=== design 1 ===
## config.mk

```make
export PLATFORM = sky130hd
export DESIGN_NAME = cache_reader
export DESIGN_NICKNAME = d
export VERILOG_FILES = /design/src/rtl/etrange_cache_pkg.sv /design/src/rtl/cache_reader_fifo.sv /design/src/rtl/cache_reader.sv
export SDC_FILE = /design/constraint.sdc
export NUM_CORES = 1
export LEC_CHECK = 0
export ABC_CLOCK_PERIOD_IN_PS = 5300
export CORE_ASPECT_RATIO = 1.5
export CORE_MARGIN = 10
export CORE_UTILIZATION = 30
export DETAILED_ROUTE_END_ITERATION = 7
export SYNTH_ARGS = -nofsm -noshare
export SYNTH_HDL_FRONTEND = slang
export SYNTH_SLANG_ARGS = --single-unit
```

## constraint.sdc

```tcl
create_clock -name p_clk -period 5.3 [get_ports p_clk]
set_input_delay 1.59 -clock p_clk [delete_from_list [all_inputs] [get_ports p_clk]]
set_output_delay 1.59 -clock p_clk [all_outputs]
set_load 0.005 [all_outputs]
```

## src/rtl/etrange_cache_pkg.sv

```systemverilog
// Shared types and constants for the etrange cache datapath.
// Used by cache_reader and its output FIFO.
package etrange_cache_pkg;

    typedef enum logic {
        IDLE  = 1'b0,
        SERVE = 1'b1
    } state_t;

    localparam int PIX_W        = 8;
    localparam int PIX_PER_WORD = 4;
    localparam int COORD_W      = 11;

    function automatic logic in_range(
        input logic [COORD_W-1:0] v,
        input logic [COORD_W-1:0] lo,
        input logic [COORD_W-1:0] len
    );
        logic [COORD_W-1:0] hi;
        hi = lo + len;
        return (v >= lo) && (v < hi);
    endfunction

endpackage

```

## src/rtl/cache_reader_fifo.sv

```systemverilog
// Two-entry result FIFO for cache_reader, head visible while not popped.
// Flush drops every entry in one cycle and wins over push/pop.
module cache_reader_fifo
    import etrange_cache_pkg::*;
#(
    parameter int DW = PIX_W + 1
) (
    input  logic          p_clk,
    input  logic          preset_n,
    input  logic          flush,
    input  logic          push,
    input  logic [DW-1:0] push_data,
    input  logic          pop,
    output logic          out_valid,
    output logic [DW-1:0] out_data,
    output logic [1:0]    count
);

    logic [DW-1:0] mem [2];
    logic          wr_ptr;
    logic          rd_ptr;
    logic [1:0]    cnt_q;
    logic          do_pop;

    assign do_pop    = pop && (cnt_q != 2'd0);
    assign out_valid = (cnt_q != 2'd0);
    assign out_data  = mem[rd_ptr];
    assign count     = cnt_q;

    // Storage, pointers and occupancy
    always_ff @(posedge p_clk or negedge preset_n) begin
        if (!preset_n) begin
            mem[0] <= '0;
            mem[1] <= '0;
            wr_ptr <= 1'b0;
            rd_ptr <= 1'b0;
            cnt_q  <= 2'd0;
        end else if (flush) begin
            wr_ptr <= 1'b0;
            rd_ptr <= 1'b0;
            cnt_q  <= 2'd0;
        end else begin
            if (push) begin
                mem[wr_ptr] <= push_data;
                wr_ptr      <= !wr_ptr;
            end
            if (do_pop) begin
                rd_ptr <= !rd_ptr;
            end
            cnt_q <= cnt_q + {1'b0, push} - {1'b0, do_pop};
        end
    end

endmodule

```

## src/rtl/cache_reader.sv

```systemverilog
// Pixel reader over a filled tile cache: window test, RAM read, ordered FIFO out.
// Optional miss counter port enabled by CACHE_READER_STATS_EN.
module cache_reader
    import etrange_cache_pkg::*;
#(
    parameter int         ADDR_SIZE_W = 5,
    parameter int         ADDR_SIZE_H = 5,
    parameter int         DATA_SIZE   = 32,
    parameter logic [7:0] FILL_PIX    = 8'h00
) (
    input  logic                           p_clk,
    input  logic                           preset_n,
    input  logic                           cache_rdy,
    input  logic                           cache_inval,
    input  logic [9:0]                     decalage_w,
    input  logic [9:0]                     decalage_h,
    input  logic [9:0]                     cache_w,
    input  logic [9:0]                     cache_h,
    input  logic                           req_valid,
    output logic                           req_ready,
    input  logic [ADDR_SIZE_W-1:0]         req_x,
    input  logic [ADDR_SIZE_H-1:0]         req_y,
    output logic                           ram_re,
    output logic [ADDR_SIZE_W+ADDR_SIZE_H-1:0] ram_addr,
    input  logic [DATA_SIZE-1:0]           ram_data,
    output logic                           pix_valid,
    input  logic                           pix_ready,
    output logic [7:0]                     pix_out,
    output logic                           pix_in_win
`ifdef CACHE_READER_STATS_EN
   ,output logic [15:0]                    miss_cnt
`endif
);

    localparam int AW     = ADDR_SIZE_W + ADDR_SIZE_H;
    localparam int LANE_W = $clog2(PIX_PER_WORD);

    state_t                 state;
    state_t                 state_nxt;
    logic [9:0]             dw_q, dh_q, cw_q, ch_q;
    logic                   go, kill, accept, in_win, pop;
    logic [ADDR_SIZE_W-1:0] rel_x;
    logic [ADDR_SIZE_H-1:0] rel_y;
    logic [AW-1:0]          addr_calc;
    logic [2:0]             occ;
    logic                   s1_vld, s1_win;
    logic [LANE_W-1:0]      s1_lane;
    logic [PIX_W-1:0]       lane_pix;
    logic [PIX_W:0]         push_data, head;
    logic                   fifo_vld;
    logic [1:0]             fifo_cnt;

    assign go   = (state == IDLE) && cache_rdy && !cache_inval;
    assign kill = (state == SERVE) && cache_inval;

    // State register
    always_ff @(posedge p_clk or negedge preset_n) begin
        if (!preset_n) state <= IDLE;
        else           state <= state_nxt;
    end

    // Next state: invalidate always wins, ready ignored while serving
    always_comb begin
        state_nxt = state;
        unique case (state)
            IDLE:  if (go)          state_nxt = SERVE;
            SERVE: if (cache_inval) state_nxt = IDLE;
        endcase
    end

    // Window geometry captured at the start of a serve period
    always_ff @(posedge p_clk or negedge preset_n) begin
        if (!preset_n) begin
            dw_q <= '0;
            dh_q <= '0;
            cw_q <= '0;
            ch_q <= '0;
        end else if (go) begin
            dw_q <= decalage_w;
            dh_q <= decalage_h;
            cw_q <= cache_w;
            ch_q <= cache_h;
        end
    end

    // Window classification and word address of the request
    always_comb begin
        in_win = in_range(COORD_W'(req_x), {1'b0, dw_q}, {1'b0, cw_q})
              && in_range(COORD_W'(req_y), {1'b0, dh_q}, {1'b0, ch_q});
        rel_x  = req_x - dw_q[ADDR_SIZE_W-1:0];
        rel_y  = req_y - dh_q[ADDR_SIZE_H-1:0];
        addr_calc = (AW'(rel_y) << (ADDR_SIZE_W - LANE_W))
                  + AW'(rel_x >> LANE_W);
    end

    // Outputs: handshake, RAM request and FIFO head
    always_comb begin
        pop        = fifo_vld && pix_ready;
        occ        = {1'b0, fifo_cnt} + {2'b0, s1_vld} - {2'b0, pop};
        req_ready  = (state == SERVE) && (occ < 3'd2);
        accept     = req_valid && req_ready;
        ram_re     = accept && in_win;
        ram_addr   = ram_re ? addr_calc : '0;
        pix_valid  = fifo_vld;
        pix_out    = fifo_vld ? head[PIX_W-1:0] : '0;
        pix_in_win = fifo_vld && head[PIX_W];
    end

    // Read stage: one request waiting for its RAM word
    always_ff @(posedge p_clk or negedge preset_n) begin
        if (!preset_n) begin
            s1_vld  <= 1'b0;
            s1_win  <= 1'b0;
            s1_lane <= '0;
        end else begin
            s1_vld  <= accept && !kill;
            s1_win  <= in_win;
            s1_lane <= rel_x[LANE_W-1:0];
        end
    end

    // Byte lane pick or fill value for the result
    always_comb begin
        lane_pix  = ram_data[int'(s1_lane)*PIX_W +: PIX_W];
        push_data = s1_win ? {1'b1, lane_pix} : {1'b0, FILL_PIX};
    end

    cache_reader_fifo #(
        .DW(PIX_W + 1)
    ) u_fifo (
        .p_clk     (p_clk),
        .preset_n  (preset_n),
        .flush     (kill),
        .push      (s1_vld),
        .push_data (push_data),
        .pop       (pop),
        .out_valid (fifo_vld),
        .out_data  (head),
        .count     (fifo_cnt)
    );

`ifdef CACHE_READER_STATS_EN
    // Saturating count of accepted out-of-window requests
    always_ff @(posedge p_clk or negedge preset_n) begin
        if (!preset_n) begin
            miss_cnt <= '0;
        end else if (go) begin
            miss_cnt <= '0;
        end else if (accept && !in_win && (miss_cnt != 16'hFFFF)) begin
            miss_cnt <= miss_cnt + 16'd1;
        end
    end
`endif

endmodule

```

=== design 2 ===
## src/rtl/reg_alu_seq_pkg.sv

```systemverilog
// Shared encodings for the reg_alu command sequencer.
// No logic; types and constants only.
// Used by the sequencer top and its testbench.
package reg_alu_seq_pkg;

  // Sequencer states (2-bit encoding)
  typedef enum logic [1:0] {
    S_IDLE = 2'd0,
    S_EXEC = 2'd1,
    S_DONE = 2'd2
  } state_t;

  // Command kinds
  typedef enum logic {
    K_LOAD = 1'b0,
    K_ALU  = 1'b1
  } kind_t;

  // reg_alu op codes; the sequencer forwards op untouched, these are for reference
  localparam logic [1:0] OP_ADD = 2'd0;
  localparam logic [1:0] OP_SUB = 2'd1;
  localparam logic [1:0] OP_AND = 2'd2;
  localparam logic [1:0] OP_OR  = 2'd3;

  // Latched command fields (repeat count lives in the iteration counter)
  typedef struct packed {
    kind_t       kind;
    logic [1:0]  op;
    logic [2:0]  ra;
    logic [2:0]  rb;
    logic [2:0]  rd;
    logic [15:0] imm;
  } cmd_t;

endpackage

```

## src/rtl/iter_cnt.sv

```systemverilog
// Loadable down counter with zero flag for the sequencer's repeat count.
// Latency: load/decrement visible one cycle after the enabling edge.
// No backpressure; saturates at zero instead of wrapping.
module iter_cnt #(
  parameter int CNT_W = 4
) (
  input  logic             clk,
  input  logic             rst_n,
  input  logic             load,
  input  logic [CNT_W-1:0] load_val,
  input  logic             dec,
  output logic [CNT_W-1:0] cnt,
  output logic             zero
);

  // Load has priority over decrement; decrement stops at zero
  always_ff @(posedge clk or negedge rst_n) begin
    if (!rst_n) begin
      cnt <= '0;
    end else if (load) begin
      cnt <= load_val;
    end else if (dec && (cnt != '0)) begin
      cnt <= cnt - 1'b1;
    end
  end

  assign zero = (cnt == '0);

endmodule

```

## src/rtl/reg_alu_seq.sv

```systemverilog
// Command sequencer driving reg_alu: immediate loads and repeated rd = rd op rb.
// Latency: accept at T, first write at T+1, done pulse in cycle T+2+cnt (LOAD: T+2).
// Backpressure: cmd_ready only in IDLE; one command in flight at a time.
module reg_alu_seq
  import reg_alu_seq_pkg::*;
#(
  parameter int CNT_W = 4
) (
  input  logic             clk,
  input  logic             reset,
  input  logic             cmd_valid,
  output logic             cmd_ready,
  input  logic             cmd_kind,
  input  logic [1:0]       cmd_op,
  input  logic [2:0]       cmd_ra,
  input  logic [2:0]       cmd_rb,
  input  logic [2:0]       cmd_rd,
  input  logic [15:0]      cmd_imm,
  input  logic [CNT_W-1:0] cmd_cnt,
  input  logic             abort,
  output logic             sel,
  output logic             wr,
  output logic [1:0]       op,
  output logic [2:0]       rd_addr_a,
  output logic [2:0]       rd_addr_b,
  output logic [2:0]       wr_addr,
  output logic [15:0]      d_in,
  input  logic             cout,
  output logic             busy,
  output logic             done,
  output logic             carry_flag,
  output logic             aborted
);

  state_t           state_q;
  state_t           state_d;
  cmd_t             cmd_q;
  logic             first_q;
  logic             accept;
  logic             in_exec;
  logic             is_alu;
  logic             cnt_zero;
  logic [CNT_W-1:0] cnt_val;

  assign accept  = cmd_valid && (state_q == S_IDLE);
  assign in_exec = (state_q == S_EXEC);
  assign is_alu  = (cmd_q.kind == K_ALU);

  // Remaining iterations after the current one; loaded at accept
  iter_cnt #(
    .CNT_W (CNT_W)
  ) u_iter_cnt (
    .clk      (clk),
    .rst_n    (reset),
    .load     (accept),
    .load_val (cmd_cnt),
    .dec      (in_exec && is_alu),
    .cnt      (cnt_val),
    .zero     (cnt_zero)
  );

  // State register
  always_ff @(posedge clk or negedge reset) begin
    if (!reset) begin
      state_q <= S_IDLE;
    end else begin
      state_q <= state_d;
    end
  end

  // Next-state: LOAD is a single EXEC cycle, ALU runs until the counter hits zero
  always_comb begin
    state_d = state_q;
    case (state_q)
      S_IDLE: begin
        if (accept) state_d = S_EXEC;
      end
      S_EXEC: begin
        if (abort || !is_alu || cnt_zero) state_d = S_DONE;
      end
      S_DONE: begin
        state_d = S_IDLE;
      end
      default: begin
        state_d = S_IDLE;
      end
    endcase
  end

  // Command latch, first-iteration marker and sticky status flags
  always_ff @(posedge clk or negedge reset) begin
    if (!reset) begin
      cmd_q      <= '0;
      first_q    <= 1'b0;
      carry_flag <= 1'b0;
      aborted    <= 1'b0;
    end else if (accept) begin
      cmd_q.kind <= kind_t'(cmd_kind);
      cmd_q.op   <= cmd_op;
      cmd_q.ra   <= cmd_ra;
      cmd_q.rb   <= cmd_rb;
      cmd_q.rd   <= cmd_rd;
      cmd_q.imm  <= cmd_imm;
      first_q    <= 1'b1;
      carry_flag <= 1'b0;
      aborted    <= 1'b0;
    end else if (in_exec) begin
      first_q <= 1'b0;
      if (abort) begin
        aborted <= 1'b1;
      end else if (is_alu) begin
        carry_flag <= carry_flag | cout;
      end
    end
  end

  // Datapath controls decode only from state and latched fields; abort gates wr alone
  always_comb begin
    cmd_ready = (state_q == S_IDLE);
    busy      = (state_q == S_EXEC) || (state_q == S_DONE);
    done      = (state_q == S_DONE);
    sel       = 1'b0;
    wr        = 1'b0;
    op        = 2'd0;
    rd_addr_a = 3'd0;
    rd_addr_b = 3'd0;
    wr_addr   = 3'd0;
    d_in      = 16'd0;
    if (in_exec) begin
      wr      = !abort;
      wr_addr = cmd_q.rd;
      if (is_alu) begin
        sel       = 1'b1;
        op        = cmd_q.op;
        rd_addr_b = cmd_q.rb;
        rd_addr_a = first_q ? cmd_q.ra : cmd_q.rd;
      end else begin
        d_in = cmd_q.imm;
      end
    end
  end

endmodule

```

## config.mk

```make
export PLATFORM = sky130hd
export DESIGN_NAME = reg_alu_seq
export DESIGN_NICKNAME = d
export VERILOG_FILES = /design/src/rtl/reg_alu_seq_pkg.sv /design/src/rtl/iter_cnt.sv /design/src/rtl/reg_alu_seq.sv
export SDC_FILE = /design/constraint.sdc
export NUM_CORES = 1
export LEC_CHECK = 0
export CAP_MARGIN = 20
export CORE_UTILIZATION = 39
export CTS_CLUSTER_SIZE = 30
export DETAILED_ROUTE_END_ITERATION = 7
export PLACE_DENSITY = 0.82
export SETUP_SLACK_MARGIN = 0.3
export SLEW_MARGIN = 20
export SYNTH_ARGS = -nofsm -noshare
export SYNTH_HDL_FRONTEND = slang
export SYNTH_SLANG_ARGS = --single-unit
```

## constraint.sdc

```tcl
create_clock -name clk -period 1.57 [get_ports clk]
set_input_delay 0.2355 -clock clk [delete_from_list [all_inputs] [get_ports clk]]
set_output_delay 0.2355 -clock clk [all_outputs]
set_load 0.01 [all_outputs]
```

**Design 2: cell placement**

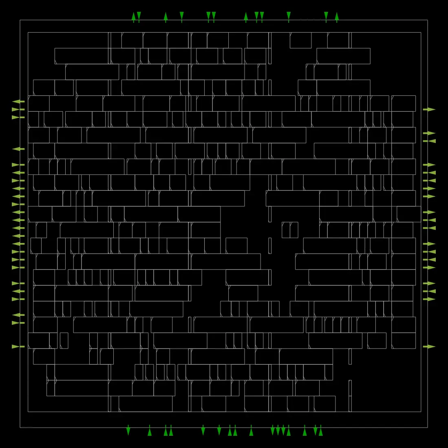
count of flip-flops and latches: 37
fraction of standard cell area that is sequential: 30.1%
Filler Cell Count: 350

**Design 2: gate families picked out**

Bar = 20 um.
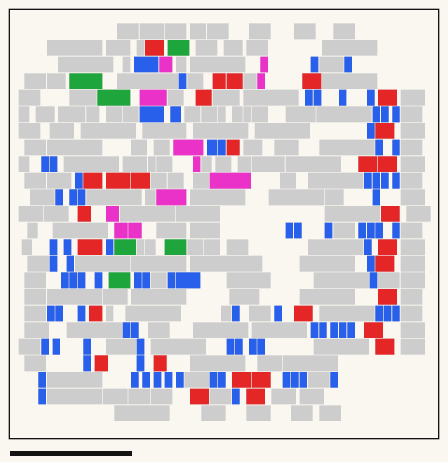
red -> and/or cells  # cells 29, where widely spread
blue -> nand cells  # cells 91, where widely spread
green -> mux cells  # cells 6
magenta -> nor cells  # cells 11
post-route non-filler standard cell count: 353
most frequent logic cell in the layout: sky130_fd_sc_hd__nand2_1
share of the final layout cell area in multi-input gates: 31.5%

==> impl_metrics.csv, design 2 <==
group,metric,value,unit
timing,timing.max_slew.rel_slack,70.9,%
critical_path,critical_path.cell_chain,"inv_2 > ha_4 > nor2b_4 > clkbuf_16 > and2_4 > buf_6",
logic_synthesis,flop_cell,"sky130_fd_sc_hd__dfrtp_1",
clock_tree,holdBufCountCts,1,
logic_synthesis,number_of_flops_mapped_to_enable_cells_by_yosys,0,
timing,final-hold-violation-count,0,
global_routing,first_pass_grt_wire_length,7.85,mm
global_routing,track_usage,20.8,%
timing,fin_ws,-192,ps
power_and_ir_drop,internal-power,3.36,mW
global_routing,grt.overflow.total,0,
outcome,run_status,"complete, but fails checks",
cells_and_area,post_route_cells_drive_above_1_share,33.9,%
logic_synthesis,synth.yosys.warnings,0,
timing,finalSetupViolCount,36,
floorplan,chip_area,4920,um^2
logic_synthesis,post-synth-top-area-fraction,51.1,%
outcome,failed_checks,"setup timing",
detailed_routing,met2_wirelength,2.30,mm
cells_and_area,post-route-cell-area,3070,um^2
cells_and_area,buffers,96,
critical_path,critical_path.endpoint_type,"primary output",
power_and_ir_drop,power.clock.fraction,11.9,%
critical_path,r2r-start,"state_q[1]$_DFFE_PN0P_",
run,log.warning_count,33,
power_and_ir_drop,p_comb,2.94,mW
cells_and_area,area_share_nonclk_buffers,32.6,%
detailed_routing,residual_drc,0,
detailed_routing,met3_length,266,um
global_routing,grt_pass1_vias,1644,
detailed_routing,route.top_layer_used,"met4",
cells_and_area,max_flop_register,"cmd_q",
place,gp_congestion,0.794,
critical_path,master_of_the_slowest_instance_on_the_critical_path,"sky130_fd_sc_hd__dfrtp_1",
floorplan,fp.dieH,70.1,um
cells_and_area,lay_top_cells,"86 x sky130_fd_sc_hd__nand2_1, 37 x sky130_fd_sc_hd__dfrtp_1, 35 x sky130_fd_sc_hd__clkdlybuf4s50_1",
[design 2: worst max-delay path by stage]
stage                                       from  depth (start not counted)  slack, ps                      to
final                     state_q[1]$_DFFE_PN0P_                          6       -190                 d_in[1]
after global routing      state_q[1]$_DFFE_PN0P_                          6       -250                 d_in[1]
after CTS                 state_q[1]$_DFFE_PN0P_                          6       -200                d_in[11]
after detailed placement  state_q[1]$_DFFE_PN0P_                          6       -300                 d_in[1]
after global placement    state_q[1]$_DFFE_PN0P_                          6       -260                d_in[10]
after floorplan           state_q[1]$_DFFE_PN0P_                          5         40  state_q[0]$_DFFE_PN0P_
**Design 1: clock network drawn from the DEF**

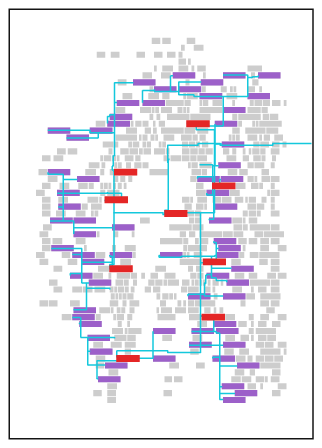
cyan -> clock wires  # length 1020 um
red -> clock-net drivers  # count 9
purple -> flip-flops  # count 67
routed clock nets = 10
clock latency on the worst-skew pair: 330 ps
Clock power frac: 25.3%

==> impl_metrics.csv, design 1 <==
group,metric,value,unit
power_and_ir_drop,powerDensity,345,nW/um^2
detailed_routing,residual_drc,0,
power_and_ir_drop,vdd.ir_drop.worst,131,uV
logic_synthesis,post-synth-top-area-fraction,38.0,%
cells_and_area,num-fill-cells,1417,
outcome,run_status,"complete, no violations",
global_routing,pin_count_of_the_biggest_net_entering_global_routing,49,
power_and_ir_drop,internal-power,1.45,mW
logic_synthesis,yosys_register_bits,67,
critical_path,critical_path.endpoint_type,"primary output",
global_routing,track_usage,12.0,%
critical_path,master_of_the_slowest_instance_on_the_critical_path,"sky130_fd_sc_hd__fa_2",
cells_and_area,dominant-cell-class,"combinational gates",
power_and_ir_drop,seq-power,687,uW
critical_path,worstSetupPathDepth,12,
worst_hold_path,worst_case_hold_path_end_point,"cw_q[5]$_DFFE_PN0P_",
logic_synthesis,yosys-stat-area,4410,um^2
clock_tree,post-cts-setup-buffers,9,
critical_path,critical-path-top-cell-by-count,"sky130_fd_sc_hd__buf_4",
critical_path,critical_path.cell_chain,"clkdlybuf4s15_1 > nor2b_4 > buf_4 > buf_4 > ha_2 > fa_2 > xnor2_2 > and3_4 > and2_4 > buf_6 > and4_1 > buf_2",
critical_path,critPathTopFamily,"simple AND/OR/NAND/NOR gates",
critical_path,cp-start-kind,"primary input",
logic_synthesis,synthesis.area,4410,um^2
cells_and_area,post-route-cell-area,6390,um^2
detailed_routing,number_of_nets_still_failing_antenna_checks_after_routing,0,
timing,clock.fmax,191,MHz
logic_synthesis,ys_top_cells_by_count,"67 x sky130_fd_sc_hd__dfrtp_1, 47 x sky130_fd_sc_hd__mux2_2, 41 x sky130_fd_sc_hd__ha_1",
power_and_ir_drop,maxPowerGroup,"combinational logic",
detailed_routing,via_count,3587,
global_routing,antenna_found_initial,0,
timing,clock_skew,5.61,ps
cells_and_area,post_route_cells_drive_above_1_share,28.0,%
[design 1: per-layer routing]
metal	vias up	track usage (%)	part of all wire (%)
met4	0	4.37	1.4
met2	103	20.2	49
met3	17	3.63	5.9
li1	1749	-	-
met5	-	0	0
met1	1718	14.0	44
[design 1: cell families (layout without fill, tap and decap cells)]
kind of cell / Yosys count / in the layout
adders and majority gates: 46 / 46
other: 1 / 2
AOI/OAI and AO/OA: 71 / 71
buffers and inverters: 38 / 183
DFF: 67 / 67
muxes: 69 / 69
xor gates and xnor gates: 18 / 18
and+or+nand+nor: 97 / 97

=== design 3 ===
<file path="src/rtl/alu_seq.sv">
// Multi-cycle ALU with a valid/ready handshake on both sides. Shifts run one bit per
// cycle and every other operation completes in a single cycle.
module alu_seq #(
   parameter int XLEN       = 32,
   parameter int SHAMT_W    = 5,
   parameter int ALU_OP_LEN = 4
) (
   input  logic                  clk,
   input  logic                  rst_n,
   input  logic                  in_valid,
   output logic                  in_ready,
   input  logic [ALU_OP_LEN-1:0] alu_op,
   input  logic [XLEN-1:0]       srca,
   input  logic [XLEN-1:0]       srcb,
   output logic                  out_valid,
   input  logic                  out_ready,
   output logic [XLEN-1:0]       result,
   output logic                  zero
);

   typedef enum logic [1:0] {IDLE, SHIFT, DONE} state_t;
   typedef enum logic [1:0] {SH_LEFT, SH_RIGHT_LOGIC, SH_RIGHT_ARITH} shift_t;

   localparam logic [ALU_OP_LEN-1:0] OP_ADD  = ALU_OP_LEN'(0);
   localparam logic [ALU_OP_LEN-1:0] OP_SUB  = ALU_OP_LEN'(1);
   localparam logic [ALU_OP_LEN-1:0] OP_SLL  = ALU_OP_LEN'(2);
   localparam logic [ALU_OP_LEN-1:0] OP_SLT  = ALU_OP_LEN'(3);
   localparam logic [ALU_OP_LEN-1:0] OP_SLTU = ALU_OP_LEN'(4);
   localparam logic [ALU_OP_LEN-1:0] OP_XOR  = ALU_OP_LEN'(5);
   localparam logic [ALU_OP_LEN-1:0] OP_SRL  = ALU_OP_LEN'(6);
   localparam logic [ALU_OP_LEN-1:0] OP_SRA  = ALU_OP_LEN'(7);
   localparam logic [ALU_OP_LEN-1:0] OP_OR   = ALU_OP_LEN'(8);
   localparam logic [ALU_OP_LEN-1:0] OP_AND  = ALU_OP_LEN'(9);

   state_t              state;
   shift_t              shift_kind;
   shift_t              shift_kind_next;
   logic [SHAMT_W-1:0]  cnt;
   logic [SHAMT_W-1:0]  shamt;
   logic [XLEN-1:0]     op_result;
   logic [XLEN-1:0]     shifted;
   logic                is_shift;
   logic                accept;

   assign shamt  = srcb[SHAMT_W-1:0];
   assign accept = in_valid && in_ready;
   assign zero   = (result == '0);

   // Single-cycle datapath; shift opcodes pass srca through as the preload value.
   always_comb begin
      // NOTE: every output of this block is given a default first, so no path infers a latch.
      op_result       = '0;
      is_shift        = 1'b0;
      shift_kind_next = SH_LEFT;
      case (alu_op)
         OP_ADD:  op_result = srca + srcb;
         OP_SUB:  op_result = srca - srcb;
         OP_SLT:  op_result = {{(XLEN-1){1'b0}}, ($signed(srca) < $signed(srcb))};
         OP_SLTU: op_result = {{(XLEN-1){1'b0}}, (srca < srcb)};
         OP_XOR:  op_result = srca ^ srcb;
         OP_OR:   op_result = srca | srcb;
         OP_AND:  op_result = srca & srcb;
         OP_SLL: begin
            op_result       = srca;
            is_shift        = 1'b1;
            shift_kind_next = SH_LEFT;
         end
         OP_SRL: begin
            op_result       = srca;
            is_shift        = 1'b1;
            shift_kind_next = SH_RIGHT_LOGIC;
         end
         OP_SRA: begin
            op_result       = srca;
            is_shift        = 1'b1;
            shift_kind_next = SH_RIGHT_ARITH;
         end
         default: op_result = '0;
      endcase
   end

   always_comb begin
      shifted = result;
      case (shift_kind)
         SH_LEFT:        shifted = {result[XLEN-2:0], 1'b0};
         SH_RIGHT_LOGIC: shifted = {1'b0, result[XLEN-1:1]};
         SH_RIGHT_ARITH: shifted = {result[XLEN-1], result[XLEN-1:1]};
         default:        shifted = result;
      endcase
   end

   // in_ready and out_valid are registered and track the state they belong to.
   always_ff @(posedge clk or negedge rst_n) begin
      if (!rst_n) begin
         state      <= IDLE;
         shift_kind <= SH_LEFT;
         cnt        <= '0;
         result     <= '0;
         in_ready   <= 1'b0;
         out_valid  <= 1'b0;
      end else begin
         // NOTE: non-blocking assignments, so every register here sees pre-edge values.
         case (state)
            IDLE: begin
               in_ready <= 1'b1;
               if (accept) begin
                  in_ready <= 1'b0;
                  result   <= op_result;
                  if (is_shift && (shamt != '0)) begin
                     cnt        <= shamt;
                     shift_kind <= shift_kind_next;
                     state      <= SHIFT;
                  end else begin
                     out_valid <= 1'b1;
                     state     <= DONE;
                  end
               end
            end
            SHIFT: begin
               result <= shifted;
               cnt    <= cnt - SHAMT_W'(1);
               if (cnt == SHAMT_W'(1)) begin
                  out_valid <= 1'b1;
                  state     <= DONE;
               end
            end
            DONE: begin
               if (out_ready) begin
                  out_valid <= 1'b0;
                  in_ready  <= 1'b1;
                  state     <= IDLE;
               end
            end
            default: begin
               out_valid <= 1'b0;
               in_ready  <= 1'b0;
               state     <= IDLE;
            end
         endcase
      end
   end

endmodule

</file>
<file path="config.mk">
export PLATFORM = sky130hd
export DESIGN_NAME = alu_seq
export DESIGN_NICKNAME = d
export VERILOG_FILES = /design/src/rtl/alu_seq.sv
export SDC_FILE = /design/constraint.sdc
export NUM_CORES = 1
export LEC_CHECK = 0
export CAP_MARGIN = 30
export CORE_MARGIN = 2
export CORE_UTILIZATION = 63
export CTS_BUF_LIST = sky130_fd_sc_hd__clkbuf_4
export DETAILED_ROUTE_END_ITERATION = 7
export PLACE_DENSITY = 0.9
export SLEW_MARGIN = 20
export SYNTH_ARGS = -nofsm -noshare
export SYNTH_HDL_FRONTEND = slang
export SYNTH_SLANG_ARGS = --single-unit
</file>
<file path="constraint.sdc">
create_clock -name clk -period 6.8 [get_ports clk]
set_input_delay 1.02 -clock clk [delete_from_list [all_inputs] [get_ports clk]]
set_output_delay 1.02 -clock clk [all_outputs]
set_load 0.005 [all_outputs]
</file>
=== design 4 ===
[config.mk]
export PLATFORM = sky130hd
export DESIGN_NAME = seq_multiplier_n
export DESIGN_NICKNAME = d
export VERILOG_FILES = /design/src/rtl/seq_multiplier_n.sv
export SDC_FILE = /design/constraint.sdc
export NUM_CORES = 1
export LEC_CHECK = 0
export CORE_ASPECT_RATIO = 1.4
export CORE_MARGIN = 2
export CORE_UTILIZATION = 62
export DETAILED_ROUTE_END_ITERATION = 8
export MAX_ROUTING_LAYER = met4
export PLACE_DENSITY = 0.95
export SKIP_CTS_REPAIR_TIMING = 1
export SLEW_MARGIN = 10
export SYNTH_ARGS = -nofsm -noshare
export SYNTH_HDL_FRONTEND = slang
export SYNTH_SLANG_ARGS = --single-unit
export TNS_END_PERCENT = 30
[constraint.sdc]
create_clock -name clk -period 3.8 [get_ports clk]
set_clock_uncertainty 0.15 [all_clocks]
set_input_delay 0.76 -clock clk [delete_from_list [all_inputs] [get_ports clk]]
set_output_delay 0.76 -clock clk [all_outputs]
set_load 0.05 [all_outputs]
[src/rtl/seq_multiplier_n.sv]
// Parametrised shift-add multiplier: IDLE/CALC/DONE control and datapath in one block.
// Signed operands are multiplied as magnitudes and the sign is applied when the product is written.
module seq_multiplier_n #(
  parameter int WIDTH      = 8,
  parameter bit EARLY_TERM = 1'b1
) (
  input  logic               clk,
  input  logic               rst,
  input  logic               start,
  input  logic               signed_mode,
  input  logic [WIDTH-1:0]   multiplicand,
  input  logic [WIDTH-1:0]   multiplier,
  output logic               busy,
  output logic               done,
  output logic [2*WIDTH-1:0] product
);

  localparam int PW = 2 * WIDTH;
  localparam int CW = $clog2(WIDTH + 1);

  typedef enum logic [1:0] {
    ST_IDLE = 2'd0,
    ST_CALC = 2'd1,
    ST_DONE = 2'd2
  } state_t;

  state_t          state_r;
  logic [PW-1:0]   md_r;
  logic [WIDTH-1:0] mr_r;
  logic [PW-1:0]   acc_r;
  logic [CW-1:0]   cnt_r;
  logic            neg_r;
  logic [PW-1:0]   product_r;

  logic            finish_s;
  logic [PW-1:0]   acc_next_s;
  logic [PW-1:0]   product_next_s;

  // |-2^(WIDTH-1)| wraps to 2^(WIDTH-1), which is exactly right when read as unsigned.
  function automatic logic [WIDTH-1:0] magnitude(input logic [WIDTH-1:0] v, input logic sgn);
    if (sgn && v[WIDTH-1]) begin
      magnitude = ~v + {{(WIDTH-1){1'b0}}, 1'b1};
    end else begin
      magnitude = v;
    end
  endfunction

  // Termination test, conditional accumulate and signed result for the current CALC step.
  always_comb begin
    finish_s       = 1'b0;
    acc_next_s     = acc_r;
    product_next_s = acc_r;
    if ((cnt_r == CW'(WIDTH)) || (EARLY_TERM && (mr_r == {WIDTH{1'b0}}))) begin
      finish_s = 1'b1;
    end else begin
      finish_s = 1'b0;
    end
    if (mr_r[0]) begin
      acc_next_s = acc_r + md_r;
    end else begin
      acc_next_s = acc_r;
    end
    if (neg_r) begin
      product_next_s = ~acc_r + {{(PW-1){1'b0}}, 1'b1};
    end else begin
      product_next_s = acc_r;
    end
  end

  // Control FSM and datapath registers.
  always_ff @(posedge clk) begin
    if (rst) begin
      state_r   <= ST_IDLE;
      md_r      <= {PW{1'b0}};
      mr_r      <= {WIDTH{1'b0}};
      acc_r     <= {PW{1'b0}};
      cnt_r     <= {CW{1'b0}};
      neg_r     <= 1'b0;
      product_r <= {PW{1'b0}};
    end else begin
      case (state_r)
        ST_IDLE: begin
          if (start) begin
            md_r    <= {{WIDTH{1'b0}}, magnitude(multiplicand, signed_mode)};
            mr_r    <= magnitude(multiplier, signed_mode);
            neg_r   <= signed_mode & (multiplicand[WIDTH-1] ^ multiplier[WIDTH-1]);
            acc_r   <= {PW{1'b0}};
            cnt_r   <= {CW{1'b0}};
            state_r <= ST_CALC;
          end else begin
            state_r <= ST_IDLE;
          end
        end
        ST_CALC: begin
          if (finish_s) begin
            product_r <= product_next_s;
            state_r   <= ST_DONE;
          end else begin
            acc_r <= acc_next_s;
            md_r  <= {md_r[PW-2:0], 1'b0};
            mr_r  <= {1'b0, mr_r[WIDTH-1:1]};
            cnt_r <= cnt_r + CW'(1);
          end
        end
        ST_DONE: begin
          state_r <= ST_IDLE;
        end
        default: begin
          state_r <= ST_IDLE;
        end
      endcase
    end
  end

  assign busy    = (state_r == ST_CALC);
  assign done    = (state_r == ST_DONE);
  assign product = product_r;

endmodule

=== design 5 ===
### src/rtl/leftunpad_if.sv
// leftunpad_if: character stream bus for leftunpad; master drives the padded stream, slave returns the unpadded one.
// The overflow signal exists only when LEFTUNPAD_OVERFLOW_EN is defined.
interface leftunpad_if #(parameter int STR_LEN_MAX = 8, parameter int CHAR_W = 8);
    localparam int LW = $clog2(STR_LEN_MAX + 1);
    localparam int PW = $clog2(2 * STR_LEN_MAX + 1);
    logic              start;
    logic [CHAR_W-1:0] cpad;
    logic              in_en;
    logic [CHAR_W-1:0] cin;
    logic              in_last;
    logic [CHAR_W-1:0] cout;
    logic              out_en;
    logic [LW-1:0]     out_len;
    logic [PW-1:0]     padcnt;
    logic              done;
`ifdef LEFTUNPAD_OVERFLOW_EN
    logic              overflow;
`endif
    modport master (
        output start, cpad, in_en, cin, in_last,
        input  cout, out_en, out_len, padcnt, done
`ifdef LEFTUNPAD_OVERFLOW_EN
        , input overflow
`endif
    );
    modport slave (
        input  start, cpad, in_en, cin, in_last,
        output cout, out_en, out_len, padcnt, done
`ifdef LEFTUNPAD_OVERFLOW_EN
        , output overflow
`endif
    );
endinterface

### src/rtl/leftunpad.sv
// leftunpad: strips leading pad characters from a stream, buffers the remainder and replays it.
// Define LEFTUNPAD_OVERFLOW_EN to add a sticky overflow flag for beats dropped on a full buffer.
module leftunpad #(
    parameter int STR_LEN_MAX = 8,
    parameter int CHAR_W = 8
) (
    input logic clk,
    input logic rst_n,
    leftunpad_if.slave bus
);
    localparam int LW = $clog2(STR_LEN_MAX + 1);
    localparam int AW = STR_LEN_MAX > 1 ? $clog2(STR_LEN_MAX) : 1;
    localparam logic [LW-1:0] MAX_LEN = LW'(STR_LEN_MAX);
    typedef enum logic [2:0] {ST_IDLE, ST_STRIP, ST_BUF, ST_EMIT, ST_DONE} state_t;
    state_t state;
    logic [CHAR_W-1:0] pad;
    logic [CHAR_W-1:0] mem [STR_LEN_MAX];
    logic [LW-1:0] idx;
    logic full, wr;
    assign full = bus.out_len == MAX_LEN;
    assign wr = bus.in_en && !full && (state == ST_BUF || (state == ST_STRIP && bus.cin != pad));
    always_ff @(posedge clk) begin
        if (wr) mem[bus.out_len[AW-1:0]] <= bus.cin;
    end
    // Emission is registered: the in_last edge already presents the first character.
    always_ff @(posedge clk or negedge rst_n) begin
        if (!rst_n) begin
            state       <= ST_IDLE;
            pad         <= '0;
            idx         <= '0;
            bus.cout    <= '0;
            bus.out_en  <= 1'b0;
            bus.done    <= 1'b0;
            bus.out_len <= '0;
            bus.padcnt  <= '0;
`ifdef LEFTUNPAD_OVERFLOW_EN
            bus.overflow <= 1'b0;
`endif
        end else begin
            case (state)
                ST_IDLE, ST_DONE: if (bus.start) begin
                    pad         <= bus.cpad;
                    idx         <= '0;
                    bus.out_len <= '0;
                    bus.padcnt  <= '0;
                    bus.done    <= 1'b0;
`ifdef LEFTUNPAD_OVERFLOW_EN
                    bus.overflow <= 1'b0;
`endif
                    state       <= ST_STRIP;
                end
                ST_STRIP: if (bus.in_en) begin
                    if (bus.cin == pad) begin
                        if (bus.padcnt != '1) bus.padcnt <= bus.padcnt + 1'b1;
                        if (bus.in_last) begin
                            bus.done <= 1'b1;
                            state    <= ST_DONE;
                        end
                    end else begin
                        bus.out_len <= LW'(1);
                        if (bus.in_last) begin
                            bus.out_en <= 1'b1;
                            bus.cout   <= bus.cin;
                            idx        <= LW'(1);
                            state      <= ST_EMIT;
                        end else begin
                            state <= ST_BUF;
                        end
                    end
                end
                ST_BUF: if (bus.in_en) begin
                    if (!full) bus.out_len <= bus.out_len + 1'b1;
`ifdef LEFTUNPAD_OVERFLOW_EN
                    else bus.overflow <= 1'b1;
`endif
                    if (bus.in_last) begin
                        bus.out_en <= 1'b1;
                        bus.cout   <= mem[0];
                        idx        <= LW'(1);
                        state      <= ST_EMIT;
                    end
                end
                ST_EMIT: if (idx == bus.out_len) begin
                    bus.out_en <= 1'b0;
                    bus.cout   <= '0;
                    bus.done   <= 1'b1;
                    state      <= ST_DONE;
                end else begin
                    bus.cout <= mem[idx[AW-1:0]];
                    idx      <= idx + 1'b1;
                end
                default: state <= ST_IDLE;
            endcase
        end
    end
endmodule

### src/flat_wrapper.sv
// flat-port wrapper written by rule: the top's interface ports become plain ports
module leftunpad_flat 
#(
    parameter int STR_LEN_MAX = 8,
    parameter int CHAR_W = 8
)
  (clk, rst_n, bus_start, bus_cpad, bus_in_en, bus_cin, bus_in_last, bus_cout, bus_out_en, bus_out_len, bus_padcnt, bus_done);
  leftunpad_if #(.STR_LEN_MAX(STR_LEN_MAX), .CHAR_W(CHAR_W)) bus_i ();
  input logic clk;
  input logic rst_n;
  input wire logic [$bits(bus_i.start)-1:0] bus_start;
  input wire logic [$bits(bus_i.cpad)-1:0] bus_cpad;
  input wire logic [$bits(bus_i.in_en)-1:0] bus_in_en;
  input wire logic [$bits(bus_i.cin)-1:0] bus_cin;
  input wire logic [$bits(bus_i.in_last)-1:0] bus_in_last;
  output wire logic [$bits(bus_i.cout)-1:0] bus_cout;
  output wire logic [$bits(bus_i.out_en)-1:0] bus_out_en;
  output wire logic [$bits(bus_i.out_len)-1:0] bus_out_len;
  output wire logic [$bits(bus_i.padcnt)-1:0] bus_padcnt;
  output wire logic [$bits(bus_i.done)-1:0] bus_done;
  assign bus_i.start = bus_start;
  assign bus_i.cpad = bus_cpad;
  assign bus_i.in_en = bus_in_en;
  assign bus_i.cin = bus_cin;
  assign bus_i.in_last = bus_in_last;
  assign bus_cout = bus_i.cout;
  assign bus_out_en = bus_i.out_en;
  assign bus_out_len = bus_i.out_len;
  assign bus_padcnt = bus_i.padcnt;
  assign bus_done = bus_i.done;
  leftunpad #(.STR_LEN_MAX(STR_LEN_MAX), .CHAR_W(CHAR_W)) u_core (.clk(clk), .rst_n(rst_n), .bus(bus_i));
endmodule
### config.mk
export PLATFORM = sky130hd
export DESIGN_NAME = leftunpad_flat
export DESIGN_NICKNAME = d
export VERILOG_FILES = /design/src/rtl/leftunpad_if.sv /design/src/rtl/leftunpad.sv /design/src/flat_wrapper.sv
export SDC_FILE = /design/constraint.sdc
export NUM_CORES = 1
export LEC_CHECK = 0
export ABC_AREA = 1
export CORE_MARGIN = 5
export CORE_UTILIZATION = 55
export CTS_CLUSTER_SIZE = 40
export DETAILED_ROUTE_END_ITERATION = 10
export PLACE_DENSITY = 0.76
export SYNTH_ARGS = -nofsm -noshare
export SYNTH_HDL_FRONTEND = slang
export SYNTH_SLANG_ARGS = --single-unit
### constraint.sdc
create_clock -name clk -period 2.3 [get_ports clk]
set_clock_uncertainty 0.2 [all_clocks]
set_input_delay 0.69 -clock clk [delete_from_list [all_inputs] [get_ports clk]]
set_output_delay 0.69 -clock clk [all_outputs]
set_load 0.01 [all_outputs]
=== design 6 ===
<file path="src/rtl/uart_tx_fifo.sv">
// UART transmitter with transmit FIFO; define UART_TX_PARITY_EN to add an
// even-parity bit between DATA and STOP.
module uart_tx_fifo #(
    parameter int CLK_DIV    = 4,
    parameter int DATA_BITS  = 8,
    parameter int STOP_BITS  = 1,
    parameter int FIFO_DEPTH = 16
) (
    input  logic                 clk,
    input  logic                 rst_n,
    input  logic                 wr_en,
    input  logic [DATA_BITS-1:0] wr_data,
    output logic                 full,
    output logic                 empty,
    output logic                 busy,
    output logic                 overflow,
    output logic                 tx
);

    localparam int AW = $clog2(FIFO_DEPTH);
    localparam int CW = $clog2(CLK_DIV);
    localparam int IW = 4;
    localparam logic [CW-1:0] CNT_LAST  = CW'(CLK_DIV - 1);
    localparam logic [IW-1:0] DATA_LAST = IW'(DATA_BITS - 1);
    localparam logic [IW-1:0] STOP_LAST = IW'(STOP_BITS - 1);
    localparam logic [AW:0]   DEPTH     = (AW+1)'(FIFO_DEPTH);

`ifdef UART_TX_PARITY_EN
    typedef enum logic [2:0] {IDLE, START, DATA, PARITY, STOP} state_t;
`else
    typedef enum logic [2:0] {IDLE, START, DATA, STOP} state_t;
`endif

    state_t               state, state_n;
    logic [CW-1:0]        cnt, cnt_n;
    logic [IW-1:0]        idx, idx_n;
    logic [DATA_BITS-1:0] shreg, shreg_n;
    logic                 tx_q, tx_n;
    logic                 pop;
    logic                 push;
    logic                 bit_end;
`ifdef UART_TX_PARITY_EN
    logic                 par, par_n;
`endif

    logic [DATA_BITS-1:0] mem [FIFO_DEPTH];
    logic [AW-1:0]        wptr, rptr;
    logic [AW:0]          count;
    logic [DATA_BITS-1:0] head;

    assign full     = (count == DEPTH);
    assign empty    = (count == '0);
    assign push     = wr_en & ~full;
    assign head     = mem[rptr];
    assign busy     = (state != IDLE);
    assign tx       = tx_q;
    assign bit_end  = (cnt == CNT_LAST);

    always_ff @(posedge clk) begin
        if (push) mem[wptr] <= wr_data;
    end

    always_ff @(posedge clk or negedge rst_n) begin
        if (!rst_n) begin
            wptr     <= '0;
            rptr     <= '0;
            count    <= '0;
            overflow <= 1'b0;
        end else begin
            if (push) wptr <= wptr + 1'b1;
            if (pop)  rptr <= rptr + 1'b1;
            if (push && !pop)      count <= count + 1'b1;
            else if (!push && pop) count <= count - 1'b1;
            if (wr_en && full) overflow <= 1'b1;
        end
    end

    always_comb begin
        state_n = state;
        cnt_n   = cnt;
        idx_n   = idx;
        shreg_n = shreg;
        tx_n    = tx_q;
        pop     = 1'b0;
`ifdef UART_TX_PARITY_EN
        par_n   = par;
`endif
        if (state != IDLE) cnt_n = bit_end ? '0 : cnt + 1'b1;
        unique case (state)
            IDLE: begin
                if (!empty) begin
                    pop     = 1'b1;
                    state_n = START;
                    cnt_n   = '0;
                    tx_n    = 1'b0;
                    shreg_n = head;
`ifdef UART_TX_PARITY_EN
                    par_n   = ^head;
`endif
                end
            end
            START: begin
                if (bit_end) begin
                    state_n = DATA;
                    idx_n   = '0;
                    tx_n    = shreg[0];
                    shreg_n = {1'b0, shreg[DATA_BITS-1:1]};
                end
            end
            DATA: begin
                if (bit_end) begin
                    if (idx == DATA_LAST) begin
`ifdef UART_TX_PARITY_EN
                        state_n = PARITY;
                        tx_n    = par;
`else
                        state_n = STOP;
                        tx_n    = 1'b1;
                        idx_n   = '0;
`endif
                    end else begin
                        idx_n   = idx + 1'b1;
                        tx_n    = shreg[0];
                        shreg_n = {1'b0, shreg[DATA_BITS-1:1]};
                    end
                end
            end
`ifdef UART_TX_PARITY_EN
            PARITY: begin
                if (bit_end) begin
                    state_n = STOP;
                    tx_n    = 1'b1;
                    idx_n   = '0;
                end
            end
`endif
            STOP: begin
                if (bit_end) begin
                    if (idx != STOP_LAST) begin
                        idx_n = idx + 1'b1;
                    end else if (!empty) begin
                        // back-to-back frame: no idle gap
                        pop     = 1'b1;
                        state_n = START;
                        tx_n    = 1'b0;
                        shreg_n = head;
`ifdef UART_TX_PARITY_EN
                        par_n   = ^head;
`endif
                    end else begin
                        state_n = IDLE;
                        tx_n    = 1'b1;
                    end
                end
            end
            default: begin
                state_n = IDLE;
                tx_n    = 1'b1;
            end
        endcase
    end

    always_ff @(posedge clk or negedge rst_n) begin
        if (!rst_n) begin
            state <= IDLE;
            cnt   <= '0;
            idx   <= '0;
            shreg <= '0;
            tx_q  <= 1'b1;
`ifdef UART_TX_PARITY_EN
            par   <= 1'b0;
`endif
        end else begin
            state <= state_n;
            cnt   <= cnt_n;
            idx   <= idx_n;
            shreg <= shreg_n;
            tx_q  <= tx_n;
`ifdef UART_TX_PARITY_EN
            par   <= par_n;
`endif
        end
    end

endmodule
</file>
<file path="config.mk">
export PLATFORM = sky130hd
export DESIGN_NAME = uart_tx_fifo
export DESIGN_NICKNAME = d
export VERILOG_FILES = /design/src/rtl/uart_tx_fifo.sv
export SDC_FILE = /design/constraint.sdc
export NUM_CORES = 1
export LEC_CHECK = 0
export ABC_AREA = 1
export ABC_CLOCK_PERIOD_IN_PS = 2750
export CORE_MARGIN = 4
export CORE_UTILIZATION = 64
export CTS_BUF_LIST = sky130_fd_sc_hd__clkbuf_4
export DETAILED_ROUTE_END_ITERATION = 7
export PLACE_DENSITY_LB_ADDON = 0.25
export REMOVE_ABC_BUFFERS = 1
export SYNTH_ARGS = -nofsm -noshare
export SYNTH_HDL_FRONTEND = slang
export SYNTH_SLANG_ARGS = --single-unit
</file>
<file path="constraint.sdc">
create_clock -name clk -period 2.75 [get_ports clk]
set_input_delay 0.275 -clock clk [delete_from_list [all_inputs] [get_ports clk]]
set_output_delay 0.275 -clock clk [all_outputs]
set_load 0.02 [all_outputs]
</file>
**Design 4: gate families picked out**

Bar = 20 um.
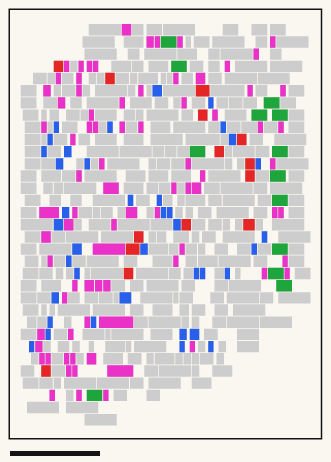
red -> and/or cells  # cells 14
green -> mux cells  # cells 13
blue -> nand cells  # cells 38
magenta -> nor cells  # cells 80, where widely spread

**Design 4: close-up of the layout**

Bar = 10 um. Region (22, 16) to (47, 41) um. Cells in grey, sequential cells in the stronger grey; small squares are vias.
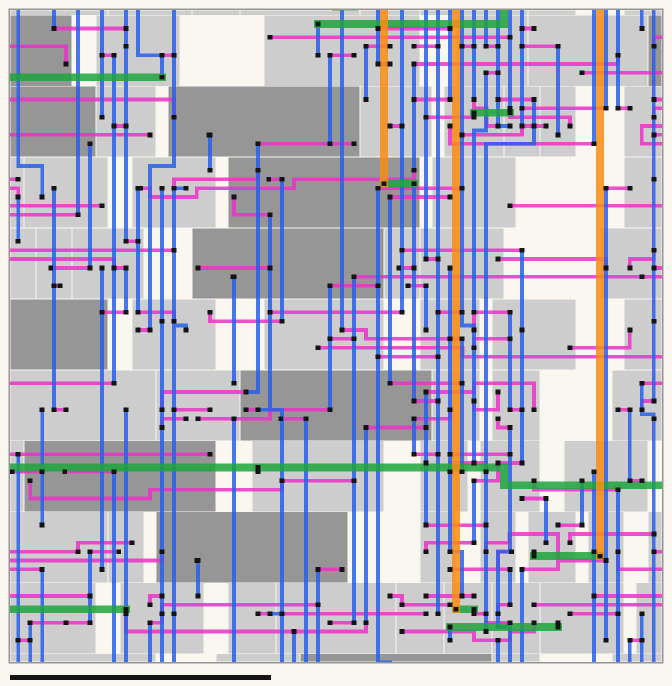
magenta -> M1
green -> M3
blue -> M2
orange -> M4
netlist names of flops here include = md_r (5), cnt_r (2)
cells with their middle in the window = 54
sequential cells in the window = 7
most frequent = dfxtp_1 (7), a22o_1 (6), ha_1 (6)

==> impl_metrics.csv, design 4 <==
group,metric,value,unit
outcome,run_status,"complete, no violations",
logic_synthesis,ys_top_cells_by_count,"63 x sky130_fd_sc_hd__dfxtp_1, 60 x sky130_fd_sc_hd__nor2_1, 31 x sky130_fd_sc_hd__a21oi_1",
critical_path,critPathMaxFanout,10,
detailed_routing,via_count,3209,
timing,worst_hold_slack,341,ps
global_routing,grt_pass1_vias,3160,
detailed_routing,drt_first_pass_iters,5,
logic_synthesis,area_fraction_in_mux_cells,3.51,%
power_and_ir_drop,seq-power,742,uW
logic_synthesis,fp_nets,465,
power_and_ir_drop,power.clock.fraction,30.5,%
critical_path,data_arrival_critical_path,1810,ps
clock_tree,clock_pin_slew_of_the_registers_on_the_worst_case_setup_and_hold_paths,60,ps
logic_synthesis,post-synth-top-area-fraction,34.0,%
critical_path,critPathTopFamily,"buffers and inverters",
power_and_ir_drop,maxPowerGroup,"sequential cells",
cells_and_area,fin_nets,501,
worst_hold_path,whs_path_depth,2,
logic_synthesis,ys_sh_xor,8.97,%
power_and_ir_drop,psw,516,uW
power_and_ir_drop,sequentialPowerShare,45.5,%
design 4: final cells by class:
cell class | count | area, um^2
repair buffers | 42 | 408
inverters | 16 | 62.6
multi-input cells | 328 | 2260
clock inverters | 1 | 5.00
well taps | 70 | 87.6
clock buffers | 13 | 159
fillers | 435 | 1580
flip-flops and latches | 63 | 1260
design 4: routing by layer:
metal  global-route usage, %  up-vias  wire length, um
met5                       -        -                0
met4                    13.7        0              265
met3                    5.92       21              416
met2                    51.1      121             4670
met1                    26.9     1472             3140
li1                        -     1595                -
**Design 3: clock network drawn from the DEF**

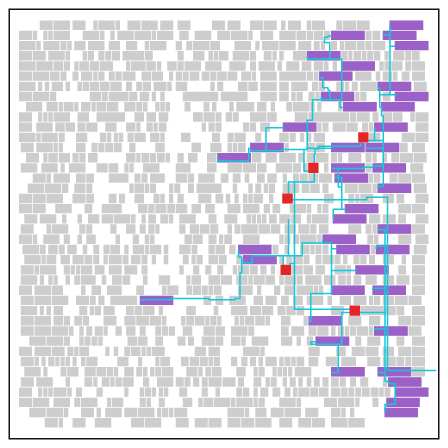
red -> clock-net drivers  # count 5
cyan -> clock wires  # length 633 um
purple -> flip-flops  # count 43
routed clock nets = 6

**Design 3: close-up of the layout**

Bar = 10 um. Region (45, 22) to (70, 47) um. Cells in grey, sequential cells in the stronger grey; small squares are vias.
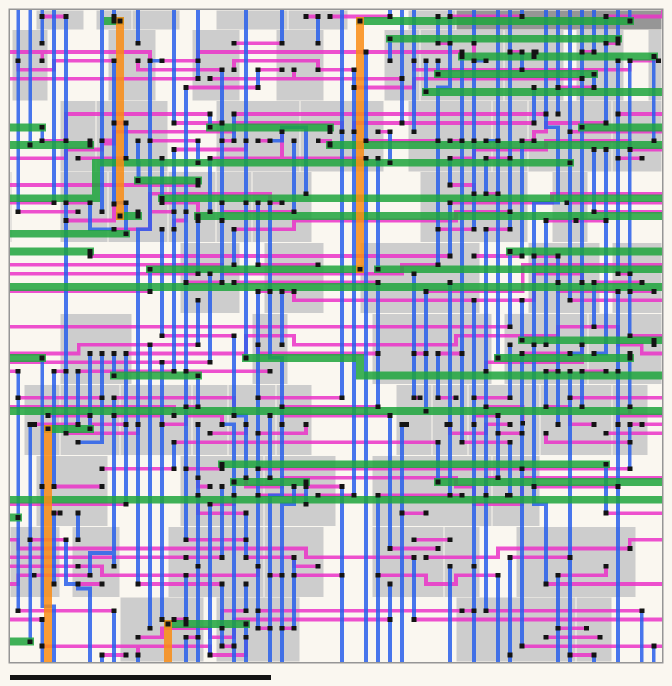
blue -> M2
magenta -> M1
orange -> M4
green -> M3
sequential cells in the window = 0
cells with their middle in the window = 60
most frequent = nor2_1 (6), inv_1 (5), ha_1 (5)

==> impl_metrics.csv, design 3 <==
group,metric,value,unit
outcome,run_status,"complete, no violations",
power_and_ir_drop,sw_frac_of_total,47.4,%
cells_and_area,post_route_cells_drive_above_1_share,6.01,%
cells_and_area,post-route-cell-area,8860,um^2
cells_and_area,ff_count,43,
logic_synthesis,largest_area_cell,"sky130_fd_sc_hd__ha_1",
cells_and_area,lay_top_cells,"108 x sky130_fd_sc_hd__ha_1, 105 x sky130_fd_sc_hd__clkdlybuf4s50_1, 100 x sky130_fd_sc_hd__inv_1",
logic_synthesis,synth.yosys.warnings,0,
power_and_ir_drop,seq-power,561,uW
power_and_ir_drop,internal-power,979,uW
worst_hold_path,holdCritPathClass,"primary input to asynchronous set/reset pin",
cells_and_area,fin_nets,1295,
run,drv.max_cap_violation_count,0,
timing,final-hold-violation-count,0,
cells_and_area,seq_share,12.1,%
timing,finalSetupViolCount,0,
detailed_routing,route.top_layer_used,"met4",
power_and_ir_drop,powerDensity,210,nW/um^2
timing,clock.fmax,237,MHz
global_routing,grt_use_met3,8.21,%
cells_and_area,dominant-cell-class,"combinational gates",
place,placed_cells,1251,
floorplan,fp.dieH,114,um
logic_synthesis,yosys-stat-area,7650,um^2
design 3: kinds of logic (layout without fill, tap and decap cells):
kind of cell / after synthesis / count (layout) / synth area share [%]
compound gates: 419 / 419 / 38.4
xor+xnor: 2 / 2 / 0.229
fa+ha+maj: 110 / 110 / 18.2
buf+inv: 169 / 230 / 8.57
flops: 43 / 43 / 14.1
mux: 5 / 5 / 0.703
other cells: 0 / 1 / 0
simple gates: 305 / 305 / 19.8
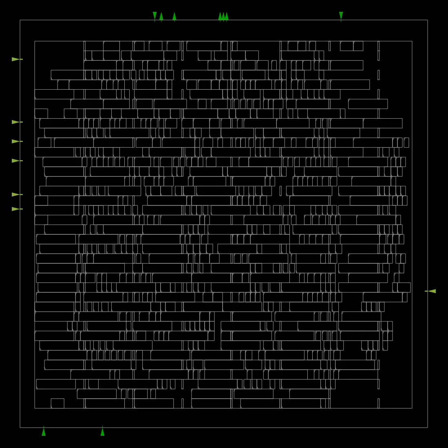
**Above:** design 6 (cell placement).
Floorplan Core Area: 11000 um^2
Filler Cell Count: 761
Final Util: 72.3%
post-route non-filler standard cell count: 901
Core Rows: 38

==> impl_metrics.csv, design 6 <==
group,metric,value,unit
outcome,run_status,"complete, no violations",
timing,finalCriticalPeriod,2530,ps
logic_synthesis,yosys-top-cells-area,"sky130_fd_sc_hd__edfxtp_1 53%, sky130_fd_sc_hd__nand2_1 12%, sky130_fd_sc_hd__dfrtp_1 10%",
cells_and_area,multi_input_comb_cells,445,
cells_and_area,clock_cell_area_share,3.80,%
cells_and_area,synthToLayoutAreaGrowth,8.87,%
floorplan,die_x,115,um
cells_and_area,lay_top_cells,"223 x sky130_fd_sc_hd__nand2_1, 128 x sky130_fd_sc_hd__edfxtp_1, 90 x sky130_fd_sc_hd__nand3_1",
cells_and_area,diodes,1,
logic_synthesis,post_synth_ao_oa_area_fraction,3.17,%
cells_and_area,area.combinational,2180,um^2
logic_synthesis,yosys_register_bits,159,
floorplan,top_level_ports,16,
timing,final-hold-violation-count,0,
logic_synthesis,synth_simple_gate_area_share,22.1,%
power_and_ir_drop,post-layout-total-power,7.95,mW
global_routing,grt_pass1_vias,4773,
floorplan,chip_area,13200,um^2
place,dp_worst_setup_slack,111,ps
logic_synthesis,synthTopLogicFamily,"simple AND/OR/NAND/NOR gates",
logic_synthesis,yosys-stat-area,7290,um^2
timing,final.setup.tns,0,ps
power_and_ir_drop,power_frac_comb,41.3,%
global_routing,grt_most_used_layer,"met2",
timing,final.period_utilization,91.9,%
place,gp_congestion,0.825,
critical_path,data_arrival_critical_path,2960,ps
logic_synthesis,synth_seq_share,63.3,%
design 6: sequential cells by signal, summed over array words and instances (netlist names):
register  count
cnt           2
count         5
idx           4
mem         128
overflow      1
rptr          4
shreg         8
state         2
tx            1
wptr          4
design 6: power groups by stage:
stage               combinational [mW]  sequential [mW]  clock, mW
finish                            3.28             3.19       1.48
global route                      3.70             3.23       1.61
detailed placement                3.23             3.24          0
global placement                  3.07             3.22          0
CTS                               3.26             3.19       1.50
floorplan                         2.12             3.34          0
**Design 5: gate families picked out**

Bar = 20 um.
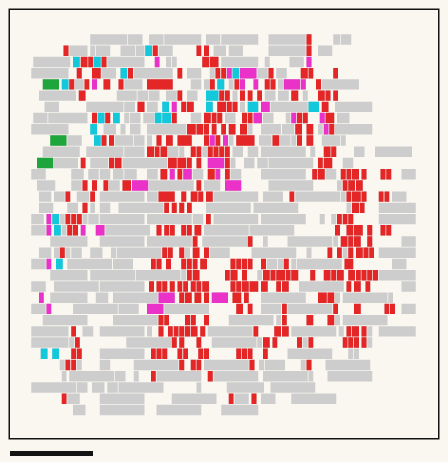
magenta -> nor cells  # cells 33
red -> nand cells  # cells 307
green -> mux cells  # cells 3
cyan -> aoi and oai cells  # cells 23
post-route non-filler standard cell count: 752
most frequent logic cell in the layout: sky130_fd_sc_hd__nand2_1
share of the final layout cell area in multi-input gates: 30.7%

==> impl_metrics.csv, design 5 <==
group,metric,value,unit
critical_path,critical_path.endpoint_type,"primary output",
clock_tree,tritoncts_clock_tree,"yes",
cells_and_area,nClkBuffers,11,
critical_path,critical_path.cell_chain,"clkdlybuf4s50_1",
floorplan,tap_cells,108,
power_and_ir_drop,sequentialPowerShare,35.1,%
power_and_ir_drop,seq-power,2.41,mW
global_routing,track_usage,22.8,%
power_and_ir_drop,post-layout-total-power,6.87,mW
cells_and_area,area.combinational,1800,um^2
detailed_routing,via_count,4086,
logic_synthesis,post_synth_ao_oa_area_fraction,2.75,%
critical_path,timing.critical_path.to,"bus_padcnt[2]",
place,place_hpwl,8.64,mm
cells_and_area,nNonClkInverters,64,
cells_and_area,multi_input_comb_cells,380,
clock_tree,clock_tree.root_cell,"sky130_fd_sc_hd__clkbuf_8",
cells_and_area,synthToLayoutAreaGrowth,21.8,%
critical_path,cp.buffers_inverters,1,
logic_synthesis,netlist-cell-type-count,31,
place,placed_cells,736,
cells_and_area,num-fill-cells,677,
cells_and_area,finish.utilization,68.1,%
clock_tree,clock_pin_slew_of_the_registers_on_the_worst_case_setup_and_hold_paths,90,ps
critical_path,crit_path_start,"u_core.bus.padcnt[2]$_DFFE_PN0P_",
outcome,run_status,"complete, no violations",
timing,finalSetupViolCount,0,
cells_and_area,lay_top_cells,"224 x sky130_fd_sc_hd__nand2_1, 64 x sky130_fd_sc_hd__edfxtp_1, 63 x sky130_fd_sc_hd__nand3_1",
cells_and_area,fin_nets,665,
power_and_ir_drop,p_comb,3.34,mW
floorplan,die_x,104,um
detailed_routing,wire_per_inst,16.1,um
logic_synthesis,synth_seq_share,57.4,%
place,instance_area_after_placement,5610,um^2
logic_synthesis,fp_nets,586,
timing,final.period_utilization,97.6,%
critical_path,critPathTopFamily,"buffers and inverters",
global_routing,first_pass_grt_wire_length,19.7,mm
==> design 5: flip-flops by register name, summed over array words and instances (netlist names) <==
register / count
u_core.pad: 8
u_core.bus.done: 1
u_core.bus.cout: 8
u_core.idx: 4
u_core.bus.padcnt: 5
u_core.mem: 64
u_core.state: 3
u_core.bus.out_en: 1
u_core.bus.out_len: 4
==> design 5: per-layer routing <==
| metal | part of all wire, % | GRT usage (%) |
|---|---|---|
| met1 | 41 | 29.2 |
| met2 | 50 | 38.0 |
| met3 | 7.5 | 4.60 |
| met4 | 2.2 | 9.25 |
| met5 | 0 | 0 |

==> gallery <==
Wire density map.
Plate I
23 x 23 tiles, from black (low) to pale yellow (high), scaled to the fullest tile. Values are wire area over tile area, all layers added.
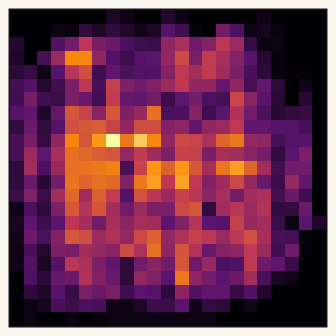
Plate II
14 x 19 tiles, from black (low) to pale yellow (high), scaled to the fullest tile. Values are wire area over tile area, all layers added.
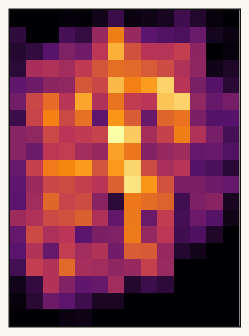
Plate III
23 x 23 tiles, from black (low) to pale yellow (high), scaled to the fullest tile. Values are wire area over tile area, all layers added.
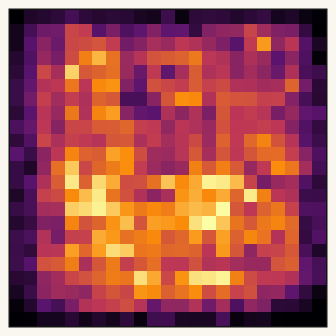
Plate IV
21 x 21 tiles, from black (low) to pale yellow (high), scaled to the fullest tile. Values are wire area over tile area, all layers added.
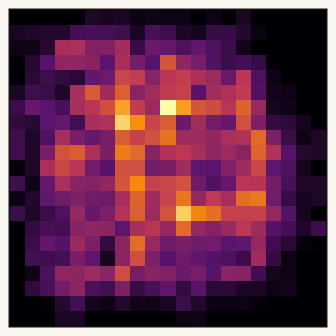
| from | picture |
|---|---|
| design 6 | Plate I |
| design 3 | Plate III |
| design 4 | Plate II |
| design 5 | Plate IV |

Key to Plate I:
nearly empty tiles = 16%
emptiest ninth of the die = upper right
mean over tiles = 0.19


=== design 7 ===
**Design 7: close-up of the layout**

Bar = 10 um. Region (15, 1) to (40, 26) um. Cells in grey, sequential cells in the stronger grey; small squares are vias.
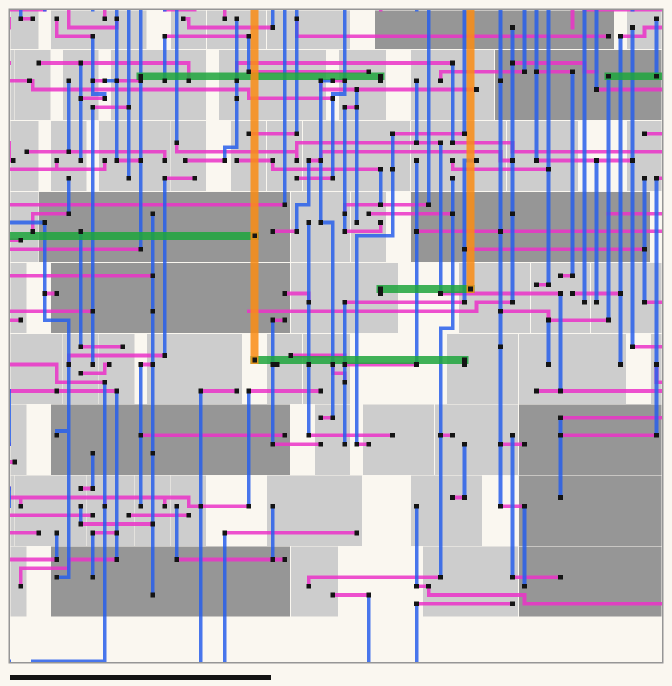

<file path="src/rtl/saikoro_pkg.sv">
// Shared types and constants for the saikoro roll sequencer: FSM states,
// legal face range and the jitter LFSR polynomial/seed.
package saikoro_pkg;

  typedef enum logic [2:0] {
    IDLE,
    SPIN,
    SLOW,
    SETTLE,
    DONE
  } state_t;

  localparam logic [2:0] FACE_MIN = 3'd1;
  localparam logic [2:0] FACE_MAX = 3'd6;

  // x^8 + x^6 + x^5 + x^4 + 1, shifting left with feedback into bit 0.
  localparam logic [7:0] LFSR_TAPS = 8'hB8;
  localparam logic [7:0] LFSR_SEED = 8'h01;

  function automatic logic face_illegal(input logic [2:0] face);
    return (face < FACE_MIN) || (face > FACE_MAX);
  endfunction

  function automatic logic [7:0] lfsr_next(input logic [7:0] q);
    return {q[6:0], ^(q & LFSR_TAPS)};
  endfunction

endpackage

</file>
<file path="src/rtl/saikoro_lfsr.sv">
// Free-running 8-bit Fibonacci LFSR that supplies the spin-length jitter.
// Only instantiated when SAIKORO_ROLL_JITTER_EN is defined.
module saikoro_lfsr
  import saikoro_pkg::*;
(
  input  logic       ck,
  input  logic       reset,
  output logic [7:0] q
);

  // NOTE: sequential state uses non-blocking assignments so every register
  // samples its inputs from the same edge, independent of statement order.
  always_ff @(posedge ck or negedge reset) begin
    if (!reset) q <= LFSR_SEED;
    else        q <= lfsr_next(q);
  end

endmodule

</file>
<file path="src/rtl/saikoro_roll_ctrl.sv">
// Roll sequencer: turns a start request into fast-spin, decelerating and
// settle phases of dice_en, then latches the face and rotates the player.
// Optional spin-length jitter is enabled by defining SAIKORO_ROLL_JITTER_EN.
module saikoro_roll_ctrl
  import saikoro_pkg::*;
#(
  parameter  int FAST_CYC   = 16,
  parameter  int SLOW_STEPS = 6,
  parameter  int GAP_INC    = 2,
  parameter  int NPLAYER    = 2,
  localparam int PW         = (NPLAYER > 1) ? $clog2(NPLAYER) : 1
) (
  input  logic          ck,
  input  logic          reset,
  input  logic          start,
  input  logic [2:0]    face_in,
  output logic          dice_en,
  output logic          busy,
  output logic          done,
  output logic [2:0]    result,
  output logic          err,
  output logic [PW-1:0] player
);

`ifdef SAIKORO_ROLL_JITTER_EN
  localparam int SPIN_MAX = FAST_CYC + 7;
`else
  localparam int SPIN_MAX = FAST_CYC;
`endif
  localparam int SCW = $clog2(SPIN_MAX + 1);
  localparam int GW  = $clog2(GAP_INC * SLOW_STEPS + 1);
  localparam int STW = (SLOW_STEPS > 1) ? $clog2(SLOW_STEPS) : 1;

  state_t           state, next_state;
  logic [SCW-1:0]   spin_cnt;
  logic [SCW-1:0]   spin_last;
  logic [GW-1:0]    gap_cnt;
  logic [GW-1:0]    gap_target;
  logic [STW-1:0]   step;
  logic             spin_end;
  logic             pulse;
  logic             last_step;

`ifdef SAIKORO_ROLL_JITTER_EN
  logic [7:0] lfsr_q;
  logic [2:0] jitter;

  saikoro_lfsr u_lfsr (
    .ck    (ck),
    .reset (reset),
    .q     (lfsr_q)
  );

  assign jitter = lfsr_q[2:0];

  // Spin length is frozen at the IDLE->SPIN edge so the LFSR can keep running.
  always_ff @(posedge ck or negedge reset) begin
    if (!reset)                      spin_last <= SCW'(FAST_CYC - 1);
    else if (state == IDLE && start) spin_last <= SCW'(FAST_CYC - 1) + SCW'(jitter);
  end
`else
  assign spin_last = SCW'(FAST_CYC - 1);
`endif

  // Low gap before slow pulse k is GAP_INC*(k+1); the pulse fires when it is reached.
  assign gap_target = GW'(GAP_INC * (int'(step) + 1));
  assign spin_end   = (state == SPIN) && (spin_cnt == spin_last);
  assign pulse      = (state == SLOW) && (gap_cnt == gap_target);
  assign last_step  = (step == STW'(SLOW_STEPS - 1));

  always_ff @(posedge ck or negedge reset) begin
    if (!reset) state <= IDLE;
    else        state <= next_state;
  end

  // NOTE: every output of this block gets a default first, so no path can
  // leave a signal unassigned and infer a latch.
  always_comb begin
    next_state = state;
    dice_en    = 1'b0;
    busy       = 1'b1;
    done       = 1'b0;
    unique case (state)
      IDLE: begin
        busy = 1'b0;
        if (start) next_state = SPIN;
      end
      SPIN: begin
        dice_en = 1'b1;
        if (spin_end) next_state = SLOW;
      end
      SLOW: begin
        dice_en = pulse;
        if (pulse && last_step) next_state = SETTLE;
      end
      SETTLE: next_state = DONE;
      DONE: begin
        done       = 1'b1;
        next_state = IDLE;
      end
      default: next_state = IDLE;
    endcase
  end

  always_ff @(posedge ck or negedge reset) begin
    if (!reset) begin
      spin_cnt <= '0;
      gap_cnt  <= '0;
      step     <= '0;
    end else begin
      unique case (state)
        IDLE: spin_cnt <= '0;
        SPIN: begin
          spin_cnt <= spin_cnt + 1'b1;
          gap_cnt  <= '0;
          step     <= '0;
        end
        SLOW: begin
          if (pulse) begin
            gap_cnt <= '0;
            if (!last_step) step <= step + 1'b1;
          end else begin
            gap_cnt <= gap_cnt + 1'b1;
          end
        end
        default: ;
      endcase
    end
  end

  // Result and error flag are captured together at the end of the settle cycle.
  always_ff @(posedge ck or negedge reset) begin
    if (!reset) begin
      result <= '0;
      err    <= 1'b0;
    end else if (state == SETTLE) begin
      result <= face_in;
      err    <= face_illegal(face_in);
    end
  end

  always_ff @(posedge ck or negedge reset) begin
    if (!reset) begin
      player <= '0;
    end else if (state == DONE) begin
      if (player == PW'(NPLAYER - 1)) player <= '0;
      else                            player <= player + 1'b1;
    end
  end

endmodule

</file>
<file path="config.mk">
export PLATFORM = sky130hd
export DESIGN_NAME = saikoro_roll_ctrl
export DESIGN_NICKNAME = d
export VERILOG_FILES = /design/src/rtl/saikoro_pkg.sv /design/src/rtl/saikoro_lfsr.sv /design/src/rtl/saikoro_roll_ctrl.sv
export SDC_FILE = /design/constraint.sdc
export NUM_CORES = 1
export LEC_CHECK = 0
export ABC_AREA = 1
export CAP_MARGIN = 20
export CORE_ASPECT_RATIO = 0.8
export CORE_MARGIN = 2
export CORE_UTILIZATION = 53
export CTS_CLUSTER_SIZE = 12
export DETAILED_ROUTE_END_ITERATION = 10
export HOLD_SLACK_MARGIN = 0.03
export PLACE_DENSITY = 0.81
export SETUP_SLACK_MARGIN = 0.3
export SLEW_MARGIN = 20
export SYNTH_ARGS = -nofsm -noshare
export SYNTH_HDL_FRONTEND = slang
export SYNTH_SLANG_ARGS = --single-unit
</file>
<file path="constraint.sdc">
create_clock -name ck -period 2.2 [get_ports ck]
set_clock_uncertainty 0.2 [all_clocks]
set_input_delay 0.44 -clock ck [delete_from_list [all_inputs] [get_ports ck]]
set_output_delay 0.44 -clock ck [all_outputs]
set_load 0.01 [all_outputs]
</file>
=== design 8 ===
`config.mk`:
```
export PLATFORM = sky130hd
export DESIGN_NAME = logic_op_pipe_flat
export DESIGN_NICKNAME = d
export VERILOG_FILES = /design/src/rtl/logic_op_pipe_if.sv /design/src/rtl/logic_op_pipe.sv /design/src/flat_wrapper.sv
export SDC_FILE = /design/constraint.sdc
export NUM_CORES = 1
export LEC_CHECK = 0
export ABC_AREA = 1
export CORE_MARGIN = 3
export CORE_UTILIZATION = 55
export DETAILED_ROUTE_END_ITERATION = 10
export PLACE_DENSITY = 0.78
export SLEW_MARGIN = 40
export SYNTH_ARGS = -nofsm -noshare
export SYNTH_HDL_FRONTEND = slang
export SYNTH_SLANG_ARGS = --single-unit
export TNS_END_PERCENT = 10
```
`constraint.sdc`:
```
create_clock -name clk -period 4.3 [get_ports clk]
set_input_delay 0.86 -clock clk [delete_from_list [all_inputs] [get_ports clk]]
set_output_delay 0.86 -clock clk [all_outputs]
set_load 0.1 [all_outputs]
```
`src/rtl/logic_op_pipe_if.sv`:
```
// Command/result handshake bundle for logic_op_pipe: command side, result side
// and the occupancy/completion status outputs.
interface logic_op_pipe_if #(parameter int DEPTH = 4);
  localparam int CW = $clog2(DEPTH) + 1;

  logic          in_valid;
  logic          in_ready;
  logic [3:0]    in_a;
  logic [3:0]    in_b;
  logic [1:0]    in_op;
  logic          out_valid;
  logic          out_ready;
  logic [3:0]    out_result;
  logic [1:0]    out_op;
  logic          out_zero;
  logic [CW-1:0] fifo_count;
  logic [7:0]    done_cnt;

  modport master (
    output in_valid, in_a, in_b, in_op, out_ready,
    input  in_ready, out_valid, out_result, out_op, out_zero, fifo_count, done_cnt
  );

  modport slave (
    input  in_valid, in_a, in_b, in_op, out_ready,
    output in_ready, out_valid, out_result, out_op, out_zero, fifo_count, done_cnt
  );
endinterface

```
`src/rtl/logic_op_pipe.sv`:
```
// FIFO-buffered 4-bit logic op stage: commands queue in a DEPTH-entry FIFO, the
// head is evaluated by logic_unit and the result lands in an output register.
module logic_unit (
  input  logic [3:0] a,
  input  logic [3:0] b,
  input  logic [1:0] op,
  output logic [3:0] y
);
  always_comb begin
    y = 4'h0;
    case (op)
      2'b00: y = a & b;
      2'b01: y = a | b;
      2'b10: y = a ^ b;
      2'b11: y = ~a;
      default: y = 4'h0;
    endcase
  end
endmodule

module logic_op_pipe #(
  parameter int DEPTH = 4
) (
  input logic          clk,
  input logic          rst_n,
  logic_op_pipe_if.slave bus
);
  localparam int AW = $clog2(DEPTH);
  localparam int CW = AW + 1;

  typedef struct packed {
    logic [3:0] a;
    logic [3:0] b;
    logic [1:0] op;
  } cmd_t;

  cmd_t          mem [DEPTH];
  logic [AW-1:0] wr_ptr, rd_ptr;
  logic [CW-1:0] count;
  logic          vld_q;
  logic [3:0]    res_q;
  logic [1:0]    op_q;
  logic          zero_q;
  logic [7:0]    done_q;

  cmd_t       head;
  logic [3:0] lu_y;
  logic       push, issue, fire;

  // in_ready looks only at occupancy, so a full FIFO never takes a push even
  // when the head drains in the same cycle.
  assign bus.in_ready = (count < CW'(DEPTH));
  assign push         = bus.in_valid && bus.in_ready;
  assign issue        = (count != '0) && (!vld_q || bus.out_ready);
  assign fire         = vld_q && bus.out_ready;
  assign head         = mem[rd_ptr];

  logic_unit u_lu (.a(head.a), .b(head.b), .op(head.op), .y(lu_y));

  // Storage needs no reset: an entry is only read after it has been written.
  always_ff @(posedge clk) begin
    if (push) mem[wr_ptr] <= '{a: bus.in_a, b: bus.in_b, op: bus.in_op};
  end

  always_ff @(posedge clk or negedge rst_n) begin
    if (!rst_n) begin
      wr_ptr <= '0;
      rd_ptr <= '0;
      count  <= '0;
      vld_q  <= 1'b0;
      res_q  <= 4'h0;
      op_q   <= 2'b00;
      zero_q <= 1'b0;
      done_q <= 8'h00;
    end else begin
      if (push)  wr_ptr <= wr_ptr + 1'b1;
      if (issue) rd_ptr <= rd_ptr + 1'b1;
      if (push && !issue)      count <= count + 1'b1;
      else if (!push && issue) count <= count - 1'b1;
      if (issue) begin
        vld_q  <= 1'b1;
        res_q  <= lu_y;
        op_q   <= head.op;
        zero_q <= (lu_y == 4'h0);
      end else if (fire) begin
        vld_q  <= 1'b0;
      end
      if (fire) done_q <= done_q + 8'd1;
    end
  end

  assign bus.out_valid  = vld_q;
  assign bus.out_result = res_q;
  assign bus.out_op     = op_q;
  assign bus.out_zero   = zero_q;
  assign bus.fifo_count = count;
  assign bus.done_cnt   = done_q;
endmodule

```
`src/flat_wrapper.sv`:
```
// flat-port wrapper written by rule: the top's interface ports become plain ports
module logic_op_pipe_flat 
#(
  parameter int DEPTH = 4
)
  (clk, rst_n, bus_in_valid, bus_in_a, bus_in_b, bus_in_op, bus_out_ready, bus_in_ready, bus_out_valid, bus_out_result, bus_out_op, bus_out_zero, bus_fifo_count, bus_done_cnt);
  logic_op_pipe_if #(.DEPTH(DEPTH)) bus_i ();
  input logic clk;
  input logic rst_n;
  input wire logic [$bits(bus_i.in_valid)-1:0] bus_in_valid;
  input wire logic [$bits(bus_i.in_a)-1:0] bus_in_a;
  input wire logic [$bits(bus_i.in_b)-1:0] bus_in_b;
  input wire logic [$bits(bus_i.in_op)-1:0] bus_in_op;
  input wire logic [$bits(bus_i.out_ready)-1:0] bus_out_ready;
  output wire logic [$bits(bus_i.in_ready)-1:0] bus_in_ready;
  output wire logic [$bits(bus_i.out_valid)-1:0] bus_out_valid;
  output wire logic [$bits(bus_i.out_result)-1:0] bus_out_result;
  output wire logic [$bits(bus_i.out_op)-1:0] bus_out_op;
  output wire logic [$bits(bus_i.out_zero)-1:0] bus_out_zero;
  output wire logic [$bits(bus_i.fifo_count)-1:0] bus_fifo_count;
  output wire logic [$bits(bus_i.done_cnt)-1:0] bus_done_cnt;
  assign bus_i.in_valid = bus_in_valid;
  assign bus_i.in_a = bus_in_a;
  assign bus_i.in_b = bus_in_b;
  assign bus_i.in_op = bus_in_op;
  assign bus_i.out_ready = bus_out_ready;
  assign bus_in_ready = bus_i.in_ready;
  assign bus_out_valid = bus_i.out_valid;
  assign bus_out_result = bus_i.out_result;
  assign bus_out_op = bus_i.out_op;
  assign bus_out_zero = bus_i.out_zero;
  assign bus_fifo_count = bus_i.fifo_count;
  assign bus_done_cnt = bus_i.done_cnt;
  logic_op_pipe #(.DEPTH(DEPTH)) u_core (.clk(clk), .rst_n(rst_n), .bus(bus_i));
endmodule
```
=== design 9 ===
## src/rtl/alu_pkg.sv

```systemverilog
// rtl/alu_pkg.sv - shared ALU command encoding, default sizes and the execute pipeline register layout
package alu_pkg;

  localparam int DW_DEFAULT   = 8;
  localparam int NREG_DEFAULT = 8;
  localparam int AW_DEFAULT   = $clog2(NREG_DEFAULT);

  typedef enum logic [2:0] {
    ADD  = 3'b000,
    SUB  = 3'b001,
    SHR  = 3'b010,
    SHL  = 3'b011,
    XOR  = 3'b100,
    RXOR = 3'b101,
    AND  = 3'b110,
    NOP  = 3'b111
  } alu_cmd_t;

  // The source addresses and use_imm are kept alongside the operands so a
  // stalled instruction can still pick up a write-back aimed at its sources.
  typedef struct packed {
    logic                  valid;
    alu_cmd_t              cmd;
    logic [DW_DEFAULT-1:0] a;
    logic [DW_DEFAULT-1:0] b;
    logic [AW_DEFAULT-1:0] a_src;
    logic [AW_DEFAULT-1:0] b_src;
    logic                  use_imm;
  } ex_reg_t;

endpackage

```

## src/rtl/reg_file_core.sv

```systemverilog
// rtl/reg_file_core.sv - register array with one write port and two combinational read ports
//
// Purpose: NREG x DW architectural registers, cleared by reset, no bypass.
// Ports:
//   clk, reset          clock, asynchronous active-low reset
//   we, waddr, wdata    write port (caller guarantees waddr < NREG when we)
//   raddr_a / rdata_a   read port A (combinational)
//   raddr_b / rdata_b   read port B (combinational)
module reg_file_core #(
  parameter int DW   = 8,
  parameter int NREG = 8,
  parameter int AW   = $clog2(NREG)
) (
  input  logic          clk,
  input  logic          reset,
  input  logic          we,
  input  logic [AW-1:0] waddr,
  input  logic [DW-1:0] wdata,
  input  logic [AW-1:0] raddr_a,
  output logic [DW-1:0] rdata_a,
  input  logic [AW-1:0] raddr_b,
  output logic [DW-1:0] rdata_b
);

  logic [DW-1:0] mem [NREG];

  always_ff @(posedge clk or negedge reset) begin
    if (!reset) begin
      for (int i = 0; i < NREG; i++) begin
        mem[i] <= '0;
      end
    end else if (we) begin
      mem[waddr] <= wdata;
    end
  end

  assign rdata_a = mem[raddr_a];
  assign rdata_b = mem[raddr_b];

endmodule

```

## src/rtl/operand_stage.sv

```systemverilog
// rtl/operand_stage.sv - operand fetch stage feeding the combinational ALU
//
// Purpose: reads two operands per issued instruction (with write-back bypass),
// holds them in a pipeline register with stall/flush, and keeps the ALU flags.
// Ports:
//   clk, reset                          clock, asynchronous active-low reset
//   issue_valid, issue_cmd              instruction presented this cycle
//   ra_addr, rb_addr, use_imm, imm      operand sources
//   stall, flush                        pipeline register control
//   wb_en, wb_addr, wb_data             register write-back
//   flag_en, sc_in, zero_in, pari_in    ALU flag capture
//   ex_valid, alu_cmd, inA, inB         registered instruction to the ALU
//   sc_i, flag_zero, flag_pari          stored flags
module operand_stage
  import alu_pkg::*;
#(
  parameter int DW   = DW_DEFAULT,
  parameter int NREG = NREG_DEFAULT,
  parameter int AW   = $clog2(NREG)
) (
  input  logic          clk,
  input  logic          reset,
  input  logic          issue_valid,
  input  logic [2:0]    issue_cmd,
  input  logic [AW-1:0] ra_addr,
  input  logic [AW-1:0] rb_addr,
  input  logic          use_imm,
  input  logic [DW-1:0] imm,
  input  logic          stall,
  input  logic          flush,
  input  logic          wb_en,
  input  logic [AW-1:0] wb_addr,
  input  logic [DW-1:0] wb_data,
  input  logic          flag_en,
  input  logic          sc_in,
  input  logic          zero_in,
  input  logic          pari_in,
  output logic          ex_valid,
  output logic [2:0]    alu_cmd,
  output logic [DW-1:0] inA,
  output logic [DW-1:0] inB,
  output logic          sc_i,
  output logic          flag_zero,
  output logic          flag_pari
);

  ex_reg_t       ex;
  logic          wb_ok;
  logic [DW-1:0] rd_a;
  logic [DW-1:0] rd_b;
  logic [DW-1:0] op_a;
  logic [DW-1:0] op_b;

  // Out-of-range write-back addresses only exist for non-power-of-two NREG;
  // they neither write nor bypass.
  if (NREG == (1 << AW)) begin : g_pow2
    assign wb_ok = wb_en;
  end else begin : g_npow2
    assign wb_ok = wb_en && (int'(wb_addr) < NREG);
  end

  reg_file_core #(
    .DW   (DW),
    .NREG (NREG),
    .AW   (AW)
  ) u_rf (
    .clk     (clk),
    .reset   (reset),
    .we      (wb_ok),
    .waddr   (wb_addr),
    .wdata   (wb_data),
    .raddr_a (ra_addr),
    .rdata_a (rd_a),
    .raddr_b (rb_addr),
    .rdata_b (rd_b)
  );

  // Same-cycle bypass so a result written this edge is visible to the issue.
  assign op_a = (wb_ok && wb_addr == ra_addr) ? wb_data : rd_a;
  assign op_b = use_imm                        ? imm     :
                (wb_ok && wb_addr == rb_addr) ? wb_data : rd_b;

  always_ff @(posedge clk or negedge reset) begin
    if (!reset) begin
      ex <= '0;
    end else if (flush) begin
      ex.valid <= 1'b0;
    end else if (stall) begin
      // Held instruction still sees write-backs to its register sources.
      if (wb_ok && wb_addr == ex.a_src) begin
        ex.a <= wb_data;
      end
      if (!ex.use_imm && wb_ok && wb_addr == ex.b_src) begin
        ex.b <= wb_data;
      end
    end else begin
      ex.valid   <= issue_valid;
      ex.cmd     <= alu_cmd_t'(issue_cmd);
      ex.a       <= op_a;
      ex.b       <= op_b;
      ex.a_src   <= ra_addr;
      ex.b_src   <= rb_addr;
      ex.use_imm <= use_imm;
    end
  end

  always_ff @(posedge clk or negedge reset) begin
    if (!reset) begin
      sc_i      <= 1'b0;
      flag_zero <= 1'b0;
      flag_pari <= 1'b0;
    end else if (flag_en) begin
      sc_i      <= sc_in;
      flag_zero <= zero_in;
      flag_pari <= pari_in;
    end
  end

  assign ex_valid = ex.valid;
  assign alu_cmd  = ex.cmd;
  assign inA      = ex.a;
  assign inB      = ex.b;

endmodule

```

## config.mk

```make
export PLATFORM = sky130hd
export DESIGN_NAME = operand_stage
export DESIGN_NICKNAME = d
export VERILOG_FILES = /design/src/rtl/alu_pkg.sv /design/src/rtl/reg_file_core.sv /design/src/rtl/operand_stage.sv
export SDC_FILE = /design/constraint.sdc
export NUM_CORES = 1
export LEC_CHECK = 0
export ABC_CLOCK_PERIOD_IN_PS = 1800
export CAP_MARGIN = 15
export CORE_AREA = 2 2 110 166
export CTS_BUF_LIST = sky130_fd_sc_hd__clkbuf_4 sky130_fd_sc_hd__clkbuf_8
export DETAILED_ROUTE_END_ITERATION = 12
export DIE_AREA = 0 0 112 168
export SYNTH_ARGS = -nofsm -noshare
export SYNTH_HDL_FRONTEND = slang
export SYNTH_SLANG_ARGS = --single-unit
export TNS_END_PERCENT = 50
```

## constraint.sdc

```tcl
create_clock -name clk -period 1.8 [get_ports clk]
set_input_delay 0.36 -clock clk [delete_from_list [all_inputs] [get_ports clk]]
set_output_delay 0.36 -clock clk [all_outputs]
set_load 0.1 [all_outputs]
```

=== design 10 ===
[src/rtl/bus_fifo_reader.sv]
// Unpacks IN_DEPTH-beat words from a show-ahead FIFO into a WIDTH-bit valid/ready beat stream.
// Optional: define BUS_FIFO_READER_LAST_EN to add out_last on the final beat of each word.
module bus_fifo_reader #(
  parameter  int unsigned WIDTH    = 32,
  parameter  int unsigned IN_DEPTH = 6,
  localparam int unsigned IDX_W    = (IN_DEPTH > 1) ? $clog2(IN_DEPTH) : 1
) (
  input  logic                      clk,
  input  logic                      rstn,
  input  logic                      en,
  input  logic                      flush,
  input  logic                      fifo_empty,
  input  logic [IN_DEPTH*WIDTH-1:0] fifo_rd_data,
  output logic                      fifo_rd_en,
  output logic                      out_valid,
  input  logic                      out_ready,
  output logic [WIDTH-1:0]          out_data,
  output logic [IDX_W-1:0]          out_idx
`ifdef BUS_FIFO_READER_LAST_EN
  ,
  output logic                      out_last
`endif
);

  typedef enum logic {
    IDLE   = 1'b0,
    STREAM = 1'b1
  } state_t;

  state_t           r_state;
  state_t           w_state_nxt;
  logic [IDX_W-1:0] r_cnt;
  logic [IDX_W-1:0] w_cnt_nxt;
  logic [WIDTH-1:0] r_held [IN_DEPTH];
  logic             w_load;
  logic             w_last;
  logic             w_xfer;
  logic             w_can_pop;

  assign w_last    = (r_cnt == IDX_W'(IN_DEPTH - 1));
  assign w_xfer    = (r_state == STREAM) && out_ready;
  // Pop is also masked while reset is asserted so the strobe reads 0 during reset.
  assign w_can_pop = rstn && en && !fifo_empty && !flush;

  // Next-state: flush wins over everything, last-beat transfer may reload with no bubble.
  always_comb begin
    w_state_nxt = r_state;
    w_cnt_nxt   = r_cnt;
    w_load      = 1'b0;
    if (flush) begin
      w_state_nxt = IDLE;
      w_cnt_nxt   = '0;
    end else begin
      case (r_state)
        IDLE: begin
          if (w_can_pop) begin
            w_load      = 1'b1;
            w_state_nxt = STREAM;
            w_cnt_nxt   = '0;
          end
        end
        STREAM: begin
          if (w_xfer) begin
            if (!w_last) begin
              w_cnt_nxt = IDX_W'(r_cnt + 1'b1);
            end else if (w_can_pop) begin
              w_load    = 1'b1;
              w_cnt_nxt = '0;
            end else begin
              w_state_nxt = IDLE;
              w_cnt_nxt   = '0;
            end
          end
        end
        default: begin
          w_state_nxt = IDLE;
          w_cnt_nxt   = '0;
        end
      endcase
    end
  end

  always_ff @(posedge clk or negedge rstn) begin
    if (!rstn) begin
      r_state <= IDLE;
      r_cnt   <= '0;
      for (int i = 0; i < int'(IN_DEPTH); i++) begin
        r_held[i] <= '0;
      end
    end else begin
      r_state <= w_state_nxt;
      r_cnt   <= w_cnt_nxt;
      if (w_load) begin
        for (int i = 0; i < int'(IN_DEPTH); i++) begin
          r_held[i] <= fifo_rd_data[i*WIDTH +: WIDTH];
        end
      end
    end
  end

  assign fifo_rd_en = w_load;
  assign out_valid  = (r_state == STREAM);
  assign out_data   = r_held[r_cnt];
  assign out_idx    = r_cnt;

`ifdef BUS_FIFO_READER_LAST_EN
  assign out_last = out_valid && w_last;
`endif

endmodule

[config.mk]
export PLATFORM = sky130hd
export DESIGN_NAME = bus_fifo_reader
export DESIGN_NICKNAME = d
export VERILOG_FILES = /design/src/rtl/bus_fifo_reader.sv
export SDC_FILE = /design/constraint.sdc
export NUM_CORES = 1
export LEC_CHECK = 0
export CAP_MARGIN = 20
export CORE_ASPECT_RATIO = 1.1
export CORE_UTILIZATION = 49
export CTS_CLUSTER_DIAMETER = 150
export DETAILED_ROUTE_END_ITERATION = 12
export MAX_ROUTING_LAYER = met4
export PLACE_DENSITY_LB_ADDON = 0.2
export SETUP_SLACK_MARGIN = 0.5
export SLEW_MARGIN = 40
export SYNTH_ARGS = -nofsm -noshare
export SYNTH_HDL_FRONTEND = slang
export SYNTH_SLANG_ARGS = --single-unit
[constraint.sdc]
create_clock -name clk -period 2.2 [get_ports clk]
set_clock_uncertainty 0.15 [all_clocks]
set_input_delay 0.44 -clock clk [delete_from_list [all_inputs] [get_ports clk]]
set_output_delay 0.44 -clock clk [all_outputs]
set_load 0.05 [all_outputs]

==> layout pictures side by side <==
Wire density map.
(a)
16 x 16 tiles, from black (low) to pale yellow (high), scaled to the fullest tile. Values are wire area over tile area, all layers added.
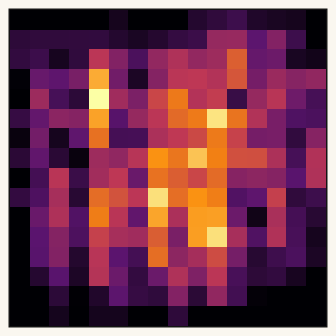
(b)
22 x 34 tiles, from black (low) to pale yellow (high), scaled to the fullest tile. Values are wire area over tile area, all layers added.
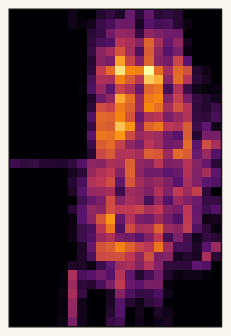
(c)
26 x 29 tiles, from black (low) to pale yellow (high), scaled to the fullest tile. Values are wire area over tile area, all layers added.
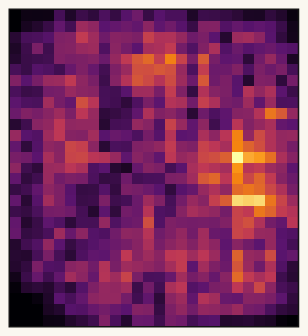
(d)
11 x 9 tiles, from black (low) to pale yellow (high), scaled to the fullest tile. Values are wire area over tile area, all layers added.
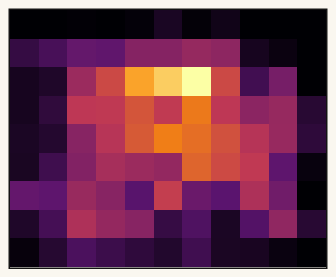
| from | picture |
|---|---|
| design 9 | (b) |
| design 7 | (d) |
| design 8 | (a) |
| design 10 | (c) |

Key to (c):
nearly empty tiles = 1.7%
mean over tiles = 0.25
tiles over half the peak = 12%
fullest tile = 0.77
emptiest ninth of the die = lower left
densest ninth of the die = middle right

**Design 8: gate families picked out**

Bar = 20 um.
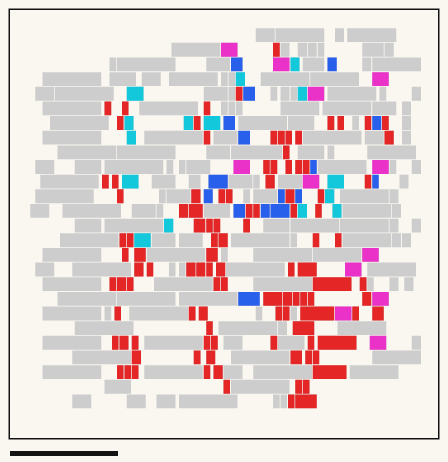
blue -> nor cells  # cells 16
cyan -> aoi and oai cells  # cells 15
red -> nand cells  # cells 108
magenta -> xor and xnor cells  # cells 12

==> impl_metrics.csv, design 8 <==
group,metric,value,unit
outcome,run_status,"complete, no violations",
critical_path,data_arrival_critical_path,3130,ps
floorplan,fp.dieH,79.5,um
global_routing,grt.overflow.total,0,
detailed_routing,drt_first_iter_violations,151,
cells_and_area,nNonClkInverters,27,
logic_synthesis,area_fraction_in_mux_cells,0.759,%
critical_path,critical_path.endpoint_type,"flop",
logic_synthesis,ys_sh_xor,3.54,%
cells_and_area,largest_register_ffs,40,
global_routing,pin_count_of_the_biggest_net_entering_global_routing,25,
timing,slew_viol_final,0,
place,place_hpwl,3.70,mm
cells_and_area,dominant-cell-class,"flip-flops and latches",
## design 8: layer usage
metal | share of wire (%) | wire [um] | global-route usage [%] | vias to the layer above
li1 | - | - | - | 959
met1 | 44 | 2390 | 24.1 | 907
met2 | 50 | 2750 | 33.5 | 44
met3 | 3.8 | 206 | 4.63 | 12
met4 | 2.1 | 113 | 10.8 | 0
met5 | 0 | 0 | 0 | -
## design 8: critical path, delay by kind of cell
kind                       cells  cell delay (ps)
AOI/OAI and AO/OA              1              300
adders and majority gates      2              720
buffers and inverters          4              990
muxes                          1              260
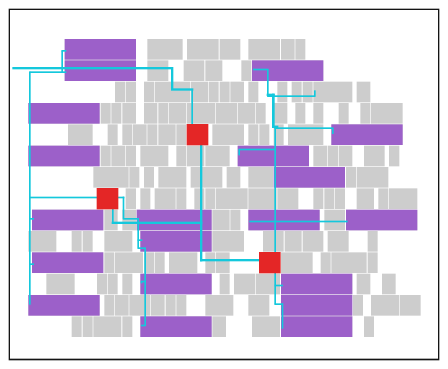
**Above:** design 7 (clock network drawn from the DEF).
cyan -> clock wires  # length 212 um
red -> clock-net drivers  # count 3
purple -> flip-flops  # count 20
routed clock nets = 4

**Design 7: cell placement**

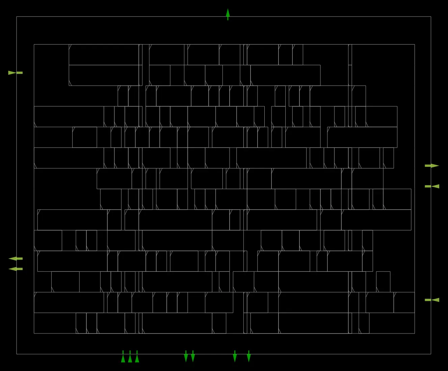
post-route non-filler standard cell count: 188
fraction of standard cell area that is sequential: 35.5%
Floorplan Core Area: 1910 um^2
Filler Cell Count: 137

## Picture notes: 'close-up of the layout' of design 7
blue -> M2
magenta -> M1
orange -> M4
green -> M3
sequential cells in the window = 10
netlist names of flops here include = spin_cnt (3), state (3)
most frequent = dfrtp_1 (9), nand2_1 (8), inv_1 (6)
cells with their middle in the window = 58

==> impl_metrics.csv, design 7 <==
group,metric,value,unit
critical_path,critPathMaxFanout,3,
timing,finalSetupViolCount,1,
critical_path,cp-start-kind,"flop",
logic_synthesis,synthesis.area,1080,um^2
global_routing,track_usage,23.0,%
critical_path,critical_path.endpoint_type,"primary output",
detailed_routing,wl,2.35,mm
logic_synthesis,synth.most_common_cell,"sky130_fd_sc_hd__nand2_1",
logic_synthesis,asyncSetResetFlopFracSynth,100,%
cells_and_area,multi_input_comb_cells,90,
timing,finalCriticalPeriod,2200,ps
place,numPortBuffers,13,
timing,timing.max_slew.rel_slack,82.6,%
cells_and_area,post_route_cells_drive_above_1_share,26.2,%
cells_and_area,nNonClkInverters,23,
cells_and_area,largest_register_ffs,5,
timing,fin_ws,-1.58,ps
global_routing,first_pass_grt_wire_length,3.98,mm
clock_tree,clock_pin_slew_of_the_registers_on_the_worst_case_setup_and_hold_paths,110,ps
clock_tree,cts_buffer_depth,2,
floorplan,chip_area,2430,um^2
floorplan,initial_core_util,56.8,%
critical_path,worstReg2RegEnd,"step[1]$_DFFE_PN0P_",
logic_synthesis,ys_sh_xor,2.42,%
timing,slew_viol_final,0,
logic_synthesis,yosys_register_bits,20,
outcome,run_status,"complete, but fails checks",
outcome,failed_checks,"setup timing",
design 7: per-layer routing:
metal | global-route usage, % | up-vias | share of wire, % | wire length [um]
li1 | - | 476 | - | -
met2 | 39.0 | 34 | 50 | 1180
met3 | 6.42 | 7 | 5.2 | 121
met1 | 27.4 | 459 | 43 | 1000
met5 | 0 | - | 0 | 0
met4 | 8.50 | 0 | 1.8 | 43
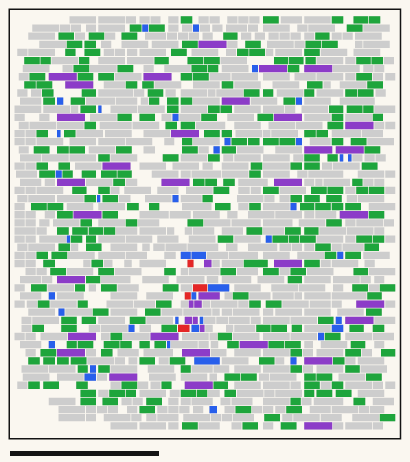
**Above:** design 10 (gate families picked out).
Bar = 50 um.
blue -> nand cells  # cells 40, where widely spread
purple -> aoi and oai cells  # cells 39, where widely spread
green -> mux cells  # cells 288, where widely spread
red -> and/or cells  # cells 4

**Design 10: cell placement**

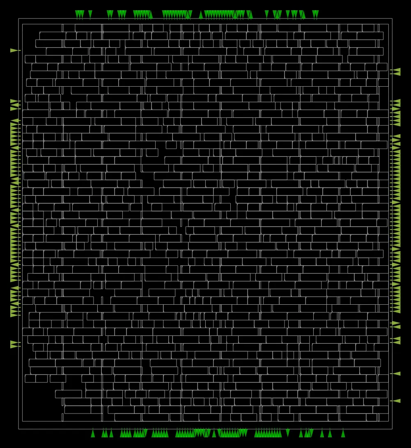
Floorplan Core Area: 17700 um^2
num tapcells: 238
fraction of standard cell area that is sequential: 32.8%
count of flip-flops and latches: 196
Final Util: 84.6%

==> impl_metrics.csv, design 10 <==
group,metric,value,unit
critical_path,crit_required,1610,ps
detailed_routing,drt_first_iter_violations,299,
cells_and_area,post-route-cell-area,15000,um^2
logic_synthesis,yosys_register_bits,196,
timing,worst_hold_slack,-110,ps
clock_tree,numClockSinks,196,
detailed_routing,detail_route.vias_per_cell,5.66,
critical_path,timing.reg2reg.setup_slack,-270,ps
timing,setup_repair_after_global_routing_missed_its_margin,"yes",
floorplan,initial_core_util,50.2,%
clock_tree,post-cts-setup-buffers,10,
cells_and_area,synthToLayoutAreaGrowth,68.4,%
timing,final-hold-violation-count,71,
outcome,run_status,"complete, but fails checks",
timing,fin_ws,-337,ps
outcome,failed_checks,"hold timing, setup timing",
timing,finalSetupViolCount,225,
logic_synthesis,fp_nets,811,
critical_path,critical-path-top-cell-by-count,"sky130_fd_sc_hd__buf_12",
global_routing,first_pass_grt_wire_length,40.6,mm
critical_path,data_arrival_critical_path,1950,ps
logic_synthesis,synth.most_common_cell,"sky130_fd_sc_hd__dfrtp_1",
global_routing,pin_count_of_the_biggest_net_entering_global_routing,158,
global_routing,track_usage,30.4,%
[design 10: routing by layer]
metal / track usage [%] / routed length (um)
met1: 35.9 / 11100
met4: 9.98 / 690
met5: - / 0
met2: 51.8 / 15500
met3: 6.25 / 1720
[design 10: flip-flops by register name, indices dropped and copies added (netlist names)]
signal and flops:
out_idx 3, r_held 192, out_valid 1
[design 10: logic make-up after synthesis]
group / Yosys count / synth area share, %
buffers and inverters: 45 / 3.26
muxes: 288 / 35.5
DFF: 196 / 55.1
and+or+nand+nor: 45 / 2.47
AOI/OAI and AO/OA: 39 / 3.71
**Design 9: close-up of the layout**

Bar = 10 um. Region (44, 38) to (69, 63) um. Cells in grey, sequential cells in the stronger grey; small squares are vias.
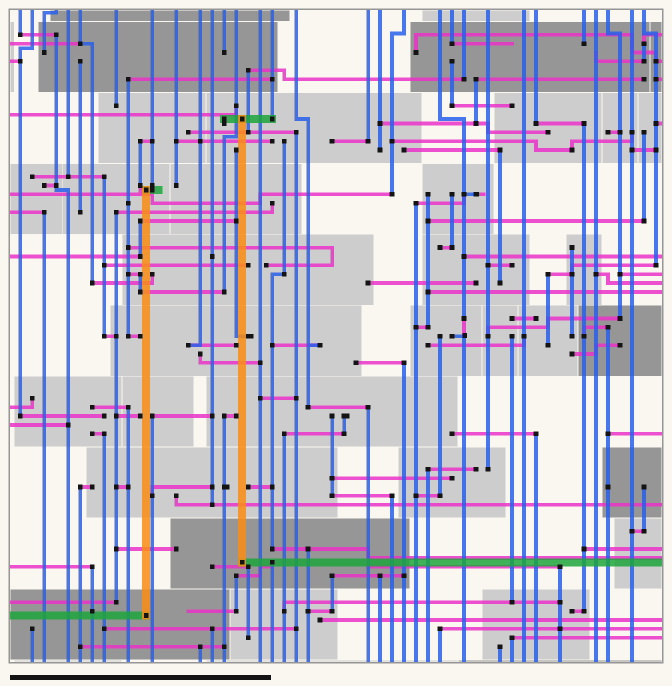
blue -> M2
orange -> M4
green -> M3
magenta -> M1
netlist names of flops here include = u_rf.mem (4)
cells with their middle in the window = 25
sequential cells in the window = 4
most frequent = mux2_2 (8), mux4_1 (4), dfrtp_1 (4)

==> impl_metrics.csv, design 9 <==
group,metric,value,unit
logic_synthesis,synth-adder-area-share,0,%
cells_and_area,final_layout_top_logic_cell,"sky130_fd_sc_hd__dfrtp_1",
critical_path,critical_path.endpoint_type,"flop",
logic_synthesis,yosys-stat-area,5140,um^2
clock_tree,tritoncts_clock_tree,"yes",
global_routing,grt_pass1_vias,3627,
timing,timing_worst_slew_pin_value,395,ps
outcome,run_status,"complete, no violations",
logic_synthesis,synthTopLogicFamily,"multiplexers",
detailed_routing,number_of_nets_still_failing_antenna_checks_after_routing,0,
cells_and_area,seq_share,34.8,%
cells_and_area,layout.area.seq,2350,um^2
cells_and_area,nClkBuffers,13,
cells_and_area,comb_share,37.3,%
place,instance_area_after_placement,6460,um^2
critical_path,worstReg2RegEnd,"inB[6]$_DFFE_PN0P_",
run,drv.max_cap_violation_count,0,
cells_and_area,diodes,0,
timing,clock.fmax,588,MHz
clock_tree,numClockSinks,94,
cells_and_area,area_share_nonclk_buffers,20.8,%
detailed_routing,residual_drc,0,
timing,final-hold-violation-count,0,
logic_synthesis,synthesis.area,5140,um^2
critical_path,timing.reg2reg.setup_slack,200,ps
cells_and_area,post-route-cell-area,6750,um^2
critical_path,worstSetupPathDepth,6,
-- design 9: repair_timing --
item / CTS / global route
endpoints found under the setup margin: 16 / 7
gates cloned: 1 / 0
gates resized: 7 / 3
setup buffers: 0 / 1
hold buffers: 1 / 0
endpoints found under the hold margin: 17 / 0
pin swaps: 1 / 1
-- design 9: per-layer routing --
layer	up-vias	global-route usage (%)	share of wire, %
met5	-	0	0
met4	0	6.26	3.2
met3	27	1.94	2.8
met2	83	27.0	56
met1	1750	16.7	38
li1	1496	-	-

=== design 11 ===
## src/rtl/jk_pkg.sv

```systemverilog
// Shared mode encoding for the JK register bank.
// Pure type/constant package; no logic, latency or flow control.
package jk_pkg;

    typedef logic [1:0] jk_mode_t;

    localparam jk_mode_t MODE_JK  = 2'b00;
    localparam jk_mode_t MODE_UP  = 2'b01;
    localparam jk_mode_t MODE_DN  = 2'b10;
    localparam jk_mode_t MODE_SHL = 2'b11;

endpackage

```

## src/rtl/jk_cell.sv

```systemverilog
// Single JK flip-flop bit with async active-low reset to RST_BIT.
// Latency 1 cycle; no backpressure, updates on every rising edge.
module jk_cell #(
    parameter logic RST_BIT = 1'b0
) (
    input  logic clk,
    input  logic rst,
    input  logic j,
    input  logic k,
    output logic q,
    output logic qb
);

    logic q_q;
    logic q_d;

    always_comb begin
        q_d = q_q;
        case ({j, k})
            2'b00:   q_d = q_q;
            2'b01:   q_d = 1'b0;
            2'b10:   q_d = 1'b1;
            default: q_d = ~q_q;
        endcase
    end

    always_ff @(posedge clk or negedge rst) begin
        if (!rst) q_q <= RST_BIT;
        else      q_q <= q_d;
    end

    assign q  = q_q;
    assign qb = ~q_q;

endmodule

```

## src/rtl/jk_reg_bank.sv

```systemverilog
// WIDTH-bit JK register bank: per-bit JK, up/down count, shift-left, parallel load.
// Latency 1 cycle; no backpressure; tc/sout combinational from q and mode.
module jk_reg_bank
    import jk_pkg::*;
#(
    parameter int               WIDTH   = 8,
    parameter logic [WIDTH-1:0] RST_VAL = {WIDTH{1'b0}}
) (
    input  logic             clk,
    input  logic             rst,
    input  logic             en,
    input  jk_mode_t         mode,
    input  logic [WIDTH-1:0] j,
    input  logic [WIDTH-1:0] k,
    input  logic             load,
    input  logic [WIDTH-1:0] d,
    input  logic             sin,
    output logic [WIDTH-1:0] q,
    output logic [WIDTH-1:0] qb,
    output logic             tc,
    output logic             sout
);

    logic [WIDTH-1:0] q_q;
    logic [WIDTH-1:0] qb_w;
    logic [WIDTH-1:0] cell_j;
    logic [WIDTH-1:0] cell_k;
    logic [WIDTH-1:0] ones_run;
    logic [WIDTH-1:0] zeros_run;
    logic [WIDTH-1:0] shift_src;

    // Toggle chains: bit i flips on count when all lower bits are 1 (up) or 0 (down).
    always_comb begin
        ones_run[0]  = 1'b1;
        zeros_run[0] = 1'b1;
        for (int i = 1; i < WIDTH; i++) begin
            ones_run[i]  = ones_run[i-1] & q_q[i-1];
            zeros_run[i] = zeros_run[i-1] & ~q_q[i-1];
        end
    end

    assign shift_src = {q_q[WIDTH-2:0], sin};

    always_comb begin
        cell_j = '0;
        cell_k = '0;
        if (load) begin
            cell_j = d;
            cell_k = ~d;
        end else if (en) begin
            case (mode)
                MODE_JK: begin
                    cell_j = j;
                    cell_k = k;
                end
                MODE_UP: begin
                    cell_j = ones_run;
                    cell_k = ones_run;
                end
                MODE_DN: begin
                    cell_j = zeros_run;
                    cell_k = zeros_run;
                end
                default: begin
                    cell_j = shift_src;
                    cell_k = ~shift_src;
                end
            endcase
        end
    end

    for (genvar gi = 0; gi < WIDTH; gi++) begin : g_cell
        jk_cell #(
            .RST_BIT(RST_VAL[gi])
        ) u_cell (
            .clk(clk),
            .rst(rst),
            .j  (cell_j[gi]),
            .k  (cell_k[gi]),
            .q  (q_q[gi]),
            .qb (qb_w[gi])
        );
    end

    assign q    = q_q;
    assign qb   = qb_w;
    assign sout = q_q[WIDTH-1];
    assign tc   = ((mode == MODE_UP) && (&q_q)) || ((mode == MODE_DN) && (q_q == '0));

endmodule

```

## config.mk

```make
export PLATFORM = sky130hd
export DESIGN_NAME = jk_reg_bank
export DESIGN_NICKNAME = d
export VERILOG_FILES = /design/src/rtl/jk_pkg.sv /design/src/rtl/jk_cell.sv /design/src/rtl/jk_reg_bank.sv
export SDC_FILE = /design/constraint.sdc
export NUM_CORES = 1
export LEC_CHECK = 0
export CELL_PAD_IN_SITES_DETAIL_PLACEMENT = 0
export CELL_PAD_IN_SITES_GLOBAL_PLACEMENT = 1
export CORE_ASPECT_RATIO = 0.5
export CORE_UTILIZATION = 36
export CTS_CLUSTER_DIAMETER = 40
export CTS_CLUSTER_SIZE = 28
export DETAILED_ROUTE_END_ITERATION = 7
export PLACE_DENSITY = 0.95
export SLEW_MARGIN = 20
export SYNTH_ARGS = -nofsm -noshare
export SYNTH_HDL_FRONTEND = slang
export SYNTH_SLANG_ARGS = --single-unit
```

## constraint.sdc

```tcl
create_clock -name clk -period 5.26 [get_ports clk]
set_input_delay 1.052 -clock clk [delete_from_list [all_inputs] [get_ports clk]]
set_output_delay 1.052 -clock clk [all_outputs]
set_load 0.05 [all_outputs]
```

=== design 12 ===
<file path="src/rtl/fetch_pkg.sv">
// Shared definitions for the fetch unit and the control decoder: FSM states,
// instruction width, the HALT encoding and the instruction field layout.
package fetch_pkg;

  localparam int INST_W = 9;
  localparam logic [INST_W-1:0] HALT_INST = 9'h1FF;

  // Instruction fields: opcode in the top bits, LUT key in the bottom bits.
  localparam int OPC_MSB = 8;
  localparam int OPC_LSB = 5;
  localparam int KEY_MSB = 4;
  localparam int KEY_LSB = 0;

  typedef enum logic [2:0] {
    ST_IDLE,
    ST_FETCH,
    ST_LOAD,
    ST_EXEC,
    ST_HALTED
  } fetch_state_t;

  function automatic logic [OPC_MSB-OPC_LSB:0] inst_opcode(input logic [INST_W-1:0] inst);
    return inst[OPC_MSB:OPC_LSB];
  endfunction

  function automatic logic [KEY_MSB-KEY_LSB:0] inst_key(input logic [INST_W-1:0] inst);
    return inst[KEY_MSB:KEY_LSB];
  endfunction

endpackage

</file>
<file path="src/rtl/fetch_unit_if.sv">
// Instruction-ROM and decoder-facing bus of the fetch unit.
// The master side is the fetch unit; the slave side is the ROM plus decoder.
interface fetch_unit_if
  import fetch_pkg::*;
#(
  parameter int PC_W = 10
) ();

  logic              rom_rd;
  logic [PC_W-1:0]   rom_addr;
  logic [INST_W-1:0] rom_data;
  logic [INST_W-1:0] inst;
  logic              inst_valid;
  logic              branch_en;
  logic              fetch_acc_en;
  logic [7:0]        acc_value;

  modport master (
    output rom_rd, rom_addr, inst, inst_valid, acc_value,
    input  rom_data, branch_en, fetch_acc_en
  );

  modport slave (
    input  rom_rd, rom_addr, inst, inst_valid, acc_value,
    output rom_data, branch_en, fetch_acc_en
  );

endinterface

</file>
<file path="src/rtl/key_lut.sv">
// 2^KEY_W-entry register file: one synchronous write port, one combinational
// read port (read-before-write on a same-index collision), cleared on reset.
module key_lut #(
  parameter int KEY_W  = 5,
  parameter int DATA_W = 8
) (
  input  logic              clk,
  input  logic              reset,
  input  logic              we_i,
  input  logic [KEY_W-1:0]  waddr_i,
  input  logic [DATA_W-1:0] wdata_i,
  input  logic [KEY_W-1:0]  raddr_i,
  output logic [DATA_W-1:0] rdata_o
);

  logic [DATA_W-1:0] mem_q [2**KEY_W];

  // NOTE: this table must read zero straight after reset, so it is built from
  // flops that all clear together; a RAM macro could not be wiped in one cycle.
  always_ff @(posedge clk) begin
    if (reset) begin
      for (int i = 0; i < 2**KEY_W; i++) begin
        mem_q[i] <= '0;
      end
    end else if (we_i) begin
      mem_q[waddr_i] <= wdata_i;
    end
  end

  assign rdata_o = mem_q[raddr_i];

endmodule

</file>
<file path="src/rtl/fetch_unit.sv">
// Instruction sequencer: fetches from a synchronous ROM, presents each
// instruction to the decoder and follows its branch decision until HALT.
module fetch_unit
  import fetch_pkg::*;
#(
  parameter int PC_W  = 10,
  parameter int KEY_W = 5
) (
  input  logic             clk,
  input  logic             reset,
  input  logic             start,
  input  logic [PC_W-1:0]  start_addr,
  input  logic             stall,
  input  logic             lut_we,
  input  logic             lut_sel,
  input  logic [KEY_W-1:0] lut_waddr,
  input  logic [PC_W-1:0]  lut_wdata,
  output logic [PC_W-1:0]  pc,
  output logic             done,
  fetch_unit_if.master     bus
);

  fetch_state_t      state_q, state_d;
  logic [PC_W-1:0]   pc_q, pc_d;
  logic [INST_W-1:0] inst_q, inst_d;
  logic [KEY_W-1:0]  key;
  logic [PC_W-1:0]   branch_target;
  logic [7:0]        acc_rd;
  logic              fetch_acc_unused;

  assign key = inst_q[KEY_LSB +: KEY_W];

  // The accumulator request is the decoder's business; sequencing ignores it.
  assign fetch_acc_unused = bus.fetch_acc_en;

  key_lut #(.KEY_W(KEY_W), .DATA_W(PC_W)) u_branch_lut (
    .clk     (clk),
    .reset   (reset),
    .we_i    (lut_we && !lut_sel),
    .waddr_i (lut_waddr),
    .wdata_i (lut_wdata),
    .raddr_i (key),
    .rdata_o (branch_target)
  );

  key_lut #(.KEY_W(KEY_W), .DATA_W(8)) u_acc_lut (
    .clk     (clk),
    .reset   (reset),
    .we_i    (lut_we && lut_sel),
    .waddr_i (lut_waddr),
    .wdata_i (lut_wdata[7:0]),
    .raddr_i (key),
    .rdata_o (acc_rd)
  );

  // NOTE: state registers use non-blocking assignments so every flop samples
  // the pre-edge values, whatever order the simulator runs the processes in.
  always_ff @(posedge clk) begin
    if (reset) begin
      state_q <= ST_IDLE;
      pc_q    <= '0;
      inst_q  <= '0;
    end else begin
      state_q <= state_d;
      pc_q    <= pc_d;
      inst_q  <= inst_d;
    end
  end

  always_comb begin
    // NOTE: hold values are assigned first so no path through the case leaves
    // a next-state signal unassigned, which would otherwise infer a latch.
    state_d = state_q;
    pc_d    = pc_q;
    inst_d  = inst_q;
    unique case (state_q)
      ST_IDLE, ST_HALTED: begin
        if (start) begin
          pc_d    = start_addr;
          state_d = ST_FETCH;
        end
      end
      ST_FETCH: state_d = ST_LOAD;
      ST_LOAD: begin
        inst_d  = bus.rom_data;
        state_d = ST_EXEC;
      end
      ST_EXEC: begin
        if (!stall) begin
          if (inst_q == HALT_INST) begin
            state_d = ST_HALTED;
          end else begin
            pc_d    = bus.branch_en ? branch_target : pc_q + 1'b1;
            state_d = ST_FETCH;
          end
        end
      end
      default: state_d = ST_IDLE;
    endcase
  end

  assign bus.rom_rd     = (state_q == ST_FETCH);
  assign bus.rom_addr   = pc_q;
  assign bus.inst       = inst_q;
  assign bus.inst_valid = (state_q == ST_EXEC);
  assign bus.acc_value  = acc_rd;
  assign pc             = pc_q;
  assign done           = (state_q == ST_HALTED);

endmodule

</file>
<file path="src/flat_wrapper.sv">
// flat-port wrapper written by rule: the top's interface ports become plain ports
module fetch_unit_flat import fetch_pkg::*;
#(
  parameter int PC_W  = 10,
  parameter int KEY_W = 5
)
  (clk, reset, start, start_addr, stall, lut_we, lut_sel, lut_waddr, lut_wdata, pc, done, bus_rom_rd, bus_rom_addr, bus_inst, bus_inst_valid, bus_acc_value, bus_rom_data, bus_branch_en, bus_fetch_acc_en);
  fetch_unit_if #(.PC_W(PC_W)) bus_i ();
  input  logic clk;
  input  logic reset;
  input  logic start;
  input  logic [PC_W-1:0] start_addr;
  input  logic stall;
  input  logic lut_we;
  input  logic lut_sel;
  input  logic [KEY_W-1:0] lut_waddr;
  input  logic [PC_W-1:0] lut_wdata;
  output logic [PC_W-1:0] pc;
  output logic done;
  output wire logic [$bits(bus_i.rom_rd)-1:0] bus_rom_rd;
  output wire logic [$bits(bus_i.rom_addr)-1:0] bus_rom_addr;
  output wire logic [$bits(bus_i.inst)-1:0] bus_inst;
  output wire logic [$bits(bus_i.inst_valid)-1:0] bus_inst_valid;
  output wire logic [$bits(bus_i.acc_value)-1:0] bus_acc_value;
  input wire logic [$bits(bus_i.rom_data)-1:0] bus_rom_data;
  input wire logic [$bits(bus_i.branch_en)-1:0] bus_branch_en;
  input wire logic [$bits(bus_i.fetch_acc_en)-1:0] bus_fetch_acc_en;
  assign bus_rom_rd = bus_i.rom_rd;
  assign bus_rom_addr = bus_i.rom_addr;
  assign bus_inst = bus_i.inst;
  assign bus_inst_valid = bus_i.inst_valid;
  assign bus_acc_value = bus_i.acc_value;
  assign bus_i.rom_data = bus_rom_data;
  assign bus_i.branch_en = bus_branch_en;
  assign bus_i.fetch_acc_en = bus_fetch_acc_en;
  fetch_unit #(.PC_W(PC_W), .KEY_W(KEY_W)) u_core (.clk(clk), .reset(reset), .start(start), .start_addr(start_addr), .stall(stall), .lut_we(lut_we), .lut_sel(lut_sel), .lut_waddr(lut_waddr), .lut_wdata(lut_wdata), .pc(pc), .done(done), .bus(bus_i));
endmodule
</file>
<file path="config.mk">
export PLATFORM = sky130hd
export DESIGN_NAME = fetch_unit_flat
export DESIGN_NICKNAME = d
export VERILOG_FILES = /design/src/rtl/fetch_pkg.sv /design/src/rtl/fetch_unit_if.sv /design/src/rtl/key_lut.sv /design/src/rtl/fetch_unit.sv /design/src/flat_wrapper.sv
export SDC_FILE = /design/constraint.sdc
export NUM_CORES = 1
export LEC_CHECK = 0
export CORE_ASPECT_RATIO = 0.8
export CORE_MARGIN = 1
export CORE_UTILIZATION = 65
export DETAILED_ROUTE_END_ITERATION = 12
export PLACE_DENSITY_LB_ADDON = 0.08
export SLEW_MARGIN = 15
export SYNTH_ARGS = -nofsm -noshare
export SYNTH_HDL_FRONTEND = slang
export SYNTH_SLANG_ARGS = --single-unit
</file>
<file path="constraint.sdc">
create_clock -name clk -period 5.6 [get_ports clk]
set_input_delay 1.12 -clock clk [delete_from_list [all_inputs] [get_ports clk]]
set_output_delay 1.12 -clock clk [all_outputs]
set_load 0.03 [all_outputs]
</file>
=== design 13 ===
File: src/rtl/core_driver_if.sv
// CORE instruction/result port bundle between the program driver and CORE.
`timescale 1ns/1ps
interface core_driver_if #(
  parameter int DATA_WIDTH = 8
);
  logic [31:0]           o_instr;
  logic                  o_valid;
  logic                  i_ready;
  logic [DATA_WIDTH-1:0] i_data1;
  logic                  i_valid1;

  modport master (output o_instr, o_valid, input i_ready, i_data1, i_valid1);
  modport slave  (input o_instr, o_valid, output i_ready, i_data1, i_valid1);
endinterface

File: src/rtl/core_driver.sv
// Replays a host-loaded program into CORE and captures CORE results in a FIFO;
// issue is credit-limited so every in-flight result has a guaranteed FIFO slot.
`timescale 1ns/1ps
module core_driver #(
  parameter int DATA_WIDTH = 8,
  parameter int PROG_DEPTH = 16,
  parameter int RES_DEPTH  = 16
) (
  input  logic                  i_CLK,
  input  logic                  i_RST,
  input  logic [31:0]           i_prog_instr,
  input  logic                  i_prog_we,
  output logic                  o_prog_full,
  input  logic                  i_clear,
  input  logic                  i_start,
  output logic                  o_busy,
  output logic                  o_done,
  core_driver_if.master         core,
  output logic [DATA_WIDTH-1:0] o_res_data,
  output logic                  o_res_valid,
  input  logic                  i_res_ready,
  output logic                  o_err,
  output logic [1:0]            o_state
);
  localparam int PAW = $clog2(PROG_DEPTH);
  localparam int PCW = $clog2(PROG_DEPTH + 1);
  localparam int RAW = $clog2(RES_DEPTH);
  localparam int RCW = $clog2(RES_DEPTH + 1);

  localparam logic [1:0] S_IDLE  = 2'd0;
  localparam logic [1:0] S_RUN   = 2'd1;
  localparam logic [1:0] S_DRAIN = 2'd2;
  localparam logic [1:0] S_DONE  = 2'd3;

  logic [1:0]            state, state_nxt;
  logic [31:0]           prog_mem [PROG_DEPTH];
  logic [PCW-1:0]        prog_count;
  logic [PAW-1:0]        rd_ptr;
  logic [RCW-1:0]        outstanding, outstanding_nxt;
  logic [RCW-1:0]        res_count, res_count_nxt;
  logic [DATA_WIDTH-1:0] res_mem [RES_DEPTH];
  logic [RAW-1:0]        res_wr_ptr, res_rd_ptr;
  logic                  err_q;

  logic idle, run, prog_wr, credit_ok, issue, last_word;
  logic has_out, res_pop, res_space, res_push, res_drop, res_retire;

  assign idle        = (state == S_IDLE);
  assign run         = (state == S_RUN);
  assign o_prog_full = (prog_count == PCW'(PROG_DEPTH));
  assign prog_wr     = idle && i_prog_we && !o_prog_full && !i_clear;

  // Handshake: a word transfers on a cycle where o_valid && i_ready. o_valid only
  // depends on FIFO credits, which can only grow via host pops, so once raised it
  // stays high with o_instr stable until the transfer happens.
  assign credit_ok  = ((RCW+1)'(res_count) + (RCW+1)'(outstanding)) < (RCW+1)'(RES_DEPTH);
  assign issue      = run && credit_ok && core.i_ready;
  assign last_word  = (PCW'(rd_ptr) == prog_count - PCW'(1));

  assign has_out    = (outstanding != '0);
  assign res_pop    = o_res_valid && i_res_ready;
  assign res_space  = (res_count != RCW'(RES_DEPTH)) || res_pop;
  assign res_push   = core.i_valid1 && has_out && res_space;
  assign res_drop   = core.i_valid1 && !res_push;
  assign res_retire = core.i_valid1 && has_out;

  assign outstanding_nxt = outstanding + RCW'(issue) - RCW'(res_retire);
  assign res_count_nxt   = res_count + RCW'(res_push) - RCW'(res_pop);

  always_comb begin
    state_nxt = state;
    case (state)
      S_IDLE:  if (i_start && !i_clear) state_nxt = (prog_count != '0) ? S_RUN : S_DONE;
      S_RUN:   if (issue && last_word) state_nxt = S_DRAIN;
      S_DRAIN: if (outstanding_nxt == '0) state_nxt = S_DONE;
      default: state_nxt = S_IDLE;
    endcase
  end

  always_ff @(posedge i_CLK or posedge i_RST) begin
    if (i_RST) begin
      state       <= S_IDLE;
      prog_count  <= '0;
      rd_ptr      <= '0;
      outstanding <= '0;
      res_count   <= '0;
      res_wr_ptr  <= '0;
      res_rd_ptr  <= '0;
      err_q       <= 1'b0;
    end else begin
      state       <= state_nxt;
      outstanding <= outstanding_nxt;
      res_count   <= res_count_nxt;
      if (idle && i_clear)  prog_count <= '0;
      else if (prog_wr)     prog_count <= prog_count + PCW'(1);
      if (issue)                 rd_ptr <= rd_ptr + PAW'(1);
      else if (state == S_DONE)  rd_ptr <= '0;
      if (res_push) res_wr_ptr <= res_wr_ptr + RAW'(1);
      if (res_pop)  res_rd_ptr <= res_rd_ptr + RAW'(1);
      if (res_drop) err_q <= 1'b1;
    end
  end

  // Storage arrays carry no reset; validity is tracked by the counters above.
  always_ff @(posedge i_CLK) begin
    if (prog_wr)  prog_mem[prog_count[PAW-1:0]] <= i_prog_instr;
    if (res_push) res_mem[res_wr_ptr] <= core.i_data1;
  end

  assign core.o_instr = run ? prog_mem[rd_ptr] : '0;
  assign core.o_valid = run && credit_ok;
  assign o_res_valid  = (res_count != '0);
  assign o_res_data   = o_res_valid ? res_mem[res_rd_ptr] : '0;
  assign o_busy       = !idle;
  assign o_done       = (state == S_DONE);
  assign o_err        = err_q;
  assign o_state      = state;
endmodule

File: src/flat_wrapper.sv
// flat-port wrapper written by rule: the top's interface ports become plain ports
module core_driver_flat 
#(
  parameter int DATA_WIDTH = 8,
  parameter int PROG_DEPTH = 16,
  parameter int RES_DEPTH  = 16
)
  (i_CLK, i_RST, i_prog_instr, i_prog_we, o_prog_full, i_clear, i_start, o_busy, o_done, o_res_data, o_res_valid, i_res_ready, o_err, o_state, core_o_instr, core_o_valid, core_i_ready, core_i_data1, core_i_valid1);
  core_driver_if #(.DATA_WIDTH(DATA_WIDTH)) core_i ();
  input  logic i_CLK;
  input  logic i_RST;
  input  logic [31:0] i_prog_instr;
  input  logic i_prog_we;
  output logic o_prog_full;
  input  logic i_clear;
  input  logic i_start;
  output logic o_busy;
  output logic o_done;
  output logic [DATA_WIDTH-1:0] o_res_data;
  output logic o_res_valid;
  input  logic i_res_ready;
  output logic o_err;
  output logic [1:0] o_state;
  output wire logic [$bits(core_i.o_instr)-1:0] core_o_instr;
  output wire logic [$bits(core_i.o_valid)-1:0] core_o_valid;
  input wire logic [$bits(core_i.i_ready)-1:0] core_i_ready;
  input wire logic [$bits(core_i.i_data1)-1:0] core_i_data1;
  input wire logic [$bits(core_i.i_valid1)-1:0] core_i_valid1;
  assign core_o_instr = core_i.o_instr;
  assign core_o_valid = core_i.o_valid;
  assign core_i.i_ready = core_i_ready;
  assign core_i.i_data1 = core_i_data1;
  assign core_i.i_valid1 = core_i_valid1;
  core_driver #(.DATA_WIDTH(DATA_WIDTH), .PROG_DEPTH(PROG_DEPTH), .RES_DEPTH(RES_DEPTH)) u_core (.i_CLK(i_CLK), .i_RST(i_RST), .i_prog_instr(i_prog_instr), .i_prog_we(i_prog_we), .o_prog_full(o_prog_full), .i_clear(i_clear), .i_start(i_start), .o_busy(o_busy), .o_done(o_done), .core(core_i), .o_res_data(o_res_data), .o_res_valid(o_res_valid), .i_res_ready(i_res_ready), .o_err(o_err), .o_state(o_state));
endmodule
File: config.mk
export PLATFORM = sky130hd
export DESIGN_NAME = core_driver_flat
export DESIGN_NICKNAME = d
export VERILOG_FILES = /design/src/rtl/core_driver_if.sv /design/src/rtl/core_driver.sv /design/src/flat_wrapper.sv
export SDC_FILE = /design/constraint.sdc
export NUM_CORES = 1
export LEC_CHECK = 0
export CELL_PAD_IN_SITES_DETAIL_PLACEMENT = 0
export CELL_PAD_IN_SITES_GLOBAL_PLACEMENT = 2
export CORE_ASPECT_RATIO = 0.7
export CORE_UTILIZATION = 50
export CTS_BUF_LIST = sky130_fd_sc_hd__clkbuf_4
export CTS_CLUSTER_SIZE = 8
export DETAILED_ROUTE_END_ITERATION = 8
export GPL_ROUTABILITY_DRIVEN = 0
export PLACE_DENSITY_LB_ADDON = 0.1
export SYNTH_ARGS = -nofsm -noshare
export SYNTH_HDL_FRONTEND = slang
export SYNTH_SLANG_ARGS = --single-unit
File: constraint.sdc
create_clock -name i_CLK -period 5.9 [get_ports i_CLK]
set_clock_uncertainty 0.05 [all_clocks]
set_input_delay 0.59 -clock i_CLK [delete_from_list [all_inputs] [get_ports i_CLK]]
set_output_delay 0.59 -clock i_CLK [all_outputs]
set_load 0.01 [all_outputs]
=== design 14 ===
`src/rtl/vc_input_buffer_pkg.sv`:
```
// Shared flit definition for the VC input buffer and the crossbar that consumes it.
package vc_input_buffer_pkg;

    localparam int FLIT_NUM_VCS = 2;
    // One spare bit so a write addressed past the last VC is representable and can be flagged.
    localparam int FLIT_VC_W    = $clog2(FLIT_NUM_VCS) + 1;
    localparam int FLIT_DATA_W  = 16;

    typedef struct packed {
        logic [FLIT_VC_W-1:0]   vc;
        logic [FLIT_DATA_W-1:0] data;
    } flit_t;

endpackage

```
`src/rtl/vc_input_buffer_fifo.sv`:
```
// Single-VC circular FIFO; pointers wrap modulo BUFFER_SIZE, occupancy kept in its own counter.
module vc_fifo
    import vc_input_buffer_pkg::*;
#(
    parameter int BUFFER_SIZE = 8
) (
    input  logic                             clk,
    input  logic                             n_rst,
    input  logic                             wen,
    input  flit_t                            wdata,
    input  logic                             ren,
    output flit_t                            rdata,
    output logic                             full,
    output logic                             empty,
    output logic [$clog2(BUFFER_SIZE+1)-1:0] count
);

    localparam int PTR_W = $clog2(BUFFER_SIZE);
    localparam int CNT_W = $clog2(BUFFER_SIZE+1);

    flit_t            r_mem [BUFFER_SIZE];
    logic [PTR_W-1:0] r_wptr;
    logic [PTR_W-1:0] r_rptr;
    logic [CNT_W-1:0] r_count;
    logic             w_do_rd;
    logic             w_do_wr;

    function automatic logic [PTR_W-1:0] ptr_next(input logic [PTR_W-1:0] p);
        return (p == PTR_W'(BUFFER_SIZE-1)) ? '0 : p + PTR_W'(1);
    endfunction

    assign empty   = (r_count == '0);
    assign full    = (r_count == CNT_W'(BUFFER_SIZE));
    assign count   = r_count;
    assign w_do_rd = ren && !empty;
    // A full FIFO still accepts a write when its head leaves on the same edge.
    assign w_do_wr = wen && (!full || w_do_rd);
    assign rdata   = empty ? '0 : r_mem[r_rptr];

    always_ff @(posedge clk or negedge n_rst) begin
        if (!n_rst) begin
            r_wptr  <= '0;
            r_rptr  <= '0;
            r_count <= '0;
        end else begin
            if (w_do_wr) r_wptr <= ptr_next(r_wptr);
            if (w_do_rd) r_rptr <= ptr_next(r_rptr);
            case ({w_do_wr, w_do_rd})
                2'b10:   r_count <= r_count + CNT_W'(1);
                2'b01:   r_count <= r_count - CNT_W'(1);
                default: r_count <= r_count;
            endcase
        end
    end

    always_ff @(posedge clk) begin
        if (w_do_wr) r_mem[r_wptr] <= wdata;
    end

endmodule

```
`src/rtl/vc_input_buffer.sv`:
```
// Per-port input buffer: one FIFO per VC, head flits to allocation, pops returned upstream as credits.
module vc_input_buffer
    import vc_input_buffer_pkg::*;
#(
    parameter int NUM_VCS      = FLIT_NUM_VCS,
    parameter int BUFFER_SIZE  = 8,
    parameter int BATCH_CREDIT = 0
) (
    input  logic                                          clk,
    input  logic                                          n_rst,
    input  flit_t                                         in_flit,
    input  logic                                          in_valid,
    output flit_t [NUM_VCS-1:0]                           out_flit,
    output logic  [NUM_VCS-1:0]                           out_valid,
    input  logic  [NUM_VCS-1:0]                           pop,
    output logic  [NUM_VCS-1:0]                           credit_granted,
    output logic  [NUM_VCS-1:0][$clog2(BUFFER_SIZE+1)-1:0] occupancy,
    output logic                                          overflow
);

    localparam int CNT_W = $clog2(BUFFER_SIZE+1);
    localparam int BATCH = 3 * BUFFER_SIZE / 4;

    logic               w_vc_ok;
    logic [NUM_VCS-1:0] w_wen;
    logic [NUM_VCS-1:0] w_full;
    logic [NUM_VCS-1:0] w_empty;
    logic [NUM_VCS-1:0] w_pop_eff;
    logic [NUM_VCS-1:0] w_drop;
    logic               r_overflow;

    assign w_vc_ok  = int'(in_flit.vc) < NUM_VCS;
    assign overflow = r_overflow;

    for (genvar v = 0; v < NUM_VCS; v++) begin : g_vc
        logic r_cred;

        assign w_wen[v]     = in_valid && w_vc_ok && (int'(in_flit.vc) == v);
        assign w_pop_eff[v] = pop[v] && !w_empty[v];
        assign w_drop[v]    = w_wen[v] && w_full[v] && !pop[v];
        assign out_valid[v] = !w_empty[v];
        assign credit_granted[v] = r_cred;

        vc_fifo #(.BUFFER_SIZE(BUFFER_SIZE)) u_fifo (
            .clk   (clk),
            .n_rst (n_rst),
            .wen   (w_wen[v]),
            .wdata (in_flit),
            .ren   (pop[v]),
            .rdata (out_flit[v]),
            .full  (w_full[v]),
            .empty (w_empty[v]),
            .count (occupancy[v])
        );

        if (BATCH_CREDIT == 0) begin : g_single
            always_ff @(posedge clk or negedge n_rst) begin
                if (!n_rst) r_cred <= 1'b0;
                else        r_cred <= w_pop_eff[v];
            end
        end else begin : g_batch
            logic [CNT_W-1:0] r_freed;
            logic [CNT_W-1:0] w_freed_nxt;

            assign w_freed_nxt = r_freed + CNT_W'(w_pop_eff[v]);

            // freed never exceeds BATCH-1 before the add, so subtracting BATCH always lands on zero.
            always_ff @(posedge clk or negedge n_rst) begin
                if (!n_rst) begin
                    r_freed <= '0;
                    r_cred  <= 1'b0;
                end else if (w_freed_nxt == CNT_W'(BATCH)) begin
                    r_freed <= '0;
                    r_cred  <= 1'b1;
                end else begin
                    r_freed <= w_freed_nxt;
                    r_cred  <= 1'b0;
                end
            end
        end
    end

    always_ff @(posedge clk or negedge n_rst) begin
        if (!n_rst) r_overflow <= 1'b0;
        else        r_overflow <= r_overflow | (in_valid & ~w_vc_ok) | (|w_drop);
    end

endmodule

```
`config.mk`:
```
export PLATFORM = sky130hd
export DESIGN_NAME = vc_input_buffer
export DESIGN_NICKNAME = d
export VERILOG_FILES = /design/src/rtl/vc_input_buffer_pkg.sv /design/src/rtl/vc_input_buffer_fifo.sv /design/src/rtl/vc_input_buffer.sv
export SDC_FILE = /design/constraint.sdc
export NUM_CORES = 1
export LEC_CHECK = 0
export ABC_AREA = 1
export CORE_UTILIZATION = 54
export DETAILED_ROUTE_END_ITERATION = 12
export PLACE_DENSITY = 0.76
export SLEW_MARGIN = 40
export SYNTH_ARGS = -nofsm -noshare
export SYNTH_HDL_FRONTEND = slang
export SYNTH_SLANG_ARGS = --single-unit
```
`constraint.sdc`:
```
create_clock -name clk -period 2 [get_ports clk]
set_input_delay 0.2 -clock clk [delete_from_list [all_inputs] [get_ports clk]]
set_output_delay 0.2 -clock clk [all_outputs]
set_load 0.01 [all_outputs]
```

==> screenshots <==
Wire density map.
image #1
28 x 19 tiles, from black (low) to pale yellow (high), scaled to the fullest tile. Values are wire area over tile area, all layers added.
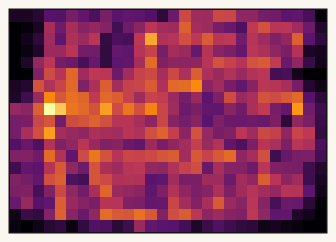
image #2
23 x 19 tiles, from black (low) to pale yellow (high), scaled to the fullest tile. Values are wire area over tile area, all layers added.
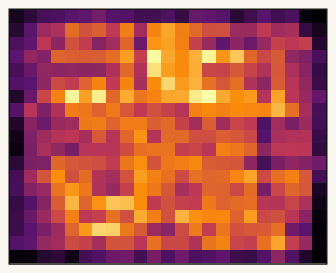
image #3
31 x 31 tiles, from black (low) to pale yellow (high), scaled to the fullest tile. Values are wire area over tile area, all layers added.
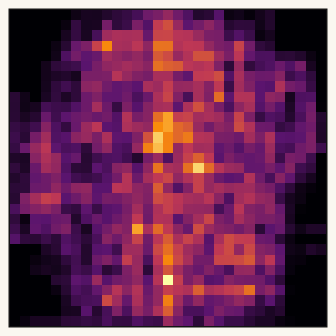
image #4
19 x 10 tiles, from black (low) to pale yellow (high), scaled to the fullest tile. Values are wire area over tile area, all layers added.
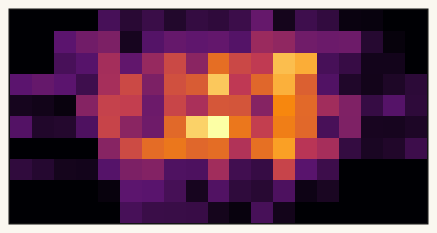
- image #2 = design 12
- image #1 = design 13
- image #4 = design 11
- image #3 = design 14

Key to image #1:
fullest tile = 0.44
nearly empty tiles = 2.8%
mean over tiles = 0.16

**Design 11: close-up of the layout**

Bar = 10 um. Region (34, 2) to (59, 27) um. Cells in grey, sequential cells in the stronger grey; small squares are vias.
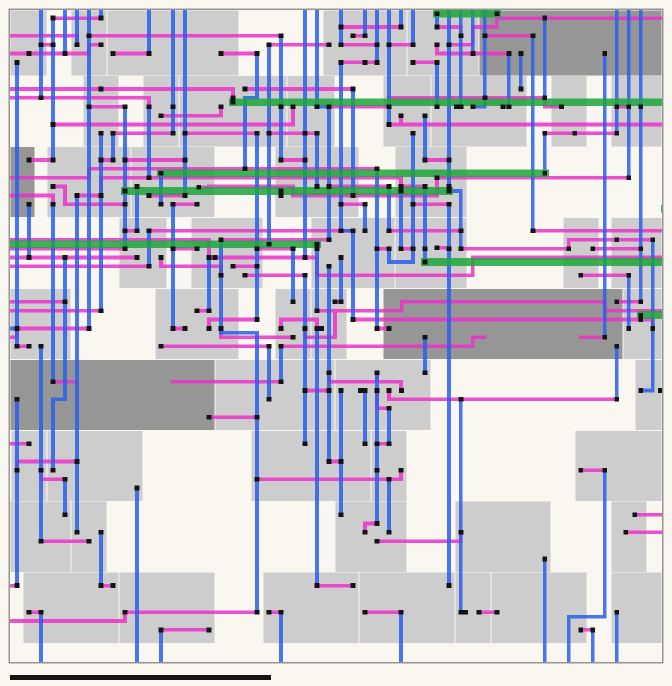
blue -> M2
green -> M3
magenta -> M1
most frequent = clkdlybuf4s50_1 (10), nand2_1 (6), inv_1 (4)
sequential cells in the window = 3
netlist names of flops here include = g_cell.u_cell.q (3)
cells with their middle in the window = 49

**Design 11: clock network drawn from the DEF**

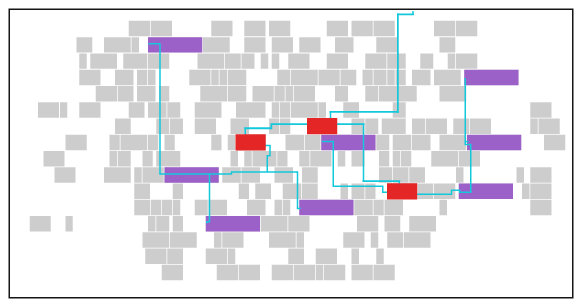
purple -> flip-flops  # count 8
red -> clock-net drivers  # count 3
cyan -> clock wires  # length 205 um
routed clock nets = 4
Power Clock: 80.2 uW
clock latency on the worst-skew pair: 240 ps
Clock power frac: 10.3%

==> impl_metrics.csv, design 11 <==
group,metric,value,unit
clock_tree,holdBufCountCts,0,
clock_tree,cts_max_level,1,
cells_and_area,layout.area.seq,200,um^2
cells_and_area,finish.cell_count_without_fillers,275,
clock_tree,cts-buffers-inserted,3,
logic_synthesis,yosys_register_bits,8,
logic_synthesis,synthesis.area_per_instance,7.77,um^2
clock_tree,tritoncts_clock_tree,"yes",
logic_synthesis,netlist-cell-type-count,48,
cells_and_area,seq_share,10.2,%
cells_and_area,nNonClkInverters,13,
logic_synthesis,post_synth_ao_oa_area_fraction,29.9,%
cells_and_area,fin_nets,274,
critical_path,crit_path_start,"mode[0]",
critical_path,worstSetupPathDepth,7,
worst_hold_path,whs_path_depth,1,
logic_synthesis,flop_cell,"sky130_fd_sc_hd__dfrtp_1",
worst_hold_path,holdCritPathClass,"flop to flop",
clock_tree,clock_tree.root_cell,"sky130_fd_sc_hd__clkbuf_8",
timing,final-hold-violation-count,0,
outcome,run_status,"complete, no violations",
logic_synthesis,syn-instance-count,196,
cells_and_area,post_route_cells_drive_above_1_share,5.43,%
logic_synthesis,synth-cells-yosys,196,
logic_synthesis,synth-adder-area-share,16.4,%
logic_synthesis,asyncSetResetFlopFracSynth,100,%
timing,fin_ws,412,ps
global_routing,antenna_found_initial,0,
timing,worst_hold_slack,639,ps
cells_and_area,finish.utilization,49.1,%
cells_and_area,lay_top_cells,"48 x sky130_fd_sc_hd__clkdlybuf4s50_1, 20 x sky130_fd_sc_hd__ha_1, 17 x sky130_fd_sc_hd__nand2_1",
logic_synthesis,number_of_flops_mapped_to_enable_cells_by_yosys,0,
place,gp_congestion,0.814,
global_routing,grt_use_met3,3.17,%
detailed_routing,drt_first_pass_iters,4,
-- design 11: report_power, final --
group          total, mW  internal (mW)  switching, mW  leakage, nW
clock network     0.0802         0.0501         0.0301       0.0216
logic              0.539          0.210          0.328        0.664
registers          0.160         0.0884         0.0718       0.0988
total              0.779          0.349          0.430        0.784
-- design 11: metal layers --
| metal | up-vias | routed length, um |
|---|---|---|
| met5 | - | 0 |
| met2 | 49 | 1850 |
| met1 | 721 | 1740 |
| met4 | 0 | 31 |
| met3 | 4 | 207 |
| li1 | 775 | - |
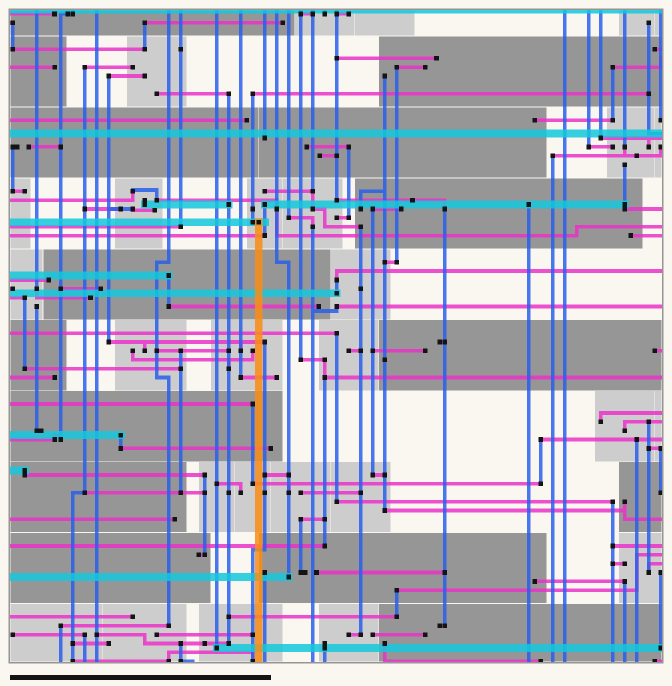
**Above:** design 12 (close-up of the layout).
Bar = 10 um. Region (105, 44) to (130, 69) um. Cells in grey, sequential cells in the stronger grey; small squares are vias.
blue -> M2
cyan -> M3
orange -> M4
magenta -> M1
sequential cells in the window = 11
cells with their middle in the window = 31
netlist names of flops here include = u_core.u_acc_lut.mem_q (11)
most frequent = edfxtp_1 (11), and2_1 (9)

**Design 12: clock network drawn from the DEF**

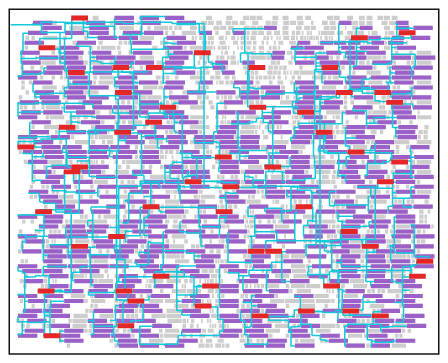
red -> clock-net drivers  # count 56
cyan -> clock wires  # length 6690 um
purple -> flip-flops  # count 603
flops lie = widely spread
worst setup skew after layout: 20.5 ps
clock latency on the worst-skew pair: 620 ps
Power Clock: 3.58 mW

==> impl_metrics.csv, design 12 <==
group,metric,value,unit
detailed_routing,met2_wirelength,30.7,mm
timing,finalCriticalPeriod,4690,ps
critical_path,critPathMaxFanout,44,
critical_path,reg2reg_depth,5,
global_routing,grt.met1_usage,46.2,%
detailed_routing,route.top_layer_used,"met5",
logic_synthesis,fp_nets,1945,
floorplan,die_x,234,um
power_and_ir_drop,power_leakage,10.4,nW
worst_hold_path,hold_start,"u_core.state_q[2]$_SDFFE_PP0P_",
cells_and_area,area.combinational,9460,um^2
detailed_routing,wire_per_inst,26.3,um
logic_synthesis,post-synth-top-area-fraction,61.6,%
clock_tree,cts_max_level,2,
cells_and_area,layout.area.seq,17800,um^2
clock_tree,clock_pin_slew_of_the_registers_on_the_worst_case_setup_and_hold_paths,60,ps
cells_and_area,post-route-cell-area,30800,um^2
critical_path,timing.reg2reg.setup_slack,2240,ps
outcome,run_status,"complete, no violations",
worst_hold_path,holdCritPathClass,"flop to flop",
timing,final-hold-violation-count,0,
detailed_routing,drt_first_pass_iters,5,
design 12: sequential cells by signal, summed over array words and instances, names as in the netlist, named ones only:
signal,count
u_core.u_branch_lut.mem_q,320
u_core.state_q,3
u_core.bus.rom_addr,10
u_core.u_acc_lut.mem_q,256
u_core.bus.inst,9
design 12: area by class of cell:
class                      instances  share of cell area, %
tap                              552                   2.24
timing repair buffer             129                   3.69
inverter                           7                 0.0852
clock buffer                      71                   4.80
sequential                       603                   57.9
antenna                            1                0.00812
multi-input combinational       1118                   30.7
clock inverter                    29                  0.605
**Design 14: clock network drawn from the DEF**

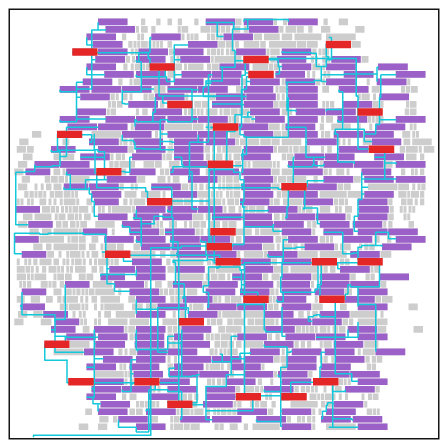
red -> clock-net drivers  # count 30
purple -> flip-flops  # count 311
cyan -> clock wires  # length 3300 um
routed clock nets = 31
flops lie = widely spread

**Design 14: gate families picked out**

Bar = 50 um.
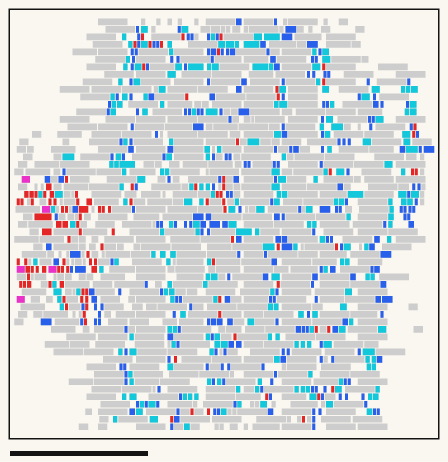
red -> nand cells  # cells 107
magenta -> xor and xnor cells  # cells 5, where middle left
cyan -> aoi and oai cells  # cells 234
blue -> nor cells  # cells 283

==> impl_metrics.csv, design 14 <==
group,metric,value,unit
power_and_ir_drop,post-layout-total-power,25.4,mW
critical_path,crit_required,1800,ps
place,numPortBuffers,71,
clock_tree,clock_tree.root_cell,"sky130_fd_sc_hd__clkbuf_16",
logic_synthesis,yosys_register_bits,311,
logic_synthesis,area_fraction_in_mux_cells,0,%
clock_tree,cts_buffer_depth,3,
logic_synthesis,ys_sh_xor,0.345,%
timing,finalSetupViolCount,36,
logic_synthesis,synthesis.area_per_instance,12.2,um^2
logic_synthesis,synth_seq_share,72.7,%
logic_synthesis,yosys-stat-area,12700,um^2
global_routing,grt_use_met3,3.54,%
critical_path,cp_slowest_stage_delay,520,ps
logic_synthesis,synthTopLogicFamily,"simple AND/OR/NAND/NOR gates",
timing,fin_ws,-340,ps
global_routing,grt.met1_usage,37.9,%
cells_and_area,diodes,0,
outcome,failed_checks,"setup timing",
outcome,run_status,"complete, but fails checks",
logic_synthesis,flop_cell,"sky130_fd_sc_hd__edfxtp_1",
cells_and_area,fin_nets,1251,
-- design 14: layout make-up --
| cell class | instances | share of cell area (%) |
|---|---|---|
| clock buffer | 37 | 4.82 |
| clock inverter | 19 | 1.62 |
| inverter | 29 | 0.838 |
| multi-input combinational | 644 | 21.5 |
| sequential | 311 | 55.7 |
| tap | 313 | 2.36 |
| timing repair buffer | 198 | 13.2 |
-- design 14: flip-flops by register name, indices dropped and copies added, names as in the netlist --
name,flops
g_vc.u_fifo.count,8
overflow,1
g_vc.u_fifo.r_rptr,6
g_vc.r_cred,2
g_vc.u_fifo.r_wptr,6
g_vc.u_fifo.r_mem,288
**Design 13: gate families picked out**

Bar = 100 um.
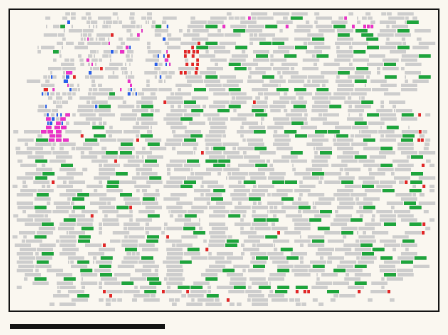
magenta -> nor cells  # cells 40
green -> mux cells  # cells 204, where widely spread
blue -> nand cells  # cells 29, where upper left
red -> and/or cells  # cells 53, where widely spread
post-route non-filler standard cell count: 2196
most frequent logic cell in the layout: sky130_fd_sc_hd__edfxtp_1
share of the final layout cell area in multi-input gates: 20.4%

**Design 13: clock network drawn from the DEF**

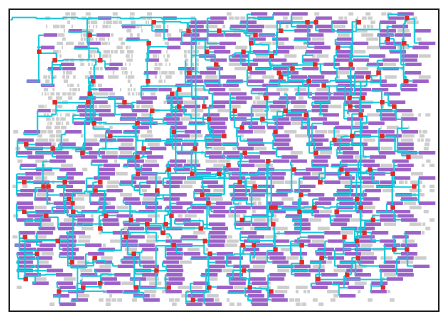
red -> clock-net drivers  # count 162
purple -> flip-flops  # count 670
cyan -> clock wires  # length 8670 um
flops lie = widely spread
clock latency on the worst-skew pair: 900 ps
Power Clock: 3.67 mW
Clock power frac: 28.3%

==> impl_metrics.csv, design 13 <==
group,metric,value,unit
critical_path,crit_path_start,"u_core.rd_ptr[0]$_DFFE_PP0P_",
logic_synthesis,synthTopLogicFamily,"multiplexers",
place,place_hpwl,30.3,mm
worst_hold_path,hold_start,"core_i_valid1",
logic_synthesis,yosys-stat-area,26400,um^2
critical_path,timing.critical_path.to,"core_o_instr[24]",
critical_path,cp.buffers_inverters,2,
outcome,run_status,"complete, no violations",
logic_synthesis,synth-adder-area-share,1.62,%
worst_hold_path,whs_path_depth,3,
critical_path,cp-start-kind,"flop",
detailed_routing,via_count,12600,
clock_tree,cts.repair.resized,0,
cells_and_area,post-route-cell-area,30300,um^2
cells_and_area,multi_input_comb_cells,413,
logic_synthesis,number_of_flops_mapped_to_enable_cells_by_yosys,640,
detailed_routing,detail_route.vias_per_cell,5.73,
## design 13: report_power, final
part           total [mW]  leakage (nW)  internal, mW  switching [mW]
Clock                3.67          1.16          1.90            1.77
Sequential           5.77          6.11          5.38           0.393
Combinational        3.52          2.54          2.08            1.44
Total                13.0          9.81          9.36            3.60
## design 13: per-layer routing
layer  GRT usage (%)  wire length, um  vias to the layer above
met1            32.6            25900                     6662
met2            30.5            25100                      387
li1                -                -                     5432
met3            5.86             3500                       93
met5               0                9                        -
met4            6.50              961                        2

=== design 15 ===
**Design 15: clock network drawn from the DEF**

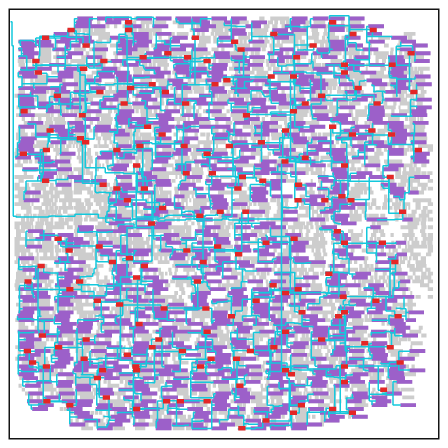

### config.mk
export PLATFORM = sky130hd
export DESIGN_NAME = grf_mp
export DESIGN_NICKNAME = d
export VERILOG_FILES = /design/src/rtl/grf_mp.sv
export SDC_FILE = /design/constraint.sdc
export NUM_CORES = 2
export LEC_CHECK = 0
export CORE_MARGIN = 3
export CORE_UTILIZATION = 65
export CTS_BUF_LIST = sky130_fd_sc_hd__clkbuf_8
export CTS_CLUSTER_SIZE = 10
export DETAILED_ROUTE_END_ITERATION = 12
export PLACE_DENSITY = 0.79
export SYNTH_ARGS = -nofsm -noshare
export SYNTH_HDL_FRONTEND = slang
export SYNTH_SLANG_ARGS = --single-unit
export TNS_END_PERCENT = 1
### constraint.sdc
create_clock -name clk -period 6.5 [get_ports clk]
set_input_delay 0.65 -clock clk [delete_from_list [all_inputs] [get_ports clk]]
set_output_delay 0.65 -clock clk [all_outputs]
set_load 0.01 [all_outputs]
### src/rtl/grf_mp.sv
// Parametrised register file: NUM_RD combinational read ports, one write port,
// optional write-to-read bypass and a per-register pending-write scoreboard.
module grf_mp #(
  parameter int unsigned DATA_W = 32,
  parameter int unsigned ADDR_W = 5,
  parameter int unsigned NUM_RD = 2,
  parameter int unsigned BYPASS = 1
) (
  input  logic                       clk,
  input  logic                       reset,
  input  logic [NUM_RD*ADDR_W-1:0]   ra,
  output logic [NUM_RD*DATA_W-1:0]   rd_data,
  output logic [NUM_RD-1:0]          rd_busy,
  input  logic                       we,
  input  logic [ADDR_W-1:0]          wa,
  input  logic [DATA_W-1:0]          wd,
  input  logic                       pend_set,
  input  logic [ADDR_W-1:0]          pend_addr,
  output logic [(2**ADDR_W)-1:0]     busy_vec
);

  localparam int unsigned NUM_REGS = 2 ** ADDR_W;

  logic [DATA_W-1:0]   regs [NUM_REGS];
  logic [NUM_REGS-1:0] busy;
  logic [NUM_REGS-1:0] busy_nxt;
  logic                wr_ok;
  logic                set_ok;

  assign wr_ok  = we && (wa != '0);
  assign set_ok = pend_set && (pend_addr != '0);

  // Retiring write clears, issuing producer sets; set is applied last so it wins.
  always_comb begin
    busy_nxt = busy;
    if (wr_ok) begin
      busy_nxt[wa] = 1'b0;
    end
    if (set_ok) begin
      busy_nxt[pend_addr] = 1'b1;
    end
    busy_nxt[0] = 1'b0;
  end

  always_ff @(posedge clk) begin
    if (!reset) begin
      for (int unsigned i = 0; i < NUM_REGS; i++) begin
        regs[i] <= '0;
      end
      busy <= '0;
    end else begin
      if (wr_ok) begin
        regs[wa] <= wd;
      end
      busy <= busy_nxt;
    end
  end

  assign busy_vec = busy;

  // Independent read ports; register 0 always reads zero and is never busy.
  for (genvar p = 0; p < int'(NUM_RD); p++) begin : g_rd
    logic [ADDR_W-1:0] addr;
    logic              hit;
    logic [DATA_W-1:0] data;
    logic              bsy;

    assign addr = ra[p*ADDR_W +: ADDR_W];
    assign hit  = (BYPASS != 0) && we && (wa == addr);

    always_comb begin
      data = regs[addr];
      bsy  = busy[addr];
      if (addr == '0) begin
        data = '0;
        bsy  = 1'b0;
      end else if (hit) begin
        data = wd;
        bsy  = 1'b0;
      end
    end

    assign rd_data[p*DATA_W +: DATA_W] = data;
    assign rd_busy[p]                  = bsy;
  end

endmodule

=== design 16 ===
**config.mk**
```make
export PLATFORM = sky130hd
export DESIGN_NAME = io_port_bridge
export DESIGN_NICKNAME = d
export VERILOG_FILES = /design/src/rtl/io_bridge_pkg.sv /design/src/rtl/io_sync_fifo.sv /design/src/rtl/io_port_bridge.sv
export SDC_FILE = /design/constraint.sdc
export NUM_CORES = 1
export LEC_CHECK = 0
export ABC_CLOCK_PERIOD_IN_PS = 4400
export CORE_MARGIN = 5
export CORE_UTILIZATION = 56
export CTS_CLUSTER_SIZE = 25
export DETAILED_ROUTE_END_ITERATION = 6
export GPL_TIMING_DRIVEN = 0
export HOLD_SLACK_MARGIN = 0.08
export PLACE_DENSITY_LB_ADDON = 0.2
export SYNTH_ARGS = -nofsm -noshare
export SYNTH_HDL_FRONTEND = slang
export SYNTH_SLANG_ARGS = --single-unit
```
**constraint.sdc**
```tcl
create_clock -name clock -period 4.4 [get_ports clock]
set_input_delay 0.88 -clock clock [delete_from_list [all_inputs] [get_ports clock]]
set_output_delay 0.88 -clock clock [all_outputs]
set_load 0.005 [all_outputs]
```
**src/rtl/io_bridge_pkg.sv**
```systemverilog
// io_bridge_pkg: shared input-FSM state encodings and default data width for the I/O port bridge
package io_bridge_pkg;
    localparam int DEFAULT_WIDTH = 32;
    typedef enum logic [1:0] {IN_IDLE, IN_LOAD, IN_WAIT} in_state_t;
endpackage

```
**src/rtl/io_sync_fifo.sv**
```systemverilog
// io_sync_fifo: synchronous FIFO with registered head word, no fall-through
//   clock/clear  : clock, asynchronous active-low reset
//   push/din     : write request and word; accepted when not full or popping this cycle
//   pop          : read request; ignored when empty
//   dout         : head word (register read, stable until popped)
//   full/empty/count : occupancy status, count 0..DEPTH
module io_sync_fifo
    import io_bridge_pkg::*;
#(
    parameter int WIDTH = DEFAULT_WIDTH,
    parameter int DEPTH = 4,
    localparam int CW = $clog2(DEPTH) + 1
) (
    input  logic             clock,
    input  logic             clear,
    input  logic             push,
    input  logic             pop,
    input  logic [WIDTH-1:0] din,
    output logic [WIDTH-1:0] dout,
    output logic             full,
    output logic             empty,
    output logic [CW-1:0]    count
);
    localparam int AW = $clog2(DEPTH);
    logic [WIDTH-1:0] mem [DEPTH];
    logic [AW-1:0] wr_ptr, rd_ptr;
    logic do_push, do_pop;
    assign empty   = count == '0;
    assign full    = count == CW'(DEPTH);
    assign do_pop  = pop && !empty;
    assign do_push = push && (!full || do_pop);
    assign dout    = mem[rd_ptr];
    // Storage is reset so the head word reads as zero out of reset
    always_ff @(posedge clock or negedge clear) begin
        if (!clear) begin
            for (int i = 0; i < DEPTH; i++) mem[i] <= '0;
            wr_ptr <= '0;
            rd_ptr <= '0;
            count  <= '0;
        end else begin
            if (do_push) begin
                mem[wr_ptr] <= din;
                wr_ptr      <= wr_ptr + 1'b1;
            end
            if (do_pop) rd_ptr <= rd_ptr + 1'b1;
            count <= count + CW'(do_push) - CW'(do_pop);
        end
    end
endmodule

```
**src/rtl/io_port_bridge.sv**
```systemverilog
// io_port_bridge: device-side end of the CPU I/O ports (Out-port FIFO drain, In-port delivery FSM)
//   clock/clear          : clock, asynchronous active-low reset
//   out_port_we/data     : Out-port write capture into the FIFO
//   tx_valid/data/ready  : FIFO drain to the external consumer
//   rx_valid/data/ready  : words from the external producer
//   in_port_strobe/data  : In-port register load strobe and word
//   in_port_read         : CPU consumed the In-port word
//   in_port_full         : word delivered, not yet read
//   out_count            : FIFO occupancy
//   out_overflow         : sticky dropped-write flag
//   loopback             : only with IO_BRIDGE_LOOPBACK_EN; FIFO head feeds the input FSM
module io_port_bridge
    import io_bridge_pkg::*;
#(
    parameter int WIDTH = DEFAULT_WIDTH,
    parameter int OUT_DEPTH = 4,
    localparam int CW = $clog2(OUT_DEPTH) + 1
) (
    input  logic             clock,
    input  logic             clear,
    input  logic             out_port_we,
    input  logic [WIDTH-1:0] out_port_data,
    output logic             tx_valid,
    output logic [WIDTH-1:0] tx_data,
    input  logic             tx_ready,
    input  logic             rx_valid,
    input  logic [WIDTH-1:0] rx_data,
    output logic             rx_ready,
    output logic             in_port_strobe,
    output logic [WIDTH-1:0] in_port_data,
    input  logic             in_port_read,
    output logic             in_port_full,
    output logic [CW-1:0]    out_count,
    output logic             out_overflow
`ifdef IO_BRIDGE_LOOPBACK_EN
    ,
    input  logic             loopback
`endif
);
    in_state_t state, state_n;
    logic lb, fifo_full, fifo_empty, fifo_pop, idle, fsm_valid, accept;
    logic [WIDTH-1:0] head;
`ifdef IO_BRIDGE_LOOPBACK_EN
    // Registered so a loopback change applies from the next cycle
    always_ff @(posedge clock or negedge clear) begin
        if (!clear) lb <= 1'b0;
        else        lb <= loopback;
    end
`else
    assign lb = 1'b0;
`endif
    // Gated with clear so rx_ready reads 0 while reset is held
    assign idle      = (state == IN_IDLE) && clear;
    assign fsm_valid = lb ? !fifo_empty : rx_valid;
    assign accept    = idle && fsm_valid;
    assign rx_ready  = idle && !lb;
    assign tx_valid  = !fifo_empty && !lb;
    assign tx_data   = head;
    assign fifo_pop  = lb ? accept : (tx_valid && tx_ready);
    assign in_port_strobe = state == IN_LOAD;
    assign in_port_full   = state == IN_WAIT;
    io_sync_fifo #(.WIDTH(WIDTH), .DEPTH(OUT_DEPTH)) u_fifo (
        .clock(clock),
        .clear(clear),
        .push(out_port_we),
        .pop(fifo_pop),
        .din(out_port_data),
        .dout(head),
        .full(fifo_full),
        .empty(fifo_empty),
        .count(out_count)
    );
    always_comb begin
        state_n = state;
        case (state)
            IN_IDLE: state_n = accept ? IN_LOAD : IN_IDLE;
            IN_LOAD: state_n = IN_WAIT;
            IN_WAIT: state_n = in_port_read ? IN_IDLE : IN_WAIT;
            default: state_n = IN_IDLE;
        endcase
    end
    always_ff @(posedge clock or negedge clear) begin
        if (!clear) begin
            state        <= IN_IDLE;
            in_port_data <= '0;
            out_overflow <= 1'b0;
        end else begin
            state <= state_n;
            if (accept) in_port_data <= lb ? head : rx_data;
            if (out_port_we && fifo_full && !fifo_pop) out_overflow <= 1'b1;
        end
    end
endmodule
```
=== design 17 ===
$ cat src/rtl/imem_loader_pkg.sv
// imem_loader_pkg -- shared types and widths for the instruction-memory loader.
//   state_t : loader FSM state encoding
//   HDR_W   : width of the word-count header
//   WORD_W  : instruction word / memory address width
//   BYTE_W  : stream byte width
package imem_loader_pkg;

    localparam int HDR_W  = 16;
    localparam int WORD_W = 32;
    localparam int BYTE_W = 8;

    typedef enum logic [2:0] {
        ST_IDLE,
        ST_HDR_HI,
        ST_HDR_LO,
        ST_PAYLOAD,
        ST_WRITE,
        ST_CHECK,
        ST_DONE,
        ST_ERR
    } state_t;

endpackage

$ cat src/rtl/imem_loader_if.sv
// imem_loader_if -- byte stream in, instruction-memory write port out.
//   byte_valid / byte_data : stream source -> loader
//   byte_ready             : loader -> source, transfer on valid && ready
//   mem_we / mem_addr / mem_wdata : loader -> instruction memory
// The loader uses the slave modport; the stream source / memory side uses master.
interface imem_loader_if;
    import imem_loader_pkg::*;

    logic              byte_valid;
    logic [BYTE_W-1:0] byte_data;
    logic              byte_ready;
    logic              mem_we;
    logic [WORD_W-1:0] mem_addr;
    logic [WORD_W-1:0] mem_wdata;

    modport slave (
        input  byte_valid, byte_data,
        output byte_ready, mem_we, mem_addr, mem_wdata
    );

    modport master (
        output byte_valid, byte_data,
        input  byte_ready, mem_we, mem_addr, mem_wdata
    );

endinterface

$ cat src/rtl/imem_loader_byte_packer.sv
// imem_byte_packer -- assembles four stream bytes (MSB first) into one word.
//   clk, rst     : clock, synchronous active-low reset
//   clear        : restart assembly at byte 0
//   shift_en     : accept byte_in this cycle
//   byte_in      : stream byte
//   word         : assembled word (valid once four bytes have been shifted in)
//   last_byte    : the next accepted byte completes the word
module imem_byte_packer
    import imem_loader_pkg::*;
(
    input  logic              clk,
    input  logic              rst,
    input  logic              clear,
    input  logic              shift_en,
    input  logic [BYTE_W-1:0] byte_in,
    output logic [WORD_W-1:0] word,
    output logic              last_byte
);

    logic [1:0] byte_idx;

    always_ff @(posedge clk) begin
        if (!rst || clear) begin
            word     <= '0;
            byte_idx <= '0;
        end else if (shift_en) begin
            word     <= {word[WORD_W-BYTE_W-1:0], byte_in};
            byte_idx <= byte_idx + 2'd1;
        end
    end

    assign last_byte = (byte_idx == 2'd3);

endmodule

$ cat src/rtl/imem_loader.sv
// imem_loader -- loads a length-prefixed, XOR-checksummed program stream into
// instruction memory and holds the CPU in reset until a good load completes.
//   clk, rst  : clock, synchronous active-low reset
//   start     : begin a load (only from IDLE, DONE, ERR)
//   bus       : byte stream in / memory write port out (imem_loader_if.slave)
//   cpu_rst   : high while no valid program is loaded
//   done      : load finished with a matching checksum
//   error     : load aborted (oversize header or bad checksum)
//
//   state      | meaning
//   -----------+-----------------------------------------------
//   ST_IDLE    | out of reset, waiting for start
//   ST_HDR_HI  | waiting for word-count MSB
//   ST_HDR_LO  | waiting for word-count LSB, then range check
//   ST_PAYLOAD | collecting the four bytes of the current word
//   ST_WRITE   | one-cycle memory write of the assembled word
//   ST_CHECK   | waiting for the checksum byte
//   ST_DONE    | good load, CPU released
//   ST_ERR     | load aborted, CPU held in reset
module imem_loader
    import imem_loader_pkg::*;
#(
    parameter logic [WORD_W-1:0] BASE_ADDR = 32'h0000_0000,
    parameter int                MAX_WORDS = 256
)
(
    input  logic           clk,
    input  logic           rst,
    input  logic           start,
    imem_loader_if.slave   bus,
    output logic           cpu_rst,
    output logic           done,
    output logic           error
);

    localparam logic [WORD_W-1:0] MAX_W = WORD_W'(MAX_WORDS);

    state_t            state, state_next;
    logic [BYTE_W-1:0] hdr_hi;
    logic [HDR_W-1:0]  word_cnt;
    logic [HDR_W-1:0]  word_idx;
    logic [BYTE_W-1:0] csum;
    logic [WORD_W-1:0] word;
    logic              last_byte;
    logic              xfer;
    logic              start_ok;
    logic [HDR_W-1:0]  hdr_full;
    logic [HDR_W:0]    idx_inc;

    assign start_ok = start && (state == ST_IDLE || state == ST_DONE || state == ST_ERR);
    assign bus.byte_ready = (state == ST_HDR_HI) || (state == ST_HDR_LO)
                         || (state == ST_PAYLOAD) || (state == ST_CHECK);
    assign xfer     = bus.byte_valid && bus.byte_ready;
    assign hdr_full = {hdr_hi, bus.byte_data};
    // One wider than the count so i+1 never wraps at N = 0xFFFF.
    assign idx_inc  = {1'b0, word_idx} + (HDR_W+1)'(1);

    imem_byte_packer u_packer (
        .clk       (clk),
        .rst       (rst),
        .clear     (start_ok),
        .shift_en  (xfer && state == ST_PAYLOAD),
        .byte_in   (bus.byte_data),
        .word      (word),
        .last_byte (last_byte)
    );

    always_ff @(posedge clk) begin
        if (!rst) state <= ST_IDLE;
        else      state <= state_next;
    end

    always_comb begin
        state_next = state;
        case (state)
            ST_IDLE, ST_DONE, ST_ERR:
                if (start) state_next = ST_HDR_HI;
            ST_HDR_HI:
                if (xfer) state_next = ST_HDR_LO;
            ST_HDR_LO:
                if (xfer) begin
                    if ({{(WORD_W-HDR_W){1'b0}}, hdr_full} > MAX_W) state_next = ST_ERR;
                    else if (hdr_full == '0)                        state_next = ST_CHECK;
                    else                                            state_next = ST_PAYLOAD;
                end
            ST_PAYLOAD:
                if (xfer && last_byte) state_next = ST_WRITE;
            ST_WRITE:
                state_next = (idx_inc < {1'b0, word_cnt}) ? ST_PAYLOAD : ST_CHECK;
            ST_CHECK:
                if (xfer) state_next = (bus.byte_data == csum) ? ST_DONE : ST_ERR;
            default:
                state_next = ST_IDLE;
        endcase
    end

    always_ff @(posedge clk) begin
        if (!rst) begin
            hdr_hi   <= '0;
            word_cnt <= '0;
            word_idx <= '0;
            csum     <= '0;
        end else if (start_ok) begin
            hdr_hi   <= '0;
            word_cnt <= '0;
            word_idx <= '0;
            csum     <= '0;
        end else begin
            case (state)
                ST_HDR_HI:  if (xfer) hdr_hi   <= bus.byte_data;
                ST_HDR_LO:  if (xfer) word_cnt <= hdr_full;
                ST_PAYLOAD: if (xfer) csum     <= csum ^ bus.byte_data;
                ST_WRITE:   word_idx <= word_idx + HDR_W'(1);
                default: ;
            endcase
        end
    end

    // Address/data are forced to zero outside WRITE so the port reads all-zero in reset.
    assign bus.mem_we    = (state == ST_WRITE);
    assign bus.mem_addr  = bus.mem_we
                         ? BASE_ADDR + {{(WORD_W-HDR_W-2){1'b0}}, word_idx, 2'b00}
                         : '0;
    assign bus.mem_wdata = bus.mem_we ? word : '0;

    assign cpu_rst = (state != ST_DONE);
    assign done    = (state == ST_DONE);
    assign error   = (state == ST_ERR);

endmodule

$ cat src/flat_wrapper.sv
// flat-port wrapper written by rule: the top's interface ports become plain ports
module imem_loader_flat import imem_loader_pkg::*;
#(
    parameter logic [WORD_W-1:0] BASE_ADDR = 32'h0000_0000,
    parameter int                MAX_WORDS = 256
)
  (clk, rst, start, cpu_rst, done, error, bus_byte_valid, bus_byte_data, bus_byte_ready, bus_mem_we, bus_mem_addr, bus_mem_wdata);
  imem_loader_if bus_i ();
  input  logic clk;
  input  logic rst;
  input  logic start;
  output logic cpu_rst;
  output logic done;
  output logic error;
  input wire logic [$bits(bus_i.byte_valid)-1:0] bus_byte_valid;
  input wire logic [$bits(bus_i.byte_data)-1:0] bus_byte_data;
  output wire logic [$bits(bus_i.byte_ready)-1:0] bus_byte_ready;
  output wire logic [$bits(bus_i.mem_we)-1:0] bus_mem_we;
  output wire logic [$bits(bus_i.mem_addr)-1:0] bus_mem_addr;
  output wire logic [$bits(bus_i.mem_wdata)-1:0] bus_mem_wdata;
  assign bus_i.byte_valid = bus_byte_valid;
  assign bus_i.byte_data = bus_byte_data;
  assign bus_byte_ready = bus_i.byte_ready;
  assign bus_mem_we = bus_i.mem_we;
  assign bus_mem_addr = bus_i.mem_addr;
  assign bus_mem_wdata = bus_i.mem_wdata;
  imem_loader #(.BASE_ADDR(BASE_ADDR), .MAX_WORDS(MAX_WORDS)) u_core (.clk(clk), .rst(rst), .start(start), .bus(bus_i), .cpu_rst(cpu_rst), .done(done), .error(error));
endmodule
$ cat config.mk
export PLATFORM = sky130hd
export DESIGN_NAME = imem_loader_flat
export DESIGN_NICKNAME = d
export VERILOG_FILES = /design/src/rtl/imem_loader_pkg.sv /design/src/rtl/imem_loader_if.sv /design/src/rtl/imem_loader_byte_packer.sv /design/src/rtl/imem_loader.sv /design/src/flat_wrapper.sv
export SDC_FILE = /design/constraint.sdc
export NUM_CORES = 1
export LEC_CHECK = 0
export ABC_AREA = 1
export CORE_ASPECT_RATIO = 2
export CORE_MARGIN = 3
export CORE_UTILIZATION = 30
export DETAILED_ROUTE_END_ITERATION = 8
export PLACE_DENSITY = 0.54
export SYNTH_ARGS = -nofsm -noshare
export SYNTH_HDL_FRONTEND = slang
export SYNTH_SLANG_ARGS = --single-unit
$ cat constraint.sdc
create_clock -name clk -period 4.95 [get_ports clk]
set_input_delay 1.485 -clock clk [delete_from_list [all_inputs] [get_ports clk]]
set_output_delay 1.485 -clock clk [all_outputs]
set_load 0.02 [all_outputs]

==> layout pictures side by side <==
Gate families picked out.
shot_01.png
Bar = 100 um.
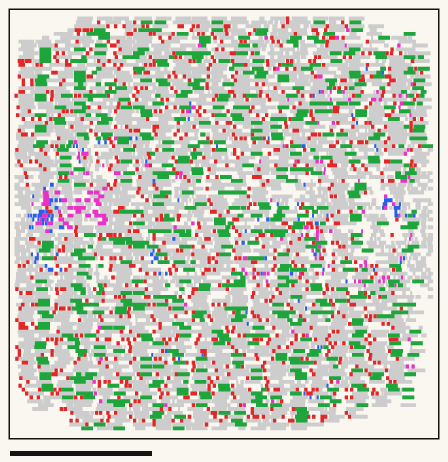
shot_02.png
Bar = 20 um.
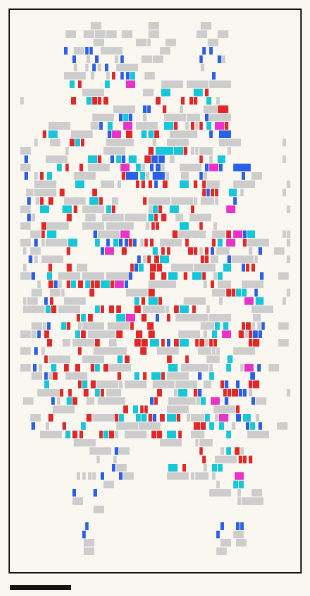
shot_03.png
Bar = 20 um.
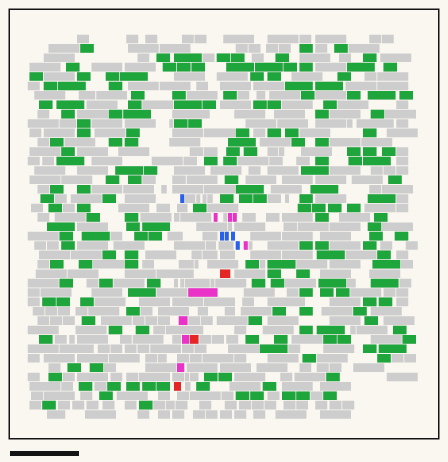
- design 15 = shot_01.png
- design 17 = shot_02.png
- design 16 = shot_03.png
Of these, largest die: shot_01.png
Of these, fewest cells: shot_03.png

Key to shot_02.png:
cyan -> aoi and oai cells  # cells 106
red -> nand cells  # cells 194
blue -> nor cells  # cells 105, where widely spread
magenta -> xor and xnor cells  # cells 19

**Design 15: close-up of the layout**

Bar = 10 um. Region (138, 78) to (163, 103) um. Cells in grey, sequential cells in the stronger grey; small squares are vias.
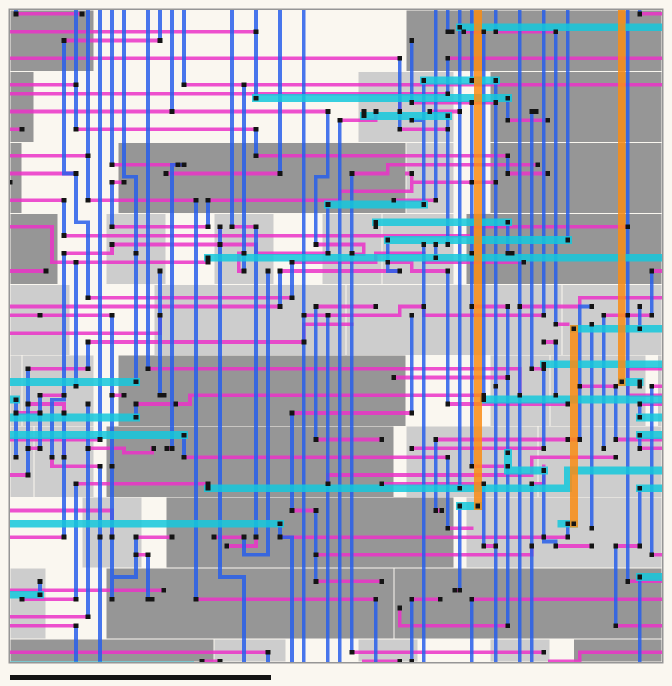
orange -> M4
magenta -> M1
cyan -> M3
blue -> M2
cells with their middle in the window = 26
netlist names of flops here include = regs (10)
sequential cells in the window = 10
most frequent = edfxtp_1 (10), and2_1 (6), mux4_2 (3)

About 'clock network drawn from the DEF' of design 15:
red -> clock-net drivers  # count 175
purple -> flip-flops  # count 1055
cyan -> clock wires  # length 13500 um
flops lie = widely spread

==> impl_metrics.csv, design 15 <==
group,metric,value,unit
timing,finalSetupViolCount,0,
detailed_routing,drt_first_pass_iters,8,
cells_and_area,max_flop_register,"regs",
cells_and_area,finish.cell_count_without_fillers,5262,
cells_and_area,multi_input_comb_cells,2408,
timing,timing.max_slew.rel_slack,5.89,%
detailed_routing,met3_length,36.7,mm
floorplan,die_x,301,um
detailed_routing,via_count,40200,
outcome,run_status,"complete, no violations",
critical_path,timing.critical_path.to,"rd_data[45]",
floorplan,std_cell_rows,107,
global_routing,grt.overflow.total,0,
floorplan,chip_area,90600,um^2
global_routing,globalRouteMet2Util,64.4,%
detailed_routing,number_of_nets_still_failing_antenna_checks_after_routing,0,
global_routing,pin_count_of_the_biggest_net_entering_global_routing,85,
detailed_routing,met2_wirelength,87.0,mm
critical_path,cp_slowest_stage_delay,800,ps
timing,finalCriticalPeriod,5330,ps
critical_path,critical_path.endpoint_type,"primary output",
logic_synthesis,yosys-top-cells-area,"sky130_fd_sc_hd__edfxtp_1 54%, sky130_fd_sc_hd__mux4_2 20%, sky130_fd_sc_hd__and2_1 11%",
global_routing,track_usage,45.4,%
cells_and_area,fin_nets,4018,
clock_tree,cts_buffer_depth,3,
power_and_ir_drop,clock_net_power,5.39,mW
logic_synthesis,syn-instance-count,3885,
timing,final.period_utilization,82.0,%
logic_synthesis,synthesis.area,56600,um^2
cells_and_area,clock_cell_area_share,4.95,%
detailed_routing,route.top_layer_used,"met5",
critical_path,worstReg2RegEnd,"busy_vec[30]$_SDFF_PN0_",
timing,clock_skew,0,ps
global_routing,grt_use_met3,20.1,%
logic_synthesis,largest_area_cell,"sky130_fd_sc_hd__edfxtp_1",
timing,timing_worst_slew_pin_value,1410,ps
power_and_ir_drop,maxPowerGroup,"sequential cells",
global_routing,antenna_found_initial,16,
logic_synthesis,synth_seq_share,55.4,%
critical_path,data_arrival_critical_path,4680,ps
clock_tree,holdBufCountCts,0,
logic_synthesis,synth.most_common_cell,"sky130_fd_sc_hd__edfxtp_1",
[design 15: worst register-to-register path, delay by kind of cell (launching register included)]
| family | cells | cell delay (ps) |
|---|---|---|
| compound gates | 1 | 210 |
| buf+inv | 1 | 100 |
| flops | 1 | 570 |
[design 15: metrics by stage]
| step | instance area, um^2 | util (%) | hold slack (ps) |
|---|---|---|---|
| global placement | 59700 | 69.7 | 501 |
| global route | 62800 | 73.3 | 540 |
| floorplan | 56700 | - | 514 |
| detailed placement | 59700 | 69.7 | 507 |
| CTS | 62800 | 73.3 | 517 |
| finish | 62900 | 73.4 | 512 |
**Design 17: clock network drawn from the DEF**

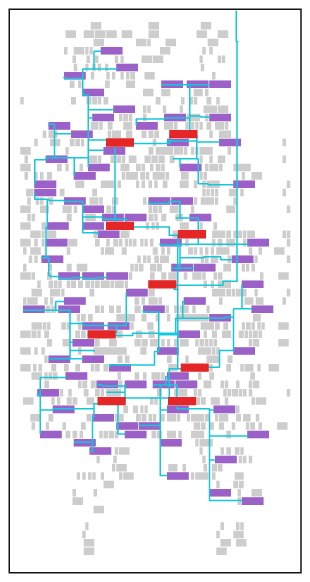
red -> clock-net drivers  # count 9
purple -> flip-flops  # count 85
cyan -> clock wires  # length 1220 um
routed clock nets = 10
worst setup skew after layout: 5.63 ps
Power Clock: 722 uW
clock latency on the worst-skew pair: 340 ps
Clock power frac: 38.0%

==> impl_metrics.csv, design 17 <==
group,metric,value,unit
outcome,run_status,"complete, no violations",
cells_and_area,area.combinational,2420,um^2
logic_synthesis,yosys-top-cells-area,"sky130_fd_sc_hd__dfxtp_1 36%, sky130_fd_sc_hd__nand2_1 9.2%, sky130_fd_sc_hd__nor2_1 7.6%",
cells_and_area,area_share_nonclk_buffers,12.0,%
critical_path,crit_path_start,"u_core.state[2]$_SDFFE_PN0P_",
power_and_ir_drop,power_frac_comb,22.9,%
critical_path,r2r-start,"u_core.state[0]$_SDFFE_PN0P_",
detailed_routing,residual_drc,0,
cells_and_area,finish.utilization,37.2,%
floorplan,std_cell_rows,64,
clock_tree,clock_pin_slew_of_the_registers_on_the_worst_case_setup_and_hold_paths,60,ps
timing,timing_worst_slew_pin_value,1030,ps
cells_and_area,ff_count,85,
logic_synthesis,synth_seq_share,36.1,%
timing,timing.max_slew.rel_slack,31.5,%
floorplan,tap_cells,198,
timing,clock.fmax,239,MHz
critical_path,critPathTopFamily,"buffers and inverters",
detailed_routing,met2_wirelength,7.03,mm
worst_hold_path,hold_start,"u_core.u_packer.word[25]$_SDFFE_PP0P_",
global_routing,grt.met1_usage,15.2,%
clock_tree,cts_max_level,3,
place,gp_congestion,0.835,
cells_and_area,clock_cell_area_share,5.51,%
detailed_routing,drt_first_iter_violations,140,
logic_synthesis,synth-cells-yosys,672,
cells_and_area,final_layout_top_logic_cell,"sky130_fd_sc_hd__nand2_1",
power_and_ir_drop,powerDensity,333,nW/um^2
logic_synthesis,synth_simple_gate_area_share,27.5,%
timing,finalCriticalPeriod,4190,ps
floorplan,die_x,94.7,um
critical_path,data_arrival_critical_path,2700,ps
logic_synthesis,ys_top_cells_by_count,"115 x sky130_fd_sc_hd__nand2_1, 95 x sky130_fd_sc_hd__nor2_1, 86 x sky130_fd_sc_hd__inv_1",
place,place_hpwl,9.16,mm
timing,fin_ws,761,ps
cells_and_area,layout.area.seq,1700,um^2
cells_and_area,buffers,71,
-- design 17: stage by stage --
| stage | cells | instance area (um^2) |
|---|---|---|
| floorplan | 687 | 4770 |
| global placement | 905 | 5400 |
| detailed placement | 905 | 5400 |
| CTS | 920 | 5720 |
| global route | 920 | 5720 |
| finish | 920 | 5720 |
-- design 17: flip-flops by register name, summed over array words and instances (netlist names) --
| register | cells |
|---|---|
| u_core.u_packer.word | 32 |
| u_core.word_cnt | 16 |
| u_core.word_idx | 16 |
| u_core.csum | 8 |
| u_core.hdr_hi | 8 |
| u_core.state | 3 |
| u_core.u_packer.byte_idx | 2 |
**Design 16: clock network drawn from the DEF**

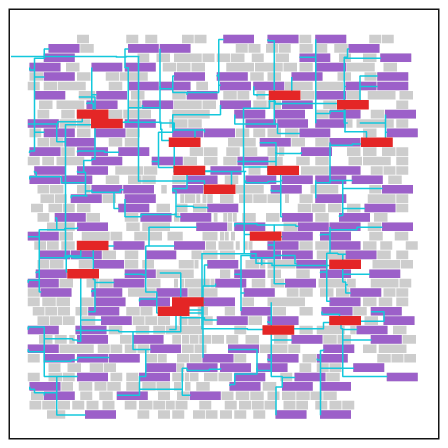
cyan -> clock wires  # length 1980 um
red -> clock-net drivers  # count 17
purple -> flip-flops  # count 170
flops lie = widely spread
routed clock nets = 18
worst setup skew after layout: 8.27 ps
Power Clock: 1.64 mW

**Design 16: wire density map**

25 x 25 tiles, from black (low) to pale yellow (high), scaled to the fullest tile. Values are wire area over tile area, all layers added.
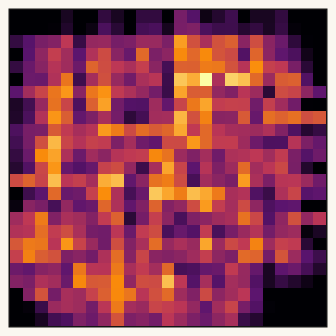
emptiest ninth of the die = lower right
nearly empty tiles = 9.1%
tiles over half the peak = 31%

==> impl_metrics.csv, design 16 <==
group,metric,value,unit
detailed_routing,route.top_layer_used,"met4",
logic_synthesis,synth_seq_share,58.5,%
global_routing,grt_pass1_vias,4906,
timing,final.period_utilization,78.3,%
logic_synthesis,post_synth_ao_oa_area_fraction,0.361,%
floorplan,chip_area,15400,um^2
cells_and_area,clock_cell_area_share,6.79,%
logic_synthesis,yosys-top-cells-area,"sky130_fd_sc_hd__dfrtp_1 58%, sky130_fd_sc_hd__mux2_2 25%, sky130_fd_sc_hd__mux4_2 9.9%",
critical_path,cp-start-kind,"flop",
cells_and_area,dominant-cell-class,"flip-flops and latches",
critical_path,worstReg2RegEnd,"u_fifo.count[2]$_DFF_PN0_",
power_and_ir_drop,internal-power,5.31,mW
cells_and_area,area_share_nonclk_buffers,17.1,%
detailed_routing,met3_length,618,um
critical_path,worstSetupPathType,"flop to primary output",
floorplan,std_cell_rows,41,
timing,setup_repair_after_global_routing_missed_its_margin,"no",
detailed_routing,number_of_nets_still_failing_antenna_checks_after_routing,0,
global_routing,pin_count_of_the_biggest_net_entering_global_routing,108,
logic_synthesis,synthesis.area,7280,um^2
outcome,run_status,"complete, no violations",
cells_and_area,layout.area.seq,4250,um^2
logic_synthesis,flop_cell,"sky130_fd_sc_hd__dfrtp_1",
logic_synthesis,synth.yosys.warnings,0,
cells_and_area,post-route-cell-area,9590,um^2
detailed_routing,wire_per_inst,19.6,um
critical_path,timing.reg2reg.setup_slack,2320,ps
worst_hold_path,holdCritPathClass,"primary input to asynchronous set/reset pin",
clock_tree,post-cts-setup-buffers,0,
critical_path,data_arrival_critical_path,2570,ps
cells_and_area,lay_top_cells,"170 x sky130_fd_sc_hd__dfrtp_1, 161 x sky130_fd_sc_hd__mux2_2, 140 x sky130_fd_sc_hd__clkdlybuf4s50_1",
cells_and_area,buffers,166,
power_and_ir_drop,psw,1.98,mW
power_and_ir_drop,power_frac_comb,41.0,%
timing,worst_hold_slack,384,ps
power_and_ir_drop,powerDensity,761,nW/um^2
detailed_routing,met2_wirelength,8.09,mm
clock_tree,cts_max_level,4,
[design 16: power groups by stage]
stage / Combinational (mW) / Sequential (mW) / Clock [mW]
after floorplan: 1.76 / 2.58 / 0
after global placement: 2.94 / 2.63 / 0
after detailed placement: 3.02 / 2.69 / 0
after CTS: 3.05 / 2.67 / 1.67
after global routing: 3.22 / 2.76 / 1.73
final: 2.99 / 2.66 / 1.64
[design 16: registers in the layout, indices dropped and copies added (netlist names)]
signal and flops:
in_port_data 32, out_overflow 1, state 2, u_fifo.count 3, u_fifo.mem 128, u_fifo.rd_ptr 2, u_fifo.wr_ptr 2

=== design 18 ===
**Design 18: close-up of the layout**

Bar = 10 um. Region (98, 54) to (123, 79) um. Cells in grey, sequential cells in the stronger grey; small squares are vias.
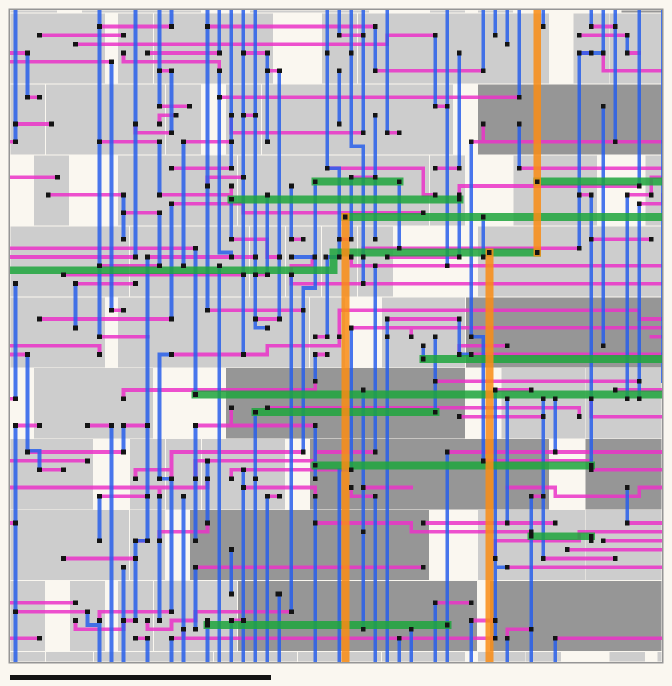
**Design 18: wire density map**

22 x 22 tiles, from black (low) to pale yellow (high), scaled to the fullest tile. Values are wire area over tile area, all layers added.
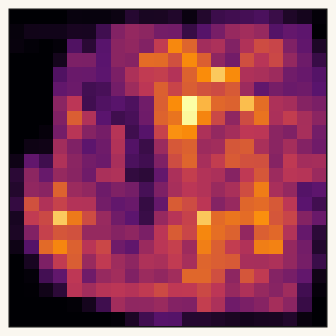
**Design 18: gate families picked out**

Bar = 50 um.
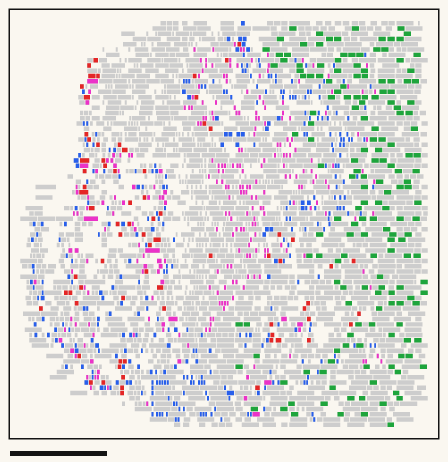
===== config.mk =====
export PLATFORM = sky130hd
export DESIGN_NAME = iir_biquad_mc
export DESIGN_NICKNAME = d
export VERILOG_FILES = /design/src/rtl/iir_biquad_mc.sv
export SDC_FILE = /design/constraint.sdc
export NUM_CORES = 2
export LEC_CHECK = 0
export CAP_MARGIN = 20
export CORE_MARGIN = 5
export CORE_UTILIZATION = 60
export DETAILED_ROUTE_END_ITERATION = 8
export PLACE_DENSITY = 0.8
export SYNTH_ARGS = -nofsm -noshare
export SYNTH_HDL_FRONTEND = slang
export SYNTH_SLANG_ARGS = --single-unit

===== constraint.sdc =====
create_clock -name clk_i -period 14.7 [get_ports clk_i]
set_clock_uncertainty 0.1 [all_clocks]
set_input_delay 1.47 -clock clk_i [delete_from_list [all_inputs] [get_ports clk_i]]
set_output_delay 1.47 -clock clk_i [all_outputs]
set_load 0.05 [all_outputs]

===== src/rtl/iir_biquad_mc.sv =====
// Multi-channel direct-form-I biquad IIR filter sharing one multiplier.
// One sample per 7 cycles: transfer, 5 MAC cycles (b0,b1,b2,a1,a2), output.
module iir_biquad_mc #(
  parameter  int DATA_W   = 16,
  parameter  int COEF_W   = 18,
  parameter  int FRAC_W   = 16,
  parameter  int CHANNELS = 2,
  localparam int CH_W     = (CHANNELS > 1) ? $clog2(CHANNELS) : 1
) (
  input  logic                     clk_i,
  input  logic                     reset_i,
  input  logic                     clear_i,
  input  logic signed [COEF_W-1:0] b0_i,
  input  logic signed [COEF_W-1:0] b1_i,
  input  logic signed [COEF_W-1:0] b2_i,
  input  logic signed [COEF_W-1:0] a1_i,
  input  logic signed [COEF_W-1:0] a2_i,
  input  logic                     in_valid_i,
  output logic                     in_ready_o,
  input  logic [CH_W-1:0]          in_ch_i,
  input  logic signed [DATA_W-1:0] data_i,
  output logic                     out_valid_o,
  output logic [CH_W-1:0]          out_ch_o,
  output logic signed [DATA_W-1:0] data_o,
  output logic                     sat_o,
  output logic                     err_o
);

  localparam int ACC_W = DATA_W + COEF_W + 3;
  localparam int PW    = DATA_W + COEF_W;
  localparam logic signed [ACC_W-1:0] RND   = ACC_W'(2 ** (FRAC_W - 1));
  localparam logic signed [ACC_W-1:0] Y_MAX = ACC_W'(2 ** (DATA_W - 1) - 1);
  localparam logic signed [ACC_W-1:0] Y_MIN = ~Y_MAX;

  typedef enum logic [1:0] {IDLE, MAC, OUT} state_t;

  state_t state, next;
  logic [2:0] cnt;
  logic [CH_W-1:0] ch_q;
  logic signed [DATA_W-1:0] x_cur;
  logic signed [COEF_W-1:0] b0_q, b1_q, b2_q, a1_q, a2_q;
  logic signed [DATA_W-1:0] x1 [CHANNELS];
  logic signed [DATA_W-1:0] x2 [CHANNELS];
  logic signed [DATA_W-1:0] y1 [CHANNELS];
  logic signed [DATA_W-1:0] y2 [CHANNELS];
  logic signed [ACC_W-1:0]  acc;

  logic transfer, ch_ok;
  assign transfer = in_valid_i && in_ready_o;
  assign ch_ok    = 32'(in_ch_i) < CHANNELS;

  always_comb begin
    next       = state;
    in_ready_o = 1'b0;
    case (state)
      IDLE: begin
        in_ready_o = !clear_i && !reset_i;
        if (transfer && ch_ok) next = MAC;
      end
      MAC:     if (cnt == 3'd4) next = OUT;
      OUT:     next = IDLE;
      default: next = IDLE;
    endcase
    if (clear_i) next = IDLE;
  end

  always_ff @(posedge clk_i or posedge reset_i) begin
    if (reset_i) state <= IDLE;
    else         state <= next;
  end

  // Shared multiplier: operand pair selected by the MAC step; feedback terms subtract.
  logic signed [COEF_W-1:0] coef_sel;
  logic signed [DATA_W-1:0] data_sel;
  logic                     sub;
  logic signed [PW-1:0]     prod;
  logic signed [ACC_W-1:0]  prod_ext, term;

  always_comb begin
    coef_sel = b0_q;
    data_sel = x_cur;
    sub      = 1'b0;
    case (cnt)
      3'd1: begin coef_sel = b1_q; data_sel = x1[ch_q]; end
      3'd2: begin coef_sel = b2_q; data_sel = x2[ch_q]; end
      3'd3: begin coef_sel = a1_q; data_sel = y1[ch_q]; sub = 1'b1; end
      3'd4: begin coef_sel = a2_q; data_sel = y2[ch_q]; sub = 1'b1; end
      default: ;
    endcase
  end

  assign prod     = PW'(coef_sel) * PW'(data_sel);
  assign prod_ext = ACC_W'(prod);
  assign term     = sub ? -prod_ext : prod_ext;

  logic signed [ACC_W-1:0]  shifted;
  logic signed [DATA_W-1:0] result;
  logic                     clipped;

  always_comb begin
    shifted = (acc + RND) >>> FRAC_W;
    result  = shifted[DATA_W-1:0];
    clipped = 1'b0;
    if (shifted > Y_MAX) begin
      result  = Y_MAX[DATA_W-1:0];
      clipped = 1'b1;
    end else if (shifted < Y_MIN) begin
      result  = Y_MIN[DATA_W-1:0];
      clipped = 1'b1;
    end
  end

  always_ff @(posedge clk_i or posedge reset_i) begin
    if (reset_i) begin
      cnt         <= '0;
      ch_q        <= '0;
      x_cur       <= '0;
      acc         <= '0;
      {b0_q, b1_q, b2_q, a1_q, a2_q} <= '0;
      out_valid_o <= 1'b0;
      out_ch_o    <= '0;
      data_o      <= '0;
      sat_o       <= 1'b0;
      err_o       <= 1'b0;
      // NOTE: history is a handful of flops, not RAM, so it can take the async reset.
      for (int c = 0; c < CHANNELS; c++) begin
        x1[c] <= '0; x2[c] <= '0; y1[c] <= '0; y2[c] <= '0;
      end
    end else begin
      out_valid_o <= 1'b0;
      if (clear_i) begin
        for (int c = 0; c < CHANNELS; c++) begin
          x1[c] <= '0; x2[c] <= '0; y1[c] <= '0; y2[c] <= '0;
        end
      end else begin
        case (state)
          IDLE: if (transfer) begin
            if (ch_ok) begin
              ch_q  <= in_ch_i;
              x_cur <= data_i;
              b0_q  <= b0_i; b1_q <= b1_i; b2_q <= b2_i;
              a1_q  <= a1_i; a2_q <= a2_i;
              acc   <= '0;
              cnt   <= '0;
            end else begin
              err_o <= 1'b1;
            end
          end
          MAC: begin
            acc <= acc + term;
            cnt <= cnt + 3'd1;
          end
          OUT: begin
            data_o      <= result;
            sat_o       <= clipped;
            out_ch_o    <= ch_q;
            out_valid_o <= 1'b1;
            x2[ch_q]    <= x1[ch_q];
            x1[ch_q]    <= x_cur;
            y2[ch_q]    <= y1[ch_q];
            y1[ch_q]    <= result;
          end
          default: ;
        endcase
      end
    end
  end

endmodule

==> impl_metrics.csv <==
group,metric,value,unit
outcome,run_status,"complete, no violations",
clock_tree,cts_max_level,2,
timing,fin_ws,2470,ps
timing,clock.fmax,81.8,MHz
timing,timing_worst_slew_pin_value,1130,ps
cells_and_area,area_share_nonclk_buffers,5.42,%
detailed_routing,met3_length,6.32,mm
logic_synthesis,synth.most_common_cell,"sky130_fd_sc_hd__inv_1",
logic_synthesis,ys_sh_xor,3.60,%
global_routing,grt_pass1_vias,21700,
logic_synthesis,synth_seq_share,27.9,%
logic_synthesis,number_of_flops_mapped_to_enable_cells_by_yosys,0,
floorplan,chip_area,48500,um^2
timing,finalSetupViolCount,0,
floorplan,std_cell_rows,77,
worst_hold_path,whs_path_depth,2,
cells_and_area,seq_share,24.9,%
detailed_routing,drt_first_iter_violations,2099,
logic_synthesis,synthesis.area_per_instance,9.76,um^2
clock_tree,clock.latency.late_pin,570,ps
floorplan,top_level_ports,132,
cells_and_area,ff_count,296,
logic_synthesis,asyncSetResetFlopFracSynth,100,%
critical_path,timing.reg2reg.setup_slack,2470,ps
clock_tree,post-cts-setup-buffers,0,
logic_synthesis,ys_top_cells_by_count,"364 x sky130_fd_sc_hd__inv_1, 296 x sky130_fd_sc_hd__dfrtp_1, 291 x sky130_fd_sc_hd__fa_1",
critical_path,critical_path.endpoint_type,"flop",
detailed_routing,detail_route.vias_per_cell,6.14,
cells_and_area,clock_cell_area_share,4.16,%
place,numPortBuffers,130,
clock_tree,numClockSinks,296,
logic_synthesis,netlist-cell-type-count,81,
critical_path,worstReg2RegEnd,"acc[36]$_DFFE_PP0P_",
timing,setup_repair_after_global_routing_missed_its_margin,"no",
worst_hold_path,hold_start,"data_o[4]$_DFFE_PP0P_",
cells_and_area,multi_input_comb_cells,1942,
critical_path,cp-start-kind,"flop",
cells_and_area,diodes,0,
timing,worst_hold_slack,376,ps
global_routing,track_usage,30.2,%
## Picture notes: 'close-up of the layout' of design 18
magenta -> M1
orange -> M4
blue -> M2
green -> M3
sequential cells in the window = 7
most frequent = nor2_1 (15), ha_1 (10), dfrtp_1 (7)
netlist names of flops here include = y2 (3), y1 (2)
cells with their middle in the window = 47

## Picture notes: 'wire density map' of design 18
tiles over half the peak = 25%
mean over tiles = 0.25
emptiest ninth of the die = upper left

## Picture notes: 'gate families picked out' of design 18
green -> mux cells  # cells 171
blue -> nand cells  # cells 337
magenta -> nor cells  # cells 273
red -> and/or cells  # cells 74
post-route non-filler standard cell count: 3431
most frequent logic cell in the layout: sky130_fd_sc_hd__inv_1
share of the final layout cell area in multi-input gates: 58.4%

## per-layer routing
layer | global-route usage, % | up-vias
met1 | 43.2 | 10500
met3 | 5.64 | 174
met4 | 10.0 | 0
met5 | 0 | -
li1 | - | 9335
met2 | 47.0 | 1006
## worst max-delay path, delay by kind of cell, from the launching register on
kind | cells | cell delay, ps
AND-OR/OR-AND | 16 | 4660
XOR/XNOR | 1 | 110
adder cells (fa/ha/maj) | 9 | 4140
buffers and inverters | 6 | 880
flip-flops | 1 | 630
AND/OR/NAND/NOR | 6 | 1640


==> gallery <==
Cell placement.
picture 1
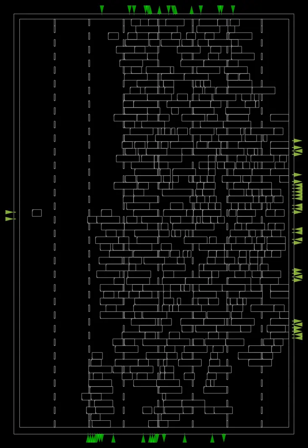
picture 2
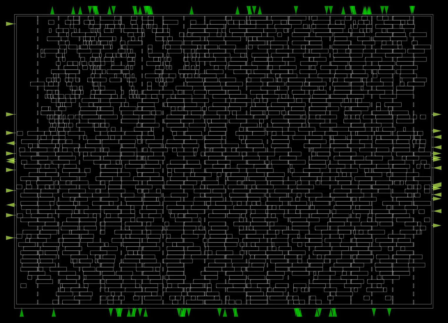
picture 3
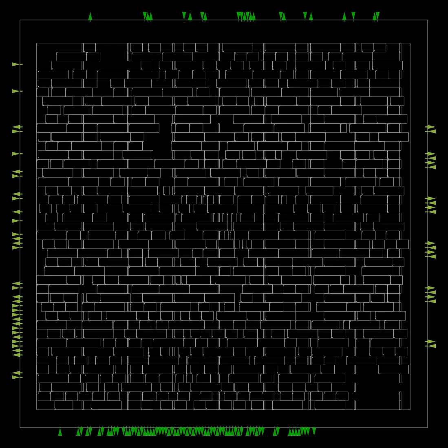
picture 4
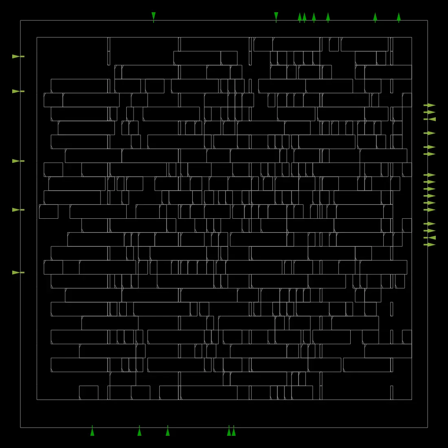
picture 5
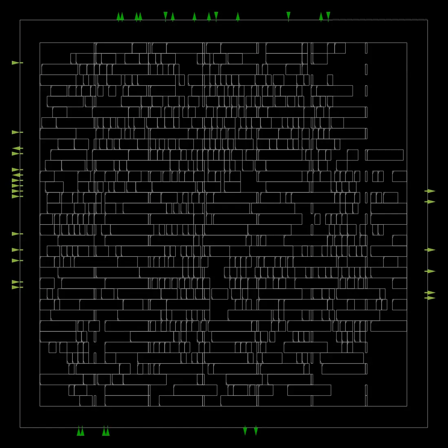
picture 6
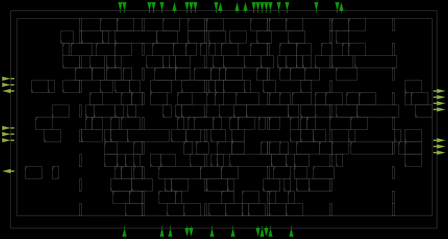
Of these, most sequential cells: picture 2
| picture | from |
|---|---|
| picture 2 | design 13 |
| picture 5 | design 5 |
| picture 3 | design 16 |
| picture 4 | design 8 |
| picture 1 | design 9 |
| picture 6 | design 11 |


## Gallery

Cell placement.
panel A
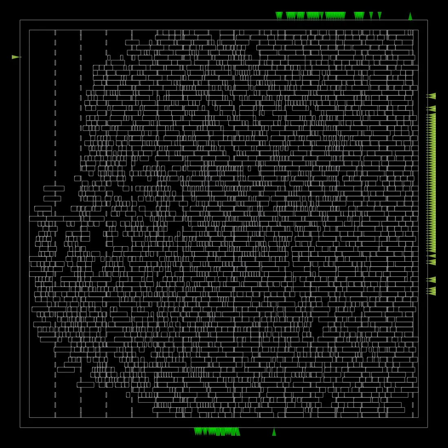
panel B
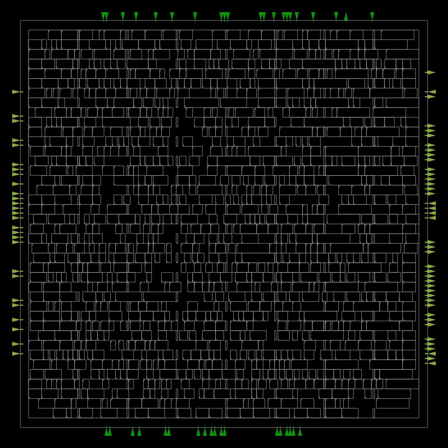
panel C
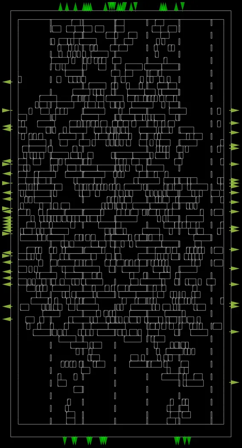
panel D
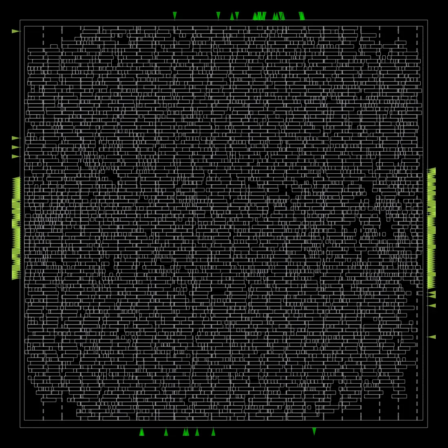
panel E
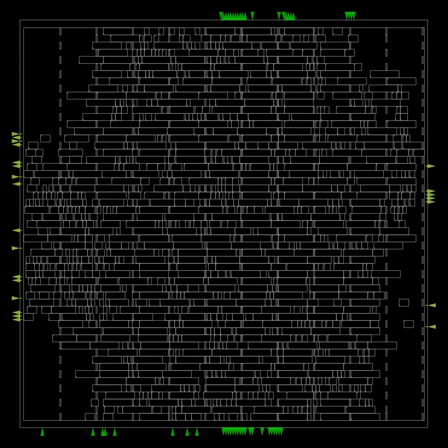
panel F
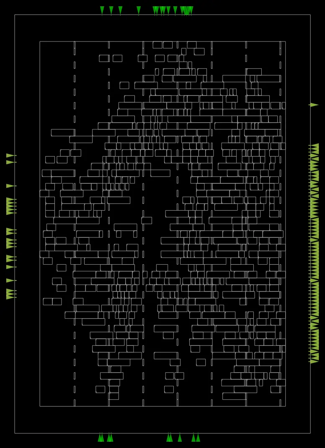
design 3: panel B
design 18: panel A
design 14: panel E
design 1: panel F
design 17: panel C
design 15: panel D
The one with the fewest cells is panel F.

Power is estimated from default activity; no workload was simulated.
